# ---- uart_rx_core ----
### Routing congestion map, uart_rx_core

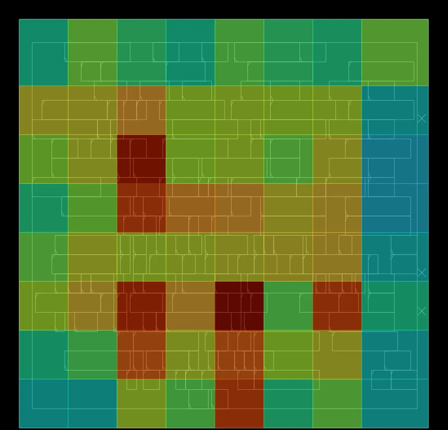

## src/rtl/uart_rx_core.sv

```systemverilog
// 8N1 UART receiver: 2-flop input sync, mid-bit sampling, level-valid/ack output handshake.
// Define UART_RX_PARITY_EN to receive 8E1 frames with even-parity checking folded into rx_error.
module uart_rx_core #(
   parameter int unsigned clk_freq       = 50000000,
   parameter int unsigned uart_baud_rate = 115200
) (
   input  logic       clk,
   input  logic       rst,
   input  logic       uart_rxd,
   output logic [7:0] rx_data,
   output logic       rx_avail,
   input  logic       rx_ack,
   output logic       rx_error,
   output logic       rx_overrun
);

   localparam int unsigned D  = clk_freq / uart_baud_rate;
   localparam int unsigned H  = D / 2;
   localparam int unsigned CW = $clog2(D);
   localparam logic [CW-1:0] D_LAST = CW'(D - 1);
   localparam logic [CW-1:0] H_LAST = CW'(H - 1);

`ifdef UART_RX_PARITY_EN
   typedef enum logic [2:0] {IDLE, START, DATA, PARITY, STOP} state_t;
`else
   typedef enum logic [2:0] {IDLE, START, DATA, STOP} state_t;
`endif

   state_t          state;
   logic            sync1;
   logic            rxs;
   logic [CW-1:0]   cnt;
   logic [2:0]      bit_idx;
   logic [7:0]      shift;
`ifdef UART_RX_PARITY_EN
   logic            par_bit;
`endif

   always_ff @(posedge clk or negedge rst) begin
      if (!rst) begin
         sync1 <= 1'b1;
         rxs   <= 1'b1;
      end else begin
         sync1 <= uart_rxd;
         rxs   <= sync1;
      end
   end

   always_ff @(posedge clk or negedge rst) begin
      if (!rst) begin
         state      <= IDLE;
         cnt        <= '0;
         bit_idx    <= '0;
         shift      <= '0;
         rx_data    <= '0;
         rx_avail   <= 1'b0;
         rx_error   <= 1'b0;
         rx_overrun <= 1'b0;
`ifdef UART_RX_PARITY_EN
         par_bit    <= 1'b0;
`endif
      end else begin
         // Acknowledge clears first; a completing frame below overrides it.
         if (rx_ack && rx_avail) begin
            rx_avail   <= 1'b0;
            rx_error   <= 1'b0;
            rx_overrun <= 1'b0;
         end

         case (state)
            IDLE: begin
               if (!rxs) begin
                  state <= START;
                  cnt   <= '0;
               end
            end

            START: begin
               if (cnt == H_LAST) begin
                  cnt     <= '0;
                  bit_idx <= '0;
                  state   <= rxs ? IDLE : DATA;
               end else begin
                  cnt <= cnt + CW'(1);
               end
            end

            DATA: begin
               if (cnt == D_LAST) begin
                  cnt     <= '0;
                  shift   <= {rxs, shift[7:1]};
                  bit_idx <= bit_idx + 3'd1;
                  if (bit_idx == 3'd7) begin
`ifdef UART_RX_PARITY_EN
                     state <= PARITY;
`else
                     state <= STOP;
`endif
                  end
               end else begin
                  cnt <= cnt + CW'(1);
               end
            end

`ifdef UART_RX_PARITY_EN
            PARITY: begin
               if (cnt == D_LAST) begin
                  cnt     <= '0;
                  par_bit <= rxs;
                  state   <= STOP;
               end else begin
                  cnt <= cnt + CW'(1);
               end
            end
`endif

            STOP: begin
               if (cnt == D_LAST) begin
                  cnt        <= '0;
                  rx_data    <= shift;
                  rx_avail   <= 1'b1;
`ifdef UART_RX_PARITY_EN
                  rx_error   <= ~rxs | ((^shift) ^ par_bit);
`else
                  rx_error   <= ~rxs;
`endif
                  // Overrun only when the old byte is left unacknowledged; it stays sticky until acked.
                  rx_overrun <= (rx_avail & ~rx_ack) | (rx_overrun & ~(rx_avail & rx_ack));
                  state      <= IDLE;
               end else begin
                  cnt <= cnt + CW'(1);
               end
            end

            default: state <= IDLE;
         endcase
      end
   end

endmodule

```

## config.mk

```make
export PLATFORM = sky130hd
export DESIGN_NAME = uart_rx_core
export DESIGN_NICKNAME = d
export VERILOG_FILES = /design/src/rtl/uart_rx_core.sv
export SDC_FILE = /design/constraint.sdc
export NUM_CORES = 1
export LEC_CHECK = 0
export CORE_MARGIN = 1.5
export CORE_UTILIZATION = 56
export DETAILED_ROUTE_END_ITERATION = 8
export MAX_ROUTING_LAYER = met4
export PLACE_DENSITY = 0.78
export SYNTH_ARGS = -nofsm -noshare
export SYNTH_HDL_FRONTEND = slang
export SYNTH_SLANG_ARGS = --single-unit
```

## constraint.sdc

```tcl
create_clock -name clk -period 2.6 [get_ports clk]
set_clock_uncertainty 0.15 [all_clocks]
set_input_delay 0.52 -clock clk [delete_from_list [all_inputs] [get_ports clk]]
set_output_delay 0.52 -clock clk [all_outputs]
set_load 0.02 [all_outputs]
```

# ---- blocking_vs_nonblocking ----
`src/rtl/blocking_vs_nonblocking.sv`:
```
// Go-triggered sequential WIDTH x WIDTH unsigned shift-add multiplier.
// Optional feature: define BVN_ACCUMULATE_EN for a running multiply-accumulate on Y with sticky ovf.
module blocking_vs_nonblocking #(
    parameter int WIDTH = 4
) (
    input  logic                 clk,
    input  logic                 rst,
    input  logic [WIDTH-1:0]     A,
    input  logic [WIDTH-1:0]     B,
    input  logic                 go,
    output logic [2*WIDTH-1:0]   Y,
    output logic                 busy,
`ifdef BVN_ACCUMULATE_EN
    output logic                 ovf,
`endif
    output logic                 done
);

    localparam int CW = (WIDTH > 1) ? $clog2(WIDTH) : 1;
    localparam logic [CW-1:0] LAST = CW'(WIDTH - 1);

    typedef enum logic [1:0] {
        IDLE = 2'd0,
        CALC = 2'd1,
        DONE = 2'd2
    } state_t;

    state_t               state;
    state_t               state_next;
    logic                 go_q;
    logic                 go_rise;
    logic [2*WIDTH-1:0]   mcand;
    logic [2*WIDTH-1:0]   acc;
    logic [WIDTH-1:0]     mplier;
    logic [CW-1:0]        cnt;

    assign go_rise = go & ~go_q;
    assign busy    = (state == CALC);

    always_ff @(posedge clk or posedge rst) begin
        if (rst) begin
            state <= IDLE;
        end else begin
            state <= state_next;
        end
    end

    always_comb begin
        state_next = state;
        case (state)
            IDLE: if (go_rise) state_next = CALC;
            CALC: if (cnt == LAST) state_next = DONE;
            DONE: state_next = IDLE;
            default: state_next = IDLE;
        endcase
    end

`ifdef BVN_ACCUMULATE_EN
    // One extra bit catches the carry-out that feeds the sticky overflow flag.
    logic [2*WIDTH:0] mac_sum;
    assign mac_sum = {1'b0, Y} + {1'b0, acc};
`endif

    always_ff @(posedge clk or posedge rst) begin
        if (rst) begin
            go_q   <= 1'b0;
            mcand  <= '0;
            mplier <= '0;
            acc    <= '0;
            cnt    <= '0;
            Y      <= '0;
            done   <= 1'b0;
`ifdef BVN_ACCUMULATE_EN
            ovf    <= 1'b0;
`endif
        end else begin
            go_q <= go;
            done <= 1'b0;
            case (state)
                IDLE: begin
                    if (go_rise) begin
                        mcand  <= {{WIDTH{1'b0}}, A};
                        mplier <= B;
                        acc    <= '0;
                        cnt    <= '0;
                    end
                end
                CALC: begin
                    if (mplier[0]) begin
                        acc <= acc + mcand;
                    end
                    mcand  <= mcand << 1;
                    mplier <= mplier >> 1;
                    cnt    <= cnt + 1'b1;
                end
                DONE: begin
                    // acc already holds the product including the last partial add.
`ifdef BVN_ACCUMULATE_EN
                    Y <= mac_sum[2*WIDTH-1:0];
                    if (mac_sum[2*WIDTH]) begin
                        ovf <= 1'b1;
                    end
`else
                    Y <= acc;
`endif
                    done <= 1'b1;
                end
                default: begin
                end
            endcase
        end
    end

endmodule

```
`config.mk`:
```
export PLATFORM = sky130hd
export DESIGN_NAME = blocking_vs_nonblocking
export DESIGN_NICKNAME = d
export VERILOG_FILES = /design/src/rtl/blocking_vs_nonblocking.sv
export SDC_FILE = /design/constraint.sdc
export NUM_CORES = 1
export LEC_CHECK = 0
export ABC_AREA = 0
export ABC_CLOCK_PERIOD_IN_PS = 1930
export CAP_MARGIN = 20
export CORE_MARGIN = 5
export CORE_UTILIZATION = 49
export CTS_CLUSTER_SIZE = 30
export DETAILED_ROUTE_END_ITERATION = 8
export GPL_ROUTABILITY_DRIVEN = 0
export PLACE_DENSITY = 0.77
export SLEW_MARGIN = 20
export SYNTH_ARGS = -nofsm -noshare
export SYNTH_HDL_FRONTEND = slang
export SYNTH_SLANG_ARGS = --single-unit
```
`constraint.sdc`:
```
create_clock -name clk -period 1.93 [get_ports clk]
set_clock_uncertainty 0.15 [all_clocks]
set_input_delay 0.579 -clock clk [delete_from_list [all_inputs] [get_ports clk]]
set_output_delay 0.579 -clock clk [all_outputs]
set_load 0.01 [all_outputs]
```
# ---- riscv_fetch ----
--- config.mk ---
export PLATFORM = sky130hd
export DESIGN_NAME = riscv_fetch
export DESIGN_NICKNAME = d
export VERILOG_FILES = /design/src/rtl/riscv_pkg.sv /design/src/rtl/riscv_fetch_fifo.sv /design/src/rtl/riscv_fetch.sv
export SDC_FILE = /design/constraint.sdc
export NUM_CORES = 1
export LEC_CHECK = 0
export ABC_CLOCK_PERIOD_IN_PS = 10700
export CAP_MARGIN = 25
export CORE_MARGIN = 5
export CORE_UTILIZATION = 48
export DETAILED_ROUTE_END_ITERATION = 6
export GPL_ROUTABILITY_DRIVEN = 0
export GPL_TIMING_DRIVEN = 1
export PLACE_DENSITY = 0.75
export SYNTH_ARGS = -nofsm -noshare
export SYNTH_HDL_FRONTEND = slang
export SYNTH_SLANG_ARGS = --single-unit
--- constraint.sdc ---
create_clock -name clk -period 10.7 [get_ports clk]
set_input_delay 1.07 -clock clk [delete_from_list [all_inputs] [get_ports clk]]
set_output_delay 1.07 -clock clk [all_outputs]
set_load 0.03 [all_outputs]
--- src/rtl/riscv_pkg.sv ---
// riscv_pkg: shared constants and types for the fetch slice.
// Holds XLEN, the NOP encoding, the fetch FSM states and the buffer entry.
package riscv_pkg;

    localparam int XLEN  = 32;
    localparam int CNT_W = 3;

    localparam logic [XLEN-1:0] NOP = 32'h0000_0013;

    typedef enum logic {
        RUN   = 1'b0,
        DRAIN = 1'b1
    } fetch_state_t;

    typedef struct packed {
        logic [XLEN-1:0] pc;
        logic [XLEN-1:0] instr;
    } fetch_entry_t;

endpackage

--- src/rtl/riscv_fetch_fifo.sv ---
// riscv_fetch_fifo: instruction/PC buffer between memory and core.
// Registered storage, head read straight from the array, flush empties it.
module riscv_fetch_fifo
    import riscv_pkg::*;
#(
    parameter int DEPTH = 2
) (
    input  logic             clk,
    input  logic             rst,
    input  logic             i_flush,
    input  logic             i_push,
    input  fetch_entry_t     i_data,
    input  logic             i_pop,
    output fetch_entry_t     o_data,
    output logic             o_valid,
    output logic [CNT_W-1:0] o_count
);

    localparam int AW = (DEPTH > 1) ? $clog2(DEPTH) : 1;
    localparam logic [AW-1:0] LAST = AW'(DEPTH - 1);

    fetch_entry_t     r_mem [DEPTH];
    logic [AW-1:0]    r_rd;
    logic [AW-1:0]    r_wr;
    logic [CNT_W-1:0] r_cnt;

    logic w_full;
    logic w_pop;
    logic w_push;

    assign w_full  = (r_cnt == CNT_W'(DEPTH));
    assign w_pop   = i_pop && (r_cnt != '0);
    assign w_push  = i_push && (!w_full || w_pop);
    assign o_valid = (r_cnt != '0);
    assign o_data  = r_mem[r_rd];
    assign o_count = r_cnt;

    // write the incoming entry at the tail
    always_ff @(posedge clk) begin
        if (w_push) begin
            r_mem[r_wr] <= i_data;
        end
    end

    // advance pointers and track occupancy
    always_ff @(posedge clk) begin
        if (rst || i_flush) begin
            r_rd  <= '0;
            r_wr  <= '0;
            r_cnt <= '0;
        end else begin
            if (w_push) begin
                r_wr <= (r_wr == LAST) ? '0 : r_wr + 1'b1;
            end
            if (w_pop) begin
                r_rd <= (r_rd == LAST) ? '0 : r_rd + 1'b1;
            end
            r_cnt <= r_cnt + {{(CNT_W-1){1'b0}}, w_push}
                           - {{(CNT_W-1){1'b0}}, w_pop};
        end
    end

endmodule

--- src/rtl/riscv_fetch.sv ---
// riscv_fetch: instruction fetch with bounded outstanding requests.
// Define RISCV_FETCH_PERF_EN to add fetch_count/stall_count counters.
module riscv_fetch
    import riscv_pkg::*;
#(
    parameter logic [XLEN-1:0] RESET_PC        = 32'h0000_0000,
    parameter int              MAX_OUTSTANDING = 2
) (
    input  logic            clk,
    input  logic            rst,
`ifdef RISCV_FETCH_PERF_EN
    output logic [XLEN-1:0] fetch_count,
    output logic [XLEN-1:0] stall_count,
`endif
    output logic            imem_req_valid,
    input  logic            imem_req_ready,
    output logic [XLEN-1:0] imem_req_addr,
    input  logic            imem_rsp_valid,
    input  logic [XLEN-1:0] imem_rsp_data,
    input  logic            redirect_valid,
    input  logic [XLEN-1:0] redirect_pc,
    output logic [XLEN-1:0] instruction,
    output logic [XLEN-1:0] instr_pc,
    output logic            instr_valid,
    input  logic            instr_ready
);

    fetch_state_t     r_state;
    logic [XLEN-1:0]  r_pc;
    logic [XLEN-1:0]  r_rsp_pc;
    logic [CNT_W-1:0] r_inflight;
    logic             r_rsp_ign;

    logic [CNT_W-1:0] w_fifo_cnt;
    logic [CNT_W-1:0] w_inflight_nxt;
    logic [XLEN-1:0]  w_target;
    logic             w_rsp;
    logic             w_req_fire;
    logic             w_out_fire;
    logic             w_push;
    fetch_entry_t     w_head;
    fetch_entry_t     w_entry;
    logic             w_unused;

    assign w_unused = &{1'b0, redirect_pc[1:0]};
    assign w_target = {redirect_pc[XLEN-1:2], 2'b00};

    // in DRAIN r_inflight doubles as the discard count
    assign w_rsp          = imem_rsp_valid && !r_rsp_ign;
    assign imem_req_valid = !rst && (r_state == RUN)
                         && ((r_inflight + w_fifo_cnt)
                             < CNT_W'(MAX_OUTSTANDING));
    assign imem_req_addr  = r_pc;
    assign w_req_fire     = imem_req_valid && imem_req_ready;
    assign w_out_fire     = instr_valid && instr_ready;
    assign w_push         = w_rsp && (r_state == RUN) && !redirect_valid;
    assign w_inflight_nxt = r_inflight
                          + {{(CNT_W-1){1'b0}}, w_req_fire}
                          - {{(CNT_W-1){1'b0}}, w_rsp};

    assign w_entry.pc    = r_rsp_pc;
    assign w_entry.instr = imem_rsp_data;

    riscv_fetch_fifo #(
        .DEPTH (MAX_OUTSTANDING)
    ) u_fifo (
        .clk     (clk),
        .rst     (rst),
        .i_flush (redirect_valid),
        .i_push  (w_push),
        .i_data  (w_entry),
        .i_pop   (w_out_fire),
        .o_data  (w_head),
        .o_valid (instr_valid),
        .o_count (w_fifo_cnt)
    );

    assign instruction = instr_valid ? w_head.instr : NOP;
    assign instr_pc    = instr_valid ? w_head.pc : '0;

    // responses in the cycle right after reset belong to the old stream
    always_ff @(posedge clk) begin
        r_rsp_ign <= rst;
    end

    // fetch FSM: PC, response PC, in-flight/discard count and state
    always_ff @(posedge clk) begin
        if (rst) begin
            r_state    <= RUN;
            r_pc       <= RESET_PC;
            r_rsp_pc   <= RESET_PC;
            r_inflight <= '0;
        end else begin
            r_inflight <= w_inflight_nxt;
            if (redirect_valid) begin
                r_pc     <= w_target;
                r_rsp_pc <= w_target;
                r_state  <= (w_inflight_nxt != '0) ? DRAIN : RUN;
            end else begin
                if (w_req_fire) begin
                    r_pc <= r_pc + 32'd4;
                end
                if (w_push) begin
                    r_rsp_pc <= r_rsp_pc + 32'd4;
                end
                if ((r_state == DRAIN) && (w_inflight_nxt == '0)) begin
                    r_state <= RUN;
                end
            end
        end
    end

`ifdef RISCV_FETCH_PERF_EN
    logic [XLEN-1:0] r_fetch_cnt;
    logic [XLEN-1:0] r_stall_cnt;

    assign fetch_count = r_fetch_cnt;
    assign stall_count = r_stall_cnt;

    // count output transfers and starved core cycles
    always_ff @(posedge clk) begin
        if (rst) begin
            r_fetch_cnt <= '0;
            r_stall_cnt <= '0;
        end else begin
            if (w_out_fire) begin
                r_fetch_cnt <= r_fetch_cnt + 1'b1;
            end
            if (instr_ready && !instr_valid) begin
                r_stall_cnt <= r_stall_cnt + 1'b1;
            end
        end
    end
`endif

endmodule

### Placement density heat map, uart_rx_core

Bar = 20 microns. The die is cut into 12 by 12 equal tiles; black is low, pale yellow is high, 0 to 100% covered.
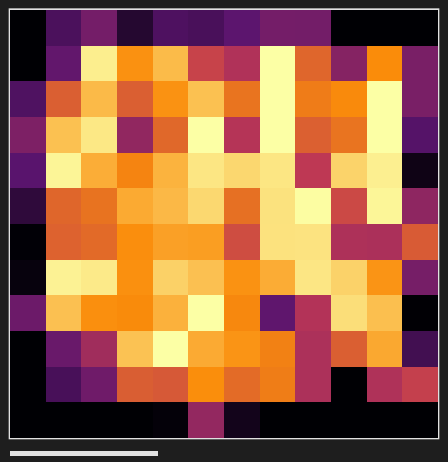
densest ninth of the die: middle
fullest tile: 100%
tiles over 75% full: 38%
fp_density: 59.7%
utilization of the core after routing: 67.1%
Std-Cell Core Area: 2810 sq um

About 'Routing congestion map' of uart_rx_core:
global-route track usage on met1: 25.6%
Routed wire per std cell: 14.5 microns

==> metrics.csv, uart_rx_core <==
metric,value,unit
outcome,"finished, violations left",
violated_checks,DRC,
openroad.warnings,28,
drc,3,
fill_cells,221,
ctsHtreeMaxLevel,2,
cts_tree,yes,
achievable-frequency,499,MHz
drt.antenna.violating_nets,0,
globalRoute.totalOverflow,0,
grt_first_pass_wirelength,5000,microns
min_from,sync1,
power.density,446,nW/um^2
antennaDiodeCount,0,
logic_gates,97,
hold_buffers,0,
timing.setup.tns,0,ns
signal_buffers,16,
ys_seq_share,52.4,%
seq_cell_count,35,
enable_flop_cells,0,
seq_share,46.6,%
post-dp-hpwl,2000,microns
cts.sink_count,35,
synth_stat.cells,142,
worstHoldEndpoint,rxs,
crit_path_start,cnt[1],
cp.required,2.66,ns
numCtsBuffers,5,
grt_pass1_vias,1147,
layout.nets,169,
clock_tree.root_cell,clkbuf_4,
compound_gate_fraction_of_synth_area,10.8,%
globalRouteTotalUtil,20.4,%
maxSlewHeadroom,70.5,%
irDropWorstVdd,0.343,mV
clock_latency,0.32,ns
final-setup-viol-count,0,
worst-setup-path-type,flip-flop to flip-flop,
largest_cell_class,registers,
top_regs,"cnt (9), rx_data (8), shift (8)",
==> uart_rx_core: synthesized netlist by cell type, drive strengths merged, types with 3 or more instances <==
library cell | n | area [sq um]
o21a | 4 | 30.0
buf | 4 | 32.5
nor2 | 4 | 15.0
nor3 | 3 | 15.0
inv | 5 | 18.8
nand3 | 5 | 25.0
o21ai | 10 | 50.1
o22ai | 5 | 31.3
dfrtp | 33 | 826
o211ai | 3 | 22.5
ha | 5 | 62.6
nand2 | 21 | 78.8
and4b | 3 | 30.0
mux2 | 15 | 195
a21oi | 3 | 18.8
==> uart_rx_core: power by group <==
group | switching, mW | internal, mW
registers | 0.00170 | 0.548
logic | 0.0135 | 0.00759
clock network | 0.163 | 0.105
==> uart_rx_core: per-stage QoR <==
step / instances / total power [mW] / setup WS (ns) / utilization, % / hold slack [ns]
final: 192 / 0.839 / 0.594 / 67.1 / 0.211
after global routing: 192 / 0.878 / 0.511 / 67.1 / 0.215
after CTS: 192 / 0.853 / 0.574 / 67.1 / 0.213
after detailed placement: 184 / 0.582 / 0.602 / 65.3 / 0.199
after global placement: 184 / 0.582 / 0.690 / 65.3 / 0.197
after floorplan: 142 / 0.563 / 0.792 / - / 0.0744
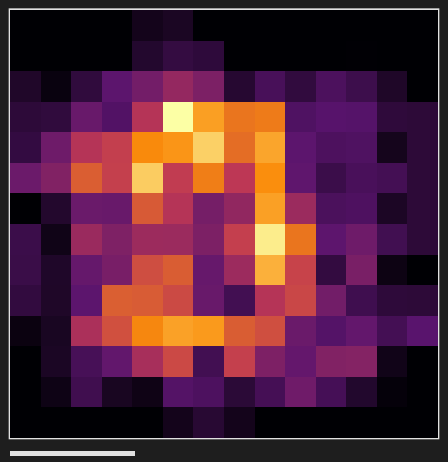
*Signal metal coverage by tile, blocking_vs_nonblocking*
Bar = 20 microns. The die is cut into 14 by 14 equal tiles; black is low, pale yellow is high, scaled to the fullest tile. Values are wire area over tile area, all layers added.
tiles over half the peak: 19%
emptiest ninth of the die: top right
densest ninth of the die: middle
nearly empty tiles: 21%
fullest tile: 0.49
Routed wire per std cell: 14.5 microns
drt total wl: 3700 microns
total track usage: 18.5%
Via Count: 1369

==> metrics.csv, blocking_vs_nonblocking <==
metric,value,unit
grt_first_pass_wirelength,6330,microns
final-setup-viol-count,1,
post_route_cells_drive_above_1_share,27.8,%
post-dp-hpwl,2640,microns
grt_util_met1,21.0,%
violated_checks,setup timing,
synth-area-yosys,1690,sq um
port_buffers,20,
top_regs,"Y (8), acc (8), mcand (8)",
ys_seq_share,50.3,%
outcome,"finished, violations left",
die-width,68.8,microns
timing.critical_path.buf_inv,0,
core_area,3340,sq um
leakage_power_summed_over_all_cells,1.07,nW
synth_stat.cells,162,
fin_ws,-0.0133,ns
io_pins,21,
## blocking_vs_nonblocking: kinds of logic after synthesis
family / count (synthesis)
compound gates: 30
mux: 11
xor+xnor: 3
flops: 34
simple gates: 65
fa+ha+maj: 9
buf+inv: 10
## blocking_vs_nonblocking: area by class of cell
type	instances	area [sq um]
Timing Repair Buffer	45	388
Fill cell	273	1090
Clock inverter	1	30.0
Sequential cell	34	852
Tap cell	46	57.6
Multi-Input combinational cell	118	855
Clock buffer	7	45.0
Inverter	4	16.3
## blocking_vs_nonblocking: synth_stat cells, types with 2 or more instances
master	instances	area share (%)
xnor2_1	2	1.0
clkbuf_1	3	0.67
buf_2	2	0.59
mux2i_1	3	1.8
nor3b_1	3	1.3
nand2_1	33	7.3
a21oi_1	5	1.5
nor2b_1	3	1.1
ha_1	8	5.9
o21ai_0	8	2.4
inv_1	3	0.67
a21o_1	2	0.89
o21bai_1	2	0.89
a31oi_1	6	2.2
nor2_1	8	1.8
dfrtp_1	34	50
a22o_1	2	1.0
nand3_1	8	2.4
mux2_2	8	5.3
## blocking_vs_nonblocking: per-layer routing
metal  wire (microns)  share of wire [%]
met3              205                5.5
met4               89                2.4
met2             1930                 52
met1             1480                 40
met5                0                  0
### Signal metal coverage by tile, riscv_fetch

Bar = 50 microns. The die is cut into 29 by 29 equal tiles; black is low, pale yellow is high, scaled to the fullest tile. Values are wire area over tile area, all layers added.
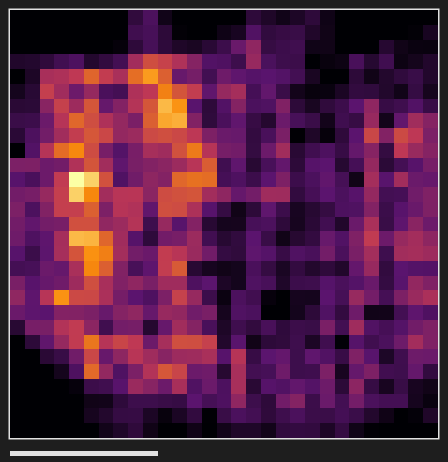
emptiest ninth of the die: top right
mean over tiles: 0.15
tiles over half the peak: 11%
fullest tile: 0.61
nearly empty tiles: 12%
Routed wire per std cell: 17.5 microns
total track usage: 18.6%
Via Count: 6383
drt total wl: 19900 microns

### Routing congestion map, riscv_fetch

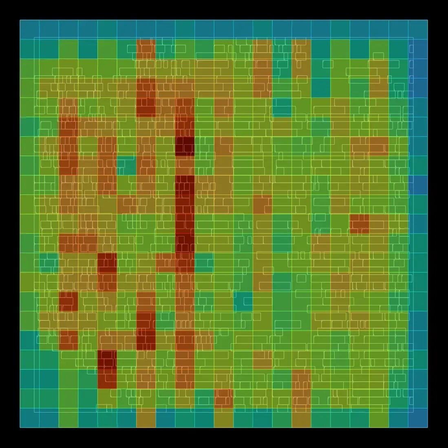
gr busiest metal: met2
utilization of the core after routing: 62.0%
Global Route met2 Usage: 28.8%
met3 usage in global routing: 4.24%
global-route track usage on met1: 26.6%

==> metrics.csv, riscv_fetch <==
metric,value,unit
die-width,145,microns
cts_tree,yes,
outcome,completed,
globalRoute.totalOverflow,0,
timing.max_cap.violations,0,
synth_area_per_cell,11.6,sq um
finalCritPeriodShare,41.0,%
topCellsByArea,"edfxtp_1 43%, dfxtp_1 16%, mux2i_1 7.2%",
fill_cells,1443,
power.density,163,nW/um^2
postCtsResizedCells,0,
maxSlewHeadroom,38.8,%
drt.antenna.violating_nets,0,
comb_power_share,15.8,%
irDropWorstVdd,0.119,mV
largest_cell_class,registers,
worstMarginPinSlew,0.916,ns
clock_latency,0.42,ns
hold_violations,0,
first_iter_violations,370,
period_needed,4.39,ns
==> riscv_fetch: flip-flops by register name, indices dropped and copies added (netlist names), named ones only <==
signal          count
imem_req_addr      30
r_rsp_ign           1
u_fifo.r_wr         1
u_fifo.r_rd         1
r_rsp_pc           30
r_inflight          3
u_fifo.o_count      3
r_state             1
u_fifo.r_mem      124
==> riscv_fetch: power groups by stage <==
stage / clock, mW / sequential [mW] / combinational [mW]
2_1_floorplan: 0 / 0.897 / 0.165
3_3_place_gp: 0 / 0.891 / 0.281
3_5_place_dp: 0 / 0.893 / 0.285
4_1_cts: 0.668 / 0.877 / 0.288
5_1_grt: 0.699 / 0.880 / 0.310
6_report: 0.657 / 0.875 / 0.288
==> riscv_fetch: kinds of logic (layout without fill, tap and decap cells) <==
group                      after synthesis  count (layout)  synth area share, %
DFF                                    195             195                 58.9
muxes                                   63              63                 7.22
other                                    1               4               0.0429
xor gates and xnor gates                23              23                 2.64
adders and majority gates                9               9                 1.55
buffers and inverters                   80             233                 3.71
AOI/OAI and AO/OA                      119             119                 9.83
and+or+nand+nor                        266             266                 16.1

==> notes/layouts.md <==
Pictures saved along the way, in no particular order.

Met2 routing.
(a)
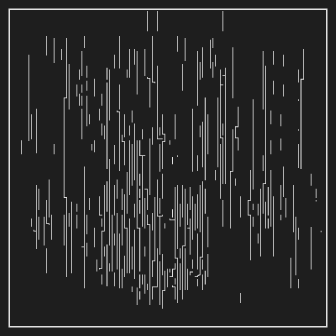
(b)
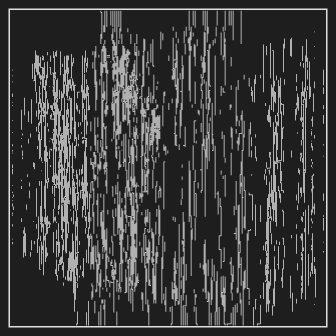
(c)
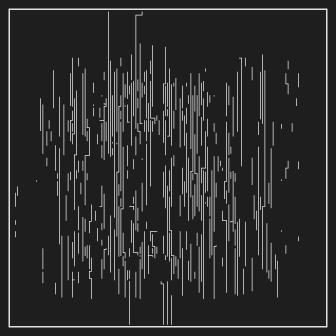
(c) comes from blocking_vs_nonblocking.
(b) comes from riscv_fetch.
(a) comes from uart_rx_core.

Key to (a):
main direction: vertical
share of all routed wire: 50%


# ---- usb_rx_timer ----
### Signal metal coverage by tile, usb_rx_timer

Bar = 20 microns. The die is cut into 11 by 11 equal tiles; black is low, pale yellow is high, scaled to the fullest tile. Values are wire area over tile area, all layers added.
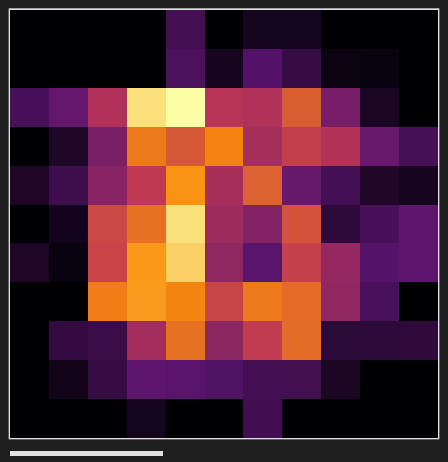

**config.mk**
```make
export PLATFORM = sky130hd
export DESIGN_NAME = usb_rx_timer
export DESIGN_NICKNAME = d
export VERILOG_FILES = /design/src/rtl/usb_rx_timer.sv
export SDC_FILE = /design/constraint.sdc
export NUM_CORES = 1
export LEC_CHECK = 0
export ABC_AREA = 1
export CORE_MARGIN = 5
export CORE_UTILIZATION = 51
export DETAILED_ROUTE_END_ITERATION = 8
export HOLD_SLACK_MARGIN = 0.02
export PLACE_DENSITY_LB_ADDON = 0.15
export SLEW_MARGIN = 20
export SYNTH_ARGS = -nofsm -noshare
export SYNTH_HDL_FRONTEND = slang
export SYNTH_SLANG_ARGS = --single-unit
```
**constraint.sdc**
```tcl
create_clock -name clk -period 1.9 [get_ports clk]
set_input_delay 0.19 -clock clk [delete_from_list [all_inputs] [get_ports clk]]
set_output_delay 0.19 -clock clk [all_outputs]
set_load 0.005 [all_outputs]
```
**src/rtl/usb_rx_timer.sv**
```systemverilog
// USB receive bit timer: recovers bit phase from line edges, strobes each bit and frames bytes.
// Optional `USB_RX_IDLE_TIMEOUT_EN adds a no-edge watchdog that ends reception with rx_error.
module usb_rx_timer #(
  parameter int CLKS_PER_BIT = 8,
  parameter int SAMPLE_POINT = 3,
  parameter int MAX_BYTES    = 64
) (
  input  logic       clk,
  input  logic       n_rst,
  input  logic       rcving,
  input  logic       d_edge,
  input  logic       stuff_bit,
  input  logic       eop,
  output logic       shift_enable,
  output logic       byte_received,
  output logic [7:0] byte_count,
  output logic       rx_done,
  output logic       rx_overflow,
  output logic       rx_error
);

  typedef enum logic [1:0] {IDLE, SYNC, RUN, DONE} state_t;

  localparam logic [3:0] SAMPLE_W = 4'(SAMPLE_POINT);
  localparam logic [3:0] WRAP_W   = 4'(CLKS_PER_BIT - 1);
  localparam logic [7:0] MAX_B    = 8'(MAX_BYTES);

  state_t     state_q, state_d;
  logic [3:0] wcnt_q, wcnt_d;
  logic [2:0] bcnt_q, bcnt_d;
  logic [7:0] cnt_q, cnt_d;
  logic       brx_q, brx_d;
  logic       ovf_q, ovf_d;
  logic       err_q, err_d;
  logic       strobe;
  logic       timeout;

  assign strobe = (state_q == RUN) && (wcnt_q == SAMPLE_W) && !eop;

`ifdef USB_RX_IDLE_TIMEOUT_EN
  localparam logic [7:0] IDLE_LIMIT = 8'(8 * CLKS_PER_BIT - 1);
  logic [7:0] idle_q, idle_d;

  always_comb begin
    idle_d  = idle_q + 8'd1;
    timeout = (state_q == RUN) && !d_edge && (idle_q == IDLE_LIMIT);
    if (state_q != RUN || d_edge) begin
      idle_d = 8'd0;
    end
  end

  always_ff @(posedge clk) begin
    if (!n_rst) begin
      idle_q <= 8'd0;
    end else begin
      idle_q <= idle_d;
    end
  end
`else
  assign timeout = 1'b0;
`endif

  always_comb begin
    state_d = state_q;
    wcnt_d  = wcnt_q;
    bcnt_d  = bcnt_q;
    cnt_d   = cnt_q;
    brx_d   = 1'b0;
    ovf_d   = ovf_q;
    err_d   = err_q;
    case (state_q)
      IDLE: begin
        if (rcving) begin
          state_d = SYNC;
        end
      end
      SYNC: begin
        if (d_edge) begin
          state_d = RUN;
          wcnt_d  = 4'd0;
        end
      end
      RUN: begin
        if (d_edge || wcnt_q == WRAP_W) begin
          wcnt_d = 4'd0;
        end else begin
          wcnt_d = wcnt_q + 4'd1;
        end
        if (strobe && !stuff_bit) begin
          bcnt_d = bcnt_q + 3'd1;
          if (bcnt_q == 3'd7) begin
            if (cnt_q < MAX_B) begin
              cnt_d = cnt_q + 8'd1;
              brx_d = 1'b1;
            end else begin
              ovf_d = 1'b1;
            end
          end
        end
        // strobe is already masked by eop, so bcnt_q here is the final bit position
        if (eop) begin
          state_d = DONE;
          if (bcnt_q != 3'd0) begin
            err_d = 1'b1;
          end
        end
        if (timeout) begin
          state_d = DONE;
          err_d   = 1'b1;
        end
      end
      default: ;
    endcase
    if (!rcving) begin
      state_d = IDLE;
      wcnt_d  = 4'd0;
      bcnt_d  = 3'd0;
      cnt_d   = 8'd0;
      brx_d   = 1'b0;
      ovf_d   = 1'b0;
      err_d   = 1'b0;
    end
  end

  always_ff @(posedge clk) begin
    if (!n_rst) begin
      state_q <= IDLE;
      wcnt_q  <= 4'd0;
      bcnt_q  <= 3'd0;
      cnt_q   <= 8'd0;
      brx_q   <= 1'b0;
      ovf_q   <= 1'b0;
      err_q   <= 1'b0;
    end else begin
      state_q <= state_d;
      wcnt_q  <= wcnt_d;
      bcnt_q  <= bcnt_d;
      cnt_q   <= cnt_d;
      brx_q   <= brx_d;
      ovf_q   <= ovf_d;
      err_q   <= err_d;
    end
  end

  assign shift_enable  = strobe;
  assign byte_received = brx_q;
  assign byte_count    = cnt_q;
  assign rx_done       = (state_q == DONE);
  assign rx_overflow   = ovf_q;
  assign rx_error      = err_q;

endmodule
```
# ---- alu_issue_ctrl ----
[src/rtl/alu_issue_ctrl.sv]
// alu_issue_ctrl: valid/ready front-end for a combinational ALU that owns the flags register
// and sequences rol/ror as lsl/lsr/orr passes.
module alu_issue_ctrl #(
    parameter int DATA_WIDTH  = 16,
    parameter int OPER_WIDTH  = 4,
    parameter int FLAGS_WIDTH = 4,
    parameter int FLAG_Z      = 0,
    parameter int FLAG_C      = 1
) (
    input  logic                   clk,
    input  logic                   rst,
    input  logic                   req_valid,
    output logic                   req_ready,
    input  logic [OPER_WIDTH-1:0]  req_oper,
    input  logic [DATA_WIDTH-1:0]  req_a,
    input  logic [DATA_WIDTH-1:0]  req_b,
    output logic                   rsp_valid,
    input  logic                   rsp_ready,
    output logic [DATA_WIDTH-1:0]  rsp_result,
    output logic [FLAGS_WIDTH-1:0] flags,
    output logic [OPER_WIDTH-1:0]  alu_oper,
    output logic [DATA_WIDTH-1:0]  alu_a,
    output logic [DATA_WIDTH-1:0]  alu_b,
    output logic [FLAGS_WIDTH-1:0] alu_flags_in,
    input  logic [DATA_WIDTH-1:0]  alu_out,
    input  logic [FLAGS_WIDTH-1:0] alu_flags_out
);
    localparam logic [OPER_WIDTH-1:0] OP_ORR = OPER_WIDTH'(5);
    localparam logic [OPER_WIDTH-1:0] OP_CMP = OPER_WIDTH'(7);
    localparam logic [OPER_WIDTH-1:0] OP_LSL = OPER_WIDTH'(8);
    localparam logic [OPER_WIDTH-1:0] OP_LSR = OPER_WIDTH'(9);
    localparam logic [OPER_WIDTH-1:0] OP_ASR = OPER_WIDTH'(10);
    localparam logic [OPER_WIDTH-1:0] OP_ROL = OPER_WIDTH'(11);
    localparam logic [OPER_WIDTH-1:0] OP_ROR = OPER_WIDTH'(12);
    localparam int SW = $clog2(DATA_WIDTH);

    typedef enum logic [2:0] {IDLE, EXEC, ROT1, ROT2, ROT3, RESP} state_t;

    state_t state, state_nxt;
    logic [OPER_WIDTH-1:0] oper_q;
    logic [DATA_WIDTH-1:0] a_q, b_q, t1, t2, n, m;
    logic req_rot, req_shift, bypass, left;

    // rotate amount is b mod DATA_WIDTH; n is never zero once a rotate reaches ROT1
    assign n         = {{(DATA_WIDTH-SW){1'b0}}, b_q[SW-1:0]};
    assign m         = DATA_WIDTH'(DATA_WIDTH) - n;
    assign left      = oper_q == OP_ROL;
    assign req_rot   = req_oper == OP_ROL || req_oper == OP_ROR;
    assign req_shift = req_oper == OP_LSL || req_oper == OP_LSR || req_oper == OP_ASR;
    assign bypass    = (req_shift && req_b == '0) || (req_rot && req_b[SW-1:0] == '0);

    assign req_ready    = state == IDLE;
    assign rsp_valid    = state == RESP;
    assign alu_flags_in = flags;

    always_comb begin
        state_nxt = state;
        alu_oper  = '0;
        alu_a     = '0;
        alu_b     = '0;
        unique case (state)
            IDLE: if (req_valid) state_nxt = bypass ? RESP : (req_rot ? ROT1 : EXEC);
            EXEC: begin
                alu_oper  = oper_q;
                alu_a     = a_q;
                alu_b     = b_q;
                state_nxt = RESP;
            end
            ROT1: begin
                alu_oper  = left ? OP_LSL : OP_LSR;
                alu_a     = a_q;
                alu_b     = n;
                state_nxt = ROT2;
            end
            ROT2: begin
                alu_oper  = left ? OP_LSR : OP_LSL;
                alu_a     = a_q;
                alu_b     = m;
                state_nxt = ROT3;
            end
            ROT3: begin
                alu_oper  = OP_ORR;
                alu_a     = t1;
                alu_b     = t2;
                state_nxt = RESP;
            end
            RESP: if (rsp_ready) state_nxt = IDLE;
            default: state_nxt = IDLE;
        endcase
    end

    always_ff @(posedge clk) begin
        if (rst) begin
            state      <= IDLE;
            oper_q     <= '0;
            a_q        <= '0;
            b_q        <= '0;
            t1         <= '0;
            t2         <= '0;
            rsp_result <= '0;
            flags      <= '0;
        end else begin
            state <= state_nxt;
            case (state)
                IDLE: if (req_valid) begin
                    oper_q <= req_oper;
                    a_q    <= req_a;
                    b_q    <= req_b;
                    if (bypass) rsp_result <= req_a;
                end
                EXEC: begin
                    rsp_result <= oper_q == OP_CMP ? a_q : alu_out;
                    flags      <= alu_flags_out;
                end
                ROT1: t1 <= alu_out;
                ROT2: t2 <= alu_out;
                ROT3: begin
                    rsp_result    <= alu_out;
                    flags[FLAG_Z] <= alu_out == '0;
                    flags[FLAG_C] <= left ? alu_out[0] : alu_out[DATA_WIDTH-1];
                end
                default: ;
            endcase
        end
    end
endmodule

[config.mk]
export PLATFORM = sky130hd
export DESIGN_NAME = alu_issue_ctrl
export DESIGN_NICKNAME = d
export VERILOG_FILES = /design/src/rtl/alu_issue_ctrl.sv
export SDC_FILE = /design/constraint.sdc
export NUM_CORES = 1
export LEC_CHECK = 0
export ABC_AREA = 1
export CELL_PAD_IN_SITES_DETAIL_PLACEMENT = 0
export CELL_PAD_IN_SITES_GLOBAL_PLACEMENT = 1
export CORE_ASPECT_RATIO = 1.25
export CORE_MARGIN = 2
export CORE_UTILIZATION = 36
export CTS_CLUSTER_DIAMETER = 120
export DETAILED_ROUTE_END_ITERATION = 7
export PLACE_DENSITY_LB_ADDON = 0.1
export SYNTH_ARGS = -nofsm -noshare
export SYNTH_HDL_FRONTEND = slang
export SYNTH_SLANG_ARGS = --single-unit
[constraint.sdc]
create_clock -name clk -period 2.85 [get_ports clk]
set_input_delay 0.4275 -clock clk [delete_from_list [all_inputs] [get_ports clk]]
set_output_delay 0.4275 -clock clk [all_outputs]
set_load 0.03 [all_outputs]
# ---- lab2_proc_alu_share_arb_flat ----
**src/rtl/lab2_proc_alu_share_arb_if.sv**
```systemverilog
// Bundle of the handshake and ALU-side signals of the shared-ALU arbiter.
//   req0/req1  : val/rdy request channels, msg = {fn[67:64], in0[63:32], in1[31:0]}
//   resp0/resp1: val/rdy response channels, msg = {ops_ltu, ops_lt, ops_eq, out[31:0]}
//   alu_*      : registered operands out to the external ALU, combinational result back
// modport slave  : the arbiter's view
// modport master : the requesters' / ALU's view (testbench side)
interface lab2_proc_alu_share_arb_if;
    logic        req0_val;
    logic        req0_rdy;
    logic [67:0] req0_msg;
    logic        req1_val;
    logic        req1_rdy;
    logic [67:0] req1_msg;
    logic        resp0_val;
    logic        resp0_rdy;
    logic [34:0] resp0_msg;
    logic        resp1_val;
    logic        resp1_rdy;
    logic [34:0] resp1_msg;
    logic [31:0] alu_in0;
    logic [31:0] alu_in1;
    logic [3:0]  alu_fn;
    logic [31:0] alu_out;
    logic        alu_ops_eq;
    logic        alu_ops_lt;
    logic        alu_ops_ltu;

    modport slave (
        input  req0_val, req0_msg, req1_val, req1_msg,
        input  resp0_rdy, resp1_rdy,
        input  alu_out, alu_ops_eq, alu_ops_lt, alu_ops_ltu,
        output req0_rdy, req1_rdy,
        output resp0_val, resp0_msg, resp1_val, resp1_msg,
        output alu_in0, alu_in1, alu_fn
    );

    modport master (
        output req0_val, req0_msg, req1_val, req1_msg,
        output resp0_rdy, resp1_rdy,
        output alu_out, alu_ops_eq, alu_ops_lt, alu_ops_ltu,
        input  req0_rdy, req1_rdy,
        input  resp0_val, resp0_msg, resp1_val, resp1_msg,
        input  alu_in0, alu_in1, alu_fn
    );
endinterface

```
**src/rtl/lab2_proc_alu_share_arb.sv**
```systemverilog
// Shares one 32-bit ALU between two val/rdy requesters with round-robin grant and a
// single operation in flight. Operands are captured on accept and drive the ALU; the
// ALU result and flags are returned on the owning requester's response channel one
// cycle after accept. A response handshake and a new accept may occur in the same
// cycle, sustaining one operation per cycle.
// Ports:
//   clk   : clock, all state on posedge
//   reset : synchronous active-high reset
//   bus   : lab2_proc_alu_share_arb_if.slave (request, response and ALU signals)
module lab2_proc_alu_share_arb #(
    parameter logic p_rr_init = 1'b0
) (
    input  logic                          clk,
    input  logic                          reset,
    lab2_proc_alu_share_arb_if.slave      bus
);

    localparam logic [0:0] STATE_IDLE = 1'b0;
    localparam logic [0:0] STATE_RESP = 1'b1;

    logic [0:0]  state_q, state_d;
    logic        rr_ptr_q, rr_ptr_d;
    logic        owner_q, owner_d;
    logic [3:0]  fn_q, fn_d;
    logic [31:0] in0_q, in0_d;
    logic [31:0] in1_q, in1_d;

    logic        resp_fire_s;
    logic        can_accept_s;
    logic        grant_val_s;
    logic        grant_id_s;
    logic        accept_s;
    logic [67:0] grant_msg_s;

    // Owner's response handshake completes this cycle.
    always_comb begin
        resp_fire_s = 1'b0;
        if (state_q == STATE_RESP) begin
            resp_fire_s = owner_q ? bus.resp1_rdy : bus.resp0_rdy;
        end else begin
            resp_fire_s = 1'b0;
        end
    end

    // Free slot now, or one that is freed by this cycle's response handshake.
    assign can_accept_s = (state_q == STATE_IDLE) | resp_fire_s;

    // Arbitration: a lone requester wins; on contention the round-robin pointer decides.
    always_comb begin
        grant_val_s = 1'b0;
        grant_id_s  = 1'b0;
        case ({bus.req1_val, bus.req0_val})
            2'b01: begin
                grant_val_s = 1'b1;
                grant_id_s  = 1'b0;
            end
            2'b10: begin
                grant_val_s = 1'b1;
                grant_id_s  = 1'b1;
            end
            2'b11: begin
                grant_val_s = 1'b1;
                grant_id_s  = rr_ptr_q;
            end
            default: begin
                grant_val_s = 1'b0;
                grant_id_s  = 1'b0;
            end
        endcase
    end

    assign accept_s    = can_accept_s & grant_val_s;
    assign grant_msg_s = grant_id_s ? bus.req1_msg : bus.req0_msg;

    // Ready is combinational on the response-side rdy so back-to-back ops need no bubble.
    assign bus.req0_rdy = accept_s & ~grant_id_s;
    assign bus.req1_rdy = accept_s &  grant_id_s;

    // Next-state: capture on accept, otherwise retire on response or hold.
    always_comb begin
        state_d  = state_q;
        rr_ptr_d = rr_ptr_q;
        owner_d  = owner_q;
        fn_d     = fn_q;
        in0_d    = in0_q;
        in1_d    = in1_q;
        if (accept_s) begin
            state_d  = STATE_RESP;
            owner_d  = grant_id_s;
            rr_ptr_d = ~grant_id_s;
            fn_d     = grant_msg_s[67:64];
            in0_d    = grant_msg_s[63:32];
            in1_d    = grant_msg_s[31:0];
        end else if (resp_fire_s) begin
            state_d  = STATE_IDLE;
        end else begin
            state_d  = state_q;
        end
    end

    // State and operand registers; reset discards any op in flight.
    always_ff @(posedge clk) begin
        if (reset) begin
            state_q  <= STATE_IDLE;
            rr_ptr_q <= p_rr_init;
            owner_q  <= 1'b0;
            fn_q     <= 4'd0;
            in0_q    <= 32'd0;
            in1_q    <= 32'd0;
        end else begin
            state_q  <= state_d;
            rr_ptr_q <= rr_ptr_d;
            owner_q  <= owner_d;
            fn_q     <= fn_d;
            in0_q    <= in0_d;
            in1_q    <= in1_d;
        end
    end

    // The ALU always sees the captured operands; in IDLE they are stale and unused.
    assign bus.alu_in0 = in0_q;
    assign bus.alu_in1 = in1_q;
    assign bus.alu_fn  = fn_q;

    // Response is routed only to the owner; the other channel stays quiet with a zero msg.
    always_comb begin
        bus.resp0_val = 1'b0;
        bus.resp1_val = 1'b0;
        bus.resp0_msg = 35'd0;
        bus.resp1_msg = 35'd0;
        if (state_q == STATE_RESP) begin
            if (owner_q) begin
                bus.resp1_val = 1'b1;
                bus.resp1_msg = {bus.alu_ops_ltu, bus.alu_ops_lt, bus.alu_ops_eq, bus.alu_out};
            end else begin
                bus.resp0_val = 1'b1;
                bus.resp0_msg = {bus.alu_ops_ltu, bus.alu_ops_lt, bus.alu_ops_eq, bus.alu_out};
            end
        end else begin
            bus.resp0_val = 1'b0;
            bus.resp1_val = 1'b0;
        end
    end

endmodule
```
**src/flat_wrapper.sv**
```systemverilog
// flat-port wrapper written by rule: the top's interface ports become plain ports
module lab2_proc_alu_share_arb_flat 
#(
    parameter logic p_rr_init = 1'b0
)
  (clk, reset, bus_req0_val, bus_req0_msg, bus_req1_val, bus_req1_msg, bus_resp0_rdy, bus_resp1_rdy, bus_alu_out, bus_alu_ops_eq, bus_alu_ops_lt, bus_alu_ops_ltu, bus_req0_rdy, bus_req1_rdy, bus_resp0_val, bus_resp0_msg, bus_resp1_val, bus_resp1_msg, bus_alu_in0, bus_alu_in1, bus_alu_fn);
  lab2_proc_alu_share_arb_if bus_i ();
  input  logic clk;
  input  logic reset;
  input wire logic [$bits(bus_i.req0_val)-1:0] bus_req0_val;
  input wire logic [$bits(bus_i.req0_msg)-1:0] bus_req0_msg;
  input wire logic [$bits(bus_i.req1_val)-1:0] bus_req1_val;
  input wire logic [$bits(bus_i.req1_msg)-1:0] bus_req1_msg;
  input wire logic [$bits(bus_i.resp0_rdy)-1:0] bus_resp0_rdy;
  input wire logic [$bits(bus_i.resp1_rdy)-1:0] bus_resp1_rdy;
  input wire logic [$bits(bus_i.alu_out)-1:0] bus_alu_out;
  input wire logic [$bits(bus_i.alu_ops_eq)-1:0] bus_alu_ops_eq;
  input wire logic [$bits(bus_i.alu_ops_lt)-1:0] bus_alu_ops_lt;
  input wire logic [$bits(bus_i.alu_ops_ltu)-1:0] bus_alu_ops_ltu;
  output wire logic [$bits(bus_i.req0_rdy)-1:0] bus_req0_rdy;
  output wire logic [$bits(bus_i.req1_rdy)-1:0] bus_req1_rdy;
  output wire logic [$bits(bus_i.resp0_val)-1:0] bus_resp0_val;
  output wire logic [$bits(bus_i.resp0_msg)-1:0] bus_resp0_msg;
  output wire logic [$bits(bus_i.resp1_val)-1:0] bus_resp1_val;
  output wire logic [$bits(bus_i.resp1_msg)-1:0] bus_resp1_msg;
  output wire logic [$bits(bus_i.alu_in0)-1:0] bus_alu_in0;
  output wire logic [$bits(bus_i.alu_in1)-1:0] bus_alu_in1;
  output wire logic [$bits(bus_i.alu_fn)-1:0] bus_alu_fn;
  assign bus_i.req0_val = bus_req0_val;
  assign bus_i.req0_msg = bus_req0_msg;
  assign bus_i.req1_val = bus_req1_val;
  assign bus_i.req1_msg = bus_req1_msg;
  assign bus_i.resp0_rdy = bus_resp0_rdy;
  assign bus_i.resp1_rdy = bus_resp1_rdy;
  assign bus_i.alu_out = bus_alu_out;
  assign bus_i.alu_ops_eq = bus_alu_ops_eq;
  assign bus_i.alu_ops_lt = bus_alu_ops_lt;
  assign bus_i.alu_ops_ltu = bus_alu_ops_ltu;
  assign bus_req0_rdy = bus_i.req0_rdy;
  assign bus_req1_rdy = bus_i.req1_rdy;
  assign bus_resp0_val = bus_i.resp0_val;
  assign bus_resp0_msg = bus_i.resp0_msg;
  assign bus_resp1_val = bus_i.resp1_val;
  assign bus_resp1_msg = bus_i.resp1_msg;
  assign bus_alu_in0 = bus_i.alu_in0;
  assign bus_alu_in1 = bus_i.alu_in1;
  assign bus_alu_fn = bus_i.alu_fn;
  lab2_proc_alu_share_arb #(.p_rr_init(p_rr_init)) u_core (.clk(clk), .reset(reset), .bus(bus_i));
endmodule
```
**config.mk**
```make
export PLATFORM = sky130hd
export DESIGN_NAME = lab2_proc_alu_share_arb_flat
export DESIGN_NICKNAME = d
export VERILOG_FILES = /design/src/rtl/lab2_proc_alu_share_arb_if.sv /design/src/rtl/lab2_proc_alu_share_arb.sv /design/src/flat_wrapper.sv
export SDC_FILE = /design/constraint.sdc
export NUM_CORES = 1
export LEC_CHECK = 0
export ABC_AREA = 1
export CAP_MARGIN = 20
export CORE_AREA = 2 2 124 126
export CTS_CLUSTER_DIAMETER = 30
export CTS_CLUSTER_SIZE = 20
export DETAILED_ROUTE_END_ITERATION = 8
export DIE_AREA = 0 0 126 128
export PLACE_DENSITY = 0.74
export SKIP_CTS_REPAIR_TIMING = 1
export SLEW_MARGIN = 30
export SYNTH_ARGS = -nofsm -noshare
export SYNTH_HDL_FRONTEND = slang
export SYNTH_SLANG_ARGS = --single-unit
```
**constraint.sdc**
```tcl
create_clock -name clk -period 3.6 [get_ports clk]
set_input_delay 0.72 -clock clk [delete_from_list [all_inputs] [get_ports clk]]
set_output_delay 0.72 -clock clk [all_outputs]
set_load 0.02 [all_outputs]
```
# ---- ras ----
--- config.mk ---
export PLATFORM = sky130hd
export DESIGN_NAME = ras
export DESIGN_NICKNAME = d
export VERILOG_FILES = /design/src/rtl/ras.sv
export SDC_FILE = /design/constraint.sdc
export NUM_CORES = 1
export LEC_CHECK = 0
export CAP_MARGIN = 20
export CELL_PAD_IN_SITES_DETAIL_PLACEMENT = 2
export CELL_PAD_IN_SITES_GLOBAL_PLACEMENT = 2
export CORE_ASPECT_RATIO = 1.1
export CORE_MARGIN = 2
export CORE_UTILIZATION = 32
export CTS_CLUSTER_DIAMETER = 120
export DETAILED_ROUTE_END_ITERATION = 12
export GPL_TIMING_DRIVEN = 0
export PLACE_DENSITY_LB_ADDON = 0.1
export SETUP_SLACK_MARGIN = 0.02
export SLEW_MARGIN = 20
export SYNTH_ARGS = -nofsm -noshare
export SYNTH_HDL_FRONTEND = slang
export SYNTH_SLANG_ARGS = --single-unit
--- constraint.sdc ---
create_clock -name clk -period 2.9 [get_ports clk]
set_input_delay 0.58 -clock clk [delete_from_list [all_inputs] [get_ports clk]]
set_output_delay 0.58 -clock clk [all_outputs]
set_load 0.05 [all_outputs]
--- src/rtl/ras.sv ---
// Return address stack: circular entry buffer with a wrapping top-of-stack pointer,
// saturating occupancy count and checkpoint/restore for mispredict repair.
module ras #(
    parameter int unsigned DEPTH = 8,
    localparam int unsigned PTR_W = $clog2(DEPTH)
) (
    input  logic             clk,
    input  logic             rst_n,
    input  logic             push_i,
    input  logic [31:2]      push_pc_i,
    input  logic             pop_i,
    output logic [31:2]      top_o,
    output logic             empty_o,
    output logic [PTR_W-1:0] ckpt_ptr_o,
    output logic [PTR_W:0]   ckpt_cnt_o,
    input  logic             redirect_i,
    input  logic [PTR_W-1:0] redirect_ptr_i,
    input  logic [PTR_W:0]   redirect_cnt_i,
    input  logic             redirect_call_i,
    input  logic [31:2]      redirect_pc_i
);

    localparam logic [PTR_W:0] CntFull = DEPTH[PTR_W:0];

    logic [29:0]      entry_q [DEPTH];
    logic [PTR_W-1:0] tos_q, tos_d;
    logic [PTR_W:0]   cnt_q, cnt_d;

    logic             wr_en;
    logic [PTR_W-1:0] wr_ptr;
    logic [29:0]      wr_data;
    logic [PTR_W:0]   rcnt;

    always_comb begin
        tos_d   = tos_q;
        cnt_d   = cnt_q;
        wr_en   = 1'b0;
        wr_ptr  = tos_q;
        wr_data = push_pc_i + 30'd1;
        rcnt    = (redirect_cnt_i > CntFull) ? CntFull : redirect_cnt_i;

        if (redirect_i) begin
            tos_d = redirect_ptr_i;
            cnt_d = rcnt;
            if (redirect_call_i) begin
                wr_en   = 1'b1;
                wr_ptr  = redirect_ptr_i + 1'b1;
                wr_data = redirect_pc_i + 30'd1;
                tos_d   = wr_ptr;
                cnt_d   = (rcnt == CntFull) ? CntFull : rcnt + 1'b1;
            end
        end else if (push_i && pop_i && cnt_q != '0) begin
            // Tail call through a return: replace the top in place.
            wr_en  = 1'b1;
            wr_ptr = tos_q;
        end else if (push_i) begin
            // On a full stack the wrap overwrites the oldest entry.
            wr_en  = 1'b1;
            wr_ptr = tos_q + 1'b1;
            tos_d  = wr_ptr;
            cnt_d  = (cnt_q == CntFull) ? CntFull : cnt_q + 1'b1;
        end else if (pop_i && cnt_q != '0) begin
            tos_d = tos_q - 1'b1;
            cnt_d = cnt_q - 1'b1;
        end
    end

    always_ff @(posedge clk) begin
        if (!rst_n) begin
            tos_q <= '0;
            cnt_q <= '0;
            for (int unsigned i = 0; i < DEPTH; i++) begin
                entry_q[i] <= '0;
            end
        end else begin
            tos_q <= tos_d;
            cnt_q <= cnt_d;
            if (wr_en) begin
                entry_q[wr_ptr] <= wr_data;
            end
        end
    end

    // Popped entries are left in place so a redirect can re-expose them.
    assign empty_o    = (cnt_q == '0);
    assign top_o      = empty_o ? 30'd0 : entry_q[tos_q];
    assign ckpt_ptr_o = tos_q;
    assign ckpt_cnt_o = cnt_q;

endmodule

==> notes/layouts.md <==
Pictures saved along the way, in no particular order.

Signal metal coverage by tile.
picture 1
Bar = 20 microns. The die is cut into 21 by 26 equal tiles; black is low, pale yellow is high, scaled to the fullest tile. Values are wire area over tile area, all layers added.
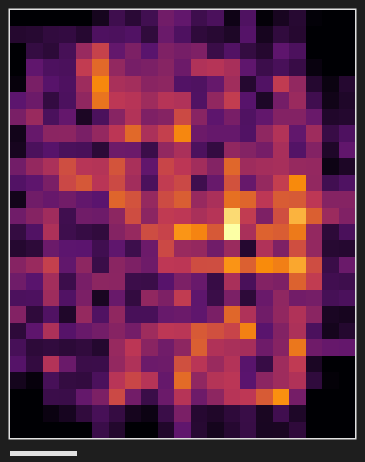
picture 2
Bar = 50 microns. The die is cut into 19 by 21 equal tiles; black is low, pale yellow is high, scaled to the fullest tile. Values are wire area over tile area, all layers added.
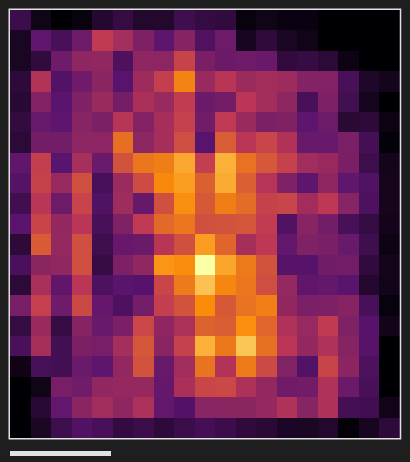
picture 3
Bar = 50 microns. The die is cut into 25 by 26 equal tiles; black is low, pale yellow is high, scaled to the fullest tile. Values are wire area over tile area, all layers added.
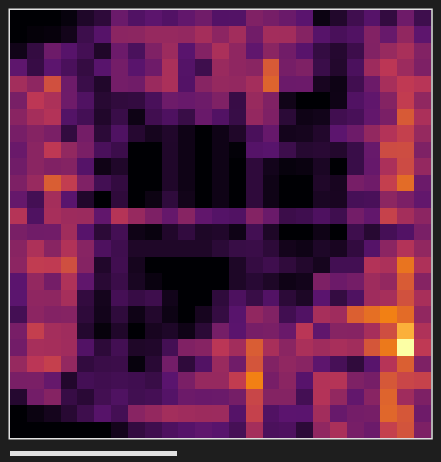
- smallest die: picture 1
Picture 2 comes from ras.
Picture 1 comes from alu_issue_ctrl.
Picture 3 comes from lab2_proc_alu_share_arb_flat.

### Signal wires on met1, ras

Bar = 50 microns.
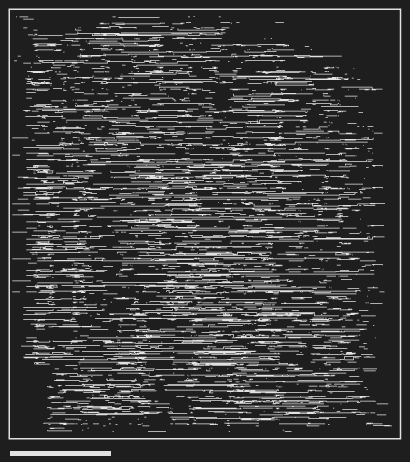
share of all routed wire: 43%
wire length on this layer: 18000 microns
nets with wire on the layer: 1151
Via Count: 8614
drt total wl: 41400 microns
global-route track usage on met1: 27.4%

==> metrics.csv, ras <==
metric,value,unit
outcome,completed,
leakage_power_summed_over_all_cells,5.69,nW
post-dp-hpwl,27400,microns
grt_first_pass_wirelength,62400,microns
timing.critical_path.from_type,flip-flop,
destination_of_the_critical_timing_path,top_o[9],
critical_path_cell_count,6,
logic_family,simple AND/OR/NAND/NOR gates,
power.density,609,nW/um^2
worstHoldEndpoint,ckpt_cnt_o[3],
clock-skew-final,0.0136,ns
maximum_number_of_pins_on_one_net_before_global_route_repair,19,
type_of_the_tightest_min_delay_check,flip-flop to flip-flop,
floorplan.rows,76,
worst-endpoint-arrival,2.28,ns
post-synth-top-area-fraction,57.4,%
family_with_the_most_delay_on_the_worst_path,multiplexers,
total_clock_network_power,3.43,mW
worst_path_most_repeated_cell,buf_12,
top_cell,nor2_1,
[ras: final cells by class]
class | instances | area, sq um
flip-flops and latches | 250 | 7420
multi-input cells | 673 | 5420
fillers | 3884 | 22600
well taps | 507 | 634
plain buffers | 57 | 557
clock inverters | 8 | 111
repair buffers | 136 | 1320
inverters | 11 | 45.0
clock buffers | 38 | 747
[ras: layer usage]
| metal | part of all wire (%) | vias to the layer above |
|---|---|---|
| met3 | 3.3 | 51 |
| met2 | 51 | 170 |
| li1 | - | 3958 |
| met4 | 2.3 | 0 |
| met5 | 0 | - |
| met1 | 43 | 4435 |
[ras: worst reg2reg max path: cells and delay by family, from the launching register on]
| family | cells | cell delay, ns |
|---|---|---|
| compound gates | 2 | 0.35 |
| flops | 1 | 0.35 |
| fa+ha+maj | 1 | 0.14 |
| simple gates | 4 | 1.07 |
| buf+inv | 3 | 0.47 |
[ras: sequential cells by signal (all words and copies together), names as in the netlist, named ones only]
register / flops
entry_q: 240
ckpt_ptr_o: 3
ckpt_cnt_o: 4
### Signal wires on met1, usb_rx_timer

Bar = 20 microns.
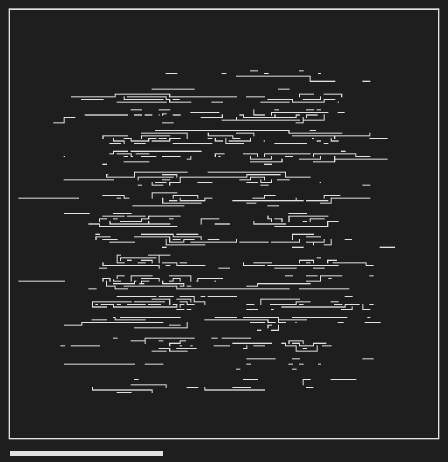
main direction: horizontal
nets with wire on the layer: 162
longest straight run: 17.5 microns
share of all routed wire: 45%
Via Count: 984
drt total wl: 2250 microns
global-route track usage on met1: 18.3%

Notes on 'Signal metal coverage by tile' of usb_rx_timer above:
fullest tile: 0.43
mean over tiles: 0.11
densest ninth of the die: middle
nearly empty tiles: 26%
tiles over half the peak: 22%
Routed wire per std cell: 11.6 microns
total track usage: 15.6%

==> metrics.csv, usb_rx_timer <==
metric,value,unit
outcome,completed,
leakage_power_summed_over_all_cells,0.515,nW
global_route_met2_usage,27.4,%
critical_path.max_stage_delay,0.51,ns
hold_buffers,0,
worst_r2r_path_depth,7,
hold_path_depth,2,
fp-utilization,54.1,%
synthToLayoutAreaGrowth,25.9,%
final_layout_top_logic_cell,nand2_1,
timing.critical_path.to_type,output pin,
achievable-frequency,548,MHz
drc,0,
clk_pin_slew,0.10,ns
core_area,2000,sq um
power.density,501,nW/um^2
antennaDiodeCount,0,
synth_stat.cells,145,
ys.flops,20,
cts.sink_count,20,
grt_first_pass_wirelength,4050,microns
final-setup-viol-count,0,
first_iter_violations,11,
port_buffers,18,
clock_tree.root_cell,clkbuf_4,
destination_of_the_critical_timing_path,shift_enable,
layout_top_cells,"35 x nand2_1, 20 x inv_1, 18 x clkdlybuf4s50_1, 16 x dfxtp_1, 15 x a21oi_1",
post-dp-hpwl,1700,microns
routed_wl_met3,117,microns
io_pins,19,
openroad.warnings,31,
syn-instance-count,145,
usb_rx_timer: through the flow:
stage / setup TNS (ns) / cell area, sq um / total power, mW / worst slack, ns
finish: 0 / 1360 / 0.683 / 0.0762
global route: -0.00403 / 1360 / 0.729 / -0.00403
CTS: 0 / 1350 / 0.688 / 0.00484
detailed placement: 0 / 1310 / 0.494 / 0.175
global placement: 0 / 1310 / 0.492 / 0.238
floorplan: 0 / 1080 / 0.470 / 0.521
usb_rx_timer: kinds of logic after synthesis:
kind of cell	Yosys count	share of synthesized area, %
AOI/OAI and AO/OA	24	12.1
DFF	20	37.0
adders and majority gates	10	11.5
xor gates and xnor gates	3	2.43
and+or+nand+nor	64	28.6
buffers and inverters	24	8.31
usb_rx_timer: power by group:
group	internal, mW	switching [mW]
Clock	0.0736	0.117
Sequential	0.422	0.00606
Combinational	0.0269	0.0369
usb_rx_timer: layout make-up:
type / count / area (sq um) / share of cell area (%)
Inverter: 23 / 86.3 / 6.33
Tap cell: 27 / 33.8 / 2.48
Sequential cell: 20 / 408 / 29.9
Clock buffer: 3 / 22.5 / 1.65
Timing Repair Buffer: 21 / 203 / 14.9
Multi-Input combinational cell: 101 / 611 / 44.8
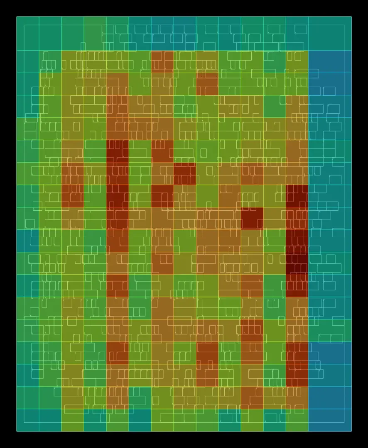
*Routing congestion map, alu_issue_ctrl*
Global Route met2 Usage: 35.5%
gr busiest metal: met2
global-route track usage on met1: 27.5%

### Met2 routing, alu_issue_ctrl

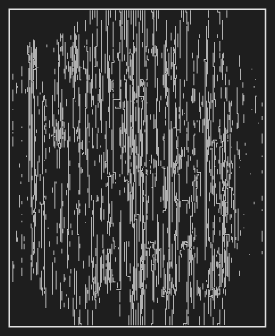
wire length on this layer: 6650 microns
longest straight run: 80.2 microns
drt total wl: 13800 microns
Via Count: 4646

==> metrics.csv, alu_issue_ctrl <==
metric,value,unit
inverters,69,
place.gp.congestion,0.908,
top_cell,o21ai_0,
crit_path_start,state[0],
type_of_the_tightest_min_delay_check,flip-flop to flip-flop,
place_area,5650,sq um
synth-area-yosys,4410,sq um
setup_repair_after_global_routing_missed_its_margin,false,
well_tap_count,164,
nClkBuffers,11,
achievable-frequency,406,MHz
rrSetupSlack,0.77,ns
finish.utilization,49.4,%
wl_met1,6120,microns
final-setup-viol-count,0,
cp.required,2.42,ns
fill_cells,1265,
grt_first_pass_wirelength,21900,microns
postLayoutCellArea,5950,sq um
final_max_slew_viol_count,0,
irDropWorstVdd,0.271,mV
layout.nets,806,
destination_of_the_critical_timing_path,alu_b[3],
timing.critical_path.from_type,flip-flop,
firstDrtPassIters,5,
routed_wl_met3,730,microns
post-dp-hpwl,9920,microns
floorplan.nets,709,
ys_seq_share,41.3,%
outcome,completed,
core_area,12000,sq um
final-nonclk-buf-share,21.2,%
## alu_issue_ctrl: logic make-up (layout without fill, tap and decap cells)
family                   count (synthesis)  in the layout  synth area share, %
AND-OR/OR-AND                          246            246                 28.5
XOR/XNOR                                 1              1                0.199
adder cells (fa/ha/maj)                  1              1                0.284
buffers and inverters                  117            217                 11.2
flip-flops                              91             91                 41.3
AND/OR/NAND/NOR                        192            192                 18.5
## alu_issue_ctrl: critical path: stages (launching register included)
cell	delay, ns
dfxtp_1	0.39
nor2_1	0.20
nand2_1	0.12
inv_2	0.48
a22oi_1	0.18
o31ai_1	0.11
buf_4	0.21
## alu_issue_ctrl: power by group
part / internal (mW) / switching [mW] / total, mW / leakage (nW)
sequential: 1.50 / 0.117 / 1.62 / 0.746
combinational: 0.705 / 1.31 / 2.01 / 1.55
clock: 0.758 / 0.470 / 1.23 / 0.145
## alu_issue_ctrl: state kept, by name, summed over array words and instances, names as in the netlist
register,flops
rsp_result,16
b_q,16
t1,16
a_q,16
state,3
t2,16
alu_flags_in,4
oper_q,4
### Met2 routing, lab2_proc_alu_share_arb_flat

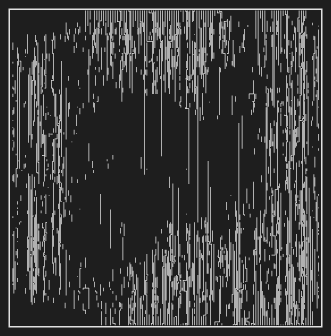
main direction: vertical
share of all routed wire: 48%
longest straight run: 67.7 microns
wire length on this layer: 8000 microns
Via Count: 5124
drt total wl: 16600 microns
Global Route met2 Usage: 34.1%

==> metrics.csv, lab2_proc_alu_share_arb_flat <==
metric,value,unit
pre_cts_slack,0.617,ns
worst-endpoint-arrival,2.25,ns
maximum_number_of_pins_on_one_net_before_global_route_repair,72,
firstDrtPassIters,6,
grt_antenna_before_repair,0,
timing.max_cap.violations,0,
hold_violations,0,
total_clock_network_power,837,uW
chipArea,16100,sq um
fin_ws,0.629,ns
synthFlopType,dfxtp_1,
syn-instance-count,663,
topCellsByArea,"dfxtp_1 37%, nand2_1 27%, nand3_1 9.4%",
synthTopCellsByCount,"280 x nand2_1, 73 x nand3_1, 71 x a21oi_1, 71 x dfxtp_1, 70 x nor2_1",
place.gp.congestion,0.866,
yosysUniqueCellTypes,14,
port_buffers,318,
netlist.top_cell.by_area,dfxtp_1,
cts.sink_count,71,
drc,0,
timing.critical_path.to_type,output pin,
grt_util_met1,22.2,%
final_std_cells_w_o_fill,1145,
floorplan.rows,45,
antennaDiodeCount,0,
irDropWorstVdd,0.156,mV
cp.required,2.88,ns
timing.critical_path.from_type,primary input,
globalRoute.totalOverflow,0,
outcome,completed,
netSwitchingPower,823,uW
timing.critical_path.buf_inv,3,
## lab2_proc_alu_share_arb_flat: final timing paths
path / startpoint / endpoint / slack (ns) / cells past startpoint
worst max-delay path: bus_resp1_rdy / bus_req1_rdy / 0.63 / 6
worst min-delay path: u_core.bus.alu_in0[30] / u_core.bus.alu_in0[30] / 0.46 / 2
worst max register to register: u_core.owner_q / u_core.bus.alu_in0[17] / 1.85 / 7
worst min register to register: u_core.bus.alu_in0[30] / u_core.bus.alu_in0[30] / 0.46 / 2
## lab2_proc_alu_share_arb_flat: area by class of cell
type,count,area (sq um)
Fill cell,1540,7440
Timing Repair Buffer,328,3250
Multi-Input combinational cell,498,2070
Sequential cell,71,1420
Clock buffer,11,253
Tap cell,188,235
Inverter,44,165
Clock inverter,5,32.5
## lab2_proc_alu_share_arb_flat: per-stage QoR
stage / area, sq um / hold WS, ns / util [%]
after floorplan: 3880 / 0.440 / -
after global placement: 7140 / 0.450 / 48.0
after detailed placement: 7140 / 0.455 / 48.0
after CTS: 7420 / 0.463 / 49.9
after global routing: 7420 / 0.472 / 49.9
final: 7420 / 0.462 / 49.9

# ---- fetch ----
### Signal metal coverage by tile, fetch

Bar = 50 microns. The die is cut into 23 by 21 equal tiles; black is low, pale yellow is high, scaled to the fullest tile. Values are wire area over tile area, all layers added.
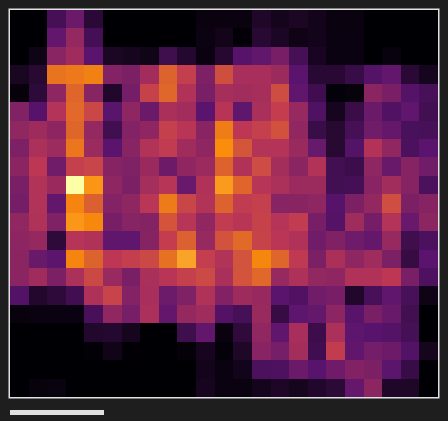

==> src/rtl/fetch_pkg.sv <==
// Shared Beta fetch definitions: PC-select encodings, instruction constants, buffer entry type.
// Latency: none (types and constants only).
// Backpressure: n/a.
package fetch_pkg;

    // PC source select driven by the control unit
    localparam logic [2:0] PC_SEL_INC   = 3'd0;
    localparam logic [2:0] PC_SEL_BR    = 3'd1;
    localparam logic [2:0] PC_SEL_JMP   = 3'd2;
    localparam logic [2:0] PC_SEL_ILLOP = 3'd3;
    localparam logic [2:0] PC_SEL_XADR  = 3'd4;

    // ADD(R31, R31, R31): architectural no-op handed to decode when nothing is fetched
    localparam logic [31:0] INST_NOP        = 32'h83FF_F800;
    // BNE(R31, 0, XP): injected by decode to take an exception
    localparam logic [31:0] INST_BNE_EXCEPT = 32'h77BF_0000;

    localparam logic [31:0] RESET_VEC_DEF = 32'h8000_0000;
    localparam logic [31:0] ILLOP_VEC_DEF = 32'h8000_0004;
    localparam logic [31:0] XADR_VEC_DEF  = 32'h8000_0008;

    typedef enum logic {
        ST_RUN   = 1'b0,
        ST_FLUSH = 1'b1
    } fetch_state_t;

    typedef struct packed {
        logic [31:0] pc_plus4;
        logic [31:0] instr;
    } fbuf_ent_t;

    // Sequential PC step: the supervisor bit never changes by incrementing
    function automatic logic [31:0] pc_inc(input logic [31:0] pc);
        return {pc[31], pc[30:0] + 31'd4};
    endfunction

endpackage

==> src/rtl/fetch_buf.sv <==
// Two-entry instruction buffer of {pc_plus4, instr} between imem responses and decode.
// Latency: written entry is visible at head_dat the cycle after push.
// Backpressure: none internally; the fetch credit check guarantees push never hits a full buffer.
module fetch_buf
    import fetch_pkg::*;
(
    input  logic       clk,
    input  logic       rst_n,
    input  logic       push,
    input  fbuf_ent_t  push_dat,
    input  logic       pop,
    input  logic       flush,
    output fbuf_ent_t  head_dat,
    output logic [1:0] count,
    output logic       full,
    output logic       empty
);

    fbuf_ent_t  ent [2];
    logic       wr_ptr;
    logic       rd_ptr;
    logic       push_ok;
    logic       pop_ok;

    assign empty    = (count == 2'd0);
    assign full     = (count == 2'd2);
    assign pop_ok   = pop && !empty;
    assign push_ok  = push && (!full || pop_ok);
    assign head_dat = ent[rd_ptr];

    // Pointer/occupancy update; flush discards everything regardless of push/pop
    always_ff @(posedge clk or negedge rst_n) begin
        if (!rst_n) begin
            wr_ptr <= 1'b0;
            rd_ptr <= 1'b0;
            count  <= 2'd0;
        end else if (flush) begin
            wr_ptr <= 1'b0;
            rd_ptr <= 1'b0;
            count  <= 2'd0;
        end else begin
            if (push_ok) wr_ptr <= ~wr_ptr;
            if (pop_ok)  rd_ptr <= ~rd_ptr;
            count <= count + {1'b0, push_ok} - {1'b0, pop_ok};
        end
    end

    // Entry storage
    always_ff @(posedge clk or negedge rst_n) begin
        if (!rst_n) begin
            ent[0] <= '0;
            ent[1] <= '0;
        end else if (push_ok && !flush) begin
            ent[wr_ptr] <= push_dat;
        end
    end

endmodule

==> src/rtl/fetch.sv <==
// Beta instruction fetch: owns the PC, issues imem reads, presents {PC+4, instr} to decode.
// Latency: 2 cycles from request accept to ir with 1-cycle memory; one instruction per cycle steady state.
// Backpressure: stall holds ir/pc; requests stop once outstanding + buffered reaches 2.
module fetch
    import fetch_pkg::*;
#(
    parameter logic [31:0] RESET_VEC = RESET_VEC_DEF,
    parameter logic [31:0] ILLOP_VEC = ILLOP_VEC_DEF,
    parameter logic [31:0] XADR_VEC  = XADR_VEC_DEF
) (
    input  logic        clk,
    input  logic        rst_n,
    input  logic [2:0]  pc_sel,
    input  logic [31:0] br_addr,
    input  logic [31:0] j_addr,
    input  logic        stall,
    output logic [31:0] pc,
    output logic [31:0] ir,
    output logic        ir_valid,
    output logic        imem_req_valid,
    input  logic        imem_req_ready,
    output logic [31:0] imem_addr,
    input  logic        imem_rsp_valid,
    input  logic [31:0] imem_rsp_data
);

    logic [31:0]  fpc;        // next address to request
    logic [31:0]  rsp_pc;     // address of the next response that will be kept
    logic [31:0]  tgt;
    logic [31:0]  ir_q;
    logic [31:0]  pc_q;
    logic         ir_vld_q;
    logic         epoch;
    logic [1:0]   out_cnt;    // requests accepted, response not yet seen (any epoch)
    logic [1:0]   out_after;
    logic [1:0]   tags;       // epoch of each outstanding request, [0] is oldest
    logic [1:0]   stale_cnt;
    logic         stale_head;
    fetch_state_t state;
    fetch_state_t state_nxt;

    logic         redirect;
    logic         fire;
    logic         rsp_pop;
    logic         rsp_keep;
    logic         bypass;
    logic         buf_push;
    logic         buf_pop;
    logic         buf_empty;
    logic         buf_full;
    logic [1:0]   buf_cnt;
    fbuf_ent_t    buf_head;
    fbuf_ent_t    buf_in;

    assign redirect   = (pc_sel != PC_SEL_INC);
    assign fire       = imem_req_valid && imem_req_ready;
    assign rsp_pop    = imem_rsp_valid && (out_cnt != 2'd0);
    assign out_after  = out_cnt - {1'b0, rsp_pop};
    assign stale_head = (tags[0] != epoch);

    // Holding outstanding + buffered at 2 means every response always has a slot
    assign imem_req_valid = rst_n && !redirect
                            && (({1'b0, out_cnt} + {1'b0, buf_cnt}) < 3'd2);
    assign imem_addr      = fpc;

    // Fresh response goes straight to decode when the buffer has nothing older
    assign bypass   = rsp_keep && !stall && buf_empty;
    assign buf_push = rsp_keep && !bypass;
    assign buf_pop  = !redirect && !stall && !buf_empty;
    assign buf_in   = '{pc_plus4: pc_inc(rsp_pc), instr: imem_rsp_data};

    assign pc       = pc_q;
    assign ir       = ir_q;
    assign ir_valid = ir_vld_q;

    // Redirect target; JMP may clear the supervisor bit but never set it
    always_comb begin
        tgt = ILLOP_VEC;
        case (pc_sel)
            PC_SEL_BR:    tgt = {br_addr[31:2], 2'b00};
            PC_SEL_JMP:   tgt = {pc_q[31] & j_addr[31], j_addr[30:2], 2'b00};
            PC_SEL_ILLOP: tgt = ILLOP_VEC;
            PC_SEL_XADR:  tgt = XADR_VEC;
            default:      tgt = ILLOP_VEC;
        endcase
    end

    // Number of outstanding requests belonging to an older epoch
    always_comb begin
        stale_cnt = 2'd0;
        if (out_cnt != 2'd0 && tags[0] != epoch) stale_cnt = stale_cnt + 2'd1;
        if (out_cnt == 2'd2 && tags[1] != epoch) stale_cnt = stale_cnt + 2'd1;
    end

    // FSM state register
    always_ff @(posedge clk or negedge rst_n) begin
        if (!rst_n) state <= ST_RUN;
        else        state <= state_nxt;
    end

    // FSM next state and response acceptance; a redirect drops any same-cycle response
    always_comb begin
        state_nxt = state;
        rsp_keep  = 1'b0;
        case (state)
            ST_RUN: begin
                rsp_keep = rsp_pop && !redirect;
            end
            ST_FLUSH: begin
                rsp_keep = rsp_pop && !redirect && !stale_head;
                if ((stale_cnt - {1'b0, rsp_pop && stale_head}) == 2'd0) state_nxt = ST_RUN;
            end
            default: state_nxt = ST_RUN;
        endcase
        if (redirect) state_nxt = (out_after != 2'd0) ? ST_FLUSH : ST_RUN;
    end

    // Fetch PC, response PC and epoch
    always_ff @(posedge clk or negedge rst_n) begin
        if (!rst_n) begin
            fpc    <= RESET_VEC;
            rsp_pc <= RESET_VEC;
            epoch  <= 1'b0;
        end else if (redirect) begin
            fpc    <= tgt;
            rsp_pc <= tgt;
            epoch  <= ~epoch;
        end else begin
            if (fire)     fpc    <= pc_inc(fpc);
            if (rsp_keep) rsp_pc <= pc_inc(rsp_pc);
        end
    end

    // Outstanding count and in-order epoch tags; on redirect every survivor is marked old
    always_ff @(posedge clk or negedge rst_n) begin
        if (!rst_n) begin
            out_cnt <= 2'd0;
            tags    <= 2'b00;
        end else if (redirect) begin
            out_cnt <= out_after;
            tags    <= {epoch, epoch};
        end else begin
            case ({fire, rsp_pop})
                2'b10: begin
                    if (out_cnt == 2'd0) tags[0] <= epoch;
                    else                 tags[1] <= epoch;
                    out_cnt <= out_cnt + 2'd1;
                end
                2'b01: begin
                    tags[0] <= tags[1];
                    out_cnt <= out_cnt - 2'd1;
                end
                2'b11: begin
                    if (out_cnt == 2'd1) begin
                        tags[0] <= epoch;
                    end else begin
                        tags[0] <= tags[1];
                        tags[1] <= epoch;
                    end
                end
                default: ;
            endcase
        end
    end

    // Decode-facing register: cleared on redirect, held on stall, else head/bypass/NOP
    always_ff @(posedge clk or negedge rst_n) begin
        if (!rst_n) begin
            ir_q     <= INST_NOP;
            pc_q     <= RESET_VEC;
            ir_vld_q <= 1'b0;
        end else if (redirect) begin
            ir_q     <= INST_NOP;
            ir_vld_q <= 1'b0;
        end else if (!stall) begin
            if (!buf_empty) begin
                ir_q     <= buf_head.instr;
                pc_q     <= buf_head.pc_plus4;
                ir_vld_q <= 1'b1;
            end else if (bypass) begin
                ir_q     <= imem_rsp_data;
                pc_q     <= pc_inc(rsp_pc);
                ir_vld_q <= 1'b1;
            end else begin
                ir_q     <= INST_NOP;
                ir_vld_q <= 1'b0;
            end
        end
    end

    fetch_buf u_buf (
        .clk      (clk),
        .rst_n    (rst_n),
        .push     (buf_push),
        .push_dat (buf_in),
        .pop      (buf_pop),
        .flush    (redirect),
        .head_dat (buf_head),
        .count    (buf_cnt),
        .full     (buf_full),
        .empty    (buf_empty)
    );

endmodule

==> config.mk <==
export PLATFORM = sky130hd
export DESIGN_NAME = fetch
export DESIGN_NICKNAME = d
export VERILOG_FILES = /design/src/rtl/fetch_pkg.sv /design/src/rtl/fetch_buf.sv /design/src/rtl/fetch.sv
export SDC_FILE = /design/constraint.sdc
export NUM_CORES = 1
export LEC_CHECK = 0
export CORE_ASPECT_RATIO = 0.9
export CORE_MARGIN = 5
export CORE_UTILIZATION = 30
export DETAILED_ROUTE_END_ITERATION = 8
export GPL_TIMING_DRIVEN = 0
export HOLD_SLACK_MARGIN = 0.05
export PLACE_DENSITY = 0.47
export SETUP_SLACK_MARGIN = 0.2
export SLEW_MARGIN = 30
export SYNTH_ARGS = -nofsm -noshare
export SYNTH_HDL_FRONTEND = slang
export SYNTH_SLANG_ARGS = --single-unit
==> constraint.sdc <==
create_clock -name clk -period 7.2 [get_ports clk]
set_input_delay 1.44 -clock clk [delete_from_list [all_inputs] [get_ports clk]]
set_output_delay 1.44 -clock clk [all_outputs]
set_load 0.05 [all_outputs]
# ---- key_debounce_flat ----
File: src/rtl/key_debounce_pkg.sv
`default_nettype none
// ============================================================================
// Module      : key_pkg
// Description : Shared types and 50 MHz default timing constants for the
//               push-button debouncer.
// Revision    : 1.0 - initial release
// ============================================================================
package key_pkg;

    // Debouncer states; the counter is only meaningful in the *_WAIT states.
    typedef enum logic [1:0] {
        IDLE         = 2'd0,
        PRESS_WAIT   = 2'd1,
        PRESSED      = 2'd2,
        RELEASE_WAIT = 2'd3
    } key_state_t;

    // Defaults for a 50 MHz clock: 10 ms debounce, 0.5 s first repeat, 0.1 s repeat period.
    localparam int unsigned c_cnt_w           = 20;
    localparam int unsigned c_debounce_cycles = 500000;
    localparam int unsigned c_repeat_delay    = 25000000;
    localparam int unsigned c_repeat_period   = 5000000;

    // Width able to hold the values 0 .. max(a, b).
    function automatic int unsigned rpt_width(input int unsigned a, input int unsigned b);
        return $clog2(((a > b) ? a : b) + 1);
    endfunction

endpackage
`default_nettype wire

File: src/rtl/key_debounce_if.sv
`default_nettype none
// ============================================================================
// Module      : key_debounce_if
// Description : Button pin in, debounced level and press/release strobes out.
//               The release strobe is carried on key_release because
//               "release" is a reserved word in SystemVerilog.
// Revision    : 1.0 - initial release
// ============================================================================
interface key_debounce_if;
    import key_pkg::*;

    logic key_n;        // raw pin, 0 = pressed, asynchronous
    logic key_level;    // debounced level, 1 = pressed
    logic press;        // one-cycle press strobe (and auto-repeat when enabled)
    logic key_release;  // one-cycle release strobe

    modport master (output key_n, input  key_level, press, key_release);
    modport slave  (input  key_n, output key_level, press, key_release);

endinterface
`default_nettype wire

File: src/rtl/key_debounce_sync.sv
`default_nettype none
// ============================================================================
// Module      : key_sync
// Description : Generic two-flop synchroniser with a configurable reset
//               value, shared by the push-button and slide-switch inputs.
// Revision    : 1.0 - initial release
// ============================================================================
module key_sync
    import key_pkg::*;
#(
    parameter int unsigned          WIDTH     = 1,
    parameter logic [WIDTH-1:0]     RESET_VAL = '0
) (
    input  wire logic               clk,
    input  wire logic               rst,
    input  wire logic [WIDTH-1:0]   i_async,
    output logic      [WIDTH-1:0]   o_sync
);

    logic [WIDTH-1:0] r_meta;
    logic [WIDTH-1:0] r_sync;

    // Two back-to-back flops give the first stage a full cycle to settle.
    always_ff @(posedge clk or posedge rst) begin
        if (rst) begin
            r_meta <= RESET_VAL;
            r_sync <= RESET_VAL;
        end else begin
            r_meta <= i_async;
            r_sync <= r_meta;
        end
    end

    assign o_sync = r_sync;

endmodule
`default_nettype wire

File: src/rtl/key_debounce.sv
`default_nettype none
// ============================================================================
// Module      : key_debounce
// Description : Synchronises an active-low push-button, filters contact
//               bounce with a stability counter and produces a clean level
//               plus one-cycle press/release strobes.
//               Optional auto-repeat of the press strobe while held is
//               enabled by defining KEY_DEBOUNCE_REPEAT_EN.
// Revision    : 1.0 - initial release
// ============================================================================
module key_debounce
    import key_pkg::*;
#(
    parameter int unsigned CNT_W           = c_cnt_w,
    parameter int unsigned DEBOUNCE_CYCLES = c_debounce_cycles,
    parameter int unsigned REPEAT_DELAY    = c_repeat_delay,
    parameter int unsigned REPEAT_PERIOD   = c_repeat_period
) (
    input  wire logic       clk,
    input  wire logic       rst,
    key_debounce_if.slave   kif
);

    // Last count of a *_WAIT state; the counter stops here and never wraps.
    localparam logic [CNT_W-1:0] c_cnt_last = CNT_W'(DEBOUNCE_CYCLES - 1);

    logic       w_sk_n;
    logic       w_sk;
    key_state_t r_state;
    logic [CNT_W-1:0] r_cnt;

    key_sync #(
        .WIDTH     (1),
        .RESET_VAL (1'b1)
    ) u_sync (
        .clk     (clk),
        .rst     (rst),
        .i_async (kif.key_n),
        .o_sync  (w_sk_n)
    );

    assign w_sk = ~w_sk_n;

`ifdef KEY_DEBOUNCE_REPEAT_EN
    localparam int unsigned      c_rpt_w       = rpt_width(REPEAT_DELAY, REPEAT_PERIOD);
    localparam logic [c_rpt_w-1:0] c_delay_last  = c_rpt_w'(REPEAT_DELAY - 1);
    localparam logic [c_rpt_w-1:0] c_period_last = c_rpt_w'(REPEAT_PERIOD - 1);

    logic [c_rpt_w-1:0] r_rpt;      // cycles held since entry or last repeat
    logic               r_rpt_on;   // first repeat already issued
    logic [c_rpt_w-1:0] w_rpt_last;

    assign w_rpt_last = r_rpt_on ? c_period_last : c_delay_last;
`else
    localparam int unsigned c_unused_rpt = REPEAT_DELAY + REPEAT_PERIOD;
`endif

    // Debounce FSM: every output is registered and strobes last exactly one cycle.
    always_ff @(posedge clk or posedge rst) begin
        if (rst) begin
            r_state         <= IDLE;
            r_cnt           <= '0;
            kif.key_level   <= 1'b0;
            kif.press       <= 1'b0;
            kif.key_release <= 1'b0;
`ifdef KEY_DEBOUNCE_REPEAT_EN
            r_rpt           <= '0;
            r_rpt_on        <= 1'b0;
`endif
        end else begin
            kif.press       <= 1'b0;
            kif.key_release <= 1'b0;
            case (r_state)
                IDLE: begin
                    if (w_sk) begin
                        r_state <= PRESS_WAIT;
                        r_cnt   <= '0;
                    end
                end
                PRESS_WAIT: begin
                    if (!w_sk) begin
                        r_state <= IDLE;
                        r_cnt   <= '0;
                    end else if (r_cnt == c_cnt_last) begin
                        r_state       <= PRESSED;
                        r_cnt         <= '0;
                        kif.press     <= 1'b1;
                        kif.key_level <= 1'b1;
`ifdef KEY_DEBOUNCE_REPEAT_EN
                        r_rpt         <= '0;
                        r_rpt_on      <= 1'b0;
`endif
                    end else begin
                        r_cnt <= r_cnt + CNT_W'(1);
                    end
                end
                PRESSED: begin
                    if (!w_sk) begin
                        r_state  <= RELEASE_WAIT;
                        r_cnt    <= '0;
`ifdef KEY_DEBOUNCE_REPEAT_EN
                        r_rpt    <= '0;
                        r_rpt_on <= 1'b0;
                    end else if (r_rpt == w_rpt_last) begin
                        kif.press <= 1'b1;
                        r_rpt     <= '0;
                        r_rpt_on  <= 1'b1;
                    end else begin
                        r_rpt <= r_rpt + c_rpt_w'(1);
`endif
                    end
                end
                RELEASE_WAIT: begin
                    if (w_sk) begin
                        // Bounce back to pressed: no strobe, repeat timing restarts.
                        r_state  <= PRESSED;
                        r_cnt    <= '0;
`ifdef KEY_DEBOUNCE_REPEAT_EN
                        r_rpt    <= '0;
                        r_rpt_on <= 1'b0;
`endif
                    end else if (r_cnt == c_cnt_last) begin
                        r_state         <= IDLE;
                        r_cnt           <= '0;
                        kif.key_release <= 1'b1;
                        kif.key_level   <= 1'b0;
                    end else begin
                        r_cnt <= r_cnt + CNT_W'(1);
                    end
                end
                default: begin
                    r_state <= IDLE;
                    r_cnt   <= '0;
                end
            endcase
        end
    end

endmodule
`default_nettype wire
File: src/flat_wrapper.sv
// flat-port wrapper written by rule: the top's interface ports become plain ports
module key_debounce_flat import key_pkg::*;
#(
    parameter int unsigned CNT_W           = c_cnt_w,
    parameter int unsigned DEBOUNCE_CYCLES = c_debounce_cycles,
    parameter int unsigned REPEAT_DELAY    = c_repeat_delay,
    parameter int unsigned REPEAT_PERIOD   = c_repeat_period
)
  (clk, rst, kif_key_n, kif_key_level, kif_press, kif_key_release);
  key_debounce_if kif_i ();
  input  wire logic clk;
  input  wire logic rst;
  input wire logic [$bits(kif_i.key_n)-1:0] kif_key_n;
  output wire logic [$bits(kif_i.key_level)-1:0] kif_key_level;
  output wire logic [$bits(kif_i.press)-1:0] kif_press;
  output wire logic [$bits(kif_i.key_release)-1:0] kif_key_release;
  assign kif_i.key_n = kif_key_n;
  assign kif_key_level = kif_i.key_level;
  assign kif_press = kif_i.press;
  assign kif_key_release = kif_i.key_release;
  key_debounce #(.CNT_W(CNT_W), .DEBOUNCE_CYCLES(DEBOUNCE_CYCLES), .REPEAT_DELAY(REPEAT_DELAY), .REPEAT_PERIOD(REPEAT_PERIOD)) u_core (.clk(clk), .rst(rst), .kif(kif_i));
endmodule
File: config.mk
export PLATFORM = sky130hd
export DESIGN_NAME = key_debounce_flat
export DESIGN_NICKNAME = d
export VERILOG_FILES = /design/src/rtl/key_debounce_pkg.sv /design/src/rtl/key_debounce_if.sv /design/src/rtl/key_debounce_sync.sv /design/src/rtl/key_debounce.sv /design/src/flat_wrapper.sv
export SDC_FILE = /design/constraint.sdc
export NUM_CORES = 1
export LEC_CHECK = 0
export ABC_AREA = 1
export CAP_MARGIN = 20
export CORE_AREA = 3 3 68 70
export CTS_CLUSTER_DIAMETER = 150
export DETAILED_ROUTE_END_ITERATION = 10
export DIE_AREA = 0 0 71 73
export HOLD_SLACK_MARGIN = 0.05
export MAX_ROUTING_LAYER = met4
export PLACE_DENSITY = 0.54
export SLEW_MARGIN = 30
export SYNTH_ARGS = -nofsm -noshare
export SYNTH_HDL_FRONTEND = slang
export SYNTH_SLANG_ARGS = --single-unit
File: constraint.sdc
create_clock -name clk -period 2.5 [get_ports clk]
set_input_delay 0.5 -clock clk [delete_from_list [all_inputs] [get_ports clk]]
set_output_delay 0.5 -clock clk [all_outputs]
set_load 0.01 [all_outputs]
# ---- bus_initiator ----
## config.mk

```make
export PLATFORM = sky130hd
export DESIGN_NAME = bus_initiator
export DESIGN_NICKNAME = d
export VERILOG_FILES = /design/src/rtl/bus_initiator.sv
export SDC_FILE = /design/constraint.sdc
export NUM_CORES = 1
export LEC_CHECK = 0
export ABC_AREA = 1
export CORE_ASPECT_RATIO = 0.7
export CORE_UTILIZATION = 55
export CTS_BUF_LIST = sky130_fd_sc_hd__clkbuf_8
export DETAILED_ROUTE_END_ITERATION = 12
export PLACE_DENSITY = 0.88
export SLEW_MARGIN = 20
export SYNTH_ARGS = -nofsm -noshare
export SYNTH_HDL_FRONTEND = slang
export SYNTH_SLANG_ARGS = --single-unit
```

## constraint.sdc

```tcl
create_clock -name clk -period 2.2 [get_ports clk]
set_clock_uncertainty 0.05 [all_clocks]
set_input_delay 0.66 -clock clk [delete_from_list [all_inputs] [get_ports clk]]
set_output_delay 0.66 -clock clk [all_outputs]
set_load 0.02 [all_outputs]
```

## src/rtl/bus_initiator.sv

```systemverilog
// Register-bus initiator: turns one request into one or two byte cycles with
// programmable setup / strobe / hold timing and returns a completion pulse.
module bus_initiator #(
  parameter int unsigned SETUP_CYCLES  = 2,
  parameter int unsigned STROBE_CYCLES = 4,
  parameter int unsigned HOLD_CYCLES   = 2
) (
  input  logic        clk,
  input  logic        reset_n_i,
  input  logic        req_valid_i,
  output logic        req_ready_o,
  input  logic        req_rd_nwr_i,
  input  logic [3:0]  req_reg_num_i,
  input  logic        req_word_i,
  input  logic        req_bytesel_i,
  input  logic [15:0] req_data_i,
  output logic        rsp_valid_o,
  output logic [15:0] rsp_data_o,
  output logic        bus_cs_n_o,
  output logic        bus_rd_nwr_o,
  output logic [3:0]  bus_reg_num_o,
  output logic        bus_bytesel_o,
  output logic [7:0]  bus_data_o,
  output logic        bus_data_oe_o,
  input  logic [7:0]  bus_data_i
);

  typedef enum logic [2:0] {
    IDLE   = 3'd0,
    SETUP  = 3'd1,
    STROBE = 3'd2,
    HOLD   = 3'd3,
    DONE   = 3'd4
  } state_t;

  localparam logic [3:0] SETUP_LOAD  = 4'(SETUP_CYCLES - 1);
  localparam logic [3:0] STROBE_LOAD = 4'(STROBE_CYCLES - 1);
  localparam logic [3:0] HOLD_LOAD   = 4'(HOLD_CYCLES - 1);

  state_t      state_r, state_s;
  logic [3:0]  cnt_r, cnt_s;
  logic        rd_r, word_r, phase_r;
  logic [7:0]  odd_byte_r;
  logic [15:0] cap_r;
  logic        accept_s, last_strobe_s;

  function automatic logic [7:0] lane_byte(input logic [15:0] d, input logic odd);
    return odd ? d[7:0] : d[15:8];
  endfunction

  assign req_ready_o = (state_r == IDLE) && reset_n_i;
  assign accept_s    = req_valid_i && req_ready_o;

  // Next-state and phase-counter logic; the counter reloads on every state change.
  always_comb begin
    state_s       = state_r;
    cnt_s         = cnt_r;
    last_strobe_s = (state_r == STROBE) && (cnt_r == 4'd0);
    case (state_r)
      IDLE: begin
        if (accept_s) begin
          state_s = SETUP;
          cnt_s   = SETUP_LOAD;
        end else begin
          state_s = IDLE;
          cnt_s   = cnt_r;
        end
      end
      SETUP: begin
        if (cnt_r == 4'd0) begin
          state_s = STROBE;
          cnt_s   = STROBE_LOAD;
        end else begin
          cnt_s = cnt_r - 4'd1;
        end
      end
      STROBE: begin
        if (cnt_r == 4'd0) begin
          state_s = HOLD;
          cnt_s   = HOLD_LOAD;
        end else begin
          cnt_s = cnt_r - 4'd1;
        end
      end
      HOLD: begin
        if (cnt_r == 4'd0) begin
          if (word_r && !phase_r) begin
            state_s = SETUP;
            cnt_s   = SETUP_LOAD;
          end else begin
            state_s = DONE;
            cnt_s   = 4'd0;
          end
        end else begin
          cnt_s = cnt_r - 4'd1;
        end
      end
      DONE: begin
        state_s = IDLE;
        cnt_s   = 4'd0;
      end
      default: begin
        state_s = IDLE;
        cnt_s   = 4'd0;
      end
    endcase
  end

  // State, request capture and registered bus/response outputs.
  always_ff @(posedge clk) begin
    if (!reset_n_i) begin
      state_r       <= IDLE;
      cnt_r         <= 4'd0;
      rd_r          <= 1'b1;
      word_r        <= 1'b0;
      phase_r       <= 1'b0;
      odd_byte_r    <= 8'h00;
      cap_r         <= 16'h0000;
      rsp_valid_o   <= 1'b0;
      rsp_data_o    <= 16'h0000;
      bus_cs_n_o    <= 1'b1;
      bus_rd_nwr_o  <= 1'b1;
      bus_reg_num_o <= 4'd0;
      bus_bytesel_o <= 1'b0;
      bus_data_o    <= 8'h00;
      bus_data_oe_o <= 1'b0;
    end else begin
      state_r     <= state_s;
      cnt_r       <= cnt_s;
      rsp_valid_o <= (state_s == DONE);
      bus_cs_n_o  <= (state_s != STROBE);

      if (accept_s) begin
        rd_r          <= req_rd_nwr_i;
        word_r        <= req_word_i;
        phase_r       <= 1'b0;
        odd_byte_r    <= req_data_i[7:0];
        bus_reg_num_o <= req_reg_num_i;
        bus_bytesel_o <= req_word_i ? 1'b0 : req_bytesel_i;
        bus_data_o    <= lane_byte(req_data_i, req_word_i ? 1'b0 : req_bytesel_i);
      end else if ((state_r == HOLD) && (state_s == SETUP)) begin
        phase_r       <= 1'b1;
        bus_bytesel_o <= 1'b1;
        bus_data_o    <= odd_byte_r;
      end else begin
        phase_r <= phase_r;
      end

      if ((state_s == IDLE) || (state_s == DONE)) begin
        bus_rd_nwr_o  <= 1'b1;
        bus_data_oe_o <= 1'b0;
      end else if (accept_s) begin
        bus_rd_nwr_o  <= req_rd_nwr_i;
        bus_data_oe_o <= !req_rd_nwr_i;
      end else begin
        bus_rd_nwr_o  <= bus_rd_nwr_o;
      end

      // Even byte lands in the high half; a lone byte is right-aligned.
      if (last_strobe_s && rd_r) begin
        if (!word_r) begin
          cap_r <= {8'h00, bus_data_i};
        end else if (!phase_r) begin
          cap_r[15:8] <= bus_data_i;
        end else begin
          cap_r[7:0] <= bus_data_i;
        end
      end else begin
        cap_r <= cap_r;
      end

      if ((state_s == DONE) && rd_r) begin
        rsp_data_o <= cap_r;
      end else begin
        rsp_data_o <= rsp_data_o;
      end
    end
  end

endmodule

```

# ---- pending_req_encoder ----
File: config.mk
export PLATFORM = sky130hd
export DESIGN_NAME = pending_req_encoder
export DESIGN_NICKNAME = d
export VERILOG_FILES = /design/src/rtl/enc_pkg.sv /design/src/rtl/pending_req_encoder_prio_enc.sv /design/src/rtl/pending_req_encoder.sv
export SDC_FILE = /design/constraint.sdc
export NUM_CORES = 1
export LEC_CHECK = 0
export ABC_AREA = 1
export CAP_MARGIN = 10
export CORE_UTILIZATION = 40
export CTS_CLUSTER_SIZE = 25
export DETAILED_ROUTE_END_ITERATION = 10
export PLACE_DENSITY = 0.73
export SKIP_LAST_GASP = 1
export SYNTH_ARGS = -nofsm -noshare
export SYNTH_HDL_FRONTEND = slang
export SYNTH_SLANG_ARGS = --single-unit
export TNS_END_PERCENT = 20
File: constraint.sdc
create_clock -name clk -period 1.5 [get_ports clk]
set_clock_uncertainty 0.05 [all_clocks]
set_input_delay 0.375 -clock clk [delete_from_list [all_inputs] [get_ports clk]]
set_output_delay 0.375 -clock clk [all_outputs]
set_load 0.03 [all_outputs]
File: src/rtl/enc_pkg.sv
// Shared helpers for the pending-request encoder: index width, one-hot expansion and priority pick.
// Functions work on MAX_N-wide vectors so they serve any N up to MAX_N; callers cast to their own widths.
package enc_pkg;

  localparam int MAX_N = 64;
  localparam int MAX_W = 6;

  typedef enum logic {
    ST_IDLE    = 1'b0,
    ST_PRESENT = 1'b1
  } out_state_e;

  function automatic int idx_w(input int n);
    return (n < 2) ? 1 : $clog2(n);
  endfunction

  function automatic logic [MAX_N-1:0] idx_to_onehot(input logic [MAX_W-1:0] idx, input int n);
    logic [MAX_N-1:0] oh;
    oh = '0;
    for (int i = 0; i < MAX_N; i++) begin
      if (i < n && idx == i[MAX_W-1:0]) oh[i] = 1'b1;
    end
    return oh;
  endfunction

  // Last write wins, so scan direction sets which end has priority; empty vector yields 0.
  function automatic logic [MAX_W-1:0] prio_idx(input logic [MAX_N-1:0] vec, input int n,
                                                input bit msb_first);
    logic [MAX_W-1:0] r;
    r = '0;
    if (msb_first) begin
      for (int i = 0; i < MAX_N; i++) begin
        if (i < n && vec[i]) r = i[MAX_W-1:0];
      end
    end else begin
      for (int i = MAX_N - 1; i >= 0; i--) begin
        if (i < n && vec[i]) r = i[MAX_W-1:0];
      end
    end
    return r;
  endfunction

endpackage

File: src/rtl/pending_req_encoder_prio_enc.sv
// Combinational N -> {any, idx} priority encoder; idx is 0 when nothing is set.
module prio_enc
  import enc_pkg::*;
#(
  parameter int N         = 4,
  parameter int MSB_FIRST = 0,
  localparam int W        = idx_w(N)
) (
  input  logic [N-1:0] vec,
  output logic         any,
  output logic [W-1:0] idx
);

  assign any = |vec;
  assign idx = W'(prio_idx(MAX_N'(vec), N, MSB_FIRST != 0));

endmodule

File: src/rtl/pending_req_encoder.sv
// Buffers request pulses as pending bits and presents them one per valid/ready handshake as a binary index.
// Output register loads only when empty or firing, so a stalled index never changes under the consumer.
module pending_req_encoder
  import enc_pkg::*;
#(
  parameter int N         = 4,
  parameter int CNT_W     = 8,
  parameter int MSB_FIRST = 0,
  localparam int W        = idx_w(N)
) (
  input  logic             clk,
  input  logic             rst_n,
  input  logic [N-1:0]     req,
  input  logic             flush,
  output logic             out_valid,
  output logic [W-1:0]     out_idx,
  input  logic             out_ready,
  output logic [N-1:0]     pend,
  output logic             busy,
  output logic [CNT_W-1:0] drop_cnt
);

  out_state_e   state, state_nxt;
  logic [W-1:0] idx_nxt;
  logic         fire;
  logic [N-1:0] clr;
  logic [N-1:0] pend_nxt;
  logic         drop;
  logic         nxt_any;
  logic [W-1:0] nxt_idx;

  assign out_valid = (state == ST_PRESENT);
  assign fire      = out_valid & out_ready;
  assign clr       = fire ? N'(idx_to_onehot(MAX_W'(out_idx), N)) : '0;
  assign pend_nxt  = (pend & ~clr) | req;
  // A bit fired and re-requested in the same cycle is a fresh request, not a drop.
  assign drop      = |(req & pend & ~clr);
  assign busy      = |pend;

  prio_enc #(
    .N         (N),
    .MSB_FIRST (MSB_FIRST)
  ) u_prio (
    .vec (pend_nxt),
    .any (nxt_any),
    .idx (nxt_idx)
  );

  always_comb begin
    state_nxt = state;
    idx_nxt   = out_idx;
    if (flush) begin
      state_nxt = ST_IDLE;
      idx_nxt   = '0;
    end else begin
      case (state)
        ST_IDLE: begin
          state_nxt = nxt_any ? ST_PRESENT : ST_IDLE;
          idx_nxt   = nxt_idx;
        end
        ST_PRESENT: begin
          if (fire) begin
            state_nxt = nxt_any ? ST_PRESENT : ST_IDLE;
            idx_nxt   = nxt_idx;
          end
        end
        default: begin
          state_nxt = ST_IDLE;
          idx_nxt   = '0;
        end
      endcase
    end
  end

  always_ff @(posedge clk or negedge rst_n) begin
    if (!rst_n) begin
      state    <= ST_IDLE;
      out_idx  <= '0;
      pend     <= '0;
      drop_cnt <= '0;
    end else begin
      state   <= state_nxt;
      out_idx <= idx_nxt;
      pend    <= flush ? '0 : pend_nxt;
      if (!flush && drop && drop_cnt != {CNT_W{1'b1}}) drop_cnt <= drop_cnt + 1'b1;
    end
  end

endmodule

### Signal wires on met1, key_debounce_flat

Bar = 20 microns.
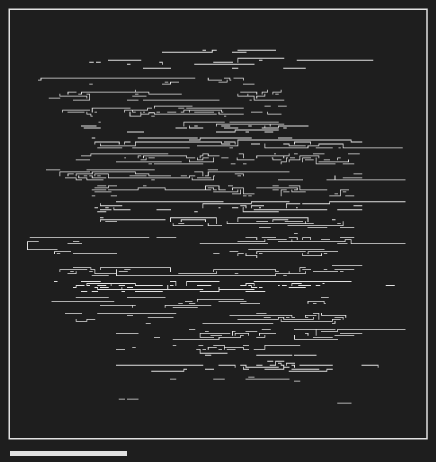
wire length on this layer: 1680 microns
share of all routed wire: 52%
nets with wire on the layer: 203
longest straight run: 27.1 microns
main direction: horizontal
global-route track usage on met1: 19.7%
drt total wl: 3250 microns
Via Count: 1256

### Signal metal coverage by tile, key_debounce_flat

Bar = 20 microns. The die is cut into 14 by 15 equal tiles; black is low, pale yellow is high, scaled to the fullest tile. Values are wire area over tile area, all layers added.
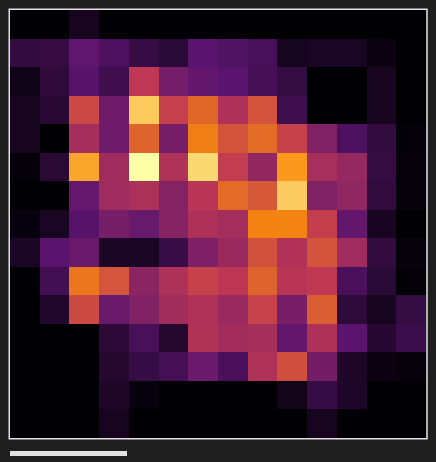
densest ninth of the die: middle
mean over tiles: 0.096
emptiest ninth of the die: top right
total track usage: 15.0%
Routed wire per std cell: 12.3 microns

==> metrics.csv, key_debounce_flat <==
metric,value,unit
cells_along_the_critical_path,ha_1 > nand2_2 > nor2_8 > nand3_1 > nor2_1 > nor2_2 > nand2_1 > a21boi_2,
first_iter_violations,70,
ctsHtreeMaxLevel,1,
openroad.warnings,26,
crit_path_start,u_core.r_cnt[0],
synth_xor_xnor_area_share,4.40,%
ys_seq_share,42.5,%
ys_sh_mux,0,%
logic_family,simple AND/OR/NAND/NOR gates,
grt_first_pass_wirelength,5930,microns
rrSetupSlack,0.72,ns
cts.sink_count,27,
global_route_met2_usage,23.3,%
die-width,71,microns
timing.critical_path.buf_inv,0,
pre_cts_slack,0.740,ns
synth_stat.cells,208,
timing.critical_path.from_type,flip-flop,
synthToLayoutAreaGrowth,9.26,%
irDropWorstVdd,0.306,mV
achievable-frequency,563,MHz
outcome,completed,
type_of_the_tightest_min_delay_check,flip-flop to flip-flop,
global_route.peak_usage_layer,met2,
critical_path.max_stage_delay,0.43,ns
compound_gate_fraction_of_synth_area,9.50,%
period_needed,1.78,ns
family_with_the_most_delay_on_the_worst_path,simple AND/OR/NAND/NOR gates,
post_route_cells_drive_above_1_share,13.0,%
min_from,u_core.u_sync.r_meta,
core_area,4030,sq um
timing.max_cap.violations,0,
finish.utilization,43.2,%
yosys_warnings,0,
place_area,1690,sq um
layout_top_cells,"55 x nand2_1, 27 x inv_1, 25 x dfrtp_1, 21 x nor2_1, 10 x nand3_1",
critical-path-slowest-cell,dfrtp_1,
regToRegStartpoint,u_core.r_cnt[0],
globalRoute.totalOverflow,0,
antennaDiodeCount,0,
layout.nets,220,
maxSlewHeadroom,65.8,%
fp.dieH,73,microns
final-setup-viol-count,0,
## key_debounce_flat: final cells by class
class / instances / area, sq um / area share [%]
Inverter: 28 / 105 / 6.03
Multi-Input combinational cell: 150 / 790 / 45.3
Tap cell: 50 / 62.6 / 3.59
Clock inverter: 1 / 7.51 / 0.431
Sequential cell: 27 / 678 / 38.9
Timing Repair Buffer: 6 / 57.6 / 3.30
Clock buffer: 3 / 41.3 / 2.37
## key_debounce_flat: report_power, final
group / switching, mW / total (mW) / leakage, nW / internal (mW)
logic: 0.176 / 0.237 / 0.443 / 0.0610
clock network: 0.147 / 0.260 / 0.0217 / 0.113
registers: 0.0401 / 0.511 / 0.366 / 0.471
total: 0.363 / 1.01 / 0.830 / 0.645
## key_debounce_flat: cells in the mapped netlist
cell,number
nand2_4,2
dfstp_2,2
o21ai_1,4
nand3_2,4
o21ai_0,9
ha_1,1
o22ai_1,4
nor2_8,1
xor2_1,7
nand2_2,5
nand4_1,6
a21boi_2,1
dfrtp_1,25
or2_1,1
a21oi_1,7
nand3_1,10
inv_2,1
nor3_1,3
o21ai_2,1
inv_1,27
a31oi_1,1
nor2_2,4
xnor2_1,1
nand2_1,55
nor2_1,21
buf_6,1
buf_2,2
nor2_4,2
### Signal wires on met1, fetch

Bar = 50 microns.
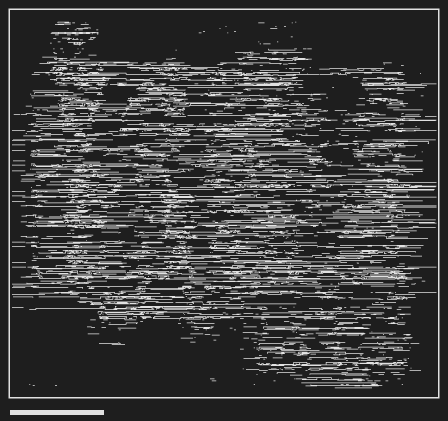
main direction: horizontal
longest straight run: 69.0 microns
wire length on this layer: 20.9 mm
share of all routed wire: 48%
global-route track usage on met1: 26.3%
Via Count: 10800
drt total wl: 43800 microns

## Picture notes: 'Signal metal coverage by tile' of fetch
densest ninth of the die: middle
tiles over half the peak: 14%
fullest tile: 0.51
mean over tiles: 0.15
nearly empty tiles: 14%
total track usage: 18.1%
Routed wire per std cell: 21.0 microns

==> metrics.csv, fetch <==
metric,value,unit
worstMarginPinSlew,0.958,ns
regToRegStartpoint,u_buf.count[0],
grt_pass1_vias,10900,
maxSlewHeadroom,35.3,%
clock-skew-final,0.0150,ns
power.density,267,nW/um^2
worst_r2r_path_depth,9,
hold-worst-slack,0.473,ns
drt.antenna.violating_nets,0,
finalCritPeriodShare,81.6,%
layout.nets,1621,
numCtsBuffers,30,
clk_pin_slew,0.06,ns
largest_reg_flops,124,
timing.critical_path.from_type,primary input,
fin_ws,1.32,ns
netSwitchingPower,1.41,mW
timing.setup.tns,0,ns
outcome,completed,
fp.dieH,207,microns
post_cts_buffers,0,
worst-setup-path-type,primary input to output pin,
cts-root-to-sink-buffers,3,
regMostFlops,u_buf.ent,
yosysUniqueCellTypes,74,
die-width,229,microns
cts_tree,yes,
fp-utilization,30.2,%
min_from,ir_valid,
post_route_cells_drive_above_1_share,12.6,%
pre_cts_slack,1.29,ns
openroad.warnings,32,
yosys_warnings,0,
synthToLayoutAreaGrowth,28.8,%
top_cell,dfrtp_1,
layout_top_cells,"238 x dfrtp_1, 189 x clkdlybuf4s50_1, 120 x a21oi_1, 109 x nor2_1, 99 x nand2_1",
-- fetch: power by group through the flow --
stage,logic [mW],clock network (mW),registers (mW)
2_1_floorplan,0.504,0,1.98
3_3_place_gp,1.08,0,1.81
3_5_place_dp,1.09,0,1.82
4_1_cts,1.10,1.61,1.79
5_1_grt,1.18,1.66,1.82
6_report,1.09,1.57,1.79
-- fetch: metal layers --
| metal | wire (microns) | GRT usage, % | vias to the layer above | share of wire (%) |
|---|---|---|---|---|
| li1 | - | - | 5101 | - |
| met1 | 20900 | 26.3 | 5268 | 48 |
| met2 | 19200 | 28.3 | 345 | 44 |
| met3 | 2730 | 3.25 | 55 | 6.2 |
| met4 | 935 | 3.97 | 2 | 2.1 |
| met5 | 13 | 0 | - | 0.030 |
-- fetch: cell type report --
type	instances	area [sq um]	share of cell area (%)
inverter	18	67.6	0.406
clock inverter	6	130	0.782
clock buffer	46	881	5.29
multi-input combinational	911	6040	36.3
sequential	256	6430	38.6
tap	555	694	4.17
buffer	96	409	2.46
timing repair buffer	194	2000	12.0
-- fetch: critical path: stages --
cell,delay [ns]
clkdlybuf4s50_1,0.45
nor3_2,0.75
clkbuf_1,0.69
and3_1,0.28
clkdlybuf4s50_1,0.82
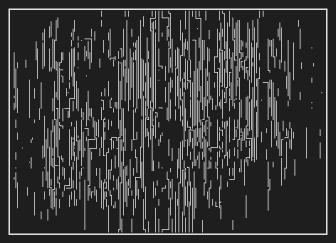
*Met2 routing, bus_initiator*
nets with wire on the layer: 397
share of all routed wire: 46%
main direction: vertical
longest straight run: 26.2 microns
wire length on this layer: 3190 microns
Via Count: 2727
Global Route met2 Usage: 44.3%
drt total wl: 6970 microns

==> metrics.csv, bus_initiator <==
metric,value,unit
layout.nets,470,
top_cell,nand2_1,
maxSlewHeadroom,54.4,%
mappedNetlistArea,2750,sq um
pre_cts_slack,-0.522,ns
family_with_the_most_delay_on_the_worst_path,buffers and inverters,
floorplan.nets,397,
post_cts_buffers,0,
post_drt_via_cell_ratio,5.35,
p_clk_share,36.9,%
seq-power,1.35,mW
comb_power_share,20.4,%
internal_power,2.23,mW
synthFlopType,dfxtp_1,
clk_pin_slew,0.07,ns
globalRoute.totalOverflow,0,
critical_path_cell_count,1,
firstDrtPassIters,8,
final_std_cells_w_o_fill,510,
yosysUniqueCellTypes,28,
ys.flops,67,
clock_latency,0.36,ns
grt_antenna_before_repair,0,
clock_tree.root_cell,clkbuf_8,
achievable-frequency,486,MHz
power.density,855,nW/um^2
enable_flop_cells,0,
min_from,rsp_data_o[6],
finish.utilization,77.6,%
route.detailed.wl_per_inst,13.7,microns
timing.setup.tns,0,ns
layout_top_cells,"75 x nand2_1, 67 x dfxtp_1, 65 x clkdlybuf4s50_1, 55 x a21oi_1",
outcome,completed,
grt_pass1_vias,2423,
topCellsByArea,"dfxtp_1 49%, nand2_1 10%, a21oi_1 10%",
port_buffers,67,
top_power_group,sequential cells,
maximum_number_of_pins_on_one_net_before_global_route_repair,40,
post-dp-hpwl,4530,microns
design_power_total,3.17,mW
final_max_slew_viol_count,0,
power.sequential.fraction,42.7,%
-- bus_initiator: sequential cells by signal, summed over array words and instances (netlist names), 3 cells and up --
signal         cells
odd_byte_r         8
bus_data_o         8
cnt_r              4
cap_r             16
state_r            3
rsp_data_o        16
bus_reg_num_o      4
-- bus_initiator: final cells by class --
cell class                 instances  area (sq um)  area share [%]
clock buffer                      10           138            3.71
multi-input combinational        239          1150            31.0
tap                               69          86.3            2.33
sequential                        67          1340            36.1
clock inverter                     6          88.8            2.39
inverter                          40           151            4.08
timing repair buffer              79           757            20.4
-- bus_initiator: per-layer routing --
| layer | share of wire (%) | vias up |
|---|---|---|
| li1 | - | 1340 |
| met1 | 45 | 1253 |
| met3 | 7.3 | 17 |
| met4 | 2.3 | 0 |
| met2 | 46 | 117 |
| met5 | 0 | - |
-- bus_initiator: logic make-up after synthesis --
kind of cell,Yosys count,synth area share (%)
and+or+nand+nor,144,24.1
AOI/OAI and AO/OA,95,17.8
buffers and inverters,57,9.34
DFF,67,48.8
-- bus_initiator: repair_timing --
| action | in CTS | in global routing |
|---|---|---|
| hold endpoints to repair | 0 | 0 |
| resized | 6 | 0 |
| endpoints found under the setup margin | 1 | 0 |
### Signal metal coverage by tile, pending_req_encoder

Bar = 10 microns. The die is cut into 10 by 10 equal tiles; black is low, pale yellow is high, scaled to the fullest tile. Values are wire area over tile area, all layers added.
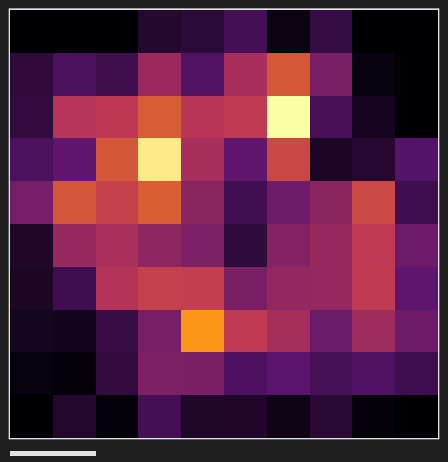
mean over tiles: 0.13
fullest tile: 0.46
tiles over half the peak: 18%
emptiest ninth of the die: bottom left
nearly empty tiles: 12%
total track usage: 17.7%
Via Count: 934
drt total wl: 2000 microns

### Signal wires on met1, pending_req_encoder

Bar = 10 microns.
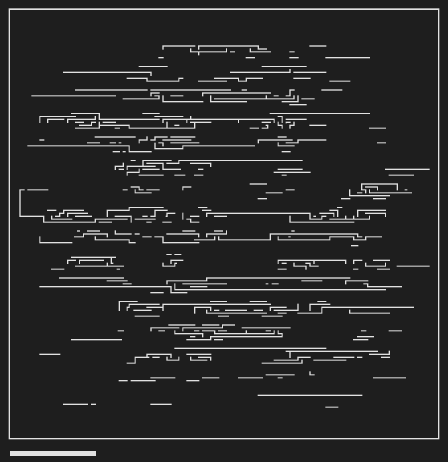
share of all routed wire: 48%
main direction: horizontal
nets with wire on the layer: 157
wire length on this layer: 953 microns
global-route track usage on met1: 24.0%

==> metrics.csv, pending_req_encoder <==
metric,value,unit
outcome,"finished, violations left",
violated_checks,setup timing,
finalCritPeriodShare,119,%
final_std_cells_w_o_fill,201,
nClkBuffers,3,
yosysUniqueCellTypes,15,
hold_buffers,0,
cells_along_the_critical_path,or4_4 > buf_6,
worstMarginPinSlew,0.317,ns
logic_family,simple AND/OR/NAND/NOR gates,
compound_gate_fraction_of_synth_area,1.66,%
cp_max_fo,2,
power_combinational,515,uW
fill_cells,198,
regToRegStartpoint,drop_cnt[0],
layout_top_cells,"52 x nand2_1, 21 x nor2_1, 21 x buf_4, 19 x inv_1, 15 x nand3_1",
well_tap_count,27,
seq-power,563,uW
grt_pass1_vias,841,
post-place-cells,197,
logic_gates,99,
io_pins,24,
final-setup-viol-count,8,
fin_ws,-0.279,ns
mappedNetlistArea,905,sq um
port_buffers,23,
seq_area,379,sq um
cts-root-to-sink-buffers,2,
multi_input_comb_area,432,sq um
power.density,1070,nW/um^2
ys_sh_mux,0,%
period_needed,1.78,ns
post_cts_buffers,0,
-- pending_req_encoder: per-layer routing --
metal	vias up	part of all wire, %
met2	27	48
met5	-	0
met3	2	4.0
met4	0	0.70
met1	418	48
li1	487	-
-- pending_req_encoder: final timing paths --
path | end | slack, ns | cells after the start
max | busy | -0.28 | 2
min | drop_cnt[6] | 0.33 | 2
max reg2reg | drop_cnt[4] | -0.03 | 9
min reg2reg | drop_cnt[7] | 0.48 | 2
max in group asynchronous | pend[2] | 0.87 | 2
min in group clk | drop_cnt[7] | 0.48 | 2
-- pending_req_encoder: cells in the mapped netlist, types with 2 or more instances --
| cell | instances |
|---|---|
| a21oi_1 | 2 |
| dfrtp_1 | 15 |
| inv_1 | 19 |
| inv_2 | 4 |
| nand2_1 | 52 |
| nand2_2 | 2 |
| nand3_1 | 15 |
| nor2_1 | 21 |
| xor2_1 | 3 |
-- pending_req_encoder: sequential cells by signal, indices dropped and copies added (netlist names) --
register   flops
drop_cnt       8
out_idx        2
out_valid      1
pend           4
-- pending_req_encoder: what timing repair did --
item / in CTS / in global routing
hold endpoints to repair: 0 / 0
pin swaps: 1 / 0
endpoints found under the setup margin: 10 / 14
resized: 11 / 1

# ---- data_cal_packer_flat ----
### Routing congestion map, data_cal_packer_flat

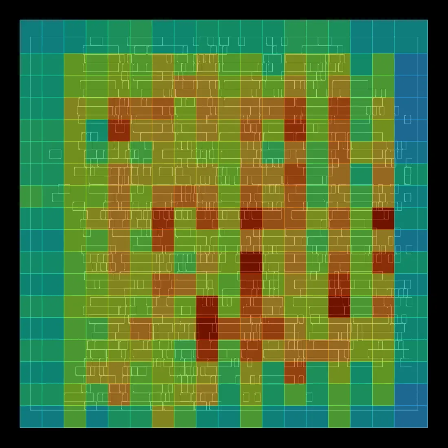

==> src/rtl/data_cal_packer_if.sv <==
// Stream bundle between the nibble-sum calculator, the packer and its consumer.
// Input side: in_data/in_valid with no back-pressure, so a sample is taken on every
// edge where in_valid=1. Output side: valid/ready. The head word transfers on an edge
// where out_valid=1 and out_ready=1. out_valid never depends on out_ready, and out_*
// stay stable while out_valid=1 until the transfer happens.
interface data_cal_packer_if #(
    parameter int IN_W   = 5,
    parameter int PACK_N = 3
);
    logic [IN_W-1:0]        in_data;
    logic                   in_valid;
    logic [PACK_N*IN_W-1:0] out_data;
    logic [2:0]             out_cnt;
    logic [IN_W+1:0]        out_sum;
    logic                   out_valid;
    logic                   out_ready;

    // Environment side: produces samples and consumes packed words.
    modport master (
        output in_data, in_valid, out_ready,
        input  out_data, out_cnt, out_sum, out_valid
    );

    // Packer side.
    modport slave (
        input  in_data, in_valid, out_ready,
        output out_data, out_cnt, out_sum, out_valid
    );
endinterface

==> src/rtl/data_cal_packer.sv <==
// Packs PACK_N consecutive calculator results into one word, tagged with its sample
// count and sum, and queues the word in a DEPTH-entry show-ahead FIFO.
module data_cal_packer #(
    parameter int IN_W   = 5,
    parameter int PACK_N = 3,
    parameter int DEPTH  = 4
) (
    input  logic                     clk,
    input  logic                     rst,
    data_cal_packer_if.slave         bus,
    input  logic                     flush_i,
    input  logic                     ovf_clr_i,
    output logic [$clog2(DEPTH):0]   level_o,
    output logic                     overflow_o
);
    localparam int AW = $clog2(DEPTH);
    localparam int DW = PACK_N * IN_W;
    localparam int SW = IN_W + 2;
    localparam int EW = DW + 3 + SW;

    // Packer state
    logic [DW-1:0] word_q, word_d, acc_word;
    logic [SW-1:0] sum_q, sum_d, acc_sum;
    logic [2:0]    n_q, n_d, acc_n;
    logic          push;

    // FIFO state; pointers carry one extra bit so full and empty are distinct
    logic [EW-1:0] mem_q [DEPTH];
    logic [AW:0]   wr_q, wr_d, rd_q, rd_d;
    logic [AW:0]   level;
    logic          empty, full, pop, wr_en, drop;
    logic          ovf_q, ovf_d;
    logic [EW-1:0] head;

    // Merge this cycle's sample into the packer and decide whether the word goes out
    always_comb begin
        acc_word = word_q;
        acc_sum  = sum_q;
        acc_n    = n_q;
        if (bus.in_valid) begin
            for (int k = 0; k < PACK_N; k++) begin
                if (n_q == 3'(k)) begin
                    acc_word[k*IN_W +: IN_W] = bus.in_data;
                end
            end
            acc_sum = sum_q + SW'(bus.in_data);
            acc_n   = n_q + 3'd1;
        end
        push = (acc_n == 3'(PACK_N)) || (flush_i && (acc_n != 3'd0));
        // A pushed word always empties the packer, even when the FIFO drops it
        word_d = push ? '0 : acc_word;
        sum_d  = push ? '0 : acc_sum;
        n_d    = push ? 3'd0 : acc_n;
    end

    // FIFO bookkeeping; a pop frees a slot for a push on the same edge
    always_comb begin
        level = wr_q - rd_q;
        empty = (level == '0);
        full  = (level == (AW+1)'(DEPTH));
        pop   = !empty && bus.out_ready;
        wr_en = push && (!full || pop);
        drop  = push && full && !pop;
        wr_d  = wr_en ? wr_q + 1'b1 : wr_q;
        rd_d  = pop   ? rd_q + 1'b1 : rd_q;
        // A drop sets the flag even if a clear is requested on the same edge
        ovf_d = drop ? 1'b1 : (ovf_clr_i ? 1'b0 : ovf_q);
    end

    // Packer, pointers and sticky overflow flag
    always_ff @(posedge clk or posedge rst) begin
        if (rst) begin
            word_q <= '0;
            sum_q  <= '0;
            n_q    <= '0;
            wr_q   <= '0;
            rd_q   <= '0;
            ovf_q  <= 1'b0;
        end else begin
            word_q <= word_d;
            sum_q  <= sum_d;
            n_q    <= n_d;
            wr_q   <= wr_d;
            rd_q   <= rd_d;
            ovf_q  <= ovf_d;
        end
    end

    // Storage needs no reset: outputs are masked while the FIFO is empty
    always_ff @(posedge clk) begin
        if (wr_en) begin
            mem_q[wr_q[AW-1:0]] <= {acc_word, acc_n, acc_sum};
        end
    end

    // Show-ahead head entry, forced to zero while empty
    always_comb begin
        head          = empty ? '0 : mem_q[rd_q[AW-1:0]];
        bus.out_data  = head[EW-1 -: DW];
        bus.out_cnt   = head[SW +: 3];
        bus.out_sum   = head[SW-1:0];
        bus.out_valid = !empty;
        level_o       = level;
        overflow_o    = ovf_q;
    end
endmodule
==> src/flat_wrapper.sv <==
// flat-port wrapper written by rule: the top's interface ports become plain ports
module data_cal_packer_flat 
#(
    parameter int IN_W   = 5,
    parameter int PACK_N = 3,
    parameter int DEPTH  = 4
)
  (clk, rst, flush_i, ovf_clr_i, level_o, overflow_o, bus_in_data, bus_in_valid, bus_out_ready, bus_out_data, bus_out_cnt, bus_out_sum, bus_out_valid);
  data_cal_packer_if #(.IN_W(IN_W), .PACK_N(PACK_N)) bus_i ();
  input  logic clk;
  input  logic rst;
  input  logic flush_i;
  input  logic ovf_clr_i;
  output logic [$clog2(DEPTH):0] level_o;
  output logic overflow_o;
  input wire logic [$bits(bus_i.in_data)-1:0] bus_in_data;
  input wire logic [$bits(bus_i.in_valid)-1:0] bus_in_valid;
  input wire logic [$bits(bus_i.out_ready)-1:0] bus_out_ready;
  output wire logic [$bits(bus_i.out_data)-1:0] bus_out_data;
  output wire logic [$bits(bus_i.out_cnt)-1:0] bus_out_cnt;
  output wire logic [$bits(bus_i.out_sum)-1:0] bus_out_sum;
  output wire logic [$bits(bus_i.out_valid)-1:0] bus_out_valid;
  assign bus_i.in_data = bus_in_data;
  assign bus_i.in_valid = bus_in_valid;
  assign bus_i.out_ready = bus_out_ready;
  assign bus_out_data = bus_i.out_data;
  assign bus_out_cnt = bus_i.out_cnt;
  assign bus_out_sum = bus_i.out_sum;
  assign bus_out_valid = bus_i.out_valid;
  data_cal_packer #(.IN_W(IN_W), .PACK_N(PACK_N), .DEPTH(DEPTH)) u_core (.clk(clk), .rst(rst), .bus(bus_i), .flush_i(flush_i), .ovf_clr_i(ovf_clr_i), .level_o(level_o), .overflow_o(overflow_o));
endmodule
==> config.mk <==
export PLATFORM = sky130hd
export DESIGN_NAME = data_cal_packer_flat
export DESIGN_NICKNAME = d
export VERILOG_FILES = /design/src/rtl/data_cal_packer_if.sv /design/src/rtl/data_cal_packer.sv /design/src/flat_wrapper.sv
export SDC_FILE = /design/constraint.sdc
export NUM_CORES = 1
export LEC_CHECK = 0
export ABC_AREA = 1
export CAP_MARGIN = 20
export CORE_MARGIN = 3
export CORE_UTILIZATION = 40
export DETAILED_ROUTE_END_ITERATION = 12
export PLACE_DENSITY = 0.58
export SLEW_MARGIN = 20
export SYNTH_ARGS = -nofsm -noshare
export SYNTH_HDL_FRONTEND = slang
export SYNTH_SLANG_ARGS = --single-unit
==> constraint.sdc <==
create_clock -name clk -period 3 [get_ports clk]
set_input_delay 0.6 -clock clk [delete_from_list [all_inputs] [get_ports clk]]
set_output_delay 0.6 -clock clk [all_outputs]
set_load 0.02 [all_outputs]
# ---- program_sequencer ----
`config.mk`:
```
export PLATFORM = sky130hd
export DESIGN_NAME = program_sequencer
export DESIGN_NICKNAME = d
export VERILOG_FILES = /design/src/rtl/program_sequencer_pkg.sv /design/src/rtl/seq_run_counter.sv /design/src/rtl/program_sequencer.sv
export SDC_FILE = /design/constraint.sdc
export NUM_CORES = 1
export LEC_CHECK = 0
export CAP_MARGIN = 20
export CORE_MARGIN = 8
export CORE_UTILIZATION = 47
export CTS_BUF_LIST = sky130_fd_sc_hd__clkbuf_8
export CTS_CLUSTER_DIAMETER = 150
export CTS_CLUSTER_SIZE = 10
export DETAILED_ROUTE_END_ITERATION = 6
export PLACE_DENSITY = 0.89
export SYNTH_ARGS = -nofsm -noshare
export SYNTH_HDL_FRONTEND = slang
export SYNTH_HIERARCHICAL = 1
export SYNTH_SLANG_ARGS = --single-unit
```
`constraint.sdc`:
```
create_clock -name clk -period 2.85 [get_ports clk]
set_input_delay 0.57 -clock clk [delete_from_list [all_inputs] [get_ports clk]]
set_output_delay 0.57 -clock clk [all_outputs]
set_load 0.005 [all_outputs]
```
`src/rtl/program_sequencer_pkg.sv`:
```
// Shared types and constants for the MC14500B program sequencer:
// FSM state encoding, default instruction width and opcodes for building programs.
package program_sequencer_pkg;

  typedef enum logic [2:0] {
    IDLE     = 3'd0,
    LOAD     = 3'd1,
    CORE_RST = 3'd2,
    RUN      = 3'd3,
    DONE     = 3'd4,
    ERR      = 3'd5
  } seq_state_t;

  localparam int INSTR_WIDTH_DEFAULT = 12;

  // MC14500B opcodes (upper nibble of a program word)
  localparam logic [3:0] OP_NOPO = 4'h0;
  localparam logic [3:0] OP_LD   = 4'h1;
  localparam logic [3:0] OP_LDC  = 4'h2;
  localparam logic [3:0] OP_AND  = 4'h3;
  localparam logic [3:0] OP_ANDC = 4'h4;
  localparam logic [3:0] OP_OR   = 4'h5;
  localparam logic [3:0] OP_ORC  = 4'h6;
  localparam logic [3:0] OP_XNOR = 4'h7;
  localparam logic [3:0] OP_STO  = 4'h8;
  localparam logic [3:0] OP_STOC = 4'h9;
  localparam logic [3:0] OP_IEN  = 4'hA;
  localparam logic [3:0] OP_OEN  = 4'hB;
  localparam logic [3:0] OP_JMP  = 4'hC;
  localparam logic [3:0] OP_RTN  = 4'hD;
  localparam logic [3:0] OP_SKZ  = 4'hE;
  localparam logic [3:0] OP_NOPF = 4'hF;

  function automatic logic [11:0] make_instr(input logic [3:0] op, input logic [7:0] addr);
    return {op, addr};
  endfunction

endpackage

```
`src/rtl/seq_run_counter.sv`:
```
// Run-cycle counter: clear, enable, saturation at all-ones, and a latched
// limit whose hit flag marks the final counted cycle (limit 0 never hits).
module seq_run_counter #(
  parameter int W = 16
) (
  input  logic         clk,
  input  logic         rst_n,
  input  logic         clear_i,
  input  logic         load_limit_i,
  input  logic         en_i,
  input  logic [W-1:0] limit_i,
  output logic [W-1:0] count_o,
  output logic         hit_o
);

  logic [W-1:0] count_q, count_d;
  logic [W-1:0] limit_q;

  always_comb begin
    count_d = count_q;
    if (clear_i) begin
      count_d = '0;
    end else if (en_i && (count_q != '1)) begin
      count_d = count_q + W'(1);
    end
  end

  always_ff @(posedge clk or negedge rst_n) begin
    if (!rst_n) begin
      count_q <= '0;
      limit_q <= '0;
    end else begin
      count_q <= count_d;
      if (load_limit_i) begin
        limit_q <= limit_i;
      end
    end
  end

  assign count_o = count_q;
  assign hit_o   = (limit_q != '0) && (count_q == limit_q - W'(1));

endmodule

```
`src/rtl/program_sequencer.sv`:
```
// Loads a program into the MC14500B wrapper, holds the core in reset, runs it for a
// bounded number of cycles and captures its outputs. Optional SEQ_SINGLE_STEP_EN adds step control.
module program_sequencer
  import program_sequencer_pkg::*;
#(
  parameter int ADDR_WIDTH  = 8,
  parameter int INSTR_WIDTH = INSTR_WIDTH_DEFAULT,
  parameter int OUTPUT_SIZE = 5,
  parameter int RST_CYCLES  = 2,
  parameter int LIMIT_WIDTH = 16
) (
  input  logic                   clk,
  input  logic                   reset,
  input  logic                   start,
  input  logic                   abort,
  // load stream: a word transfers on a cycle where load_valid && load_ready are both high
  input  logic                   load_valid,
  input  logic [INSTR_WIDTH-1:0] load_data,
  input  logic                   load_last,
  output logic                   load_ready,
  input  logic [LIMIT_WIDTH-1:0] run_limit,
  input  logic                   halt_req,
  input  logic [OUTPUT_SIZE-1:0] core_outputs,
`ifdef SEQ_SINGLE_STEP_EN
  input  logic                   step_mode,
  input  logic                   step_req,
`endif
  output logic                   prog_write,
  output logic [ADDR_WIDTH-1:0]  prog_addr,
  output logic [INSTR_WIDTH-1:0] prog_cmd,
  output logic                   core_reset,
  output logic                   core_en,
  output logic [ADDR_WIDTH:0]    words_loaded,
  output logic [LIMIT_WIDTH-1:0] cycle_count,
  output logic [OUTPUT_SIZE-1:0] result,
  output logic                   busy,
  output logic                   done,
  output logic                   error,
  output seq_state_t             dbg_state
);

  localparam int RCW = $clog2(RST_CYCLES + 1);

  seq_state_t             state_q, state_d;
  logic                   load_ready_q, prog_write_q, core_reset_q, core_en_q, core_en_d;
  logic                   busy_q, done_q, error_q;
  logic [ADDR_WIDTH-1:0]  wr_addr_q, prog_addr_q;
  logic [INSTR_WIDTH-1:0] prog_cmd_q;
  logic [ADDR_WIDTH:0]    words_loaded_q;
  logic [OUTPUT_SIZE-1:0] result_q;
  logic [RCW-1:0]         rst_cnt_q;
  logic                   xfer, run_exit, rst_done, cnt_hit, cnt_en, cnt_clear;

  always_comb begin
    state_d  = state_q;
    xfer     = load_ready_q && load_valid && !abort;
    run_exit = (state_q == RUN) && !abort && (halt_req || (core_en_q && cnt_hit));
    rst_done = (rst_cnt_q == RCW'(RST_CYCLES - 1));
    if (abort) begin
      state_d = IDLE;
    end else begin
      case (state_q)
        IDLE, DONE, ERR: if (start) state_d = LOAD;
        LOAD: begin
          // the word at the top address is still written before ERR is entered
          if (xfer && load_last)                state_d = CORE_RST;
          else if (xfer && (wr_addr_q == '1))   state_d = ERR;
        end
        CORE_RST: if (rst_done) state_d = RUN;
        RUN:      if (run_exit) state_d = DONE;
        default:  state_d = IDLE;
      endcase
    end
`ifdef SEQ_SINGLE_STEP_EN
    // a step request during an active enable pulse is dropped
    core_en_d = (state_d == RUN) && (!step_mode || (step_req && !core_en_q));
`else
    core_en_d = (state_d == RUN);
`endif
  end

  assign cnt_en    = (state_q == RUN) && core_en_q && !run_exit && !abort;
  assign cnt_clear = (state_q == CORE_RST) && !abort;

  seq_run_counter #(.W(LIMIT_WIDTH)) u_run_counter (
    .clk          (clk),
    .rst_n        (reset),
    .clear_i      (cnt_clear),
    .load_limit_i (cnt_clear),
    .en_i         (cnt_en),
    .limit_i      (run_limit),
    .count_o      (cycle_count),
    .hit_o        (cnt_hit)
  );

  always_ff @(posedge clk or negedge reset) begin
    if (!reset) begin
      state_q        <= IDLE;
      load_ready_q   <= 1'b0;
      prog_write_q   <= 1'b0;
      core_reset_q   <= 1'b1;
      core_en_q      <= 1'b0;
      busy_q         <= 1'b0;
      done_q         <= 1'b0;
      error_q        <= 1'b0;
      wr_addr_q      <= '0;
      prog_addr_q    <= '0;
      prog_cmd_q     <= '0;
      words_loaded_q <= '0;
      result_q       <= '0;
      rst_cnt_q      <= '0;
    end else begin
      state_q      <= state_d;
      load_ready_q <= (state_d == LOAD);
      core_reset_q <= !((state_d == RUN) || (state_d == DONE));
      core_en_q    <= core_en_d;
      busy_q       <= (state_d inside {LOAD, CORE_RST, RUN});
      done_q       <= (state_d == DONE);
      error_q      <= (state_d == ERR);
      prog_write_q <= xfer;
      if (xfer) begin
        prog_addr_q    <= wr_addr_q;
        prog_cmd_q     <= load_data;
        wr_addr_q      <= wr_addr_q + ADDR_WIDTH'(1);
        words_loaded_q <= words_loaded_q + (ADDR_WIDTH + 1)'(1);
      end else if ((state_d == LOAD) && (state_q != LOAD)) begin
        wr_addr_q      <= '0;
        words_loaded_q <= '0;
      end
      rst_cnt_q <= ((state_q == CORE_RST) && (state_d == CORE_RST)) ? rst_cnt_q + RCW'(1) : '0;
      if (run_exit) begin
        result_q <= core_outputs;
      end
    end
  end

  assign load_ready   = load_ready_q;
  assign prog_write   = prog_write_q;
  assign prog_addr    = prog_addr_q;
  assign prog_cmd     = prog_cmd_q;
  assign core_reset   = core_reset_q;
  assign core_en      = core_en_q;
  assign words_loaded = words_loaded_q;
  assign result       = result_q;
  assign busy         = busy_q;
  assign done         = done_q;
  assign error        = error_q;
  assign dbg_state    = state_q;

endmodule

```
# ---- phase_sequencer ----
## config.mk

```make
export PLATFORM = sky130hd
export DESIGN_NAME = phase_sequencer
export DESIGN_NICKNAME = d
export VERILOG_FILES = /design/src/rtl/phase_sequencer.sv
export SDC_FILE = /design/constraint.sdc
export NUM_CORES = 1
export LEC_CHECK = 0
export ABC_AREA = 1
export CORE_UTILIZATION = 45
export DETAILED_ROUTE_END_ITERATION = 10
export PLACE_DENSITY = 0.8
export SYNTH_ARGS = -nofsm -noshare
export SYNTH_HDL_FRONTEND = slang
export SYNTH_SLANG_ARGS = --single-unit
```

## constraint.sdc

```tcl
create_clock -name clk -period 1.6 [get_ports clk]
set_clock_uncertainty 0.1 [all_clocks]
set_input_delay 0.24 -clock clk [delete_from_list [all_inputs] [get_ports clk]]
set_output_delay 0.24 -clock clk [all_outputs]
set_load 0.01 [all_outputs]
```

## src/rtl/phase_sequencer.sv

```systemverilog
// ---------------------------------------------------------------------------------------------
// phase_sequencer
//
// Multi-phase instruction sequencer for the 16-bit core. Every instruction is stepped through
// P1 fetch, P2 decode, P3 execute, P4 memory (loads/stores only) and P5 writeback. The block
// owns run/stop control, recognises the halt instruction, stretches P1/P4 across memory wait
// states and counts retired instructions.
//
// Parameters:
//   HLT_FCODE  function code that halts the core when the instruction class is 2'b11
//   CNT_W      width of the retired-instruction counter
//
// Ports:
//   clk        system clock
//   rst        asynchronous, active-high reset
//   start      single-cycle pulse; leave HALT and begin fetching
//   stop       single-cycle pulse; halt at the next instruction boundary
//   in_class   instruction bits [15:14] (11 ALU, 00 LD, 01 ST, 10 immediate/branch)
//   in_fcode   decoded function code from the decode register
//   br_taken   branch condition result, valid in P5
//   mem_ready  memory completes the current access this cycle
//   phase      one-hot phase, bit0 = P1 ... bit4 = P5; all zero in HALT
//   ld_ir      load instruction register
//   ld_rf      load strobe to the instruction-field decode register
//   pc_inc     PC += 1
//   pc_ld      PC <= branch target
//   alu_en     execute-stage enable
//   mem_rd     memory read request
//   mem_wr     memory write request
//   reg_we     register-file write enable
//   halted     sequencer is in HALT
//   icount     retired-instruction count (wraps)
// ---------------------------------------------------------------------------------------------
module phase_sequencer #(
   parameter logic [3:0]  HLT_FCODE = 4'b1111,
   parameter int unsigned CNT_W     = 16
) (
   input  logic             clk,
   input  logic             rst,
   input  logic             start,
   input  logic             stop,
   input  logic [1:0]       in_class,
   input  logic [3:0]       in_fcode,
   input  logic             br_taken,
   input  logic             mem_ready,
   output logic [4:0]       phase,
   output logic             ld_ir,
   output logic             ld_rf,
   output logic             pc_inc,
   output logic             pc_ld,
   output logic             alu_en,
   output logic             mem_rd,
   output logic             mem_wr,
   output logic             reg_we,
   output logic             halted,
   output logic [CNT_W-1:0] icount
);

   localparam logic [1:0] ClsLd  = 2'b00;
   localparam logic [1:0] ClsSt  = 2'b01;
   localparam logic [1:0] ClsBr  = 2'b10;
   localparam logic [1:0] ClsAlu = 2'b11;

   typedef enum logic [2:0] {
      StHalt = 3'd0,
      StP1   = 3'd1,
      StP2   = 3'd2,
      StP3   = 3'd3,
      StP4   = 3'd4,
      StP5   = 3'd5
   } state_e;

   state_e           state_q;
   logic             stop_pend_q;
   logic [CNT_W-1:0] icount_q;

   logic is_hlt_instr;
   logic is_mem_instr;

   assign is_hlt_instr = (in_class == ClsAlu) && (in_fcode == HLT_FCODE);
   assign is_mem_instr = (in_class == ClsLd) || (in_class == ClsSt);

   // ------------------------------------------------------------------------------------------
   // State, sticky stop request and retired-instruction counter
   // ------------------------------------------------------------------------------------------
   always_ff @(posedge clk or posedge rst) begin
      if (rst) begin
         state_q     <= StHalt;
         stop_pend_q <= 1'b0;
         icount_q    <= '0;
      end else begin
         // A stop while running is remembered until the instruction boundary; the per-state
         // assignments below take precedence where the request is consumed.
         if ((state_q != StHalt) && stop) begin
            stop_pend_q <= 1'b1;
         end

         case (state_q)
            StHalt: begin
               stop_pend_q <= 1'b0;
               // Simultaneous start and stop resolves in favour of staying halted.
               if (start && !stop) begin
                  state_q <= StP1;
               end
            end

            StP1: begin
               if (mem_ready) begin
                  state_q <= StP2;
               end
            end

            StP2: begin
               state_q <= StP3;
            end

            StP3: begin
               // The halt instruction never reaches writeback, so it is not counted.
               if (is_hlt_instr) begin
                  state_q <= StHalt;
               end else if (is_mem_instr) begin
                  state_q <= StP4;
               end else begin
                  state_q <= StP5;
               end
            end

            StP4: begin
               if (mem_ready) begin
                  state_q <= StP5;
               end
            end

            StP5: begin
               icount_q <= icount_q + 1'b1;
               if (stop_pend_q || stop) begin
                  state_q     <= StHalt;
                  stop_pend_q <= 1'b0;
               end else begin
                  state_q <= StP1;
               end
            end

            default: begin
               state_q <= StHalt;
            end
         endcase
      end
   end

   assign icount = icount_q;

   // ------------------------------------------------------------------------------------------
   // Strobe decode. Strobes are combinational so that fetch and memory handshakes react to
   // mem_ready in the same cycle, and so that reset drops every strobe immediately.
   // ------------------------------------------------------------------------------------------
   always_comb begin
      phase  = 5'b00000;
      ld_ir  = 1'b0;
      ld_rf  = 1'b0;
      pc_inc = 1'b0;
      pc_ld  = 1'b0;
      alu_en = 1'b0;
      mem_rd = 1'b0;
      mem_wr = 1'b0;
      reg_we = 1'b0;
      halted = 1'b0;

      case (state_q)
         StHalt: begin
            halted = 1'b1;
         end

         StP1: begin
            phase  = 5'b00001;
            mem_rd = 1'b1;
            // The fetch completes only on the ready cycle, so IR load and PC bump happen once.
            ld_ir  = mem_ready;
            pc_inc = mem_ready;
         end

         StP2: begin
            phase = 5'b00010;
            ld_rf = 1'b1;
         end

         StP3: begin
            phase  = 5'b00100;
            alu_en = 1'b1;
         end

         StP4: begin
            phase  = 5'b01000;
            mem_rd = (in_class == ClsLd);
            mem_wr = (in_class == ClsSt);
         end

         StP5: begin
            phase  = 5'b10000;
            reg_we = (in_class == ClsAlu) || (in_class == ClsLd);
            pc_ld  = (in_class == ClsBr) && br_taken;
         end

         default: begin
            halted = 1'b1;
         end
      endcase
   end

   // ------------------------------------------------------------------------------------------
   // Structural invariants
   // ------------------------------------------------------------------------------------------
   a_phase_onehot0 : assert property (@(posedge clk) disable iff (rst) $onehot0(phase));
   a_mem_excl      : assert property (@(posedge clk) disable iff (rst) !(mem_rd && mem_wr));
   a_halt_no_phase : assert property (@(posedge clk) disable iff (rst) halted == (phase == 5'b0));

endmodule

```


==> layout pictures side by side <==
Signal wires on met1.
image #1
Bar = 50 microns.
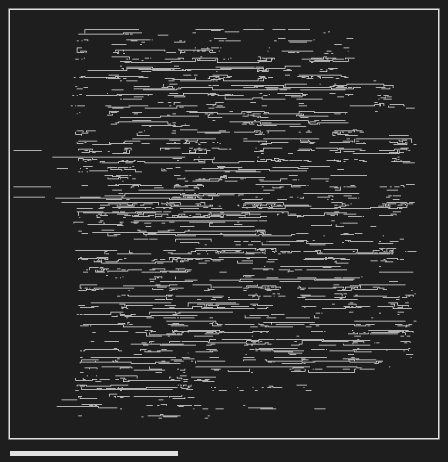
image #2
Bar = 20 microns.
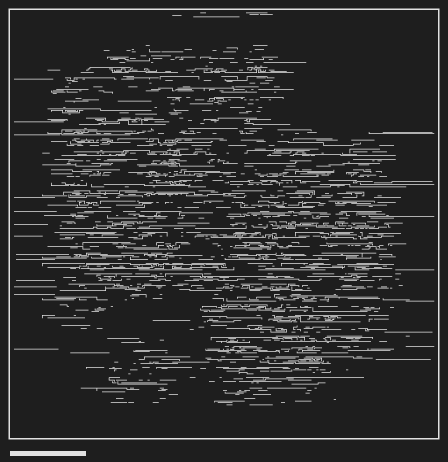
image #3
Bar = 20 microns.
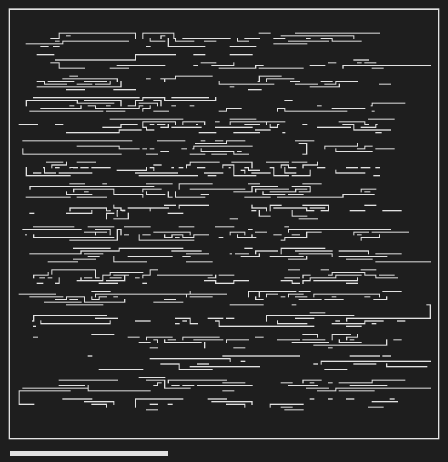
| picture | from |
|---|---|
| image #2 | program_sequencer |
| image #1 | data_cal_packer_flat |
| image #3 | phase_sequencer |
The one with the smallest die is image #3.
The one with the largest die is image #1.

Key to image #3:
main direction: horizontal
wire length on this layer: 1590 microns
longest straight run: 16.6 microns

### Signal metal coverage by tile, data_cal_packer_flat

Bar = 50 microns. The die is cut into 26 by 26 equal tiles; black is low, pale yellow is high, scaled to the fullest tile. Values are wire area over tile area, all layers added.
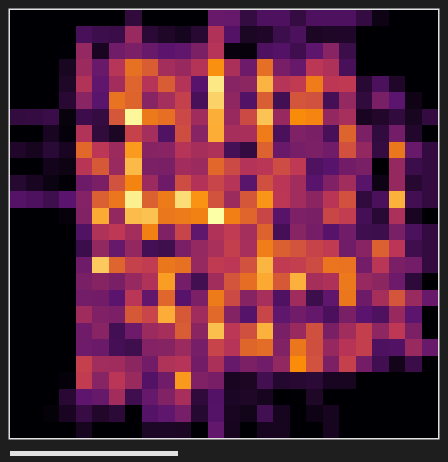
emptiest ninth of the die: bottom left
mean over tiles: 0.12
tiles over half the peak: 20%
densest ninth of the die: middle
total track usage: 16.2%
drt total wl: 12600 microns

Notes on 'Routing congestion map' of data_cal_packer_flat above:
met3 usage in global routing: 3.71%
Global Route met2 Usage: 27.5%
utilization of the core after routing: 51.0%
Routed wire per std cell: 15.6 microns
global-route track usage on met1: 20.3%

==> metrics.csv, data_cal_packer_flat <==
metric,value,unit
outcome,completed,
achievable-frequency,342,MHz
topCellsByArea,"edfxtp_1 51%, dfrtp_1 14%, nor2_1 5.6%",
ys.flops,132,
min_from,u_core.overflow_o,
timing.setup.tns,0,ns
netSwitchingPower,3.88,mW
cts-root-to-sink-buffers,2,
fp-utilization,41.7,%
timing.critical_path.from_type,flip-flop,
port_buffers,40,
pre_cts_slack,0.0546,ns
met2_length,6450,microns
grt_antenna_before_repair,0,
place.gp.congestion,0.802,
netlist.top_cell.by_area,edfxtp_1,
compound_gate_fraction_of_synth_area,8.00,%
top_cell,edfxtp_1,
comb_power_share,47.5,%
hold_path_depth,2,
synth_xor_xnor_area_share,0.739,%
post_synth_fa_ha_maj_area_fraction,3.84,%
wl_met1,5490,microns
-- data_cal_packer_flat: sequential cells by signal, summed over array words and instances (netlist names) --
register	count
u_core.wr_q	3
u_core.n_q	3
u_core.sum_q	7
u_core.overflow_o	1
u_core.mem_q	100
u_core.rd_q	3
u_core.word_q	15
-- data_cal_packer_flat: final cells by class --
type / instances / area (sq um)
Fill cell: 1320 / 6960
Multi-Input combinational cell: 314 / 1700
Clock buffer: 18 / 429
Sequential cell: 132 / 3800
Timing Repair Buffer: 62 / 582
Inverter: 91 / 344
Clock inverter: 14 / 153
Tap cell: 180 / 225
-- data_cal_packer_flat: critical path: stages (launching register included) --
cell and delay (ns):
dfrtp_1 0.42, ha_4 0.18, fa_2 0.35, xor2_1 0.15, nand2_1 0.10, nand2_2 0.14, nand2_8 0.10, buf_12 0.16
buf_6 0.11, nand2_2 0.06, inv_2 0.04, buf_6 0.12
-- data_cal_packer_flat: timing repair --
item                                    CTS  global route
setup buffers                             1             1
gates resized                            92            26
cloned                                    1             2
pin swaps                                 0             3
endpoints found under the setup margin   27            25
### Routing congestion map, program_sequencer

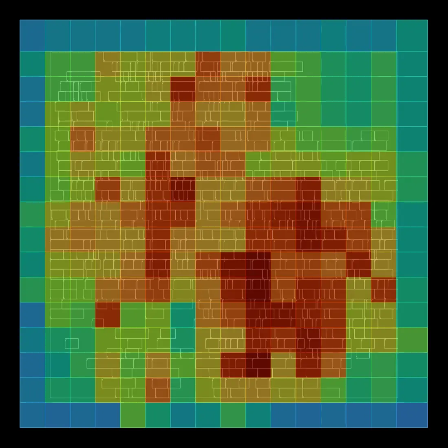
utilization of the core after routing: 70.2%
gr busiest metal: met2
Routed wire per std cell: 18.9 microns
total track usage: 19.6%
met3 usage in global routing: 6.66%

### Met2 routing, program_sequencer

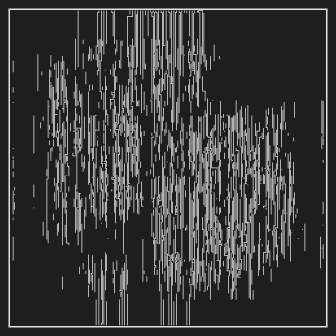
share of all routed wire: 51%
nets with wire on the layer: 562
longest straight run: 39.6 microns
main direction: vertical
wire length on this layer: 6720 microns
Via Count: 3998
Global Route met2 Usage: 32.4%
drt total wl: 13300 microns

==> metrics.csv, program_sequencer <==
metric,value,unit
fill_cells,635,
maximum_number_of_pins_on_one_net_before_global_route_repair,87,
maxSlewHeadroom,57.7,%
compound_gate_fraction_of_synth_area,11.5,%
chipArea,12600,sq um
signal_buffers,151,
io_pins,100,
cp_max_fo,7,
critical_path.max_stage_delay,0.43,ns
type_of_the_tightest_min_delay_check,primary input to async pin,
fin_ws,-0.226,ns
outcome,"finished, violations left",
topCellsByArea,"dfrtp_1 49%, nand2_1 7.6%, mux2_2 4.9%",
power.sequential.fraction,45.9,%
nClkBuffers,9,
post-synth-top-area-fraction,49.0,%
cts.sink_count,86,
floorplan.rows,35,
openroad.warnings,28,
port_buffers,99,
enable_flop_cells,0,
cts_tree,yes,
clock_latency,0.36,ns
final-setup-viol-count,35,
ctsHtreeMaxLevel,3,
place_area,5680,sq um
clock_tree.root_cell,clkbuf_8,
mappedNetlistArea,4340,sq um
crit_path_start,u_run_counter/limit_q[11],
synth_xor_xnor_area_share,6.45,%
worst-setup-path-type,flip-flop to flip-flop,
drc,0,
violated_checks,setup timing,
power.switching_fraction,28.1,%
core_area,9110,sq um
==> program_sequencer: what timing repair did <==
item / CTS / global route
cloned: 1 / 0
gates resized: 22 / 57
buffers inserted: 5 / 10
endpoints found under the setup margin: 43 / 47
pin swaps: 11 / 21
==> program_sequencer: per-layer routing <==
metal	wire [microns]	vias to the layer above	share of wire (%)
met5	0	-	0
met4	468	0	3.5
met3	922	35	7.0
met2	6720	147	51
met1	5140	1960	39
li1	-	1856	-
==> program_sequencer: how the worst min path moves through the flow <==
stage	slack, ns	from	end
3_5_place_dp	0.43	rst_cnt_q[0]	rst_cnt_q[0]
2_1_floorplan	0.27	reset	busy
4_1_cts	0.41	reset	u_run_counter/count_o[0]
3_3_place_gp	0.42	rst_cnt_q[0]	rst_cnt_q[0]
5_1_grt	0.05	reset	u_run_counter/count_o[0]
6_report	0.06	reset	u_run_counter/count_o[0]
==> program_sequencer: cells in the final DEF (no fill, tap or decap), types with 10 or more instances in the layout <==
cell	synthesis	layout
dfrtp_1	85	85
nand3_1	16	14
nor2_1	25	24
mux2_2	19	18
buf_6	2	13
xor2_1	13	13
o21ai_1	10	10
buf_4	0	38
clkdlybuf4s50_1	0	98
xnor2_1	19	18
nand2_1	88	87
a21oi_1	16	11
### Met2 routing, phase_sequencer

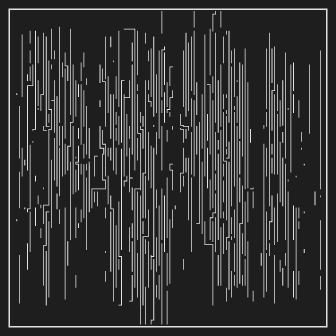
nets with wire on the layer: 237
longest straight run: 29.6 microns
share of all routed wire: 54%
wire length on this layer: 2330 microns
Global Route met2 Usage: 51.0%
drt total wl: 4330 microns
Via Count: 1428

### Signal metal coverage by tile, phase_sequencer

Bar = 20 microns. The die is cut into 11 by 11 equal tiles; black is low, pale yellow is high, scaled to the fullest tile. Values are wire area over tile area, all layers added.
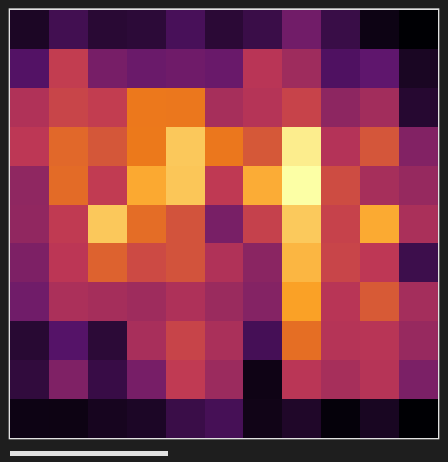
mean over tiles: 0.24
nearly empty tiles: 2.5%
emptiest ninth of the die: bottom left
fullest tile: 0.59
tiles over half the peak: 34%
Routed wire per std cell: 15.5 microns
total track usage: 27.5%

==> metrics.csv, phase_sequencer <==
metric,value,unit
outcome,"finished, violations left",
violated_checks,setup timing,
floorplan.rows,18,
post_drt_via_cell_ratio,5.10,
synthTopCellsByCount,"44 x nand2_1, 29 x inv_1, 24 x nor2_1",
numCtsBuffers,3,
final-setup-viol-count,28,
fin_ws,-0.204,ns
achievable-frequency,554,MHz
internal_power,1.56,mW
final_max_slew_viol_count,0,
netlist.top_cell.by_area,dfrtp_1,
cts-root-to-sink-buffers,2,
pre_cts_slack,-0.467,ns
first_iter_violations,23,
yosysUniqueCellTypes,20,
drt.antenna.violating_nets,0,
layout_top_cells,"40 x buf_4, 38 x nand2_1, 23 x inv_1, 19 x dfrtp_1, 18 x nor2_1",
finalCritPeriodShare,113,%
maxSlewHeadroom,78.3,%
ys_sh_simple,34.3,%
synth_area_per_cell,7.68,sq um
antennaDiodeCount,0,
async_reset_ff_share,100,%
place.gp.congestion,0.807,
worst-setup-path-type,flip-flop to output pin,
post-place-cells,244,
yosys_warnings,0,
clock_latency,0.31,ns
crit_path_start,state_q[1],
regToRegEndpoint,icount[15],
period_needed,1.80,ns
post_synth_fa_ha_maj_area_fraction,5.12,%
==> phase_sequencer: flip-flops by register name, summed over array words and instances, names as in the netlist <==
name,count
icount,16
state_q,3
stop_pend_q,1
==> phase_sequencer: layer usage <==
layer  vias up  part of all wire, %  track usage (%)
met1       683                   37             29.9
met4         0                  2.9             13.2
li1        655                    -                -
met2        69                   54             51.0
met3        21                  6.7             4.52
met5         -                    0                0
==> phase_sequencer: power groups by stage <==
stage	registers (mW)	clock network, mW	logic, mW
2_1_floorplan	0.707	0	0.498
3_3_place_gp	0.675	0	1.07
3_5_place_dp	0.685	0	1.11
4_1_cts	0.668	0.306	1.33
5_1_grt	0.687	0.320	1.77
6_report	0.684	0.299	1.62
==> phase_sequencer: final cells by class <==
cell class	count	area (sq um)
multi-input combinational	107	684
clock buffer	4	36.3
timing repair buffer	89	782
tap	30	37.5
sequential	20	502
inverter	30	118
fill	137	363
==> phase_sequencer: timing repair <==
item / CTS / global route
setup buffers: 23 / 11
hold buffers: 0 / 0
pin swaps: 6 / 18
endpoints found under the setup margin: 28 / 38
resized: 75 / 35

# ---- bl_encoder ----
### Signal metal coverage by tile, bl_encoder

Bar = 20 microns. The die is cut into 19 by 19 equal tiles; black is low, pale yellow is high, scaled to the fullest tile. Values are wire area over tile area, all layers added.
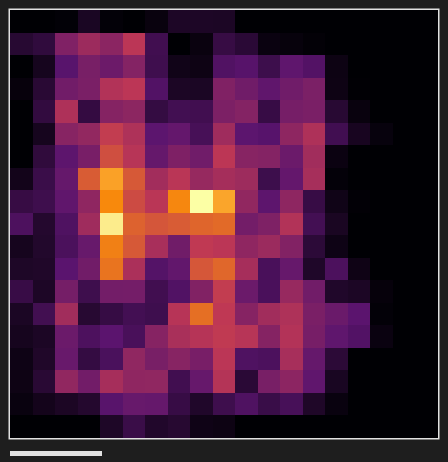

--- src/rtl/bl_encoder.sv ---
// bl_encoder: backscatter-link FM0/Miller frame encoder that advances only on sample strobes.
// Define BL_ENCODER_CRC16_EN to append an inverted CRC-16 trailer after the data bits.
module bl_encoder #(
    parameter int HALF_WIDTH = 8,
    parameter int CNT_WIDTH  = 12
) (
    input  logic                  clk,
    input  logic                  rst_n,
    input  logic                  strobe,
    input  logic                  start,
    input  logic [1:0]            mode,
    input  logic                  trext,
    input  logic [HALF_WIDTH-1:0] half_len,
    input  logic                  in_bit,
    input  logic                  in_vld,
    input  logic                  in_last,
    output logic                  in_rdy,
    output logic                  out_bl,
    output logic                  busy,
    output logic                  underrun
);
`ifdef BL_ENCODER_CRC16_EN
    typedef enum logic [2:0] {IDLE, PILOT, PREAMBLE, DATA, CRC, DUMMY} state_t;
`else
    typedef enum logic [2:0] {IDLE, PILOT, PREAMBLE, DATA, DUMMY} state_t;
`endif
    localparam logic [11:0] FM0_PRE = 12'b110100100100;
    localparam logic [5:0]  MIL_PRE = 6'b010111;
    state_t state, state_nxt;
    logic [1:0] mode_q;
    logic trext_q, lv, prev, dbit, dlast;
    logic [HALF_WIDTH-1:0] hl_q;
    logic [CNT_WIDTH-1:0] scnt, hcnt, sym, hl_m1, hmid, hmax, plen_m1;
    logic fm0, accept, last_smp, sym_end, d, inv, lv_n, sample, take, urun;
    logic [3:0] pidx;
    logic [2:0] midx;
`ifdef BL_ENCODER_CRC16_EN
    logic [15:0] crc;
    logic [3:0] cidx;
`endif
    // hcnt counts half BLF cycles inside a symbol; hmid marks the mid-symbol point
    always_comb begin
        fm0 = mode_q == 2'b00;
        accept = start && !busy;
        hl_m1 = CNT_WIDTH'(hl_q) - CNT_WIDTH'(1);
        hmid = CNT_WIDTH'(1) << mode_q;
        hmax = (hmid << 1) - CNT_WIDTH'(1);
        plen_m1 = fm0 ? CNT_WIDTH'(11) : trext_q ? CNT_WIDTH'(15) : CNT_WIDTH'(3);
        last_smp = scnt == hl_m1;
        sym_end = last_smp && hcnt == hmax;
        pidx = 4'd11 - {sym[2:0], hcnt[0]};
        midx = 3'd5 - sym[2:0];
        d = state == DATA ? dbit : state == PREAMBLE ? MIL_PRE[midx] : state != PILOT;
`ifdef BL_ENCODER_CRC16_EN
        cidx = 4'd15 - sym[3:0];
        if (state == CRC)
            d = ~crc[cidx];
`endif
        inv = scnt != '0 ? 1'b0 : hcnt == '0 ? (fm0 || (!prev && !d)) : (hcnt == hmid && (fm0 ? !d : d));
        lv_n = lv ^ inv;
        sample = fm0 ? (state == PREAMBLE ? FM0_PRE[pidx] : lv_n) : lv_n ^ !hcnt[0];
        in_rdy = sym_end && (state == PREAMBLE ? sym == CNT_WIDTH'(5) : state == DATA && !dlast);
        take = in_rdy && strobe && in_vld;
        urun = in_rdy && strobe && !in_vld;
    end
    always_comb begin
        state_nxt = state;
        if (accept)
            state_nxt = (mode == 2'b00 && !trext) ? PREAMBLE : PILOT;
        else if (strobe && sym_end)
            case (state)
                PILOT:    if (sym == plen_m1) state_nxt = PREAMBLE;
                PREAMBLE: if (sym == CNT_WIDTH'(5)) state_nxt = in_vld ? DATA : DUMMY;
`ifdef BL_ENCODER_CRC16_EN
                DATA:     state_nxt = dlast ? CRC : in_vld ? DATA : DUMMY;
                CRC:      if (sym == CNT_WIDTH'(15)) state_nxt = DUMMY;
`else
                DATA:     state_nxt = dlast ? DUMMY : in_vld ? DATA : DUMMY;
`endif
                DUMMY:    state_nxt = IDLE;
                default:  state_nxt = state;
            endcase
    end
    always_ff @(posedge clk) begin
        if (!rst_n) begin
            state <= IDLE;
            busy <= 1'b0;
            out_bl <= 1'b0;
            underrun <= 1'b0;
            mode_q <= 2'b00;
            trext_q <= 1'b0;
            hl_q <= HALF_WIDTH'(1);
            scnt <= '0;
            hcnt <= '0;
            sym <= '0;
            lv <= 1'b0;
            prev <= 1'b1;
            dbit <= 1'b0;
            dlast <= 1'b0;
`ifdef BL_ENCODER_CRC16_EN
            crc <= 16'hFFFF;
`endif
        end else begin
            state <= state_nxt;
            if (accept) begin
                busy <= 1'b1;
                underrun <= 1'b0;
                mode_q <= mode;
                trext_q <= trext;
                hl_q <= half_len == '0 ? HALF_WIDTH'(1) : half_len;
                scnt <= '0;
                hcnt <= '0;
                sym <= '0;
                lv <= 1'b0;
                prev <= 1'b1;
`ifdef BL_ENCODER_CRC16_EN
                crc <= 16'hFFFF;
`endif
            end else if (strobe && busy) begin
                if (state == IDLE) begin
                    out_bl <= 1'b0;
                    busy <= 1'b0;
                end else begin
                    out_bl <= sample;
                    // FM0 data resumes from the preamble's final low level
                    lv <= (fm0 && state == PREAMBLE) ? 1'b0 : lv_n;
                    if (scnt == '0 && hcnt == '0)
                        prev <= d;
                    scnt <= last_smp ? '0 : scnt + CNT_WIDTH'(1);
                    if (last_smp)
                        hcnt <= hcnt == hmax ? '0 : hcnt + CNT_WIDTH'(1);
                    if (sym_end)
                        sym <= state_nxt != state ? '0 : sym + CNT_WIDTH'(1);
                    if (take) begin
                        dbit <= in_bit;
                        dlast <= in_last;
`ifdef BL_ENCODER_CRC16_EN
                        crc <= {crc[14:0], 1'b0} ^ ((crc[15] ^ in_bit) ? 16'h1021 : 16'h0000);
`endif
                    end
                    if (urun)
                        underrun <= 1'b1;
                end
            end
        end
    end
endmodule

--- config.mk ---
export PLATFORM = sky130hd
export DESIGN_NAME = bl_encoder
export DESIGN_NICKNAME = d
export VERILOG_FILES = /design/src/rtl/bl_encoder.sv
export SDC_FILE = /design/constraint.sdc
export NUM_CORES = 1
export LEC_CHECK = 0
export CORE_MARGIN = 3
export CORE_UTILIZATION = 45
export CTS_BUF_LIST = sky130_fd_sc_hd__clkbuf_4 sky130_fd_sc_hd__clkbuf_8 sky130_fd_sc_hd__clkbuf_16
export CTS_CLUSTER_SIZE = 14
export DETAILED_ROUTE_END_ITERATION = 16
export GPL_ROUTABILITY_DRIVEN = 0
export PLACE_DENSITY = 0.73
export SYNTH_ARGS = -nofsm -noshare
export SYNTH_HDL_FRONTEND = slang
export SYNTH_SLANG_ARGS = --single-unit
--- constraint.sdc ---
create_clock -name clk -period 3.2 [get_ports clk]
set_clock_uncertainty 0.15 [all_clocks]
set_input_delay 0.64 -clock clk [delete_from_list [all_inputs] [get_ports clk]]
set_output_delay 0.64 -clock clk [all_outputs]
set_load 0.05 [all_outputs]
# ---- ctrl_hazard_scoreboard ----
`src/rtl/ctrl_pkg.sv`:
```
// ctrl_pkg: shared constants for the control-path interlock logic.
//   - Tuse/Tnew field width and the Tuse code meaning "source not read"
//   - default multiply/divide busy latencies
//   - forward-select encoding: 0 = GRF, k+1 = scoreboard entry k
package ctrl_pkg;

    localparam int CTRL_TNEW_W = 2;

    // An all-ones Tuse marks a source operand the instruction never reads.
    localparam logic [CTRL_TNEW_W-1:0] CTRL_TUSE_UNUSED = '1;

    localparam int CTRL_MULT_CYCLES = 5;
    localparam int CTRL_DIV_CYCLES  = 10;

    // Forward-select encoding shared by the interlock and the datapath muxes.
    localparam int FWD_SEL_GRF = 0;

    function automatic int fwd_sel_entry(input int k);
        return k + 1;
    endfunction

endpackage

```
`src/rtl/hz_src_check.sv`:
```
// hz_src_check: youngest-match search for one D-stage source register.
// Scans the scoreboard; the lowest-index valid entry writing `src` decides
// whether this source must stall and which forwarding path it may use.
// Ports:
//   sb_v, sb_a3, sb_tnew : scoreboard entries (index 0 = E stage)
//   src                  : source register read in D
//   tuse                 : cycles until the source is consumed (all-ones = unused)
//   src_stall            : producer's result will not be ready in time
//   fwd_sel              : 0 = GRF, k+1 = result of entry k
module hz_src_check
    import ctrl_pkg::*;
#(
    parameter int STAGES = 3,
    parameter int REG_W  = 5,
    parameter int TNEW_W = CTRL_TNEW_W,
    parameter int SEL_W  = $clog2(STAGES + 1)
) (
    input  logic [STAGES-1:0]             sb_v,
    input  logic [STAGES-1:0][REG_W-1:0]  sb_a3,
    input  logic [STAGES-1:0][TNEW_W-1:0] sb_tnew,
    input  logic [REG_W-1:0]              src,
    input  logic [TNEW_W-1:0]             tuse,
    output logic                          src_stall,
    output logic [SEL_W-1:0]              fwd_sel
);

    localparam logic [TNEW_W-1:0] TUSE_UNUSED = '1;

    logic              hit;
    logic [TNEW_W-1:0] hit_tnew;
    logic [SEL_W-1:0]  hit_sel;

    // Scan oldest to youngest so the youngest match overwrites older ones.
    always_comb begin
        hit      = 1'b0;
        hit_tnew = '0;
        hit_sel  = SEL_W'(FWD_SEL_GRF);
        for (int k = STAGES - 1; k >= 0; k--) begin
            if (sb_v[k] && (sb_a3[k] == src) && (src != '0)) begin
                hit      = 1'b1;
                hit_tnew = sb_tnew[k];
                hit_sel  = SEL_W'(fwd_sel_entry(k));
            end
        end
    end

    always_comb begin
        src_stall = hit && (tuse != TUSE_UNUSED) && (hit_tnew > tuse);
        fwd_sel   = (hit && (hit_tnew == '0)) ? hit_sel : SEL_W'(FWD_SEL_GRF);
    end

endmodule

```
`src/rtl/ctrl_hazard_scoreboard.sv`:
```
// ctrl_hazard_scoreboard: D-stage interlock unit.
// Tracks destination register and remaining Tnew of every in-flight
// GRF-writing instruction past D, and produces the D-stage stall, the D-stage
// forwarding selects and the multiply/divide busy interlock.
// Ports:
//   clk, reset_n             : clock, asynchronous active-low reset
//   d_valid                  : D holds a real instruction
//   d_rs, d_rt               : source registers read in D
//   d_tuse_rs, d_tuse_rt     : Tuse per source (all-ones = unused)
//   d_grfwe, d_a3, d_tnew    : destination write enable, register, Tnew in E
//   d_md_start, d_md_is_div  : mult/div start and its kind
//   d_md_use                 : any HI/LO instruction
//   stall                    : hold PC and F/D, bubble into E
//   fwd_rs_sel, fwd_rt_sel   : 0 = GRF, k+1 = result of scoreboard entry k
//   md_busy                  : multiply/divide unit still computing
module ctrl_hazard_scoreboard
    import ctrl_pkg::*;
#(
    parameter int STAGES      = 3,
    parameter int REG_W       = 5,
    parameter int TNEW_W      = CTRL_TNEW_W,
    parameter int MULT_CYCLES = CTRL_MULT_CYCLES,
    parameter int DIV_CYCLES  = CTRL_DIV_CYCLES,
    parameter int CNT_W       = 4,
    localparam int SEL_W      = $clog2(STAGES + 1)
) (
    input  logic              clk,
    input  logic              reset_n,
    input  logic              d_valid,
    input  logic [REG_W-1:0]  d_rs,
    input  logic [REG_W-1:0]  d_rt,
    input  logic [TNEW_W-1:0] d_tuse_rs,
    input  logic [TNEW_W-1:0] d_tuse_rt,
    input  logic              d_grfwe,
    input  logic [REG_W-1:0]  d_a3,
    input  logic [TNEW_W-1:0] d_tnew,
    input  logic              d_md_start,
    input  logic              d_md_is_div,
    input  logic              d_md_use,
    output logic              stall,
    output logic [SEL_W-1:0]  fwd_rs_sel,
    output logic [SEL_W-1:0]  fwd_rt_sel,
    output logic              md_busy
);

    logic [STAGES-1:0]             sb_v;
    logic [STAGES-1:0][REG_W-1:0]  sb_a3;
    logic [STAGES-1:0][TNEW_W-1:0] sb_tnew;

    // md_flag marks a start that is currently in E; md_div remembers its kind
    // so the counter can load the right latency when it leaves E.
    logic             md_flag;
    logic             md_div;
    logic [CNT_W-1:0] md_cnt;

    logic rs_stall;
    logic rt_stall;
    logic stall_md;
    logic issue;
    logic ins_v;

    hz_src_check #(
        .STAGES (STAGES),
        .REG_W  (REG_W),
        .TNEW_W (TNEW_W),
        .SEL_W  (SEL_W)
    ) u_rs_check (
        .sb_v      (sb_v),
        .sb_a3     (sb_a3),
        .sb_tnew   (sb_tnew),
        .src       (d_rs),
        .tuse      (d_tuse_rs),
        .src_stall (rs_stall),
        .fwd_sel   (fwd_rs_sel)
    );

    hz_src_check #(
        .STAGES (STAGES),
        .REG_W  (REG_W),
        .TNEW_W (TNEW_W),
        .SEL_W  (SEL_W)
    ) u_rt_check (
        .sb_v      (sb_v),
        .sb_a3     (sb_a3),
        .sb_tnew   (sb_tnew),
        .src       (d_rt),
        .tuse      (d_tuse_rt),
        .src_stall (rt_stall),
        .fwd_sel   (fwd_rt_sel)
    );

    assign md_busy  = (md_cnt != '0);
    // The start sitting in E has not loaded the counter yet, so the flag
    // covers that one cycle.
    assign stall_md = d_md_use & (md_busy | md_flag);
    assign stall    = d_valid & (rs_stall | rt_stall | stall_md);
    assign issue    = d_valid & ~stall;
    // Writes to $0 are discarded, so they never enter the scoreboard.
    assign ins_v    = issue & d_grfwe & (d_a3 != '0);

    always_ff @(posedge clk or negedge reset_n) begin
        if (!reset_n) begin
            sb_v    <= '0;
            sb_a3   <= '0;
            sb_tnew <= '0;
            md_flag <= 1'b0;
            md_div  <= 1'b0;
            md_cnt  <= '0;
        end else begin
            sb_v[0]    <= ins_v;
            sb_a3[0]   <= ins_v ? d_a3 : '0;
            sb_tnew[0] <= ins_v ? d_tnew : '0;
            for (int k = 1; k < STAGES; k++) begin
                sb_v[k]    <= sb_v[k-1];
                sb_a3[k]   <= sb_a3[k-1];
                sb_tnew[k] <= (sb_tnew[k-1] != '0) ? sb_tnew[k-1] - TNEW_W'(1) : '0;
            end

            md_flag <= issue & d_md_start;
            md_div  <= d_md_is_div;

            if (md_flag) begin
                md_cnt <= md_div ? CNT_W'(DIV_CYCLES) : CNT_W'(MULT_CYCLES);
            end else if (md_cnt != '0) begin
                md_cnt <= md_cnt - CNT_W'(1);
            end
        end
    end

endmodule

```
`config.mk`:
```
export PLATFORM = sky130hd
export DESIGN_NAME = ctrl_hazard_scoreboard
export DESIGN_NICKNAME = d
export VERILOG_FILES = /design/src/rtl/ctrl_pkg.sv /design/src/rtl/hz_src_check.sv /design/src/rtl/ctrl_hazard_scoreboard.sv
export SDC_FILE = /design/constraint.sdc
export NUM_CORES = 1
export LEC_CHECK = 0
export CELL_PAD_IN_SITES_DETAIL_PLACEMENT = 0
export CELL_PAD_IN_SITES_GLOBAL_PLACEMENT = 2
export CORE_ASPECT_RATIO = 1.5
export CORE_MARGIN = 2
export CORE_UTILIZATION = 35
export CTS_CLUSTER_DIAMETER = 40
export DETAILED_ROUTE_END_ITERATION = 7
export PLACE_DENSITY = 0.82
export SETUP_SLACK_MARGIN = 0.2
export SLEW_MARGIN = 20
export SYNTH_ARGS = -nofsm -noshare
export SYNTH_HDL_FRONTEND = slang
export SYNTH_SLANG_ARGS = --single-unit
```
`constraint.sdc`:
```
create_clock -name clk -period 6.55 [get_ports clk]
set_input_delay 0.9825 -clock clk [delete_from_list [all_inputs] [get_ports clk]]
set_output_delay 0.9825 -clock clk [all_outputs]
set_load 0.02 [all_outputs]
```
# ---- stopwatch_display_flat ----
===== src/rtl/stopwatch_pkg.sv =====
// Shared types and constants for the stopwatch display path.
// Segment patterns are active-high {g,f,e,d,c,b,a}; polarity is applied only at the output register.
package stopwatch_pkg;

  typedef enum logic [1:0] {
    ST_IDLE   = 2'd0,
    ST_CONV   = 2'd1,
    ST_COMMIT = 2'd2
  } conv_state_t;

  localparam int DD_STEPS = 6;

  localparam logic [6:0] SEG_0     = 7'h3F;
  localparam logic [6:0] SEG_1     = 7'h06;
  localparam logic [6:0] SEG_2     = 7'h5B;
  localparam logic [6:0] SEG_3     = 7'h4F;
  localparam logic [6:0] SEG_4     = 7'h66;
  localparam logic [6:0] SEG_5     = 7'h6D;
  localparam logic [6:0] SEG_6     = 7'h7D;
  localparam logic [6:0] SEG_7     = 7'h07;
  localparam logic [6:0] SEG_8     = 7'h7F;
  localparam logic [6:0] SEG_9     = 7'h6F;
  localparam logic [6:0] SEG_DASH  = 7'h40;
  localparam logic [6:0] SEG_BLANK = 7'h00;

  localparam logic [1:0] DIG_SEC_ONES = 2'd0;
  localparam logic [1:0] DIG_SEC_TENS = 2'd1;
  localparam logic [1:0] DIG_MINUTE   = 2'd2;
  localparam logic [1:0] DIG_BLANK    = 2'd3;

  function automatic logic [6:0] seg_of(input logic [3:0] d);
    case (d)
      4'd0:    seg_of = SEG_0;
      4'd1:    seg_of = SEG_1;
      4'd2:    seg_of = SEG_2;
      4'd3:    seg_of = SEG_3;
      4'd4:    seg_of = SEG_4;
      4'd5:    seg_of = SEG_5;
      4'd6:    seg_of = SEG_6;
      4'd7:    seg_of = SEG_7;
      4'd8:    seg_of = SEG_8;
      4'd9:    seg_of = SEG_9;
      default: seg_of = SEG_BLANK;
    endcase
  endfunction

endpackage


===== src/rtl/stopwatch_display_if.sv =====
// Bus between the stopwatch core (master) and the display driver (slave).
interface stopwatch_display_if;
  logic [1:0] minute;
  logic [5:0] second;
  logic [6:0] seg;
  logic       dp;
  logic [3:0] an;
  logic       busy;

  modport master (output minute, second, input seg, dp, an, busy);
  modport slave  (input minute, second, output seg, dp, an, busy);
endinterface


===== src/rtl/stopwatch_display_bcd.sv =====
// Iterative 6-bit binary to two-digit BCD converter (double-dabble, one step per clock).
module bin6_to_bcd
  import stopwatch_pkg::*;
(
  input  logic       clk,
  input  logic       reset,
  input  logic       i_start,
  input  logic [5:0] i_bin,
  output logic       o_done,
  output logic [3:0] o_tens,
  output logic [3:0] o_ones
);

  logic [13:0] r_sr;
  logic [2:0]  r_step;
  logic        r_active;
  logic [13:0] w_adj;

  always_comb begin
    w_adj = r_sr;
    if (r_sr[13:10] >= 4'd5) w_adj[13:10] = r_sr[13:10] + 4'd3;
    if (r_sr[9:6]   >= 4'd5) w_adj[9:6]   = r_sr[9:6]   + 4'd3;
  end

  always_ff @(posedge clk or posedge reset) begin
    if (reset) begin
      r_sr     <= '0;
      r_step   <= '0;
      r_active <= 1'b0;
    end else if (i_start) begin
      r_sr     <= {8'd0, i_bin};
      r_step   <= '0;
      r_active <= 1'b1;
    end else if (r_active) begin
      r_sr   <= {w_adj[12:0], 1'b0};
      r_step <= r_step + 3'd1;
      if (r_step == 3'(DD_STEPS - 1)) r_active <= 1'b0;
    end
  end

  // done flags the cycle whose edge performs the final step
  assign o_done = r_active && (r_step == 3'(DD_STEPS - 1));
  assign o_tens = r_sr[13:10];
  assign o_ones = r_sr[9:6];

endmodule


===== src/rtl/stopwatch_display.sv =====
// Change-detecting BCD conversion and 4-digit multiplexed " M.SS" display scan.
//   state     | meaning
//   ST_IDLE   | compare input against last captured value
//   ST_CONV   | double-dabble running
//   ST_COMMIT | load digit registers from converter result
module stopwatch_display
  import stopwatch_pkg::*;
#(
  parameter int SCAN_DIV   = 50000,
  parameter int ACTIVE_LOW = 1
) (
  input logic                clk,
  input logic                reset,
  stopwatch_display_if.slave bus
);

  localparam int   CW  = $clog2(SCAN_DIV);
  localparam logic INV = (ACTIVE_LOW != 0);

  conv_state_t r_state, w_next;
  logic        w_start, w_commit, w_done;
  logic [3:0]  w_tens, w_ones;
  logic [7:0]  r_last_val;
  logic [1:0]  r_d2;
  logic [3:0]  r_d1, r_d0;
  logic        r_err;
  logic [CW-1:0] r_scan_cnt;
  logic [1:0]  r_scan_idx;
  logic [6:0]  w_seg, r_seg;
  logic        w_dp, r_dp;
  logic [3:0]  w_an, r_an;

  bin6_to_bcd u_bcd (
    .clk     (clk),
    .reset   (reset),
    .i_start (w_start),
    .i_bin   (bus.second),
    .o_done  (w_done),
    .o_tens  (w_tens),
    .o_ones  (w_ones)
  );

  always_ff @(posedge clk or posedge reset) begin
    if (reset) r_state <= ST_IDLE;
    else       r_state <= w_next;
  end

  always_comb begin
    w_next   = r_state;
    w_start  = 1'b0;
    w_commit = 1'b0;
    case (r_state)
      ST_IDLE: begin
        if ({bus.minute, bus.second} != r_last_val) begin
          w_start = 1'b1;
          w_next  = ST_CONV;
        end
      end
      ST_CONV:   if (w_done) w_next = ST_COMMIT;
      ST_COMMIT: begin
        w_commit = 1'b1;
        w_next   = ST_IDLE;
      end
      default:   w_next = ST_IDLE;
    endcase
  end

  always_ff @(posedge clk or posedge reset) begin
    if (reset) begin
      r_last_val <= '0;
      r_d2       <= '0;
      r_d1       <= '0;
      r_d0       <= '0;
      r_err      <= 1'b0;
    end else begin
      if (w_start) r_last_val <= {bus.minute, bus.second};
      if (w_commit) begin
        r_d2  <= r_last_val[7:6];
        r_d1  <= w_tens;
        r_d0  <= w_ones;
        r_err <= (r_last_val[5:0] > 6'd59);
      end
    end
  end

  always_ff @(posedge clk or posedge reset) begin
    if (reset) begin
      r_scan_cnt <= '0;
      r_scan_idx <= DIG_SEC_ONES;
    end else if (r_scan_cnt == CW'(SCAN_DIV - 1)) begin
      r_scan_cnt <= '0;
      r_scan_idx <= r_scan_idx + 2'd1;
    end else begin
      r_scan_cnt <= r_scan_cnt + CW'(1);
    end
  end

  always_comb begin
    w_seg = SEG_BLANK;
    w_dp  = 1'b0;
    w_an  = 4'b1000;
    case (r_scan_idx)
      DIG_SEC_ONES: begin
        w_seg = r_err ? SEG_DASH : seg_of(r_d0);
        w_an  = 4'b0001;
      end
      DIG_SEC_TENS: begin
        w_seg = r_err ? SEG_DASH : seg_of(r_d1);
        w_an  = 4'b0010;
      end
      DIG_MINUTE: begin
        w_seg = seg_of({2'b00, r_d2});
        w_dp  = 1'b1;
        w_an  = 4'b0100;
      end
      default: ;
    endcase
  end

  // polarity is applied here only, so internal logic stays active-high
  always_ff @(posedge clk or posedge reset) begin
    if (reset) begin
      r_seg <= SEG_0 ^ {7{INV}};
      r_dp  <= INV;
      r_an  <= 4'b0001 ^ {4{INV}};
    end else begin
      r_seg <= w_seg ^ {7{INV}};
      r_dp  <= w_dp ^ INV;
      r_an  <= w_an ^ {4{INV}};
    end
  end

  assign bus.seg  = r_seg;
  assign bus.dp   = r_dp;
  assign bus.an   = r_an;
  assign bus.busy = (r_state != ST_IDLE);

endmodule


===== src/flat_wrapper.sv =====
// flat-port wrapper written by rule: the top's interface ports become plain ports
module stopwatch_display_flat import stopwatch_pkg::*;
#(
  parameter int SCAN_DIV   = 50000,
  parameter int ACTIVE_LOW = 1
)
  (clk, reset, bus_minute, bus_second, bus_seg, bus_dp, bus_an, bus_busy);
  stopwatch_display_if bus_i ();
  input logic clk;
  input logic reset;
  input wire logic [$bits(bus_i.minute)-1:0] bus_minute;
  input wire logic [$bits(bus_i.second)-1:0] bus_second;
  output wire logic [$bits(bus_i.seg)-1:0] bus_seg;
  output wire logic [$bits(bus_i.dp)-1:0] bus_dp;
  output wire logic [$bits(bus_i.an)-1:0] bus_an;
  output wire logic [$bits(bus_i.busy)-1:0] bus_busy;
  assign bus_i.minute = bus_minute;
  assign bus_i.second = bus_second;
  assign bus_seg = bus_i.seg;
  assign bus_dp = bus_i.dp;
  assign bus_an = bus_i.an;
  assign bus_busy = bus_i.busy;
  stopwatch_display #(.SCAN_DIV(SCAN_DIV), .ACTIVE_LOW(ACTIVE_LOW)) u_core (.clk(clk), .reset(reset), .bus(bus_i));
endmodule

===== config.mk =====
export PLATFORM = sky130hd
export DESIGN_NAME = stopwatch_display_flat
export DESIGN_NICKNAME = d
export VERILOG_FILES = /design/src/rtl/stopwatch_pkg.sv /design/src/rtl/stopwatch_display_if.sv /design/src/rtl/stopwatch_display_bcd.sv /design/src/rtl/stopwatch_display.sv /design/src/flat_wrapper.sv
export SDC_FILE = /design/constraint.sdc
export NUM_CORES = 1
export LEC_CHECK = 0
export ABC_CLOCK_PERIOD_IN_PS = 2160
export CAP_MARGIN = 5
export CORE_UTILIZATION = 35
export CTS_CLUSTER_SIZE = 12
export DETAILED_ROUTE_END_ITERATION = 8
export HOLD_SLACK_MARGIN = 0.03
export PLACE_DENSITY_LB_ADDON = 0.3
export SLEW_MARGIN = 20
export SYNTH_ARGS = -nofsm -noshare
export SYNTH_HDL_FRONTEND = slang
export SYNTH_SLANG_ARGS = --single-unit

===== constraint.sdc =====
create_clock -name clk -period 2.16 [get_ports clk]
set_input_delay 0.216 -clock clk [delete_from_list [all_inputs] [get_ports clk]]
set_output_delay 0.216 -clock clk [all_outputs]
set_load 0.05 [all_outputs]


==> gallery <==
Placement density heat map.
panel A
Bar = 20 microns. The die is cut into 9 by 9 equal tiles; black is low, pale yellow is high, 0 to 100% covered.
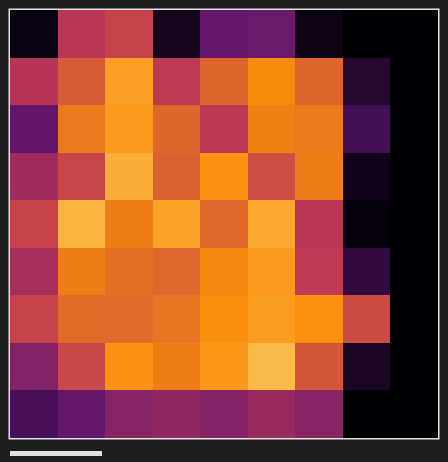
panel B
Bar = 20 microns. The die is cut into 6 by 9 equal tiles; black is low, pale yellow is high, 0 to 100% covered.
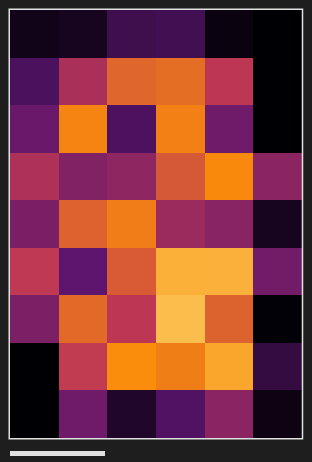
panel C
Bar = 20 microns. The die is cut into 10 by 10 equal tiles; black is low, pale yellow is high, 0 to 100% covered.
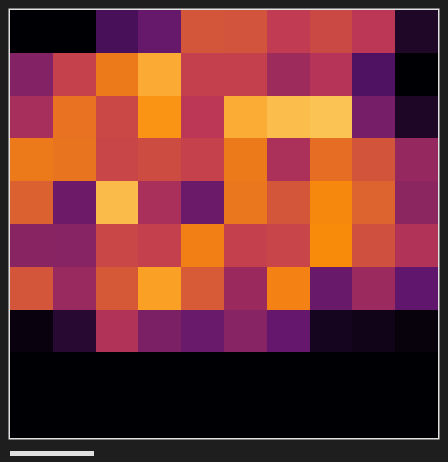
Panel C comes from stopwatch_display_flat.
Panel A comes from bl_encoder.
Panel B comes from ctrl_hazard_scoreboard.
- smallest die: panel B
- largest die: panel C

### Met2 routing, bl_encoder

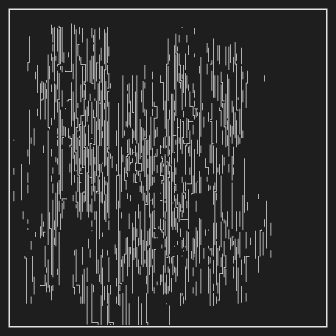
longest straight run: 33.7 microns
share of all routed wire: 47%
main direction: vertical
nets with wire on the layer: 398
drt total wl: 8580 microns
Via Count: 3277

About 'Signal metal coverage by tile' of bl_encoder:
emptiest ninth of the die: top right
densest ninth of the die: middle
mean over tiles: 0.16
total track usage: 20.5%
Routed wire per std cell: 15.1 microns

==> metrics.csv, bl_encoder <==
metric,value,unit
outcome,completed,
chipArea,8700,sq um
postLayoutCellArea,4100,sq um
seq_area,1140,sq um
worst-endpoint-arrival,2.31,ns
hold_path_depth,1,
synth-area-yosys,3430,sq um
worstHoldEndpoint,underrun,
layout_top_cells,"56 x dfxtp_1, 53 x nand2_1, 28 x nor2_1, 25 x a21oi_1, 21 x nor3_1",
die-width,93.3,microns
hold-worst-slack,0.328,ns
post_synth_fa_ha_maj_area_fraction,3.28,%
cts.sink_count,57,
yosysUniqueCellTypes,58,
ys.flops,57,
ys_seq_share,33.3,%
total_clock_network_power,727,uW
floorplan.nets,463,
fp.dieH,93.3,microns
synthFlopType,dfxtp_1,
multi_input_comb_area,2200,sq um
hold_buffers,0,
regToRegEndpoint,hcnt[4],
numCtsBuffers,9,
post-synth-top-area-fraction,33.3,%
openroad.warnings,30,
post_route_cells_drive_above_1_share,11.7,%
cts-root-to-sink-buffers,2,
power.sequential.fraction,44.2,%
finish.utilization,55.9,%
place_area,3830,sq um
floorplan.rows,31,
synth_area_per_cell,7.87,sq um
timing.critical_path.to_type,output pin,
worst-setup-path-type,flip-flop to output pin,
fin_ws,0.101,ns
timing.setup.tns,0,ns
leakage_power_summed_over_all_cells,1.43,nW
power_combinational,212,uW
syn-instance-count,436,
clk_pin_slew,0.07,ns
bl_encoder: flip-flops by register name, summed over array words and instances (netlist names):
| register | flops |
|---|---|
| busy | 1 |
| dbit | 1 |
| dlast | 1 |
| hcnt | 12 |
| hl_q | 8 |
| lv | 1 |
| mode_q | 2 |
| out_bl | 1 |
| prev | 1 |
| scnt | 12 |
| state | 3 |
| sym | 12 |
| trext_q | 1 |
| underrun | 1 |
bl_encoder: area by class of cell:
class / count / share of cell area [%]
Clock buffer: 14 / 4.39
Clock inverter: 2 / 0.854
Inverter: 13 / 1.19
Multi-Input combinational cell: 343 / 53.6
Sequential cell: 57 / 27.9
Tap cell: 99 / 3.02
Timing Repair Buffer: 41 / 9.03
bl_encoder: metal layers:
metal  GRT usage, %  share of wire, %  up-vias
li1               -                 -     1647
met1           27.0                46     1527
met2           32.2                47       85
met3           3.94               4.3       18
met4           9.52               2.7        0
met5              0                 0        -
bl_encoder: worst max-delay path, stage by stage, from the launching register on:
cell     delay [ns]
dfxtp_1        0.34
or4_1          0.67
nor4_4         0.32
o21ai_0        0.21
nor3_4         0.26
buf_12         0.17
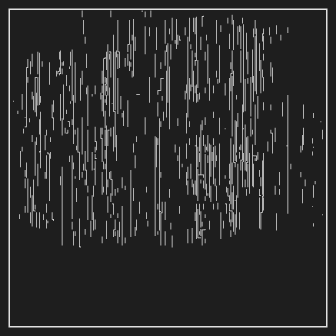
*Met2 routing, stopwatch_display_flat*
wire length on this layer: 2640 microns
longest straight run: 38.1 microns
share of all routed wire: 45%
main direction: vertical
Via Count: 2369
Global Route met2 Usage: 19.6%
drt total wl: 5900 microns

==> metrics.csv, stopwatch_display_flat <==
metric,value,unit
synth_stat.cells,348,
outcome,completed,
topCellsByArea,"dfrtp_1 46%, ha_1 8.3%, o21ai_0 6.2%",
postLayoutCellArea,4050,sq um
seq_area,1710,sq um
antennaDiodeCount,0,
cts.sink_count,68,
internal_power,3.06,mW
largest_cell_class,registers,
postCtsResizedCells,0,
well_tap_count,133,
yosys_warnings,0,
clock_latency,0.34,ns
hold-worst-slack,0.270,ns
period_needed,2.00,ns
port_buffers,22,
stopwatch_display_flat: cells in the final DEF (no fill, tap or decap), types with 10 or more instances in the layout:
cell | netlist | routed
a21oi_1 | 22 | 21
ha_1 | 23 | 23
dfrtp_1 | 64 | 64
o21ai_0 | 43 | 43
inv_1 | 29 | 28
mux2_2 | 11 | 11
nand2b_1 | 10 | 10
clkdlybuf4s50_1 | 0 | 22
mux2i_1 | 10 | 10
xor2_1 | 19 | 19
clkbuf_8 | 0 | 10
nand2_1 | 30 | 30
nor2_1 | 22 | 22
stopwatch_display_flat: per-layer routing:
metal,track usage [%],part of all wire [%]
met1,16.4,50
met2,19.6,45
met3,4.28,3.5
met4,4.12,1.4
met5,0,0
stopwatch_display_flat: cell families after synthesis:
kind of cell | count (synthesis) | share of synthesized area [%]
compound gates | 74 | 11.5
xor+xnor | 27 | 6.80
fa+ha+maj | 23 | 8.27
buf+inv | 43 | 4.82
flops | 68 | 49.0
mux | 21 | 6.44
simple gates | 92 | 13.2
stopwatch_display_flat: critical path, cell delays in order (launching register included):
cell and delay (ns):
dfrtp_1 0.40, or2_2 0.34, clkdlybuf4s50_1 0.71
### Signal wires on met1, ctrl_hazard_scoreboard

Bar = 20 microns.
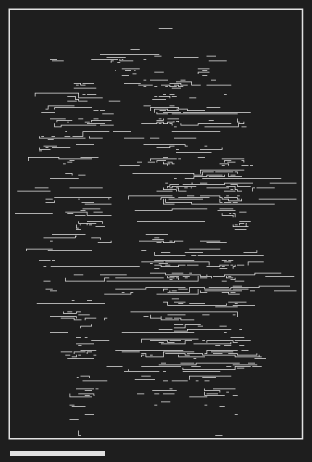
share of all routed wire: 41%
main direction: horizontal
nets with wire on the layer: 212
wire length on this layer: 1660 microns
longest straight run: 22.5 microns
Via Count: 1394
global-route track usage on met1: 20.6%

==> metrics.csv, ctrl_hazard_scoreboard <==
metric,value,unit
critical-path-slowest-cell,clkdlybuf4s50_1,
grt_antenna_before_repair,0,
leakage_power_summed_over_all_cells,0.987,nW
topCellsByArea,"dfrtp_1 43%, xnor2_1 8.0%, xor2_1 8.0%",
post_drt_via_cell_ratio,5.07,
design_power_total,504,uW
place.gp.congestion,0.872,
outcome,completed,
worst_r2r_path_depth,10,
well_tap_count,66,
pre_cts_slack,1.14,ns
cp_max_fo,7,
finish.utilization,46.6,%
period_needed,5.37,ns
final-setup-viol-count,0,
core_area,4810,sq um
chipArea,5580,sq um
drc,0,
seq-power,224,uW
synth_area_per_cell,10.3,sq um
achievable-frequency,186,MHz
hold-worst-slack,0.414,ns
firstDrtPassIters,4,
power.switching_fraction,29.3,%
openroad.warnings,27,
destination_of_the_critical_timing_path,stall,
port_buffers,33,
postLayoutCellArea,2240,sq um
antennaDiodeCount,0,
ys_sh_simple,20.1,%
timing.critical_path.buf_inv,3,
top_cell,dfrtp_1,
cp.required,5.57,ns
mappedNetlistArea,1750,sq um
post-place-cells,267,
fp-utilization,36.3,%
ctrl_hazard_scoreboard: layout by cell type (no fill, tap or decap), types with 2 or more instances in the layout:
cell type	n
clkdlybuf4s50_1	33
dfrtp_1	30
xnor2_1	16
xor2_1	16
inv_1	10
nor3_1	9
nor2_1	8
and3_1	8
a21oi_1	7
nand2_1	6
and2_1	6
ha_1	6
clkbuf_8	6
nand4_1	4
a31oi_1	4
nor2b_1	4
o21ai_0	4
nor4_1	3
and4_1	2
or3_1	2
and3b_1	2
a221o_1	2
o21a_1	2
ctrl_hazard_scoreboard: flip-flops by register name, summed over array words and instances (netlist names):
signal / count
sb_a3: 15
sb_tnew: 6
md_cnt: 4
sb_v: 3
md_div: 1
md_flag: 1
ctrl_hazard_scoreboard: layer usage:
layer | vias up | track usage (%) | wire [microns]
li1 | 674 | - | -
met1 | 671 | 20.6 | 1660
met2 | 38 | 26.1 | 2100
met3 | 11 | 3.87 | 147
met4 | 0 | 8.69 | 112
met5 | - | 0 | 0

# ---- serial_adder_ctrl_flat ----
### Placement density heat map, serial_adder_ctrl_flat

Bar = 20 microns. The die is cut into 9 by 9 equal tiles; black is low, pale yellow is high, 0 to 100% covered.
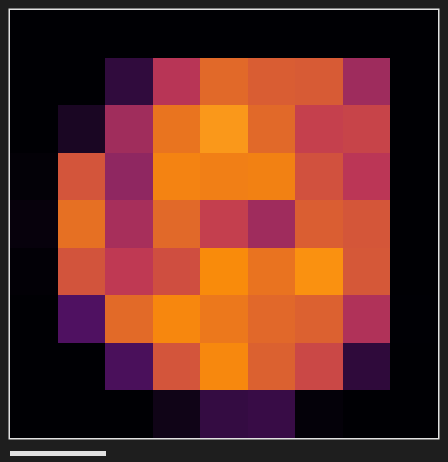

### src/rtl/serial_adder_ctrl_if.sv
// Request/result bundle between a requester and the bit-serial add/sub controller.
// master = requester side, slave = controller side.
interface serial_adder_ctrl_if #(
    parameter int WIDTH = 8
);
    logic             start;
    logic             sub;
    logic [WIDTH-1:0] a;
    logic [WIDTH-1:0] b;
    logic             clr;
    logic             ready;
    logic             busy;
    logic             done;
    logic [WIDTH-1:0] sum;
    logic             c_out;
    logic             overflow;

    modport master (
        output start, sub, a, b, clr,
        input  ready, busy, done, sum, c_out, overflow
    );

    modport slave (
        input  start, sub, a, b, clr,
        output ready, busy, done, sum, c_out, overflow
    );
endinterface

### src/rtl/serial_adder_ctrl.sv
// Bit-serial add/subtract controller time-sharing one full-adder cell, LSB first.
// Latency: start edge E0, bits at E1..E_WIDTH, done pulse the cycle after E_WIDTH.
// Backpressure: start is taken only while ready=1; starts in RUN/DONE are ignored.

module serial_fa (
    input  logic a,
    input  logic b,
    input  logic ci,
    output logic s,
    output logic co
);
    assign s  = a ^ b ^ ci;
    assign co = (a & b) | (ci & (a ^ b));
endmodule

module serial_adder_ctrl #(
    parameter int WIDTH = 8,
    parameter int CNT_W = 6
) (
    input  logic                clk,
    input  logic                rst_n,
    serial_adder_ctrl_if.slave  ctl
);
    typedef enum logic [1:0] {
        IDLE = 2'd0,
        RUN  = 2'd1,
        DONE = 2'd2
    } state_t;

    localparam logic [CNT_W-1:0] LAST_BIT = CNT_W'(WIDTH - 1);

    state_t           state;
    logic [CNT_W-1:0] cnt;
    logic             carry;
    logic [WIDTH-1:0] a_sh;
    logic [WIDTH-1:0] b_sh;
    logic [WIDTH-1:0] r_sh;
    logic [WIDTH-1:0] sum_q;
    logic             c_out_q;
    logic             ovf_q;
    logic             ready_q;
    logic             busy_q;
    logic             done_q;
    logic             fa_s;
    logic             fa_co;

    serial_fa u_fa (
        .a  (a_sh[0]),
        .b  (b_sh[0]),
        .ci (carry),
        .s  (fa_s),
        .co (fa_co)
    );

    always_ff @(posedge clk or negedge rst_n) begin
        if (!rst_n) begin
            state   <= IDLE;
            cnt     <= '0;
            carry   <= 1'b0;
            a_sh    <= '0;
            b_sh    <= '0;
            r_sh    <= '0;
            sum_q   <= '0;
            c_out_q <= 1'b0;
            ovf_q   <= 1'b0;
            ready_q <= 1'b1;
            busy_q  <= 1'b0;
            done_q  <= 1'b0;
        end else if (ctl.clr) begin
            // Abort keeps the last completed result visible.
            state   <= IDLE;
            cnt     <= '0;
            ready_q <= 1'b1;
            busy_q  <= 1'b0;
            done_q  <= 1'b0;
        end else begin
            case (state)
                IDLE: begin
                    if (ctl.start) begin
                        a_sh    <= ctl.a;
                        b_sh    <= ctl.sub ? ~ctl.b : ctl.b;
                        carry   <= ctl.sub;
                        cnt     <= '0;
                        state   <= RUN;
                        ready_q <= 1'b0;
                        busy_q  <= 1'b1;
                    end
                end
                RUN: begin
                    a_sh  <= {1'b0, a_sh[WIDTH-1:1]};
                    b_sh  <= {1'b0, b_sh[WIDTH-1:1]};
                    r_sh  <= {fa_s, r_sh[WIDTH-1:1]};
                    carry <= fa_co;
                    cnt   <= cnt + CNT_W'(1);
                    if (cnt == LAST_BIT) begin
                        // carry here is the MSB carry-in, so this XOR is signed overflow.
                        sum_q   <= {fa_s, r_sh[WIDTH-1:1]};
                        c_out_q <= fa_co;
                        ovf_q   <= fa_co ^ carry;
                        state   <= DONE;
                        busy_q  <= 1'b0;
                        done_q  <= 1'b1;
                    end
                end
                DONE: begin
                    state   <= IDLE;
                    done_q  <= 1'b0;
                    ready_q <= 1'b1;
                end
                default: begin
                    state   <= IDLE;
                    ready_q <= 1'b1;
                    busy_q  <= 1'b0;
                    done_q  <= 1'b0;
                end
            endcase
        end
    end

    assign ctl.ready    = ready_q;
    assign ctl.busy     = busy_q;
    assign ctl.done     = done_q;
    assign ctl.sum      = sum_q;
    assign ctl.c_out    = c_out_q;
    assign ctl.overflow = ovf_q;
endmodule

### src/flat_wrapper.sv
// flat-port wrapper written by rule: the top's interface ports become plain ports
module serial_adder_ctrl_flat 
#(
    parameter int WIDTH = 8,
    parameter int CNT_W = 6
)
  (clk, rst_n, ctl_start, ctl_sub, ctl_a, ctl_b, ctl_clr, ctl_ready, ctl_busy, ctl_done, ctl_sum, ctl_c_out, ctl_overflow);
  serial_adder_ctrl_if #(.WIDTH(WIDTH)) ctl_i ();
  input  logic clk;
  input  logic rst_n;
  input wire logic [$bits(ctl_i.start)-1:0] ctl_start;
  input wire logic [$bits(ctl_i.sub)-1:0] ctl_sub;
  input wire logic [$bits(ctl_i.a)-1:0] ctl_a;
  input wire logic [$bits(ctl_i.b)-1:0] ctl_b;
  input wire logic [$bits(ctl_i.clr)-1:0] ctl_clr;
  output wire logic [$bits(ctl_i.ready)-1:0] ctl_ready;
  output wire logic [$bits(ctl_i.busy)-1:0] ctl_busy;
  output wire logic [$bits(ctl_i.done)-1:0] ctl_done;
  output wire logic [$bits(ctl_i.sum)-1:0] ctl_sum;
  output wire logic [$bits(ctl_i.c_out)-1:0] ctl_c_out;
  output wire logic [$bits(ctl_i.overflow)-1:0] ctl_overflow;
  assign ctl_i.start = ctl_start;
  assign ctl_i.sub = ctl_sub;
  assign ctl_i.a = ctl_a;
  assign ctl_i.b = ctl_b;
  assign ctl_i.clr = ctl_clr;
  assign ctl_ready = ctl_i.ready;
  assign ctl_busy = ctl_i.busy;
  assign ctl_done = ctl_i.done;
  assign ctl_sum = ctl_i.sum;
  assign ctl_c_out = ctl_i.c_out;
  assign ctl_overflow = ctl_i.overflow;
  serial_adder_ctrl #(.WIDTH(WIDTH), .CNT_W(CNT_W)) u_core (.clk(clk), .rst_n(rst_n), .ctl(ctl_i));
endmodule
### config.mk
export PLATFORM = sky130hd
export DESIGN_NAME = serial_adder_ctrl_flat
export DESIGN_NICKNAME = d
export VERILOG_FILES = /design/src/rtl/serial_adder_ctrl_if.sv /design/src/rtl/serial_adder_ctrl.sv /design/src/flat_wrapper.sv
export SDC_FILE = /design/constraint.sdc
export NUM_CORES = 1
export LEC_CHECK = 0
export CAP_MARGIN = 40
export CELL_PAD_IN_SITES_DETAIL_PLACEMENT = 1
export CELL_PAD_IN_SITES_GLOBAL_PLACEMENT = 1
export CORE_MARGIN = 8
export CORE_UTILIZATION = 40
export DETAILED_ROUTE_END_ITERATION = 12
export GPL_ROUTABILITY_DRIVEN = 0
export PLACE_DENSITY = 0.86
export SYNTH_ARGS = -nofsm -noshare
export SYNTH_HDL_FRONTEND = slang
export SYNTH_SLANG_ARGS = --single-unit
### constraint.sdc
create_clock -name clk -period 2.06 [get_ports clk]
set_input_delay 0.515 -clock clk [delete_from_list [all_inputs] [get_ports clk]]
set_output_delay 0.515 -clock clk [all_outputs]
set_load 0.02 [all_outputs]
# ---- vlc_table_arbiter ----
`src/rtl/vlc_table_arbiter_pkg.sv`:
```
// Shared defines for the VLC table arbiter: default widths, table region bases, FSM state type.
package vlc_table_arbiter_pkg;

    localparam int unsigned VLC_ADDR_W = 10;
    localparam int unsigned VLC_DATA_W = 16;

    // Region start addresses; each requester adds its own code offset.
    localparam logic [VLC_ADDR_W-1:0] VLC_B2_BASE  = 10'h000;
    localparam logic [VLC_ADDR_W-1:0] VLC_B3_BASE  = 10'h040;
    localparam logic [VLC_ADDR_W-1:0] VLC_B4_BASE  = 10'h0C0;
    localparam logic [VLC_ADDR_W-1:0] VLC_B14_BASE = 10'h1C0;
    localparam logic [VLC_ADDR_W-1:0] VLC_B15_BASE = 10'h2C0;

    typedef enum logic {
        ST_IDLE  = 1'b0,
        ST_OWNED = 1'b1
    } arb_state_e;

endpackage

```
`src/rtl/vlc_table_arbiter_rr_pick.sv`:
```
// Round-robin picker: one-hot select of the first request at or after i_ptr, wrapping.
module rr_pick
    import vlc_table_arbiter_pkg::*;
#(
    parameter  int unsigned NUM_REQ = 4,
    localparam int unsigned IDX_W   = (NUM_REQ > 1) ? $clog2(NUM_REQ) : 1
) (
    input  logic [NUM_REQ-1:0] i_req,
    input  logic [IDX_W-1:0]   i_ptr,
    output logic [NUM_REQ-1:0] o_sel,
    output logic               o_valid
);

    int unsigned w_idx;

    always_comb begin
        o_sel   = '0;
        o_valid = 1'b0;
        w_idx   = 0;
        for (int unsigned i = 0; i < NUM_REQ; i++) begin
            w_idx = (32'(i_ptr) + i) % NUM_REQ;
            if (!o_valid && i_req[IDX_W'(w_idx)]) begin
                o_sel[IDX_W'(w_idx)] = 1'b1;
                o_valid              = 1'b1;
            end
        end
    end

endmodule

```
`src/rtl/vlc_table_arbiter.sv`:
```
// Arbitrates one shared VLC lookup table among NUM_REQ decoders, with round-robin
// grant, owner-muxed read port, and forced release after MAX_HOLD owned cycles.
module vlc_table_arbiter
    import vlc_table_arbiter_pkg::*;
#(
    parameter int unsigned NUM_REQ  = 4,
    parameter int unsigned ADDR_W   = VLC_ADDR_W,
    parameter int unsigned DATA_W   = VLC_DATA_W,
    parameter int unsigned MAX_HOLD = 32
) (
    input  logic                      clock,
    input  logic                      resetn,
    input  logic [NUM_REQ-1:0]        Req_I,
    input  logic [NUM_REQ-1:0]        Done_I,
    input  logic [NUM_REQ-1:0]        Rd_En_I,
    input  logic [NUM_REQ*ADDR_W-1:0] Addr_I,
    output logic [NUM_REQ-1:0]        Grant_O,
    output logic [NUM_REQ-1:0]        Data_Valid_O,
    output logic [DATA_W-1:0]         Data_O,
    output logic [NUM_REQ-1:0]        Abort_O,
    output logic                      Table_En_O,
    output logic [ADDR_W-1:0]         Table_Addr_O,
    input  logic [DATA_W-1:0]         Table_Data_I
);

    localparam int unsigned       IDX_W     = (NUM_REQ > 1) ? $clog2(NUM_REQ) : 1;
    localparam int unsigned       HOLD_W    = (MAX_HOLD > 1) ? $clog2(MAX_HOLD) : 1;
    localparam logic [IDX_W-1:0]  LAST_IDX  = IDX_W'(NUM_REQ - 1);
    localparam logic [HOLD_W-1:0] HOLD_LAST = HOLD_W'(MAX_HOLD - 1);

    arb_state_e          r_state, w_state_nxt;
    logic [IDX_W-1:0]    r_owner, w_owner_nxt;
    logic [IDX_W-1:0]    r_rr_ptr, w_rr_ptr_nxt;
    logic [HOLD_W-1:0]   r_hold, w_hold_nxt;
    logic [NUM_REQ-1:0]  r_grant, w_grant_nxt;
    logic [NUM_REQ-1:0]  r_data_valid, w_data_valid_nxt;
    logic [NUM_REQ-1:0]  r_abort, w_abort_nxt;

    logic [NUM_REQ-1:0]  w_pick_sel;
    logic                w_pick_valid;
    logic [IDX_W-1:0]    w_pick_idx;
    logic                w_own_req, w_own_done, w_own_rd, w_release;
    logic [ADDR_W-1:0]   w_own_addr;
    logic [IDX_W-1:0]    w_owner_inc;

    rr_pick #(
        .NUM_REQ (NUM_REQ)
    ) u_rr_pick (
        .i_req   (Req_I),
        .i_ptr   (r_rr_ptr),
        .o_sel   (w_pick_sel),
        .o_valid (w_pick_valid)
    );

    // Select the owner's request lines; non-owner inputs never reach the table.
    always_comb begin
        w_pick_idx = '0;
        w_own_req  = 1'b0;
        w_own_done = 1'b0;
        w_own_rd   = 1'b0;
        w_own_addr = '0;
        for (int unsigned i = 0; i < NUM_REQ; i++) begin
            if (w_pick_sel[i]) begin
                w_pick_idx = IDX_W'(i);
            end
            if (IDX_W'(i) == r_owner) begin
                w_own_req  = Req_I[i];
                w_own_done = Done_I[i];
                w_own_rd   = Rd_En_I[i];
                w_own_addr = Addr_I[i*ADDR_W +: ADDR_W];
            end
        end
    end

    assign w_release   = w_own_done | ~w_own_req;
    assign w_owner_inc = (r_owner == LAST_IDX) ? '0 : r_owner + IDX_W'(1);

    // Next-state and next-output logic; normal release outranks the timeout.
    always_comb begin
        w_state_nxt      = r_state;
        w_owner_nxt      = r_owner;
        w_rr_ptr_nxt     = r_rr_ptr;
        w_hold_nxt       = r_hold;
        w_grant_nxt      = r_grant;
        w_data_valid_nxt = '0;
        w_abort_nxt      = '0;
        case (r_state)
            ST_IDLE: begin
                w_grant_nxt = '0;
                if (w_pick_valid) begin
                    w_state_nxt = ST_OWNED;
                    w_owner_nxt = w_pick_idx;
                    w_grant_nxt = w_pick_sel;
                    w_hold_nxt  = '0;
                end
            end
            ST_OWNED: begin
                w_data_valid_nxt = w_own_rd ? r_grant : '0;
                if (w_release) begin
                    w_state_nxt  = ST_IDLE;
                    w_grant_nxt  = '0;
                    w_rr_ptr_nxt = w_owner_inc;
                end else if (r_hold == HOLD_LAST) begin
                    w_state_nxt  = ST_IDLE;
                    w_grant_nxt  = '0;
                    w_abort_nxt  = r_grant;
                    w_rr_ptr_nxt = w_owner_inc;
                end else begin
                    w_hold_nxt = r_hold + HOLD_W'(1);
                end
            end
            default: begin
                w_state_nxt = ST_IDLE;
                w_grant_nxt = '0;
            end
        endcase
    end

    always_ff @(posedge clock or negedge resetn) begin
        if (!resetn) begin
            r_state      <= ST_IDLE;
            r_owner      <= '0;
            r_rr_ptr     <= '0;
            r_hold       <= '0;
            r_grant      <= '0;
            r_data_valid <= '0;
            r_abort      <= '0;
        end else begin
            r_state      <= w_state_nxt;
            r_owner      <= w_owner_nxt;
            r_rr_ptr     <= w_rr_ptr_nxt;
            r_hold       <= w_hold_nxt;
            r_grant      <= w_grant_nxt;
            r_data_valid <= w_data_valid_nxt;
            r_abort      <= w_abort_nxt;
        end
    end

    assign Grant_O      = r_grant;
    assign Data_Valid_O = r_data_valid;
    assign Abort_O      = r_abort;
    assign Data_O       = Table_Data_I;
    assign Table_En_O   = (r_state == ST_OWNED) & w_own_rd;
    assign Table_Addr_O = (r_state == ST_OWNED) ? w_own_addr : '0;

endmodule

```
`config.mk`:
```
export PLATFORM = sky130hd
export DESIGN_NAME = vlc_table_arbiter
export DESIGN_NICKNAME = d
export VERILOG_FILES = /design/src/rtl/vlc_table_arbiter_pkg.sv /design/src/rtl/vlc_table_arbiter_rr_pick.sv /design/src/rtl/vlc_table_arbiter.sv
export SDC_FILE = /design/constraint.sdc
export NUM_CORES = 1
export LEC_CHECK = 0
export ABC_AREA = 1
export ABC_CLOCK_PERIOD_IN_PS = 2200
export CAP_MARGIN = 5
export CORE_UTILIZATION = 35
export CTS_CLUSTER_DIAMETER = 40
export DETAILED_ROUTE_END_ITERATION = 7
export PLACE_DENSITY = 0.77
export RECOVER_POWER = 100
export SYNTH_ARGS = -nofsm -noshare
export SYNTH_HDL_FRONTEND = slang
export SYNTH_HIERARCHICAL = 1
export SYNTH_SLANG_ARGS = --single-unit
```
`constraint.sdc`:
```
create_clock -name clock -period 2.2 [get_ports clock]
set_clock_uncertainty 0.1 [all_clocks]
set_input_delay 0.66 -clock clock [delete_from_list [all_inputs] [get_ports clock]]
set_output_delay 0.66 -clock clock [all_outputs]
set_load 0.005 [all_outputs]
```
# ---- lcd_master_0_st_channel_arbiter ----
## config.mk

```make
export PLATFORM = sky130hd
export DESIGN_NAME = lcd_master_0_st_channel_arbiter
export DESIGN_NICKNAME = d
export VERILOG_FILES = /design/src/rtl/lcd_master_0_st_channel_arbiter.sv
export SDC_FILE = /design/constraint.sdc
export NUM_CORES = 1
export LEC_CHECK = 0
export CAP_MARGIN = 25
export CORE_UTILIZATION = 41
export DETAILED_ROUTE_END_ITERATION = 10
export PLACE_DENSITY = 0.95
export SLEW_MARGIN = 20
export SYNTH_ARGS = -nofsm -noshare
export SYNTH_HDL_FRONTEND = slang
export SYNTH_SLANG_ARGS = --single-unit
export TNS_END_PERCENT = 5
```

## constraint.sdc

```tcl
create_clock -name clk -period 4.2 [get_ports clk]
set_input_delay 0.84 -clock clk [delete_from_list [all_inputs] [get_ports clk]]
set_output_delay 0.84 -clock clk [all_outputs]
set_load 0.005 [all_outputs]
```

## src/rtl/lcd_master_0_st_channel_arbiter.sv

```systemverilog
// Packet-locked round-robin arbiter merging four Avalon-ST sources into one
// registered output stream; out_channel carries the granted source index.
module lcd_master_0_st_channel_arbiter #(
  parameter int NUM_IN = 4,
  parameter int DATA_W = 8
) (
  input  logic                     clk,
  input  logic                     reset_n,
  input  logic [NUM_IN-1:0]        in_valid,
  output logic [NUM_IN-1:0]        in_ready,
  input  logic [NUM_IN*DATA_W-1:0] in_data,
  input  logic [NUM_IN-1:0]        in_startofpacket,
  input  logic [NUM_IN-1:0]        in_endofpacket,
  input  logic                     out_ready,
  output logic                     out_valid,
  output logic [DATA_W-1:0]        out_data,
  output logic                     out_startofpacket,
  output logic                     out_endofpacket,
  output logic [7:0]               out_channel,
  output logic                     busy
);

  localparam int GW = (NUM_IN > 1) ? $clog2(NUM_IN) : 1;

  typedef enum logic {
    IDLE,
    LOCKED
  } state_t;

  state_t            state_reg;
  logic [GW-1:0]     grant_reg;
  logic [GW-1:0]     last_reg;
  logic              busy_reg;
  logic              out_valid_reg;
  logic [DATA_W-1:0] out_data_reg;
  logic              out_sop_reg;
  logic              out_eop_reg;
  logic [7:0]        out_channel_reg;

  logic [DATA_W-1:0] src_data [NUM_IN];
  logic [GW-1:0]     rr_pick;
  logic              accept;
  logic [DATA_W-1:0] sel_data;
  logic              sel_sop;
  logic              sel_eop;

  // First requester after the previously served source, wrapping back to it last.
  function automatic logic [GW-1:0] rr_next(input logic [NUM_IN-1:0] req,
                                            input logic [GW-1:0]     last);
    logic [GW-1:0] idx;
    logic [GW-1:0] pick;
    logic          found;
    pick  = last;
    found = 1'b0;
    for (int k = 1; k <= NUM_IN; k++) begin
      idx = last + GW'(k);
      if (!found && req[idx]) begin
        pick  = idx;
        found = 1'b1;
      end
    end
    return pick;
  endfunction

  generate
    for (genvar gi = 0; gi < NUM_IN; gi++) begin : g_src
      assign src_data[gi] = in_data[gi*DATA_W +: DATA_W];
      assign in_ready[gi] = (state_reg == LOCKED) && (grant_reg == GW'(gi)) &&
                            (out_ready || !out_valid_reg);
    end
  endgenerate

  assign rr_pick  = rr_next(in_valid, last_reg);
  assign sel_data = src_data[grant_reg];
  assign sel_sop  = in_startofpacket[grant_reg];
  assign sel_eop  = in_endofpacket[grant_reg];
  assign accept   = (state_reg == LOCKED) && in_valid[grant_reg] && in_ready[grant_reg];

  always_ff @(posedge clk or negedge reset_n) begin
    if (!reset_n) begin
      state_reg       <= IDLE;
      grant_reg       <= '0;
      last_reg        <= GW'(NUM_IN - 1);
      busy_reg        <= 1'b0;
      out_valid_reg   <= 1'b0;
      out_data_reg    <= '0;
      out_sop_reg     <= 1'b0;
      out_eop_reg     <= 1'b0;
      out_channel_reg <= '0;
    end else begin
      case (state_reg)
        IDLE: begin
          if (|in_valid) begin
            grant_reg <= rr_pick;
            state_reg <= LOCKED;
            busy_reg  <= 1'b1;
          end
        end
        LOCKED: begin
          // The grant is held until the EOP beat itself is accepted, even
          // if the source goes quiet mid-packet.
          if (accept && sel_eop) begin
            state_reg <= IDLE;
            last_reg  <= grant_reg;
            busy_reg  <= 1'b0;
          end
        end
        default: begin
          state_reg <= IDLE;
          busy_reg  <= 1'b0;
        end
      endcase

      if (accept) begin
        out_valid_reg   <= 1'b1;
        out_data_reg    <= sel_data;
        out_sop_reg     <= sel_sop;
        out_eop_reg     <= sel_eop;
        out_channel_reg <= 8'(grant_reg);
      end else if (out_valid_reg && out_ready) begin
        out_valid_reg <= 1'b0;
      end
    end
  end

  assign out_valid         = out_valid_reg;
  assign out_data          = out_data_reg;
  assign out_startofpacket = out_sop_reg;
  assign out_endofpacket   = out_eop_reg;
  assign out_channel       = out_channel_reg;
  assign busy              = busy_reg;

endmodule

```

### Routing congestion map, vlc_table_arbiter

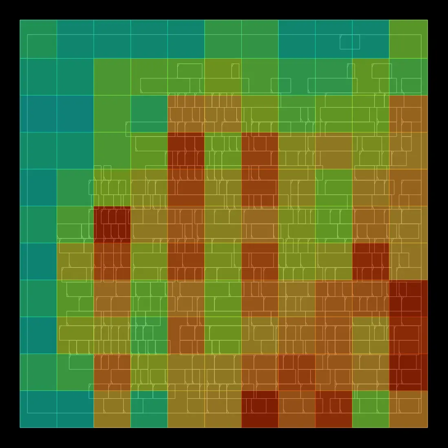
utilization of the core after routing: 61.6%
Global Route met2 Usage: 37.5%

==> metrics.csv, vlc_table_arbiter <==
metric,value,unit
outcome,"finished, violations left",
violated_checks,setup timing,
maximum_number_of_pins_on_one_net_before_global_route_repair,23,
worst_path_most_repeated_cell,nand2_2,
post_cts_buffers,8,
compound_gate_fraction_of_synth_area,14.3,%
design_power_total,3.99,mW
enable_flop_cells,0,
timing.max_cap.violations,0,
leakage_power_summed_over_all_cells,1.57,nW
fin_ws,-0.355,ns
async_reset_ff_share,100,%
antennaDiodeCount,0,
met2_length,3060,microns
post_synth_fa_ha_maj_area_fraction,7.80,%
top_layer_used,met4,
die-width,76.2,microns
final-setup-viol-count,11,
cells_along_the_critical_path,buf_6 > ha_4 > nor2_4 > buf_6 > nand2_2 > nand2_2 > nand2_2 > o211ai_1 > nand2_1 > inv_1 > buf_2,
timing.critical_path.from_type,flip-flop,
period_needed,2.55,ns
drc,0,
met3_usage_in_global_routing,4.43,%
place.gp.congestion,0.912,
synth-area-yosys,1930,sq um
routed_wirelength,6090,microns
layout.nets,458,
ys_sh_simple,34.8,%
[vlc_table_arbiter: power breakdown]
part / internal, mW / switching (mW)
clock: 0.243 / 0.131
sequential: 0.498 / 0.0900
combinational: 1.41 / 1.62
total: 2.15 / 1.84
[vlc_table_arbiter: through the flow]
| stage | cells | setup WS, ns | instance area, sq um |
|---|---|---|---|
| global route | 445 | -0.488 | 3210 |
| finish | 445 | -0.355 | 3210 |
| floorplan | 271 | 0.159 | 1930 |
| detailed placement | 423 | -0.653 | 2860 |
| CTS | 438 | -0.275 | 3080 |
| global placement | 423 | -0.634 | 2860 |
[vlc_table_arbiter: worst paths after layout]
kind / to / cells after the start
worst max register to register: r_hold[3] / 11
min in group asynchronous: Data_Valid_O[3] / 2
worst max-delay path: Table_En_O / 11
worst min register to register: r_hold[4] / 2
max in group asynchronous: r_hold[0] / 2
worst min-delay path: r_hold[4] / 2
[vlc_table_arbiter: cell type report]
class                   instances  area, sq um  share of cell area (%)
inverters                      28          113                    3.51
clock inverters                 1         30.0                   0.937
repair buffers                124         1130                    35.2
multi-input cells             197         1250                    39.1
flip-flops and latches         22          551                    17.2
well taps                      70         87.6                    2.73
clock buffers                   3         41.3                    1.29
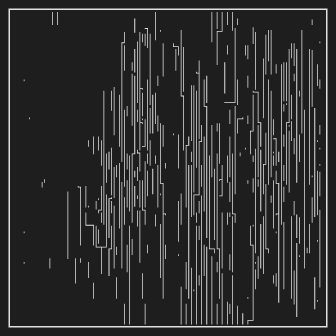
*Met2 routing, lcd_master_0_st_channel_arbiter*
longest straight run: 28.6 microns
share of all routed wire: 48%
wire length on this layer: 1790 microns
Global Route met2 Usage: 41.5%
Via Count: 1099
drt total wl: 3710 microns

==> metrics.csv, lcd_master_0_st_channel_arbiter <==
metric,value,unit
outcome,completed,
comb_power_share,54.8,%
wl_met1,1460,microns
signal_buffers,64,
numCtsBuffers,3,
cts-root-to-sink-buffers,2,
grt_pass1_vias,1128,
post_drt_via_cell_ratio,5.75,
clock_tree.root_cell,clkbuf_4,
drt.antenna.violating_nets,0,
p_clk_share,8.8,%
synthFlopType,dfrtp_1,
inverters,1,
cells_along_the_critical_path,clkdlybuf4s50_1 > nand2b_1 > nand3_1 > nor2_1 > clkdlybuf4s50_1,
final-nonclk-buf-share,34.5,%
netlist.top_cell.by_area,dfrtp_1,
yosysUniqueCellTypes,29,
period_needed,3.14,ns
pre_cts_slack,1.06,ns
timing.setup.tns,0,ns
routed_wl_met3,329,microns
type_of_the_tightest_min_delay_check,flip-flop to flip-flop,
yosys_warnings,0,
family_with_the_most_delay_on_the_worst_path,buffers and inverters,
route.detailed.wl_per_inst,19.4,microns
post-dp-hpwl,2980,microns
global_route.peak_usage_layer,met2,
==> lcd_master_0_st_channel_arbiter: final timing paths <==
| kind | from | end | slack (ns) | cells past startpoint |
|---|---|---|---|---|
| hold reg to reg | busy | busy | 0.49 | 1 |
| min in group asynchronous | reset_n | out_valid | 0.99 | 1 |
| max in group asynchronous | reset_n | out_channel[1] | 2.69 | 1 |
| setup / recovery | out_ready | in_ready[2] | 1.06 | 5 |
| setup reg to reg | grant_reg[1] | out_data[6] | 2.00 | 3 |
| hold / removal | busy | busy | 0.49 | 1 |
==> lcd_master_0_st_channel_arbiter: logic make-up (layout without fill, tap and decap cells) <==
group | after synthesis | after routing | synth area share [%]
buffers and inverters | 13 | 69 | 7.39
DFF | 19 | 19 | 39.2
AOI/OAI and AO/OA | 15 | 15 | 7.80
muxes | 23 | 23 | 33.4
other | 1 | 6 | 0.308
and+or+nand+nor | 28 | 28 | 11.9
==> lcd_master_0_st_channel_arbiter: metrics by stage <==
step	instance area, sq um	hold slack [ns]	power, mW
floorplan	1240	0.470	0.755
global placement	1830	0.465	0.986
detailed placement	1830	0.472	1.03
CTS	1860	0.499	1.12
global route	1860	0.517	1.19
finish	1860	0.493	1.12
### Routing congestion map, serial_adder_ctrl_flat

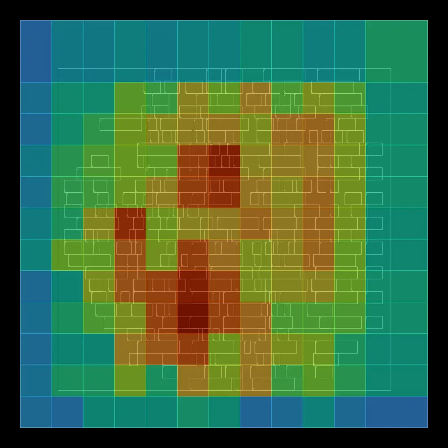
gr busiest metal: met2
utilization of the core after routing: 52.1%

About 'Placement density heat map' of serial_adder_ctrl_flat:
nearly empty tiles: 38%
mean over tiles: 33%
tiles over 75% full: 2.5%
fullest tile: 78%
fp_density: 41.8%
Std-Cell Core Area: 5170 sq um

==> metrics.csv, serial_adder_ctrl_flat <==
metric,value,unit
outcome,completed,
ys.flops,45,
leakage_power_summed_over_all_cells,1.31,nW
nClkBuffers,6,
clock_area_share,4.46,%
yosysUniqueCellTypes,38,
synthFlopType,dfrtp_1,
timing.critical_path.from_type,flip-flop,
first_iter_violations,55,
routed_wl_met3,208,microns
seq_area,1130,sq um
io_pins,34,
ys_seq_share,52.2,%
cells_along_the_critical_path,clkdlybuf4s50_1,
global_route_met2_usage,24.4,%
maxSlewHeadroom,59.3,%
irDropWorstVdd,0.308,mV
port_buffers,33,
wl_met1,2210,microns
worst_r2r_path_depth,5,
place_area,2570,sq um
postLayoutCellArea,2700,sq um
post_cts_buffers,0,
signal_buffers,40,
async_reset_ff_share,100,%
achievable-frequency,514,MHz
grt_first_pass_wirelength,8630,microns
seq-power,1.07,mW
type_of_the_tightest_min_delay_check,primary input to async pin,
-- serial_adder_ctrl_flat: worst register-to-register path, cell delays in order, from the launching register on --
cell     delay [ns]
dfrtp_1        0.41
ha_1           0.26
nor4b_4        0.40
nand3_2        0.16
buf_12         0.18
mux2_1         0.32
-- serial_adder_ctrl_flat: worst max path at each step --
stage               depth (start not counted)               end  slack [ns]             start
floorplan                                   5  u_core.ctl.c_out        0.54     u_core.cnt[0]
global placement                            4   u_core.state[0]        0.01           ctl_clr
detailed placement                          4    u_core.a_sh[1]       -0.06           ctl_clr
CTS                                         1         ctl_ready        0.09  u_core.ctl.ready
global route                                1         ctl_ready        0.08  u_core.ctl.ready
finish                                      1         ctl_ready        0.11  u_core.ctl.ready
-- serial_adder_ctrl_flat: cells by family (layout without fill, tap and decap cells) --
logic type / Yosys count / after routing / share of synthesized area, %
AND/OR/NAND/NOR: 44 / 44 / 11.2
XOR/XNOR: 10 / 10 / 4.05
multiplexers: 25 / 25 / 13.7
adder cells (fa/ha/maj): 2 / 2 / 1.51
AND-OR/OR-AND: 50 / 50 / 13.3
buffers and inverters: 16 / 51 / 4.05
flip-flops: 45 / 45 / 52.2

# ---- mandelbrot_scheduler ----
### Signal metal coverage by tile, mandelbrot_scheduler

Bar = 50 microns. The die is cut into 27 by 27 equal tiles; black is low, pale yellow is high, scaled to the fullest tile. Values are wire area over tile area, all layers added.
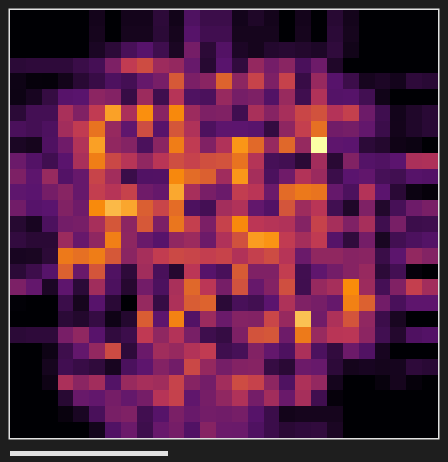

[src/rtl/mandelbrot_pkg.sv]
// ============================================================================
// mandelbrot_pkg
// Shared FSM states, coordinate widths and reset origin for the scheduler.
// Revision: 1.0
// ============================================================================
`default_nettype none

package mandelbrot_pkg;

    typedef enum logic [1:0] {
        IDLE = 2'd0,
        ITER = 2'd1,
        EMIT = 2'd2
    } state_e;

    localparam int DEF_WIDTH    = 640;
    localparam int DEF_HEIGHT   = 480;
    localparam int DEF_BITWIDTH = 10;
    localparam int X_W          = $clog2(DEF_WIDTH);
    localparam int Y_W          = $clog2(DEF_HEIGHT);

    localparam logic [DEF_BITWIDTH-1:0] RST_CR0 = '0;
    localparam logic [DEF_BITWIDTH-1:0] RST_CI0 = '0;

    // A one-pixel dimension still needs a one-bit counter.
    function automatic int coord_w(input int n);
        return (n > 1) ? $clog2(n) : 1;
    endfunction

endpackage

`default_nettype wire

[src/rtl/mandelbrot_coord_gen.sv]
// ============================================================================
// mandelbrot_coord_gen
// Raster x/y counters and incremental cr/ci accumulators with shadowed origin.
// Revision: 1.0
// ============================================================================
`default_nettype none

module mandelbrot_coord_gen
    import mandelbrot_pkg::*;
#(
    parameter int BITWIDTH = DEF_BITWIDTH,
    parameter int WIDTH    = DEF_WIDTH,
    parameter int HEIGHT   = DEF_HEIGHT
) (
    input  logic                         clk,
    input  logic                         reset,
    input  logic                         load_i,
    input  logic                         advance_i,
    input  logic [BITWIDTH-1:0]          cfg_cr0_i,
    input  logic [BITWIDTH-1:0]          cfg_ci0_i,
    input  logic [BITWIDTH-1:0]          cfg_step_i,
    output logic [BITWIDTH-1:0]          cr_o,
    output logic [BITWIDTH-1:0]          ci_o,
    output logic [coord_w(WIDTH)-1:0]    x_o,
    output logic [coord_w(HEIGHT)-1:0]   y_o,
    output logic                         last_o
);

    localparam int XW = coord_w(WIDTH);
    localparam int YW = coord_w(HEIGHT);
    localparam logic [XW-1:0] X_LAST = XW'(WIDTH - 1);
    localparam logic [YW-1:0] Y_LAST = YW'(HEIGHT - 1);

    logic [BITWIDTH-1:0] cr_q, cr_d, ci_q, ci_d, cr0_q, cr0_d, step_q, step_d;
    logic [XW-1:0]       x_q, x_d;
    logic [YW-1:0]       y_q, y_d;

    always_comb begin
        cr_d   = cr_q;
        ci_d   = ci_q;
        cr0_d  = cr0_q;
        step_d = step_q;
        x_d    = x_q;
        y_d    = y_q;
        if (load_i) begin
            cr0_d  = cfg_cr0_i;
            step_d = cfg_step_i;
            cr_d   = cfg_cr0_i;
            ci_d   = cfg_ci0_i;
            x_d    = '0;
            y_d    = '0;
        end else if (advance_i) begin
            // Row wrap reloads from the shadowed origin, not the live config.
            if (x_q == X_LAST) begin
                x_d  = '0;
                y_d  = y_q + YW'(1);
                cr_d = cr0_q;
                ci_d = ci_q + step_q;
            end else begin
                x_d  = x_q + XW'(1);
                cr_d = cr_q + step_q;
            end
        end
    end

    always_ff @(posedge clk or posedge reset) begin
        if (reset) begin
            cr_q   <= BITWIDTH'(RST_CR0);
            ci_q   <= BITWIDTH'(RST_CI0);
            cr0_q  <= BITWIDTH'(RST_CR0);
            step_q <= '0;
            x_q    <= '0;
            y_q    <= '0;
        end else begin
            cr_q   <= cr_d;
            ci_q   <= ci_d;
            cr0_q  <= cr0_d;
            step_q <= step_d;
            x_q    <= x_d;
            y_q    <= y_d;
        end
    end

    assign cr_o   = cr_q;
    assign ci_o   = ci_q;
    assign x_o    = x_q;
    assign y_o    = y_q;
    assign last_o = (x_q == X_LAST) && (y_q == Y_LAST);

endmodule

`default_nettype wire

[src/rtl/mandelbrot_scheduler.sv]
// ============================================================================
// mandelbrot_scheduler
// Start/done raster scheduler for one shared Mandelbrot iteration ALU with a
// valid/ready escape-count stream. Optional abort input: MANDELBROT_ABORT_EN.
// Revision: 1.0
// ============================================================================
`default_nettype none

module mandelbrot_scheduler
    import mandelbrot_pkg::*;
#(
    parameter int BITWIDTH = DEF_BITWIDTH,
    parameter int CTRWIDTH = 4,
    parameter int WIDTH    = DEF_WIDTH,
    parameter int HEIGHT   = DEF_HEIGHT
) (
    input  logic                         clk,
    input  logic                         reset,
    input  logic                         start,
`ifdef MANDELBROT_ABORT_EN
    input  logic                         abort,
`endif
    input  logic [BITWIDTH-1:0]          cfg_cr0,
    input  logic [BITWIDTH-1:0]          cfg_ci0,
    input  logic [BITWIDTH-1:0]          cfg_step,
    input  logic [CTRWIDTH-1:0]          cfg_max_iter,
    output logic                         busy,
    output logic                         frame_done,
    output logic [BITWIDTH-1:0]          alu_cr,
    output logic [BITWIDTH-1:0]          alu_ci,
    output logic [BITWIDTH-1:0]          alu_zr,
    output logic [BITWIDTH-1:0]          alu_zi,
    input  logic [BITWIDTH-1:0]          alu_out_zr,
    input  logic [BITWIDTH-1:0]          alu_out_zi,
    input  logic                         alu_size,
    output logic                         pix_valid,
    input  logic                         pix_ready,
    output logic [CTRWIDTH-1:0]          pix_ctr,
    output logic [coord_w(WIDTH)-1:0]    pix_x,
    output logic [coord_w(HEIGHT)-1:0]   pix_y,
    output logic                         pix_last
);

    localparam int XW = coord_w(WIDTH);
    localparam int YW = coord_w(HEIGHT);

    state_e              state_q, state_d;
    logic [BITWIDTH-1:0] zr_q, zr_d, zi_q, zi_d;
    logic [CTRWIDTH-1:0] ctr_q, ctr_d, max_iter_q, max_iter_d;
    logic [CTRWIDTH-1:0] pix_ctr_q, pix_ctr_d;
    logic [XW-1:0]       pix_x_q, pix_x_d;
    logic [YW-1:0]       pix_y_q, pix_y_d;
    logic                pix_last_q, pix_last_d;
    logic                frame_done_q, frame_done_d;

    logic                w_load, w_advance, w_last;
    logic [XW-1:0]       w_x;
    logic [YW-1:0]       w_y;

    mandelbrot_coord_gen #(
        .BITWIDTH (BITWIDTH),
        .WIDTH    (WIDTH),
        .HEIGHT   (HEIGHT)
    ) u_coord_gen (
        .clk        (clk),
        .reset      (reset),
        .load_i     (w_load),
        .advance_i  (w_advance),
        .cfg_cr0_i  (cfg_cr0),
        .cfg_ci0_i  (cfg_ci0),
        .cfg_step_i (cfg_step),
        .cr_o       (alu_cr),
        .ci_o       (alu_ci),
        .x_o        (w_x),
        .y_o        (w_y),
        .last_o     (w_last)
    );

    always_comb begin
        state_d      = state_q;
        zr_d         = zr_q;
        zi_d         = zi_q;
        ctr_d        = ctr_q;
        max_iter_d   = max_iter_q;
        pix_ctr_d    = pix_ctr_q;
        pix_x_d      = pix_x_q;
        pix_y_d      = pix_y_q;
        pix_last_d   = pix_last_q;
        frame_done_d = 1'b0;
        w_load       = 1'b0;
        w_advance    = 1'b0;
        case (state_q)
            IDLE: begin
                if (start) begin
                    max_iter_d = cfg_max_iter;
                    zr_d       = '0;
                    zi_d       = '0;
                    ctr_d      = '0;
                    w_load     = 1'b1;
                    state_d    = ITER;
                end
            end
            ITER: begin
                // Testing ctr before incrementing keeps it bounded by max_iter.
                if (!alu_size || (ctr_q == max_iter_q)) begin
                    pix_ctr_d  = ctr_q;
                    pix_x_d    = w_x;
                    pix_y_d    = w_y;
                    pix_last_d = w_last;
                    state_d    = EMIT;
                end else begin
                    zr_d  = alu_out_zr;
                    zi_d  = alu_out_zi;
                    ctr_d = ctr_q + CTRWIDTH'(1);
                end
            end
            EMIT: begin
                if (pix_ready) begin
                    if (pix_last_q) begin
                        frame_done_d = 1'b1;
                        state_d      = IDLE;
                    end else begin
                        zr_d      = '0;
                        zi_d      = '0;
                        ctr_d     = '0;
                        w_advance = 1'b1;
                        state_d   = ITER;
                    end
                end
            end
            default: state_d = IDLE;
        endcase
`ifdef MANDELBROT_ABORT_EN
        if (abort && (state_q != IDLE)) begin
            frame_done_d = 1'b0;
            w_advance    = 1'b0;
            state_d      = IDLE;
        end
`endif
    end

    always_ff @(posedge clk or posedge reset) begin
        if (reset) begin
            state_q      <= IDLE;
            zr_q         <= '0;
            zi_q         <= '0;
            ctr_q        <= '0;
            max_iter_q   <= '0;
            pix_ctr_q    <= '0;
            pix_x_q      <= '0;
            pix_y_q      <= '0;
            pix_last_q   <= 1'b0;
            frame_done_q <= 1'b0;
        end else begin
            state_q      <= state_d;
            zr_q         <= zr_d;
            zi_q         <= zi_d;
            ctr_q        <= ctr_d;
            max_iter_q   <= max_iter_d;
            pix_ctr_q    <= pix_ctr_d;
            pix_x_q      <= pix_x_d;
            pix_y_q      <= pix_y_d;
            pix_last_q   <= pix_last_d;
            frame_done_q <= frame_done_d;
        end
    end

    assign busy       = (state_q != IDLE);
    assign pix_valid  = (state_q == EMIT);
    assign frame_done = frame_done_q;
    assign alu_zr     = zr_q;
    assign alu_zi     = zi_q;
    assign pix_ctr    = pix_ctr_q;
    assign pix_x      = pix_x_q;
    assign pix_y      = pix_y_q;
    assign pix_last   = pix_last_q;

endmodule

`default_nettype wire

[config.mk]
export PLATFORM = sky130hd
export DESIGN_NAME = mandelbrot_scheduler
export DESIGN_NICKNAME = d
export VERILOG_FILES = /design/src/rtl/mandelbrot_pkg.sv /design/src/rtl/mandelbrot_coord_gen.sv /design/src/rtl/mandelbrot_scheduler.sv
export SDC_FILE = /design/constraint.sdc
export NUM_CORES = 1
export LEC_CHECK = 0
export CELL_PAD_IN_SITES_DETAIL_PLACEMENT = 0
export CELL_PAD_IN_SITES_GLOBAL_PLACEMENT = 1
export CORE_MARGIN = 8
export CORE_UTILIZATION = 40
export DETAILED_ROUTE_END_ITERATION = 8
export PLACE_DENSITY_LB_ADDON = 0.3
export RECOVER_POWER = 50
export SETUP_SLACK_MARGIN = 0.05
export SLEW_MARGIN = 20
export SYNTH_ARGS = -nofsm -noshare
export SYNTH_HDL_FRONTEND = slang
export SYNTH_SLANG_ARGS = --single-unit
[constraint.sdc]
create_clock -name clk -period 7.45 [get_ports clk]
set_input_delay 1.1175 -clock clk [delete_from_list [all_inputs] [get_ports clk]]
set_output_delay 1.1175 -clock clk [all_outputs]
set_load 0.1 [all_outputs]
# ---- pll_reset_sequencer ----
**config.mk**
```make
export PLATFORM = sky130hd
export DESIGN_NAME = pll_reset_sequencer
export DESIGN_NICKNAME = d
export VERILOG_FILES = /design/src/rtl/pll_reset_sequencer.sv
export SDC_FILE = /design/constraint.sdc
export NUM_CORES = 1
export LEC_CHECK = 0
export CAP_MARGIN = 15
export CORE_UTILIZATION = 55
export DETAILED_ROUTE_END_ITERATION = 8
export GPL_TIMING_DRIVEN = 0
export PLACE_DENSITY = 0.78
export SLEW_MARGIN = 20
export SYNTH_ARGS = -nofsm -noshare
export SYNTH_HDL_FRONTEND = slang
export SYNTH_SLANG_ARGS = --single-unit
```
**constraint.sdc**
```tcl
create_clock -name clock -period 2.4 [get_ports clock]
set_input_delay 0.24 -clock clock [delete_from_list [all_inputs] [get_ports clock]]
set_output_delay 0.24 -clock clock [all_outputs]
set_load 0.01 [all_outputs]
```
**src/rtl/pll_reset_sequencer.sv**
```systemverilog
// Turns the asynchronous PLL lock flag into ordered synchronous resets.
// Release order: video, then SDRAM (gated by its ready handshake), then CPU.
module pll_reset_sequencer #(
   parameter int LOCK_STABLE_CYCLES = 1024,
   parameter int SDRAM_RST_HOLD     = 16,
   parameter int READY_TIMEOUT      = 65535,
   parameter int CPU_DELAY          = 256
) (
   input  logic       clock,
   input  logic       reset,
   input  logic       pll_locked,
   input  logic       sdram_ready,
   output logic       rst_video,
   output logic       rst_sdram,
   output logic       rst_cpu,
   output logic [2:0] seq_state,
   output logic [7:0] lock_loss_count,
   output logic       sdram_timeout
);

   typedef enum logic [2:0] {
      ST_WAIT_LOCK  = 3'd0,
      ST_STABLE     = 3'd1,
      ST_SDRAM_HOLD = 3'd2,
      ST_WAIT_READY = 3'd3,
      ST_CPU_DELAY  = 3'd4,
      ST_RUN        = 3'd5
   } seqState_t;

   localparam logic [19:0] LOCK_LAST  = 20'(LOCK_STABLE_CYCLES - 1);
   localparam logic [19:0] HOLD_LAST  = 20'(SDRAM_RST_HOLD - 1);
   localparam logic [19:0] READY_LAST = 20'(READY_TIMEOUT - 1);
   localparam logic [19:0] CPU_LAST   = 20'(CPU_DELAY - 1);

   seqState_t   state_q, state_d;
   logic [19:0] count_q, count_d;
   logic [7:0]  lossCount_q, lossCount_d;
   logic        timeout_q, timeout_d;
   logic        syncFirst_q, lockedSync_q;
   logic        rstVideo_q, rstVideo_d;
   logic        rstSdram_q, rstSdram_d;
   logic        rstCpu_q, rstCpu_d;

   always_ff @(posedge clock) begin
      if (reset) begin
         syncFirst_q  <= 1'b0;
         lockedSync_q <= 1'b0;
         state_q      <= ST_WAIT_LOCK;
         count_q      <= '0;
         lossCount_q  <= '0;
         timeout_q    <= 1'b0;
         rstVideo_q   <= 1'b1;
         rstSdram_q   <= 1'b1;
         rstCpu_q     <= 1'b1;
      end else begin
         syncFirst_q  <= pll_locked;
         lockedSync_q <= syncFirst_q;
         state_q      <= state_d;
         count_q      <= count_d;
         lossCount_q  <= lossCount_d;
         timeout_q    <= timeout_d;
         rstVideo_q   <= rstVideo_d;
         rstSdram_q   <= rstSdram_d;
         rstCpu_q     <= rstCpu_d;
      end
   end

   // The shared counter restarts at zero on every state entry; lock loss overrides all else.
   always_comb begin
      state_d     = state_q;
      count_d     = count_q + 20'd1;
      lossCount_d = lossCount_q;
      timeout_d   = timeout_q;
      if (state_q != ST_WAIT_LOCK && !lockedSync_q) begin
         state_d = ST_WAIT_LOCK;
         count_d = '0;
         if (lossCount_q != 8'hFF) begin
            lossCount_d = lossCount_q + 8'd1;
         end
      end else begin
         case (state_q)
            ST_WAIT_LOCK: begin
               count_d = '0;
               if (lockedSync_q) begin
                  state_d = ST_STABLE;
               end
            end
            ST_STABLE: begin
               if (count_q == LOCK_LAST) begin
                  state_d = ST_SDRAM_HOLD;
                  count_d = '0;
               end
            end
            ST_SDRAM_HOLD: begin
               if (count_q == HOLD_LAST) begin
                  state_d = ST_WAIT_READY;
                  count_d = '0;
               end
            end
            ST_WAIT_READY: begin
               if (sdram_ready) begin
                  state_d = ST_CPU_DELAY;
                  count_d = '0;
               end else if (count_q == READY_LAST) begin
                  state_d   = ST_SDRAM_HOLD;
                  count_d   = '0;
                  timeout_d = 1'b1;
               end
            end
            ST_CPU_DELAY: begin
               if (!sdram_ready) begin
                  state_d = ST_WAIT_READY;
                  count_d = '0;
               end else if (count_q == CPU_LAST) begin
                  state_d = ST_RUN;
                  count_d = '0;
               end
            end
            ST_RUN: begin
               count_d = '0;
            end
            default: begin
               state_d = ST_WAIT_LOCK;
               count_d = '0;
            end
         endcase
      end
      rstVideo_d = (state_d == ST_WAIT_LOCK) || (state_d == ST_STABLE);
      rstSdram_d = rstVideo_d || (state_d == ST_SDRAM_HOLD);
      rstCpu_d   = (state_d != ST_RUN);
   end

   assign rst_video       = rstVideo_q;
   assign rst_sdram       = rstSdram_q;
   assign rst_cpu         = rstCpu_q;
   assign seq_state       = state_q;
   assign lock_loss_count = lossCount_q;
   assign sdram_timeout   = timeout_q;

endmodule

```
# ---- maxpool_relu_stage ----
==> src/rtl/cnn_pkg.sv <==
// Shared types and helpers for the digit-recognition CNN datapath.
// Holds data/address widths, the pooling FSM state encoding and a signed max.
package cnn_pkg;

    localparam int DATA_W     = 32;
    localparam int ADDR_W     = 14;
    localparam int ADDR_SPACE = 16384;

    typedef logic signed [DATA_W-1:0] data_t;

    typedef enum logic [2:0] {
        ST_IDLE = 3'd0,
        ST_RD0  = 3'd1,
        ST_RD1  = 3'd2,
        ST_RD2  = 3'd3,
        ST_RD3  = 3'd4,
        ST_WR   = 3'd5,
        ST_DONE = 3'd6
    } pool_state_e;

    // Both operands are data_t, so the compare is signed (0x80000000 is the minimum).
    function automatic data_t smax(input data_t a, input data_t b);
        smax = (a > b) ? a : b;
    endfunction

    function automatic data_t relu(input data_t a);
        relu = (a < $signed(32'sd0)) ? $signed(32'sd0) : a;
    endfunction

endpackage

==> src/rtl/pool_addr_gen.sv <==
// Window address generator for the 2x2 stride-2 pooling stage: channel / pooled
// row / pooled column counters plus the tap offset inside the current window.
module pool_addr_gen
    import cnn_pkg::*;
#(
    parameter int IN_DIM   = 28,
    parameter int CHANNELS = 6,
    parameter int IN_BASE  = 0,
    parameter int OUT_BASE = 0
) (
    input  logic              Clk,
    input  logic              Reset_n,
    input  logic              clear,
    input  logic              step,
    input  logic              advance,
    output logic [ADDR_W-1:0] rdaddr,
    output logic [ADDR_W-1:0] wraddr,
    output logic              last_window
);

    localparam int OUT_DIM = IN_DIM / 2;
    localparam int CW      = (CHANNELS > 1) ? $clog2(CHANNELS) : 1;
    localparam int PW      = (OUT_DIM > 1) ? $clog2(OUT_DIM) : 1;
    localparam logic [CW-1:0] C_LAST = CW'(CHANNELS - 1);
    localparam logic [PW-1:0] P_LAST = PW'(OUT_DIM - 1);

    logic [CW-1:0]     c_r, c_s;
    logic [PW-1:0]     pr_r, pr_s, pc_r, pc_s;
    logic [1:0]        tap_r, tap_s;
    logic [PW:0]       row_s, col_s;
    logic [ADDR_W-1:0] rd_next_s, wr_cur_s;
    logic [ADDR_W-1:0] rdaddr_r, wraddr_r;

    // Next counter values: tap walks TL,TR,BL,BR; window advance wraps pc -> pr -> c.
    always_comb begin
        c_s   = c_r;
        pr_s  = pr_r;
        pc_s  = pc_r;
        tap_s = tap_r;
        if (clear) begin
            c_s   = CW'(0);
            pr_s  = PW'(0);
            pc_s  = PW'(0);
            tap_s = 2'd0;
        end else if (advance) begin
            tap_s = 2'd0;
            if (pc_r != P_LAST) begin
                pc_s = pc_r + PW'(1);
            end else begin
                pc_s = PW'(0);
                if (pr_r != P_LAST) begin
                    pr_s = pr_r + PW'(1);
                end else begin
                    pr_s = PW'(0);
                    if (c_r != C_LAST) begin
                        c_s = c_r + CW'(1);
                    end else begin
                        c_s = CW'(0);
                    end
                end
            end
        end else if (step) begin
            tap_s = tap_r + 2'd1;
        end else begin
            tap_s = tap_r;
        end
    end

    // Read address follows the next counters so it is registered alongside them.
    always_comb begin
        row_s     = {pr_s, tap_s[1]};
        col_s     = {pc_s, tap_s[0]};
        rd_next_s = ADDR_W'(IN_BASE + int'(c_s) * (IN_DIM * IN_DIM)
                            + int'(row_s) * IN_DIM + int'(col_s));
        wr_cur_s  = ADDR_W'(OUT_BASE + int'(c_r) * (OUT_DIM * OUT_DIM)
                            + int'(pr_r) * OUT_DIM + int'(pc_r));
    end

    // Counter and address registers.
    always_ff @(posedge Clk or negedge Reset_n) begin
        if (!Reset_n) begin
            c_r      <= CW'(0);
            pr_r     <= PW'(0);
            pc_r     <= PW'(0);
            tap_r    <= 2'd0;
            rdaddr_r <= {ADDR_W{1'b0}};
            wraddr_r <= {ADDR_W{1'b0}};
        end else begin
            c_r   <= c_s;
            pr_r  <= pr_s;
            pc_r  <= pc_s;
            tap_r <= tap_s;
            if (clear || step || advance) begin
                rdaddr_r <= rd_next_s;
            end else begin
                rdaddr_r <= rdaddr_r;
            end
            // Captured as the window retires, before the counters move on.
            if (advance) begin
                wraddr_r <= wr_cur_s;
            end else begin
                wraddr_r <= wraddr_r;
            end
        end
    end

    assign rdaddr      = rdaddr_r;
    assign wraddr      = wraddr_r;
    assign last_window = (c_r == C_LAST) && (pr_r == P_LAST) && (pc_r == P_LAST);

endmodule

==> src/rtl/maxpool_relu_stage.sv <==
// 2x2 stride-2 max-pool stage between two intermediate RAMs, with optional ReLU
// on the pooled value when MAXPOOL_RELU_EN is defined (raw signed max otherwise).
module maxpool_relu_stage
    import cnn_pkg::*;
#(
    parameter int IN_DIM   = 28,
    parameter int CHANNELS = 6,
    parameter int IN_BASE  = 0,
    parameter int OUT_BASE = 0
) (
    input  logic                     Clk,
    input  logic                     Reset_n,
    input  logic                     start,
    output logic                     busy,
    output logic                     done,
    output logic [ADDR_W-1:0]        rdaddr,
    input  logic signed [DATA_W-1:0] rddata,
    output logic                     wren,
    output logic [ADDR_W-1:0]        wraddr,
    output logic signed [DATA_W-1:0] wrdata
);

    localparam int OUT_DIM = IN_DIM / 2;

    if ((IN_DIM % 2) != 0) begin : g_odd_dim
        $error("maxpool_relu_stage: IN_DIM must be even");
    end
    if (IN_BASE + CHANNELS * IN_DIM * IN_DIM > ADDR_SPACE) begin : g_in_range
        $error("maxpool_relu_stage: input tensor exceeds address space");
    end
    if (OUT_BASE + CHANNELS * OUT_DIM * OUT_DIM > ADDR_SPACE) begin : g_out_range
        $error("maxpool_relu_stage: output tensor exceeds address space");
    end

    pool_state_e state_r, next_s;
    logic        clear_s, step_s, advance_s, last_window_s;
    data_t       max_r, final_s, pool_out_s;
    logic        busy_r, done_r, wren_r;
    data_t       wrdata_r;

    pool_addr_gen #(
        .IN_DIM   (IN_DIM),
        .CHANNELS (CHANNELS),
        .IN_BASE  (IN_BASE),
        .OUT_BASE (OUT_BASE)
    ) u_addr (
        .Clk         (Clk),
        .Reset_n     (Reset_n),
        .clear       (clear_s),
        .step        (step_s),
        .advance     (advance_s),
        .rdaddr      (rdaddr),
        .wraddr      (wraddr),
        .last_window (last_window_s)
    );

    // Next-state and counter control.
    always_comb begin
        next_s    = state_r;
        clear_s   = 1'b0;
        step_s    = 1'b0;
        advance_s = 1'b0;
        case (state_r)
            ST_IDLE: begin
                if (start) begin
                    next_s  = ST_RD0;
                    clear_s = 1'b1;
                end else begin
                    next_s = ST_IDLE;
                end
            end
            ST_RD0: begin
                next_s = ST_RD1;
                step_s = 1'b1;
            end
            ST_RD1: begin
                next_s = ST_RD2;
                step_s = 1'b1;
            end
            ST_RD2: begin
                next_s = ST_RD3;
                step_s = 1'b1;
            end
            ST_RD3: next_s = ST_WR;
            ST_WR: begin
                advance_s = 1'b1;
                if (last_window_s) begin
                    next_s = ST_DONE;
                end else begin
                    next_s = ST_RD0;
                end
            end
            ST_DONE: next_s = ST_IDLE;
            default: next_s = ST_IDLE;
        endcase
    end

    // Final max folds in the bottom-right tap, which arrives during WR.
    always_comb begin
        final_s = smax(max_r, rddata);
`ifdef MAXPOOL_RELU_EN
        pool_out_s = relu(final_s);
`else
        pool_out_s = final_s;
`endif
    end

    // State register.
    always_ff @(posedge Clk or negedge Reset_n) begin
        if (!Reset_n) begin
            state_r <= ST_IDLE;
        end else begin
            state_r <= next_s;
        end
    end

    // Running window max; rddata during RDn belongs to the read issued in RD(n-1).
    always_ff @(posedge Clk or negedge Reset_n) begin
        if (!Reset_n) begin
            max_r <= $signed(32'sd0);
        end else begin
            case (state_r)
                ST_RD1:  max_r <= rddata;
                ST_RD2:  max_r <= smax(max_r, rddata);
                ST_RD3:  max_r <= smax(max_r, rddata);
                default: max_r <= max_r;
            endcase
        end
    end

    // Registered status and write-port outputs.
    always_ff @(posedge Clk or negedge Reset_n) begin
        if (!Reset_n) begin
            busy_r   <= 1'b0;
            done_r   <= 1'b0;
            wren_r   <= 1'b0;
            wrdata_r <= $signed(32'sd0);
        end else begin
            busy_r <= (next_s != ST_IDLE);
            done_r <= (state_r == ST_DONE);
            wren_r <= (state_r == ST_WR);
            if (state_r == ST_WR) begin
                wrdata_r <= pool_out_s;
            end else begin
                wrdata_r <= wrdata_r;
            end
        end
    end

    assign busy   = busy_r;
    assign done   = done_r;
    assign wren   = wren_r;
    assign wrdata = wrdata_r;

endmodule

==> config.mk <==
export PLATFORM = sky130hd
export DESIGN_NAME = maxpool_relu_stage
export DESIGN_NICKNAME = d
export VERILOG_FILES = /design/src/rtl/cnn_pkg.sv /design/src/rtl/pool_addr_gen.sv /design/src/rtl/maxpool_relu_stage.sv
export SDC_FILE = /design/constraint.sdc
export NUM_CORES = 1
export LEC_CHECK = 0
export ABC_AREA = 1
export CAP_MARGIN = 20
export CORE_UTILIZATION = 35
export CTS_CLUSTER_SIZE = 10
export DETAILED_ROUTE_END_ITERATION = 8
export GPL_TIMING_DRIVEN = 1
export PLACE_DENSITY = 0.6
export SKIP_CTS_REPAIR_TIMING = 1
export SLEW_MARGIN = 10
export SYNTH_ARGS = -nofsm -noshare
export SYNTH_HDL_FRONTEND = slang
export SYNTH_SLANG_ARGS = --single-unit
==> constraint.sdc <==
create_clock -name Clk -period 5.2 [get_ports Clk]
set_input_delay 1.04 -clock Clk [delete_from_list [all_inputs] [get_ports Clk]]
set_output_delay 1.04 -clock Clk [all_outputs]
set_load 0.03 [all_outputs]

==> screenshots <==
Met2 routing.
Plate I
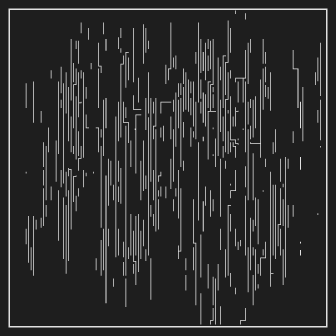
Plate II
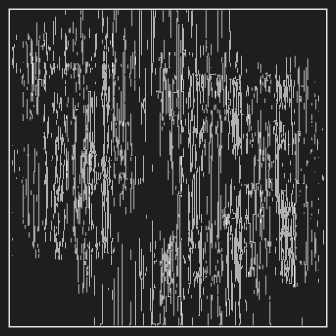
Plate III
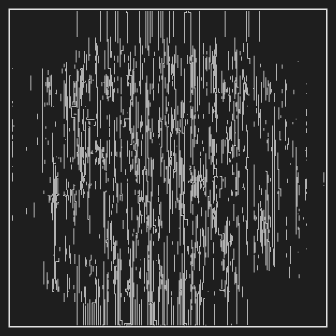
| picture | from |
|---|---|
| Plate II | maxpool_relu_stage |
| Plate III | mandelbrot_scheduler |
| Plate I | pll_reset_sequencer |

### Signal wires on met1, pll_reset_sequencer

Bar = 20 microns.
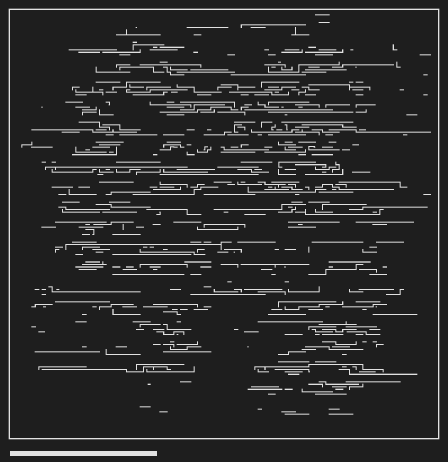
nets with wire on the layer: 211
longest straight run: 21.2 microns
share of all routed wire: 45%
main direction: horizontal
Via Count: 1445
global-route track usage on met1: 24.7%
drt total wl: 3390 microns

==> metrics.csv, pll_reset_sequencer <==
metric,value,unit
outcome,completed,
synth_stat.cells,197,
synth-area-yosys,1740,sq um
critical-path-slowest-cell,dfxtp_1,
grt_first_pass_wirelength,5700,microns
die-width,58.3,microns
globalRouteTotalUtil,21.8,%
ys_sh_simple,30.5,%
critical_path.max_stage_delay,0.43,ns
seq_area,741,sq um
regToRegStartpoint,count_q[0],
cp.required,2.64,ns
ys.flops,37,
place_area,1980,sq um
core_area,3030,sq um
clock_latency,0.34,ns
routed_wl_met3,132,microns
postLayoutCellArea,2050,sq um
post-dp-hpwl,2490,microns
==> pll_reset_sequencer: sequential cells by signal, summed over array words and instances, names as in the netlist <==
| name | cells |
|---|---|
| sdram_timeout | 1 |
| lockedSync_q | 1 |
| lock_loss_count | 8 |
| seq_state | 3 |
| rst_cpu | 1 |
| count_q | 20 |
| rst_video | 1 |
| rst_sdram | 1 |
| syncFirst_q | 1 |
==> pll_reset_sequencer: layer usage <==
metal	GRT usage (%)	up-vias
met1	24.7	675
met4	8.84	0
li1	-	729
met3	5.27	8
met5	0	-
met2	39.1	33
==> pll_reset_sequencer: cell usage in the layout (no fill, tap or decap), types with 3 or more instances in the layout <==
cell type / instances
dfxtp_1: 37
nor2b_1: 6
ha_1: 3
nor3_1: 4
a21oi_1: 4
inv_1: 3
xor2_1: 18
clkdlybuf4s50_1: 18
clkbuf_4: 5
nand4_1: 7
and4_1: 3
nor2_1: 38
buf_2: 3
a31oi_1: 3
nand2_1: 13
o21ai_0: 4
xnor2_1: 7
and3_1: 8
nand3_1: 9
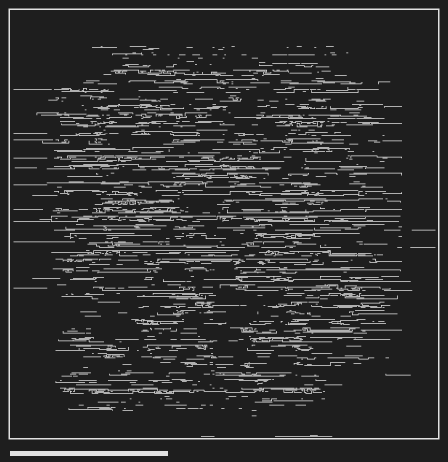
*Signal wires on met1, mandelbrot_scheduler*
Bar = 50 microns.
nets with wire on the layer: 696
longest straight run: 46.0 microns
main direction: horizontal
global-route track usage on met1: 20.5%
Via Count: 4607
drt total wl: 14700 microns

### Routing congestion map, mandelbrot_scheduler

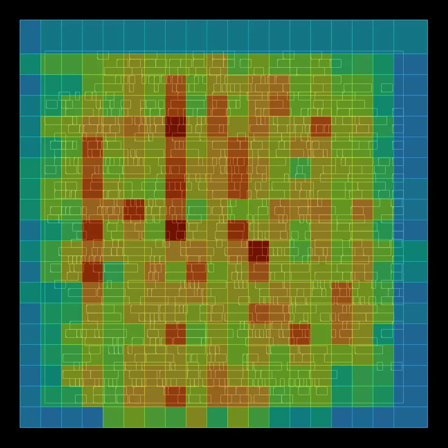
total track usage: 16.9%
gr busiest metal: met2

About 'Signal metal coverage by tile' of mandelbrot_scheduler:
tiles over half the peak: 14%
fullest tile: 0.47
mean over tiles: 0.13
nearly empty tiles: 14%
densest ninth of the die: middle
Routed wire per std cell: 16.2 microns

==> metrics.csv, mandelbrot_scheduler <==
metric,value,unit
post_route_cells_drive_above_1_share,6.63,%
post-synth-top-area-fraction,50.0,%
min_from,u_coord_gen.cr0_q[7],
firstDrtPassIters,4,
comb_area_share,34.3,%
grt_first_pass_wirelength,24600,microns
post_synth_fa_ha_maj_area_fraction,5.31,%
yosys_warnings,0,
synth_stat.cells,586,
global_route_met2_usage,27.9,%
met2_length,7140,microns
globalRoute.totalOverflow,0,
fp.dieH,135,microns
outcome,"finished, violations left",
post_cts_buffers,0,
io_pins,126,
synth_xor_xnor_area_share,5.06,%
hold-worst-slack,0.475,ns
finalCritPeriodShare,58.6,%
logic_family,simple AND/OR/NAND/NOR gates,
core_area,13900,sq um
well_tap_count,180,
violated_checks,"capacitance limit, slew limit",
drt.antenna.violating_nets,0,
port_buffers,125,
timing.max_cap.violations,4,
compound_gate_fraction_of_synth_area,11.6,%
chipArea,18300,sq um
layout_top_cells,"148 x nand2_1, 121 x clkdlybuf4s50_1, 114 x dfrtp_1, 45 x nor2_1, 45 x o21ai_0",
clock-skew-final,0.00910,ns
post-dp-hpwl,10500,microns
final_max_slew_viol_count,194,
numCtsBuffers,17,
die-width,135,microns
yosysUniqueCellTypes,49,
## mandelbrot_scheduler: flip-flops by register name, indices dropped and copies added, names as in the netlist
| signal | count |
|---|---|
| alu_zi | 10 |
| alu_zr | 10 |
| ctr_q | 4 |
| frame_done | 1 |
| max_iter_q | 4 |
| pix_ctr | 4 |
| pix_last | 1 |
| pix_x | 10 |
| pix_y | 9 |
| state_q | 2 |
| u_coord_gen.ci_o | 10 |
| u_coord_gen.cr0_q | 10 |
| u_coord_gen.cr_o | 10 |
| u_coord_gen.step_q | 10 |
| u_coord_gen.x_o | 10 |
| u_coord_gen.y_o | 9 |
## mandelbrot_scheduler: stage by stage
| step | setup slack, ns |
|---|---|
| 2_1_floorplan | 3.32 |
| 4_1_cts | 4.08 |
| 6_report | 3.08 |
| 3_3_place_gp | 4.03 |
| 5_1_grt | 2.77 |
| 3_5_place_dp | 3.94 |
## mandelbrot_scheduler: worst max-delay path: stages
cell,delay (ns)
dlygate4sd3_1,0.59
and2_2,0.15
clkbuf_1,1.79
nor3_1,0.55
a21oi_1,0.32
o21ai_0,0.10
### Placement density heat map, maxpool_relu_stage

Bar = 50 microns. The die is cut into 15 by 15 equal tiles; black is low, pale yellow is high, 0 to 100% covered.
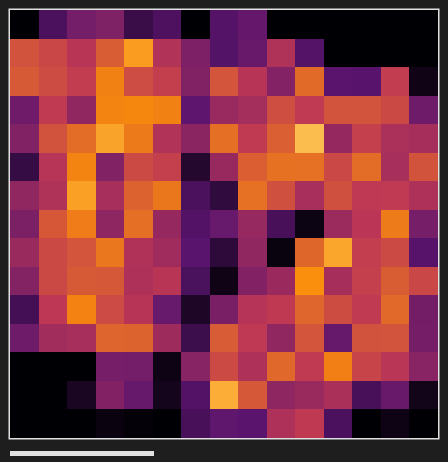
fullest tile: 86%
emptiest ninth of the die: bottom left
tiles over 75% full: 3.1%
nearly empty tiles: 11%
mean over tiles: 40%
fp_density: 35.8%
Std-Cell Core Area: 21000 sq um
utilization of the core after routing: 43.4%

### Signal wires on met1, maxpool_relu_stage

Bar = 50 microns.
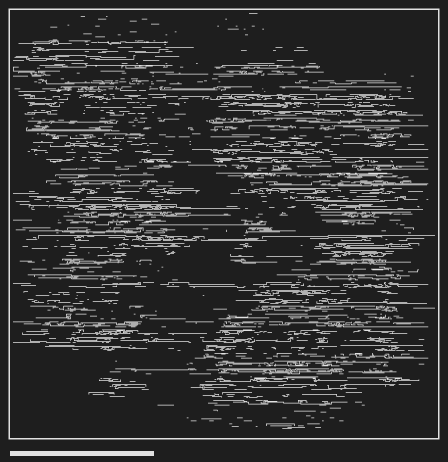
longest straight run: 43.7 microns
wire length on this layer: 8550 microns
Via Count: 6517
global-route track usage on met1: 23.1%

==> metrics.csv, maxpool_relu_stage <==
metric,value,unit
outcome,completed,
post-synth-top-area-fraction,36.3,%
topCellsByArea,"dfrtp_1 36%, ha_1 13%, nand2_1 12%",
numCtsBuffers,9,
async_reset_ff_share,100,%
ys_seq_share,36.3,%
maxSlewHeadroom,48.6,%
worst_r2r_path_depth,25,
synth-area-yosys,7520,sq um
hold_path_depth,2,
synthTopCellsByCount,"249 x nand2_1, 147 x inv_1, 110 x nand3_1",
cts_tree,yes,
synth_stat.cells,977,
regToRegStartpoint,state_r[0],
chipArea,22100,sq um
die-width,149,microns
postLayoutCellArea,9130,sq um
grt_pass1_vias,6317,
routed_wl_met3,871,microns
rrSetupSlack,0.52,ns
clock-skew-final,0.0105,ns
achievable-frequency,207,MHz
synth_xor_xnor_area_share,2.10,%
post_drt_via_cell_ratio,4.83,
globalRouteTotalUtil,17.7,%
synthToLayoutAreaGrowth,21.4,%
finalCritPeriodShare,92.9,%
## maxpool_relu_stage: cell type report
cell class | count | area [sq um] | share of cell area [%]
flip-flops and latches | 109 | 2730 | 29.9
clock inverters | 6 | 68.8 | 0.754
well taps | 275 | 344 | 3.77
repair buffers | 118 | 1130 | 12.4
inverters | 160 | 601 | 6.58
clock buffers | 10 | 229 | 2.51
multi-input cells | 671 | 4020 | 44.1
## maxpool_relu_stage: registers in the layout, summed over array words and instances, names as in the netlist
register and count:
u_addr.tap_r 2, u_addr.c_r 3, max_r 32, done 1, u_addr.wraddr 12, wren 1, u_addr.rdaddr 14, u_addr.pr_r 4
wrdata 32, u_addr.pc_r 4, state_r 3, busy 1
## maxpool_relu_stage: cell families after synthesis
logic type               Yosys count
AND-OR/OR-AND                    108
XOR/XNOR                          18
adder cells (fa/ha/maj)           94
buffers and inverters            198
flip-flops                       109
other                              1
AND/OR/NAND/NOR                  449


==> gallery <==
Met2 routing.
shot_01.png
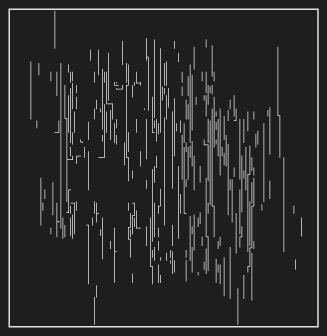
shot_02.png
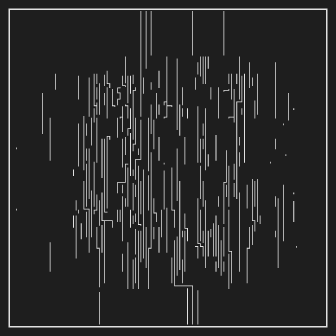
shot_03.png
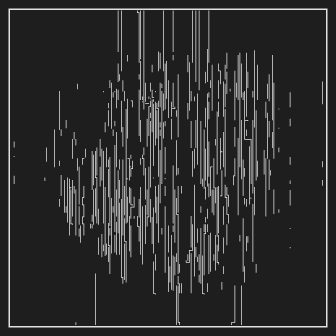
shot_04.png
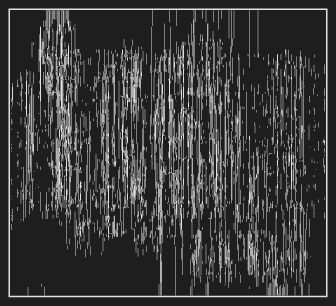
shot_05.png
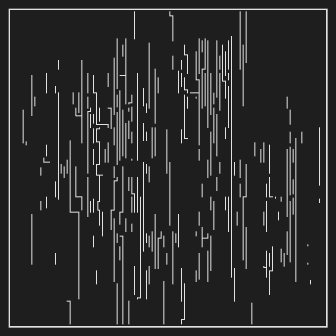
shot_06.png
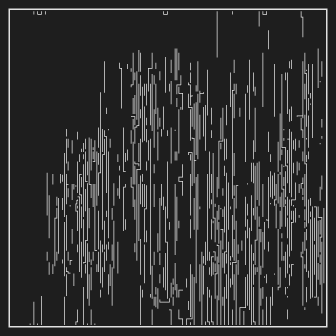
| from | picture |
|---|---|
| key_debounce_flat | shot_01.png |
| fetch | shot_04.png |
| vlc_table_arbiter | shot_06.png |
| serial_adder_ctrl_flat | shot_03.png |
| pending_req_encoder | shot_05.png |
| usb_rx_timer | shot_02.png |

Key to shot_02.png:
longest straight run: 18.6 microns
wire length on this layer: 1120 microns
nets with wire on the layer: 147
share of all routed wire: 50%


## Gallery

Placement density heat map.
picture 1
Bar = 50 microns. The die is cut into 14 by 14 equal tiles; black is low, pale yellow is high, 0 to 100% covered.
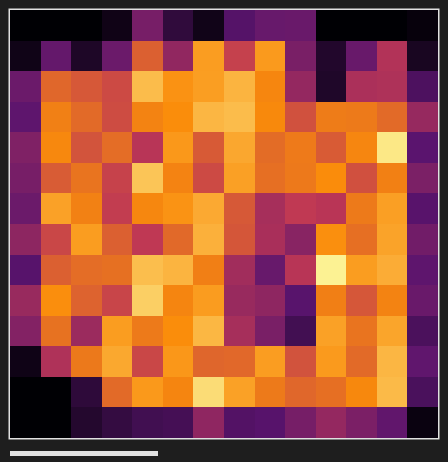
picture 2
Bar = 20 microns. The die is cut into 7 by 7 equal tiles; black is low, pale yellow is high, 0 to 100% covered.
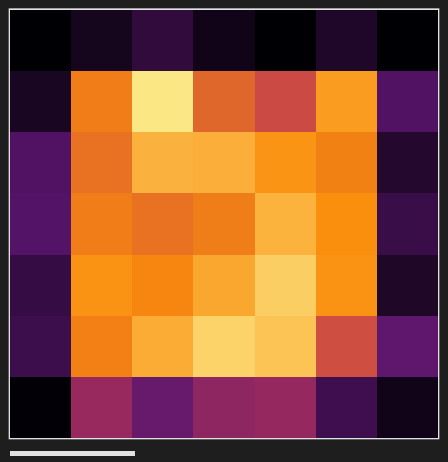
picture 3
Bar = 50 microns. The die is cut into 23 by 21 equal tiles; black is low, pale yellow is high, 0 to 100% covered.
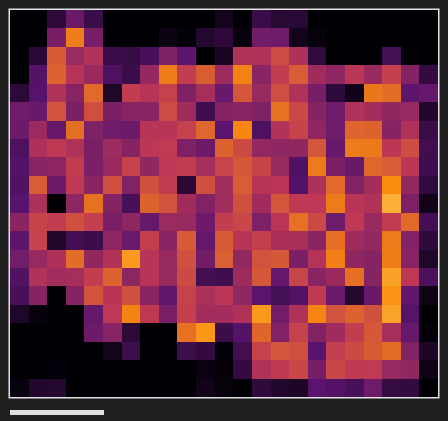
picture 4
Bar = 20 microns. The die is cut into 11 by 11 equal tiles; black is low, pale yellow is high, 0 to 100% covered.
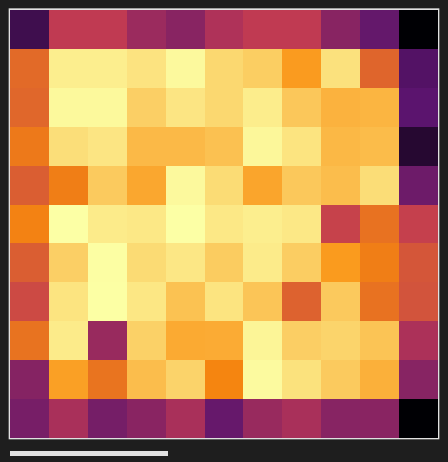
picture 5
Bar = 50 microns. The die is cut into 13 by 13 equal tiles; black is low, pale yellow is high, 0 to 100% covered.
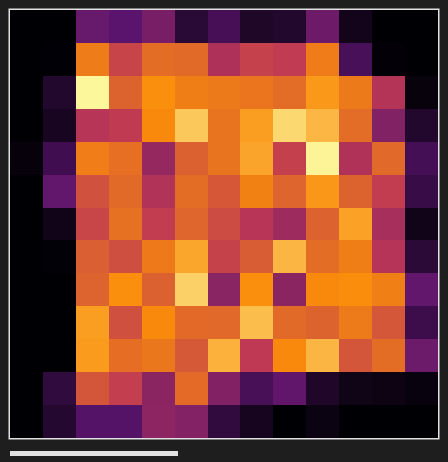
picture 6
Bar = 20 microns. The die is cut into 11 by 11 equal tiles; black is low, pale yellow is high, 0 to 100% covered.
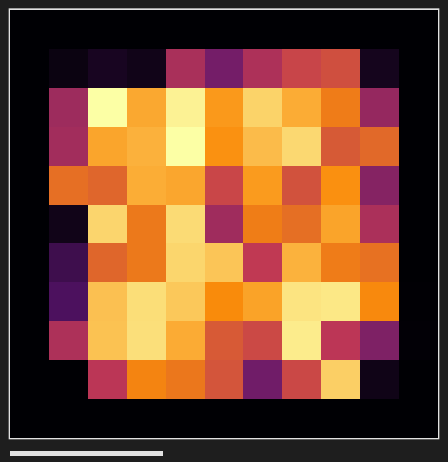
Picture 2 is blocking_vs_nonblocking.
Picture 3 is fetch.
Picture 1 is riscv_fetch.
Picture 4 is phase_sequencer.
Picture 6 is usb_rx_timer.
Picture 5 is data_cal_packer_flat.

Key to picture 2:
mean over tiles: 46%
nearly empty tiles: 8.2%
densest ninth of the die: middle
fullest tile: 95%
tiles over 75% full: 29%

Power and IR drop assume default switching activity.
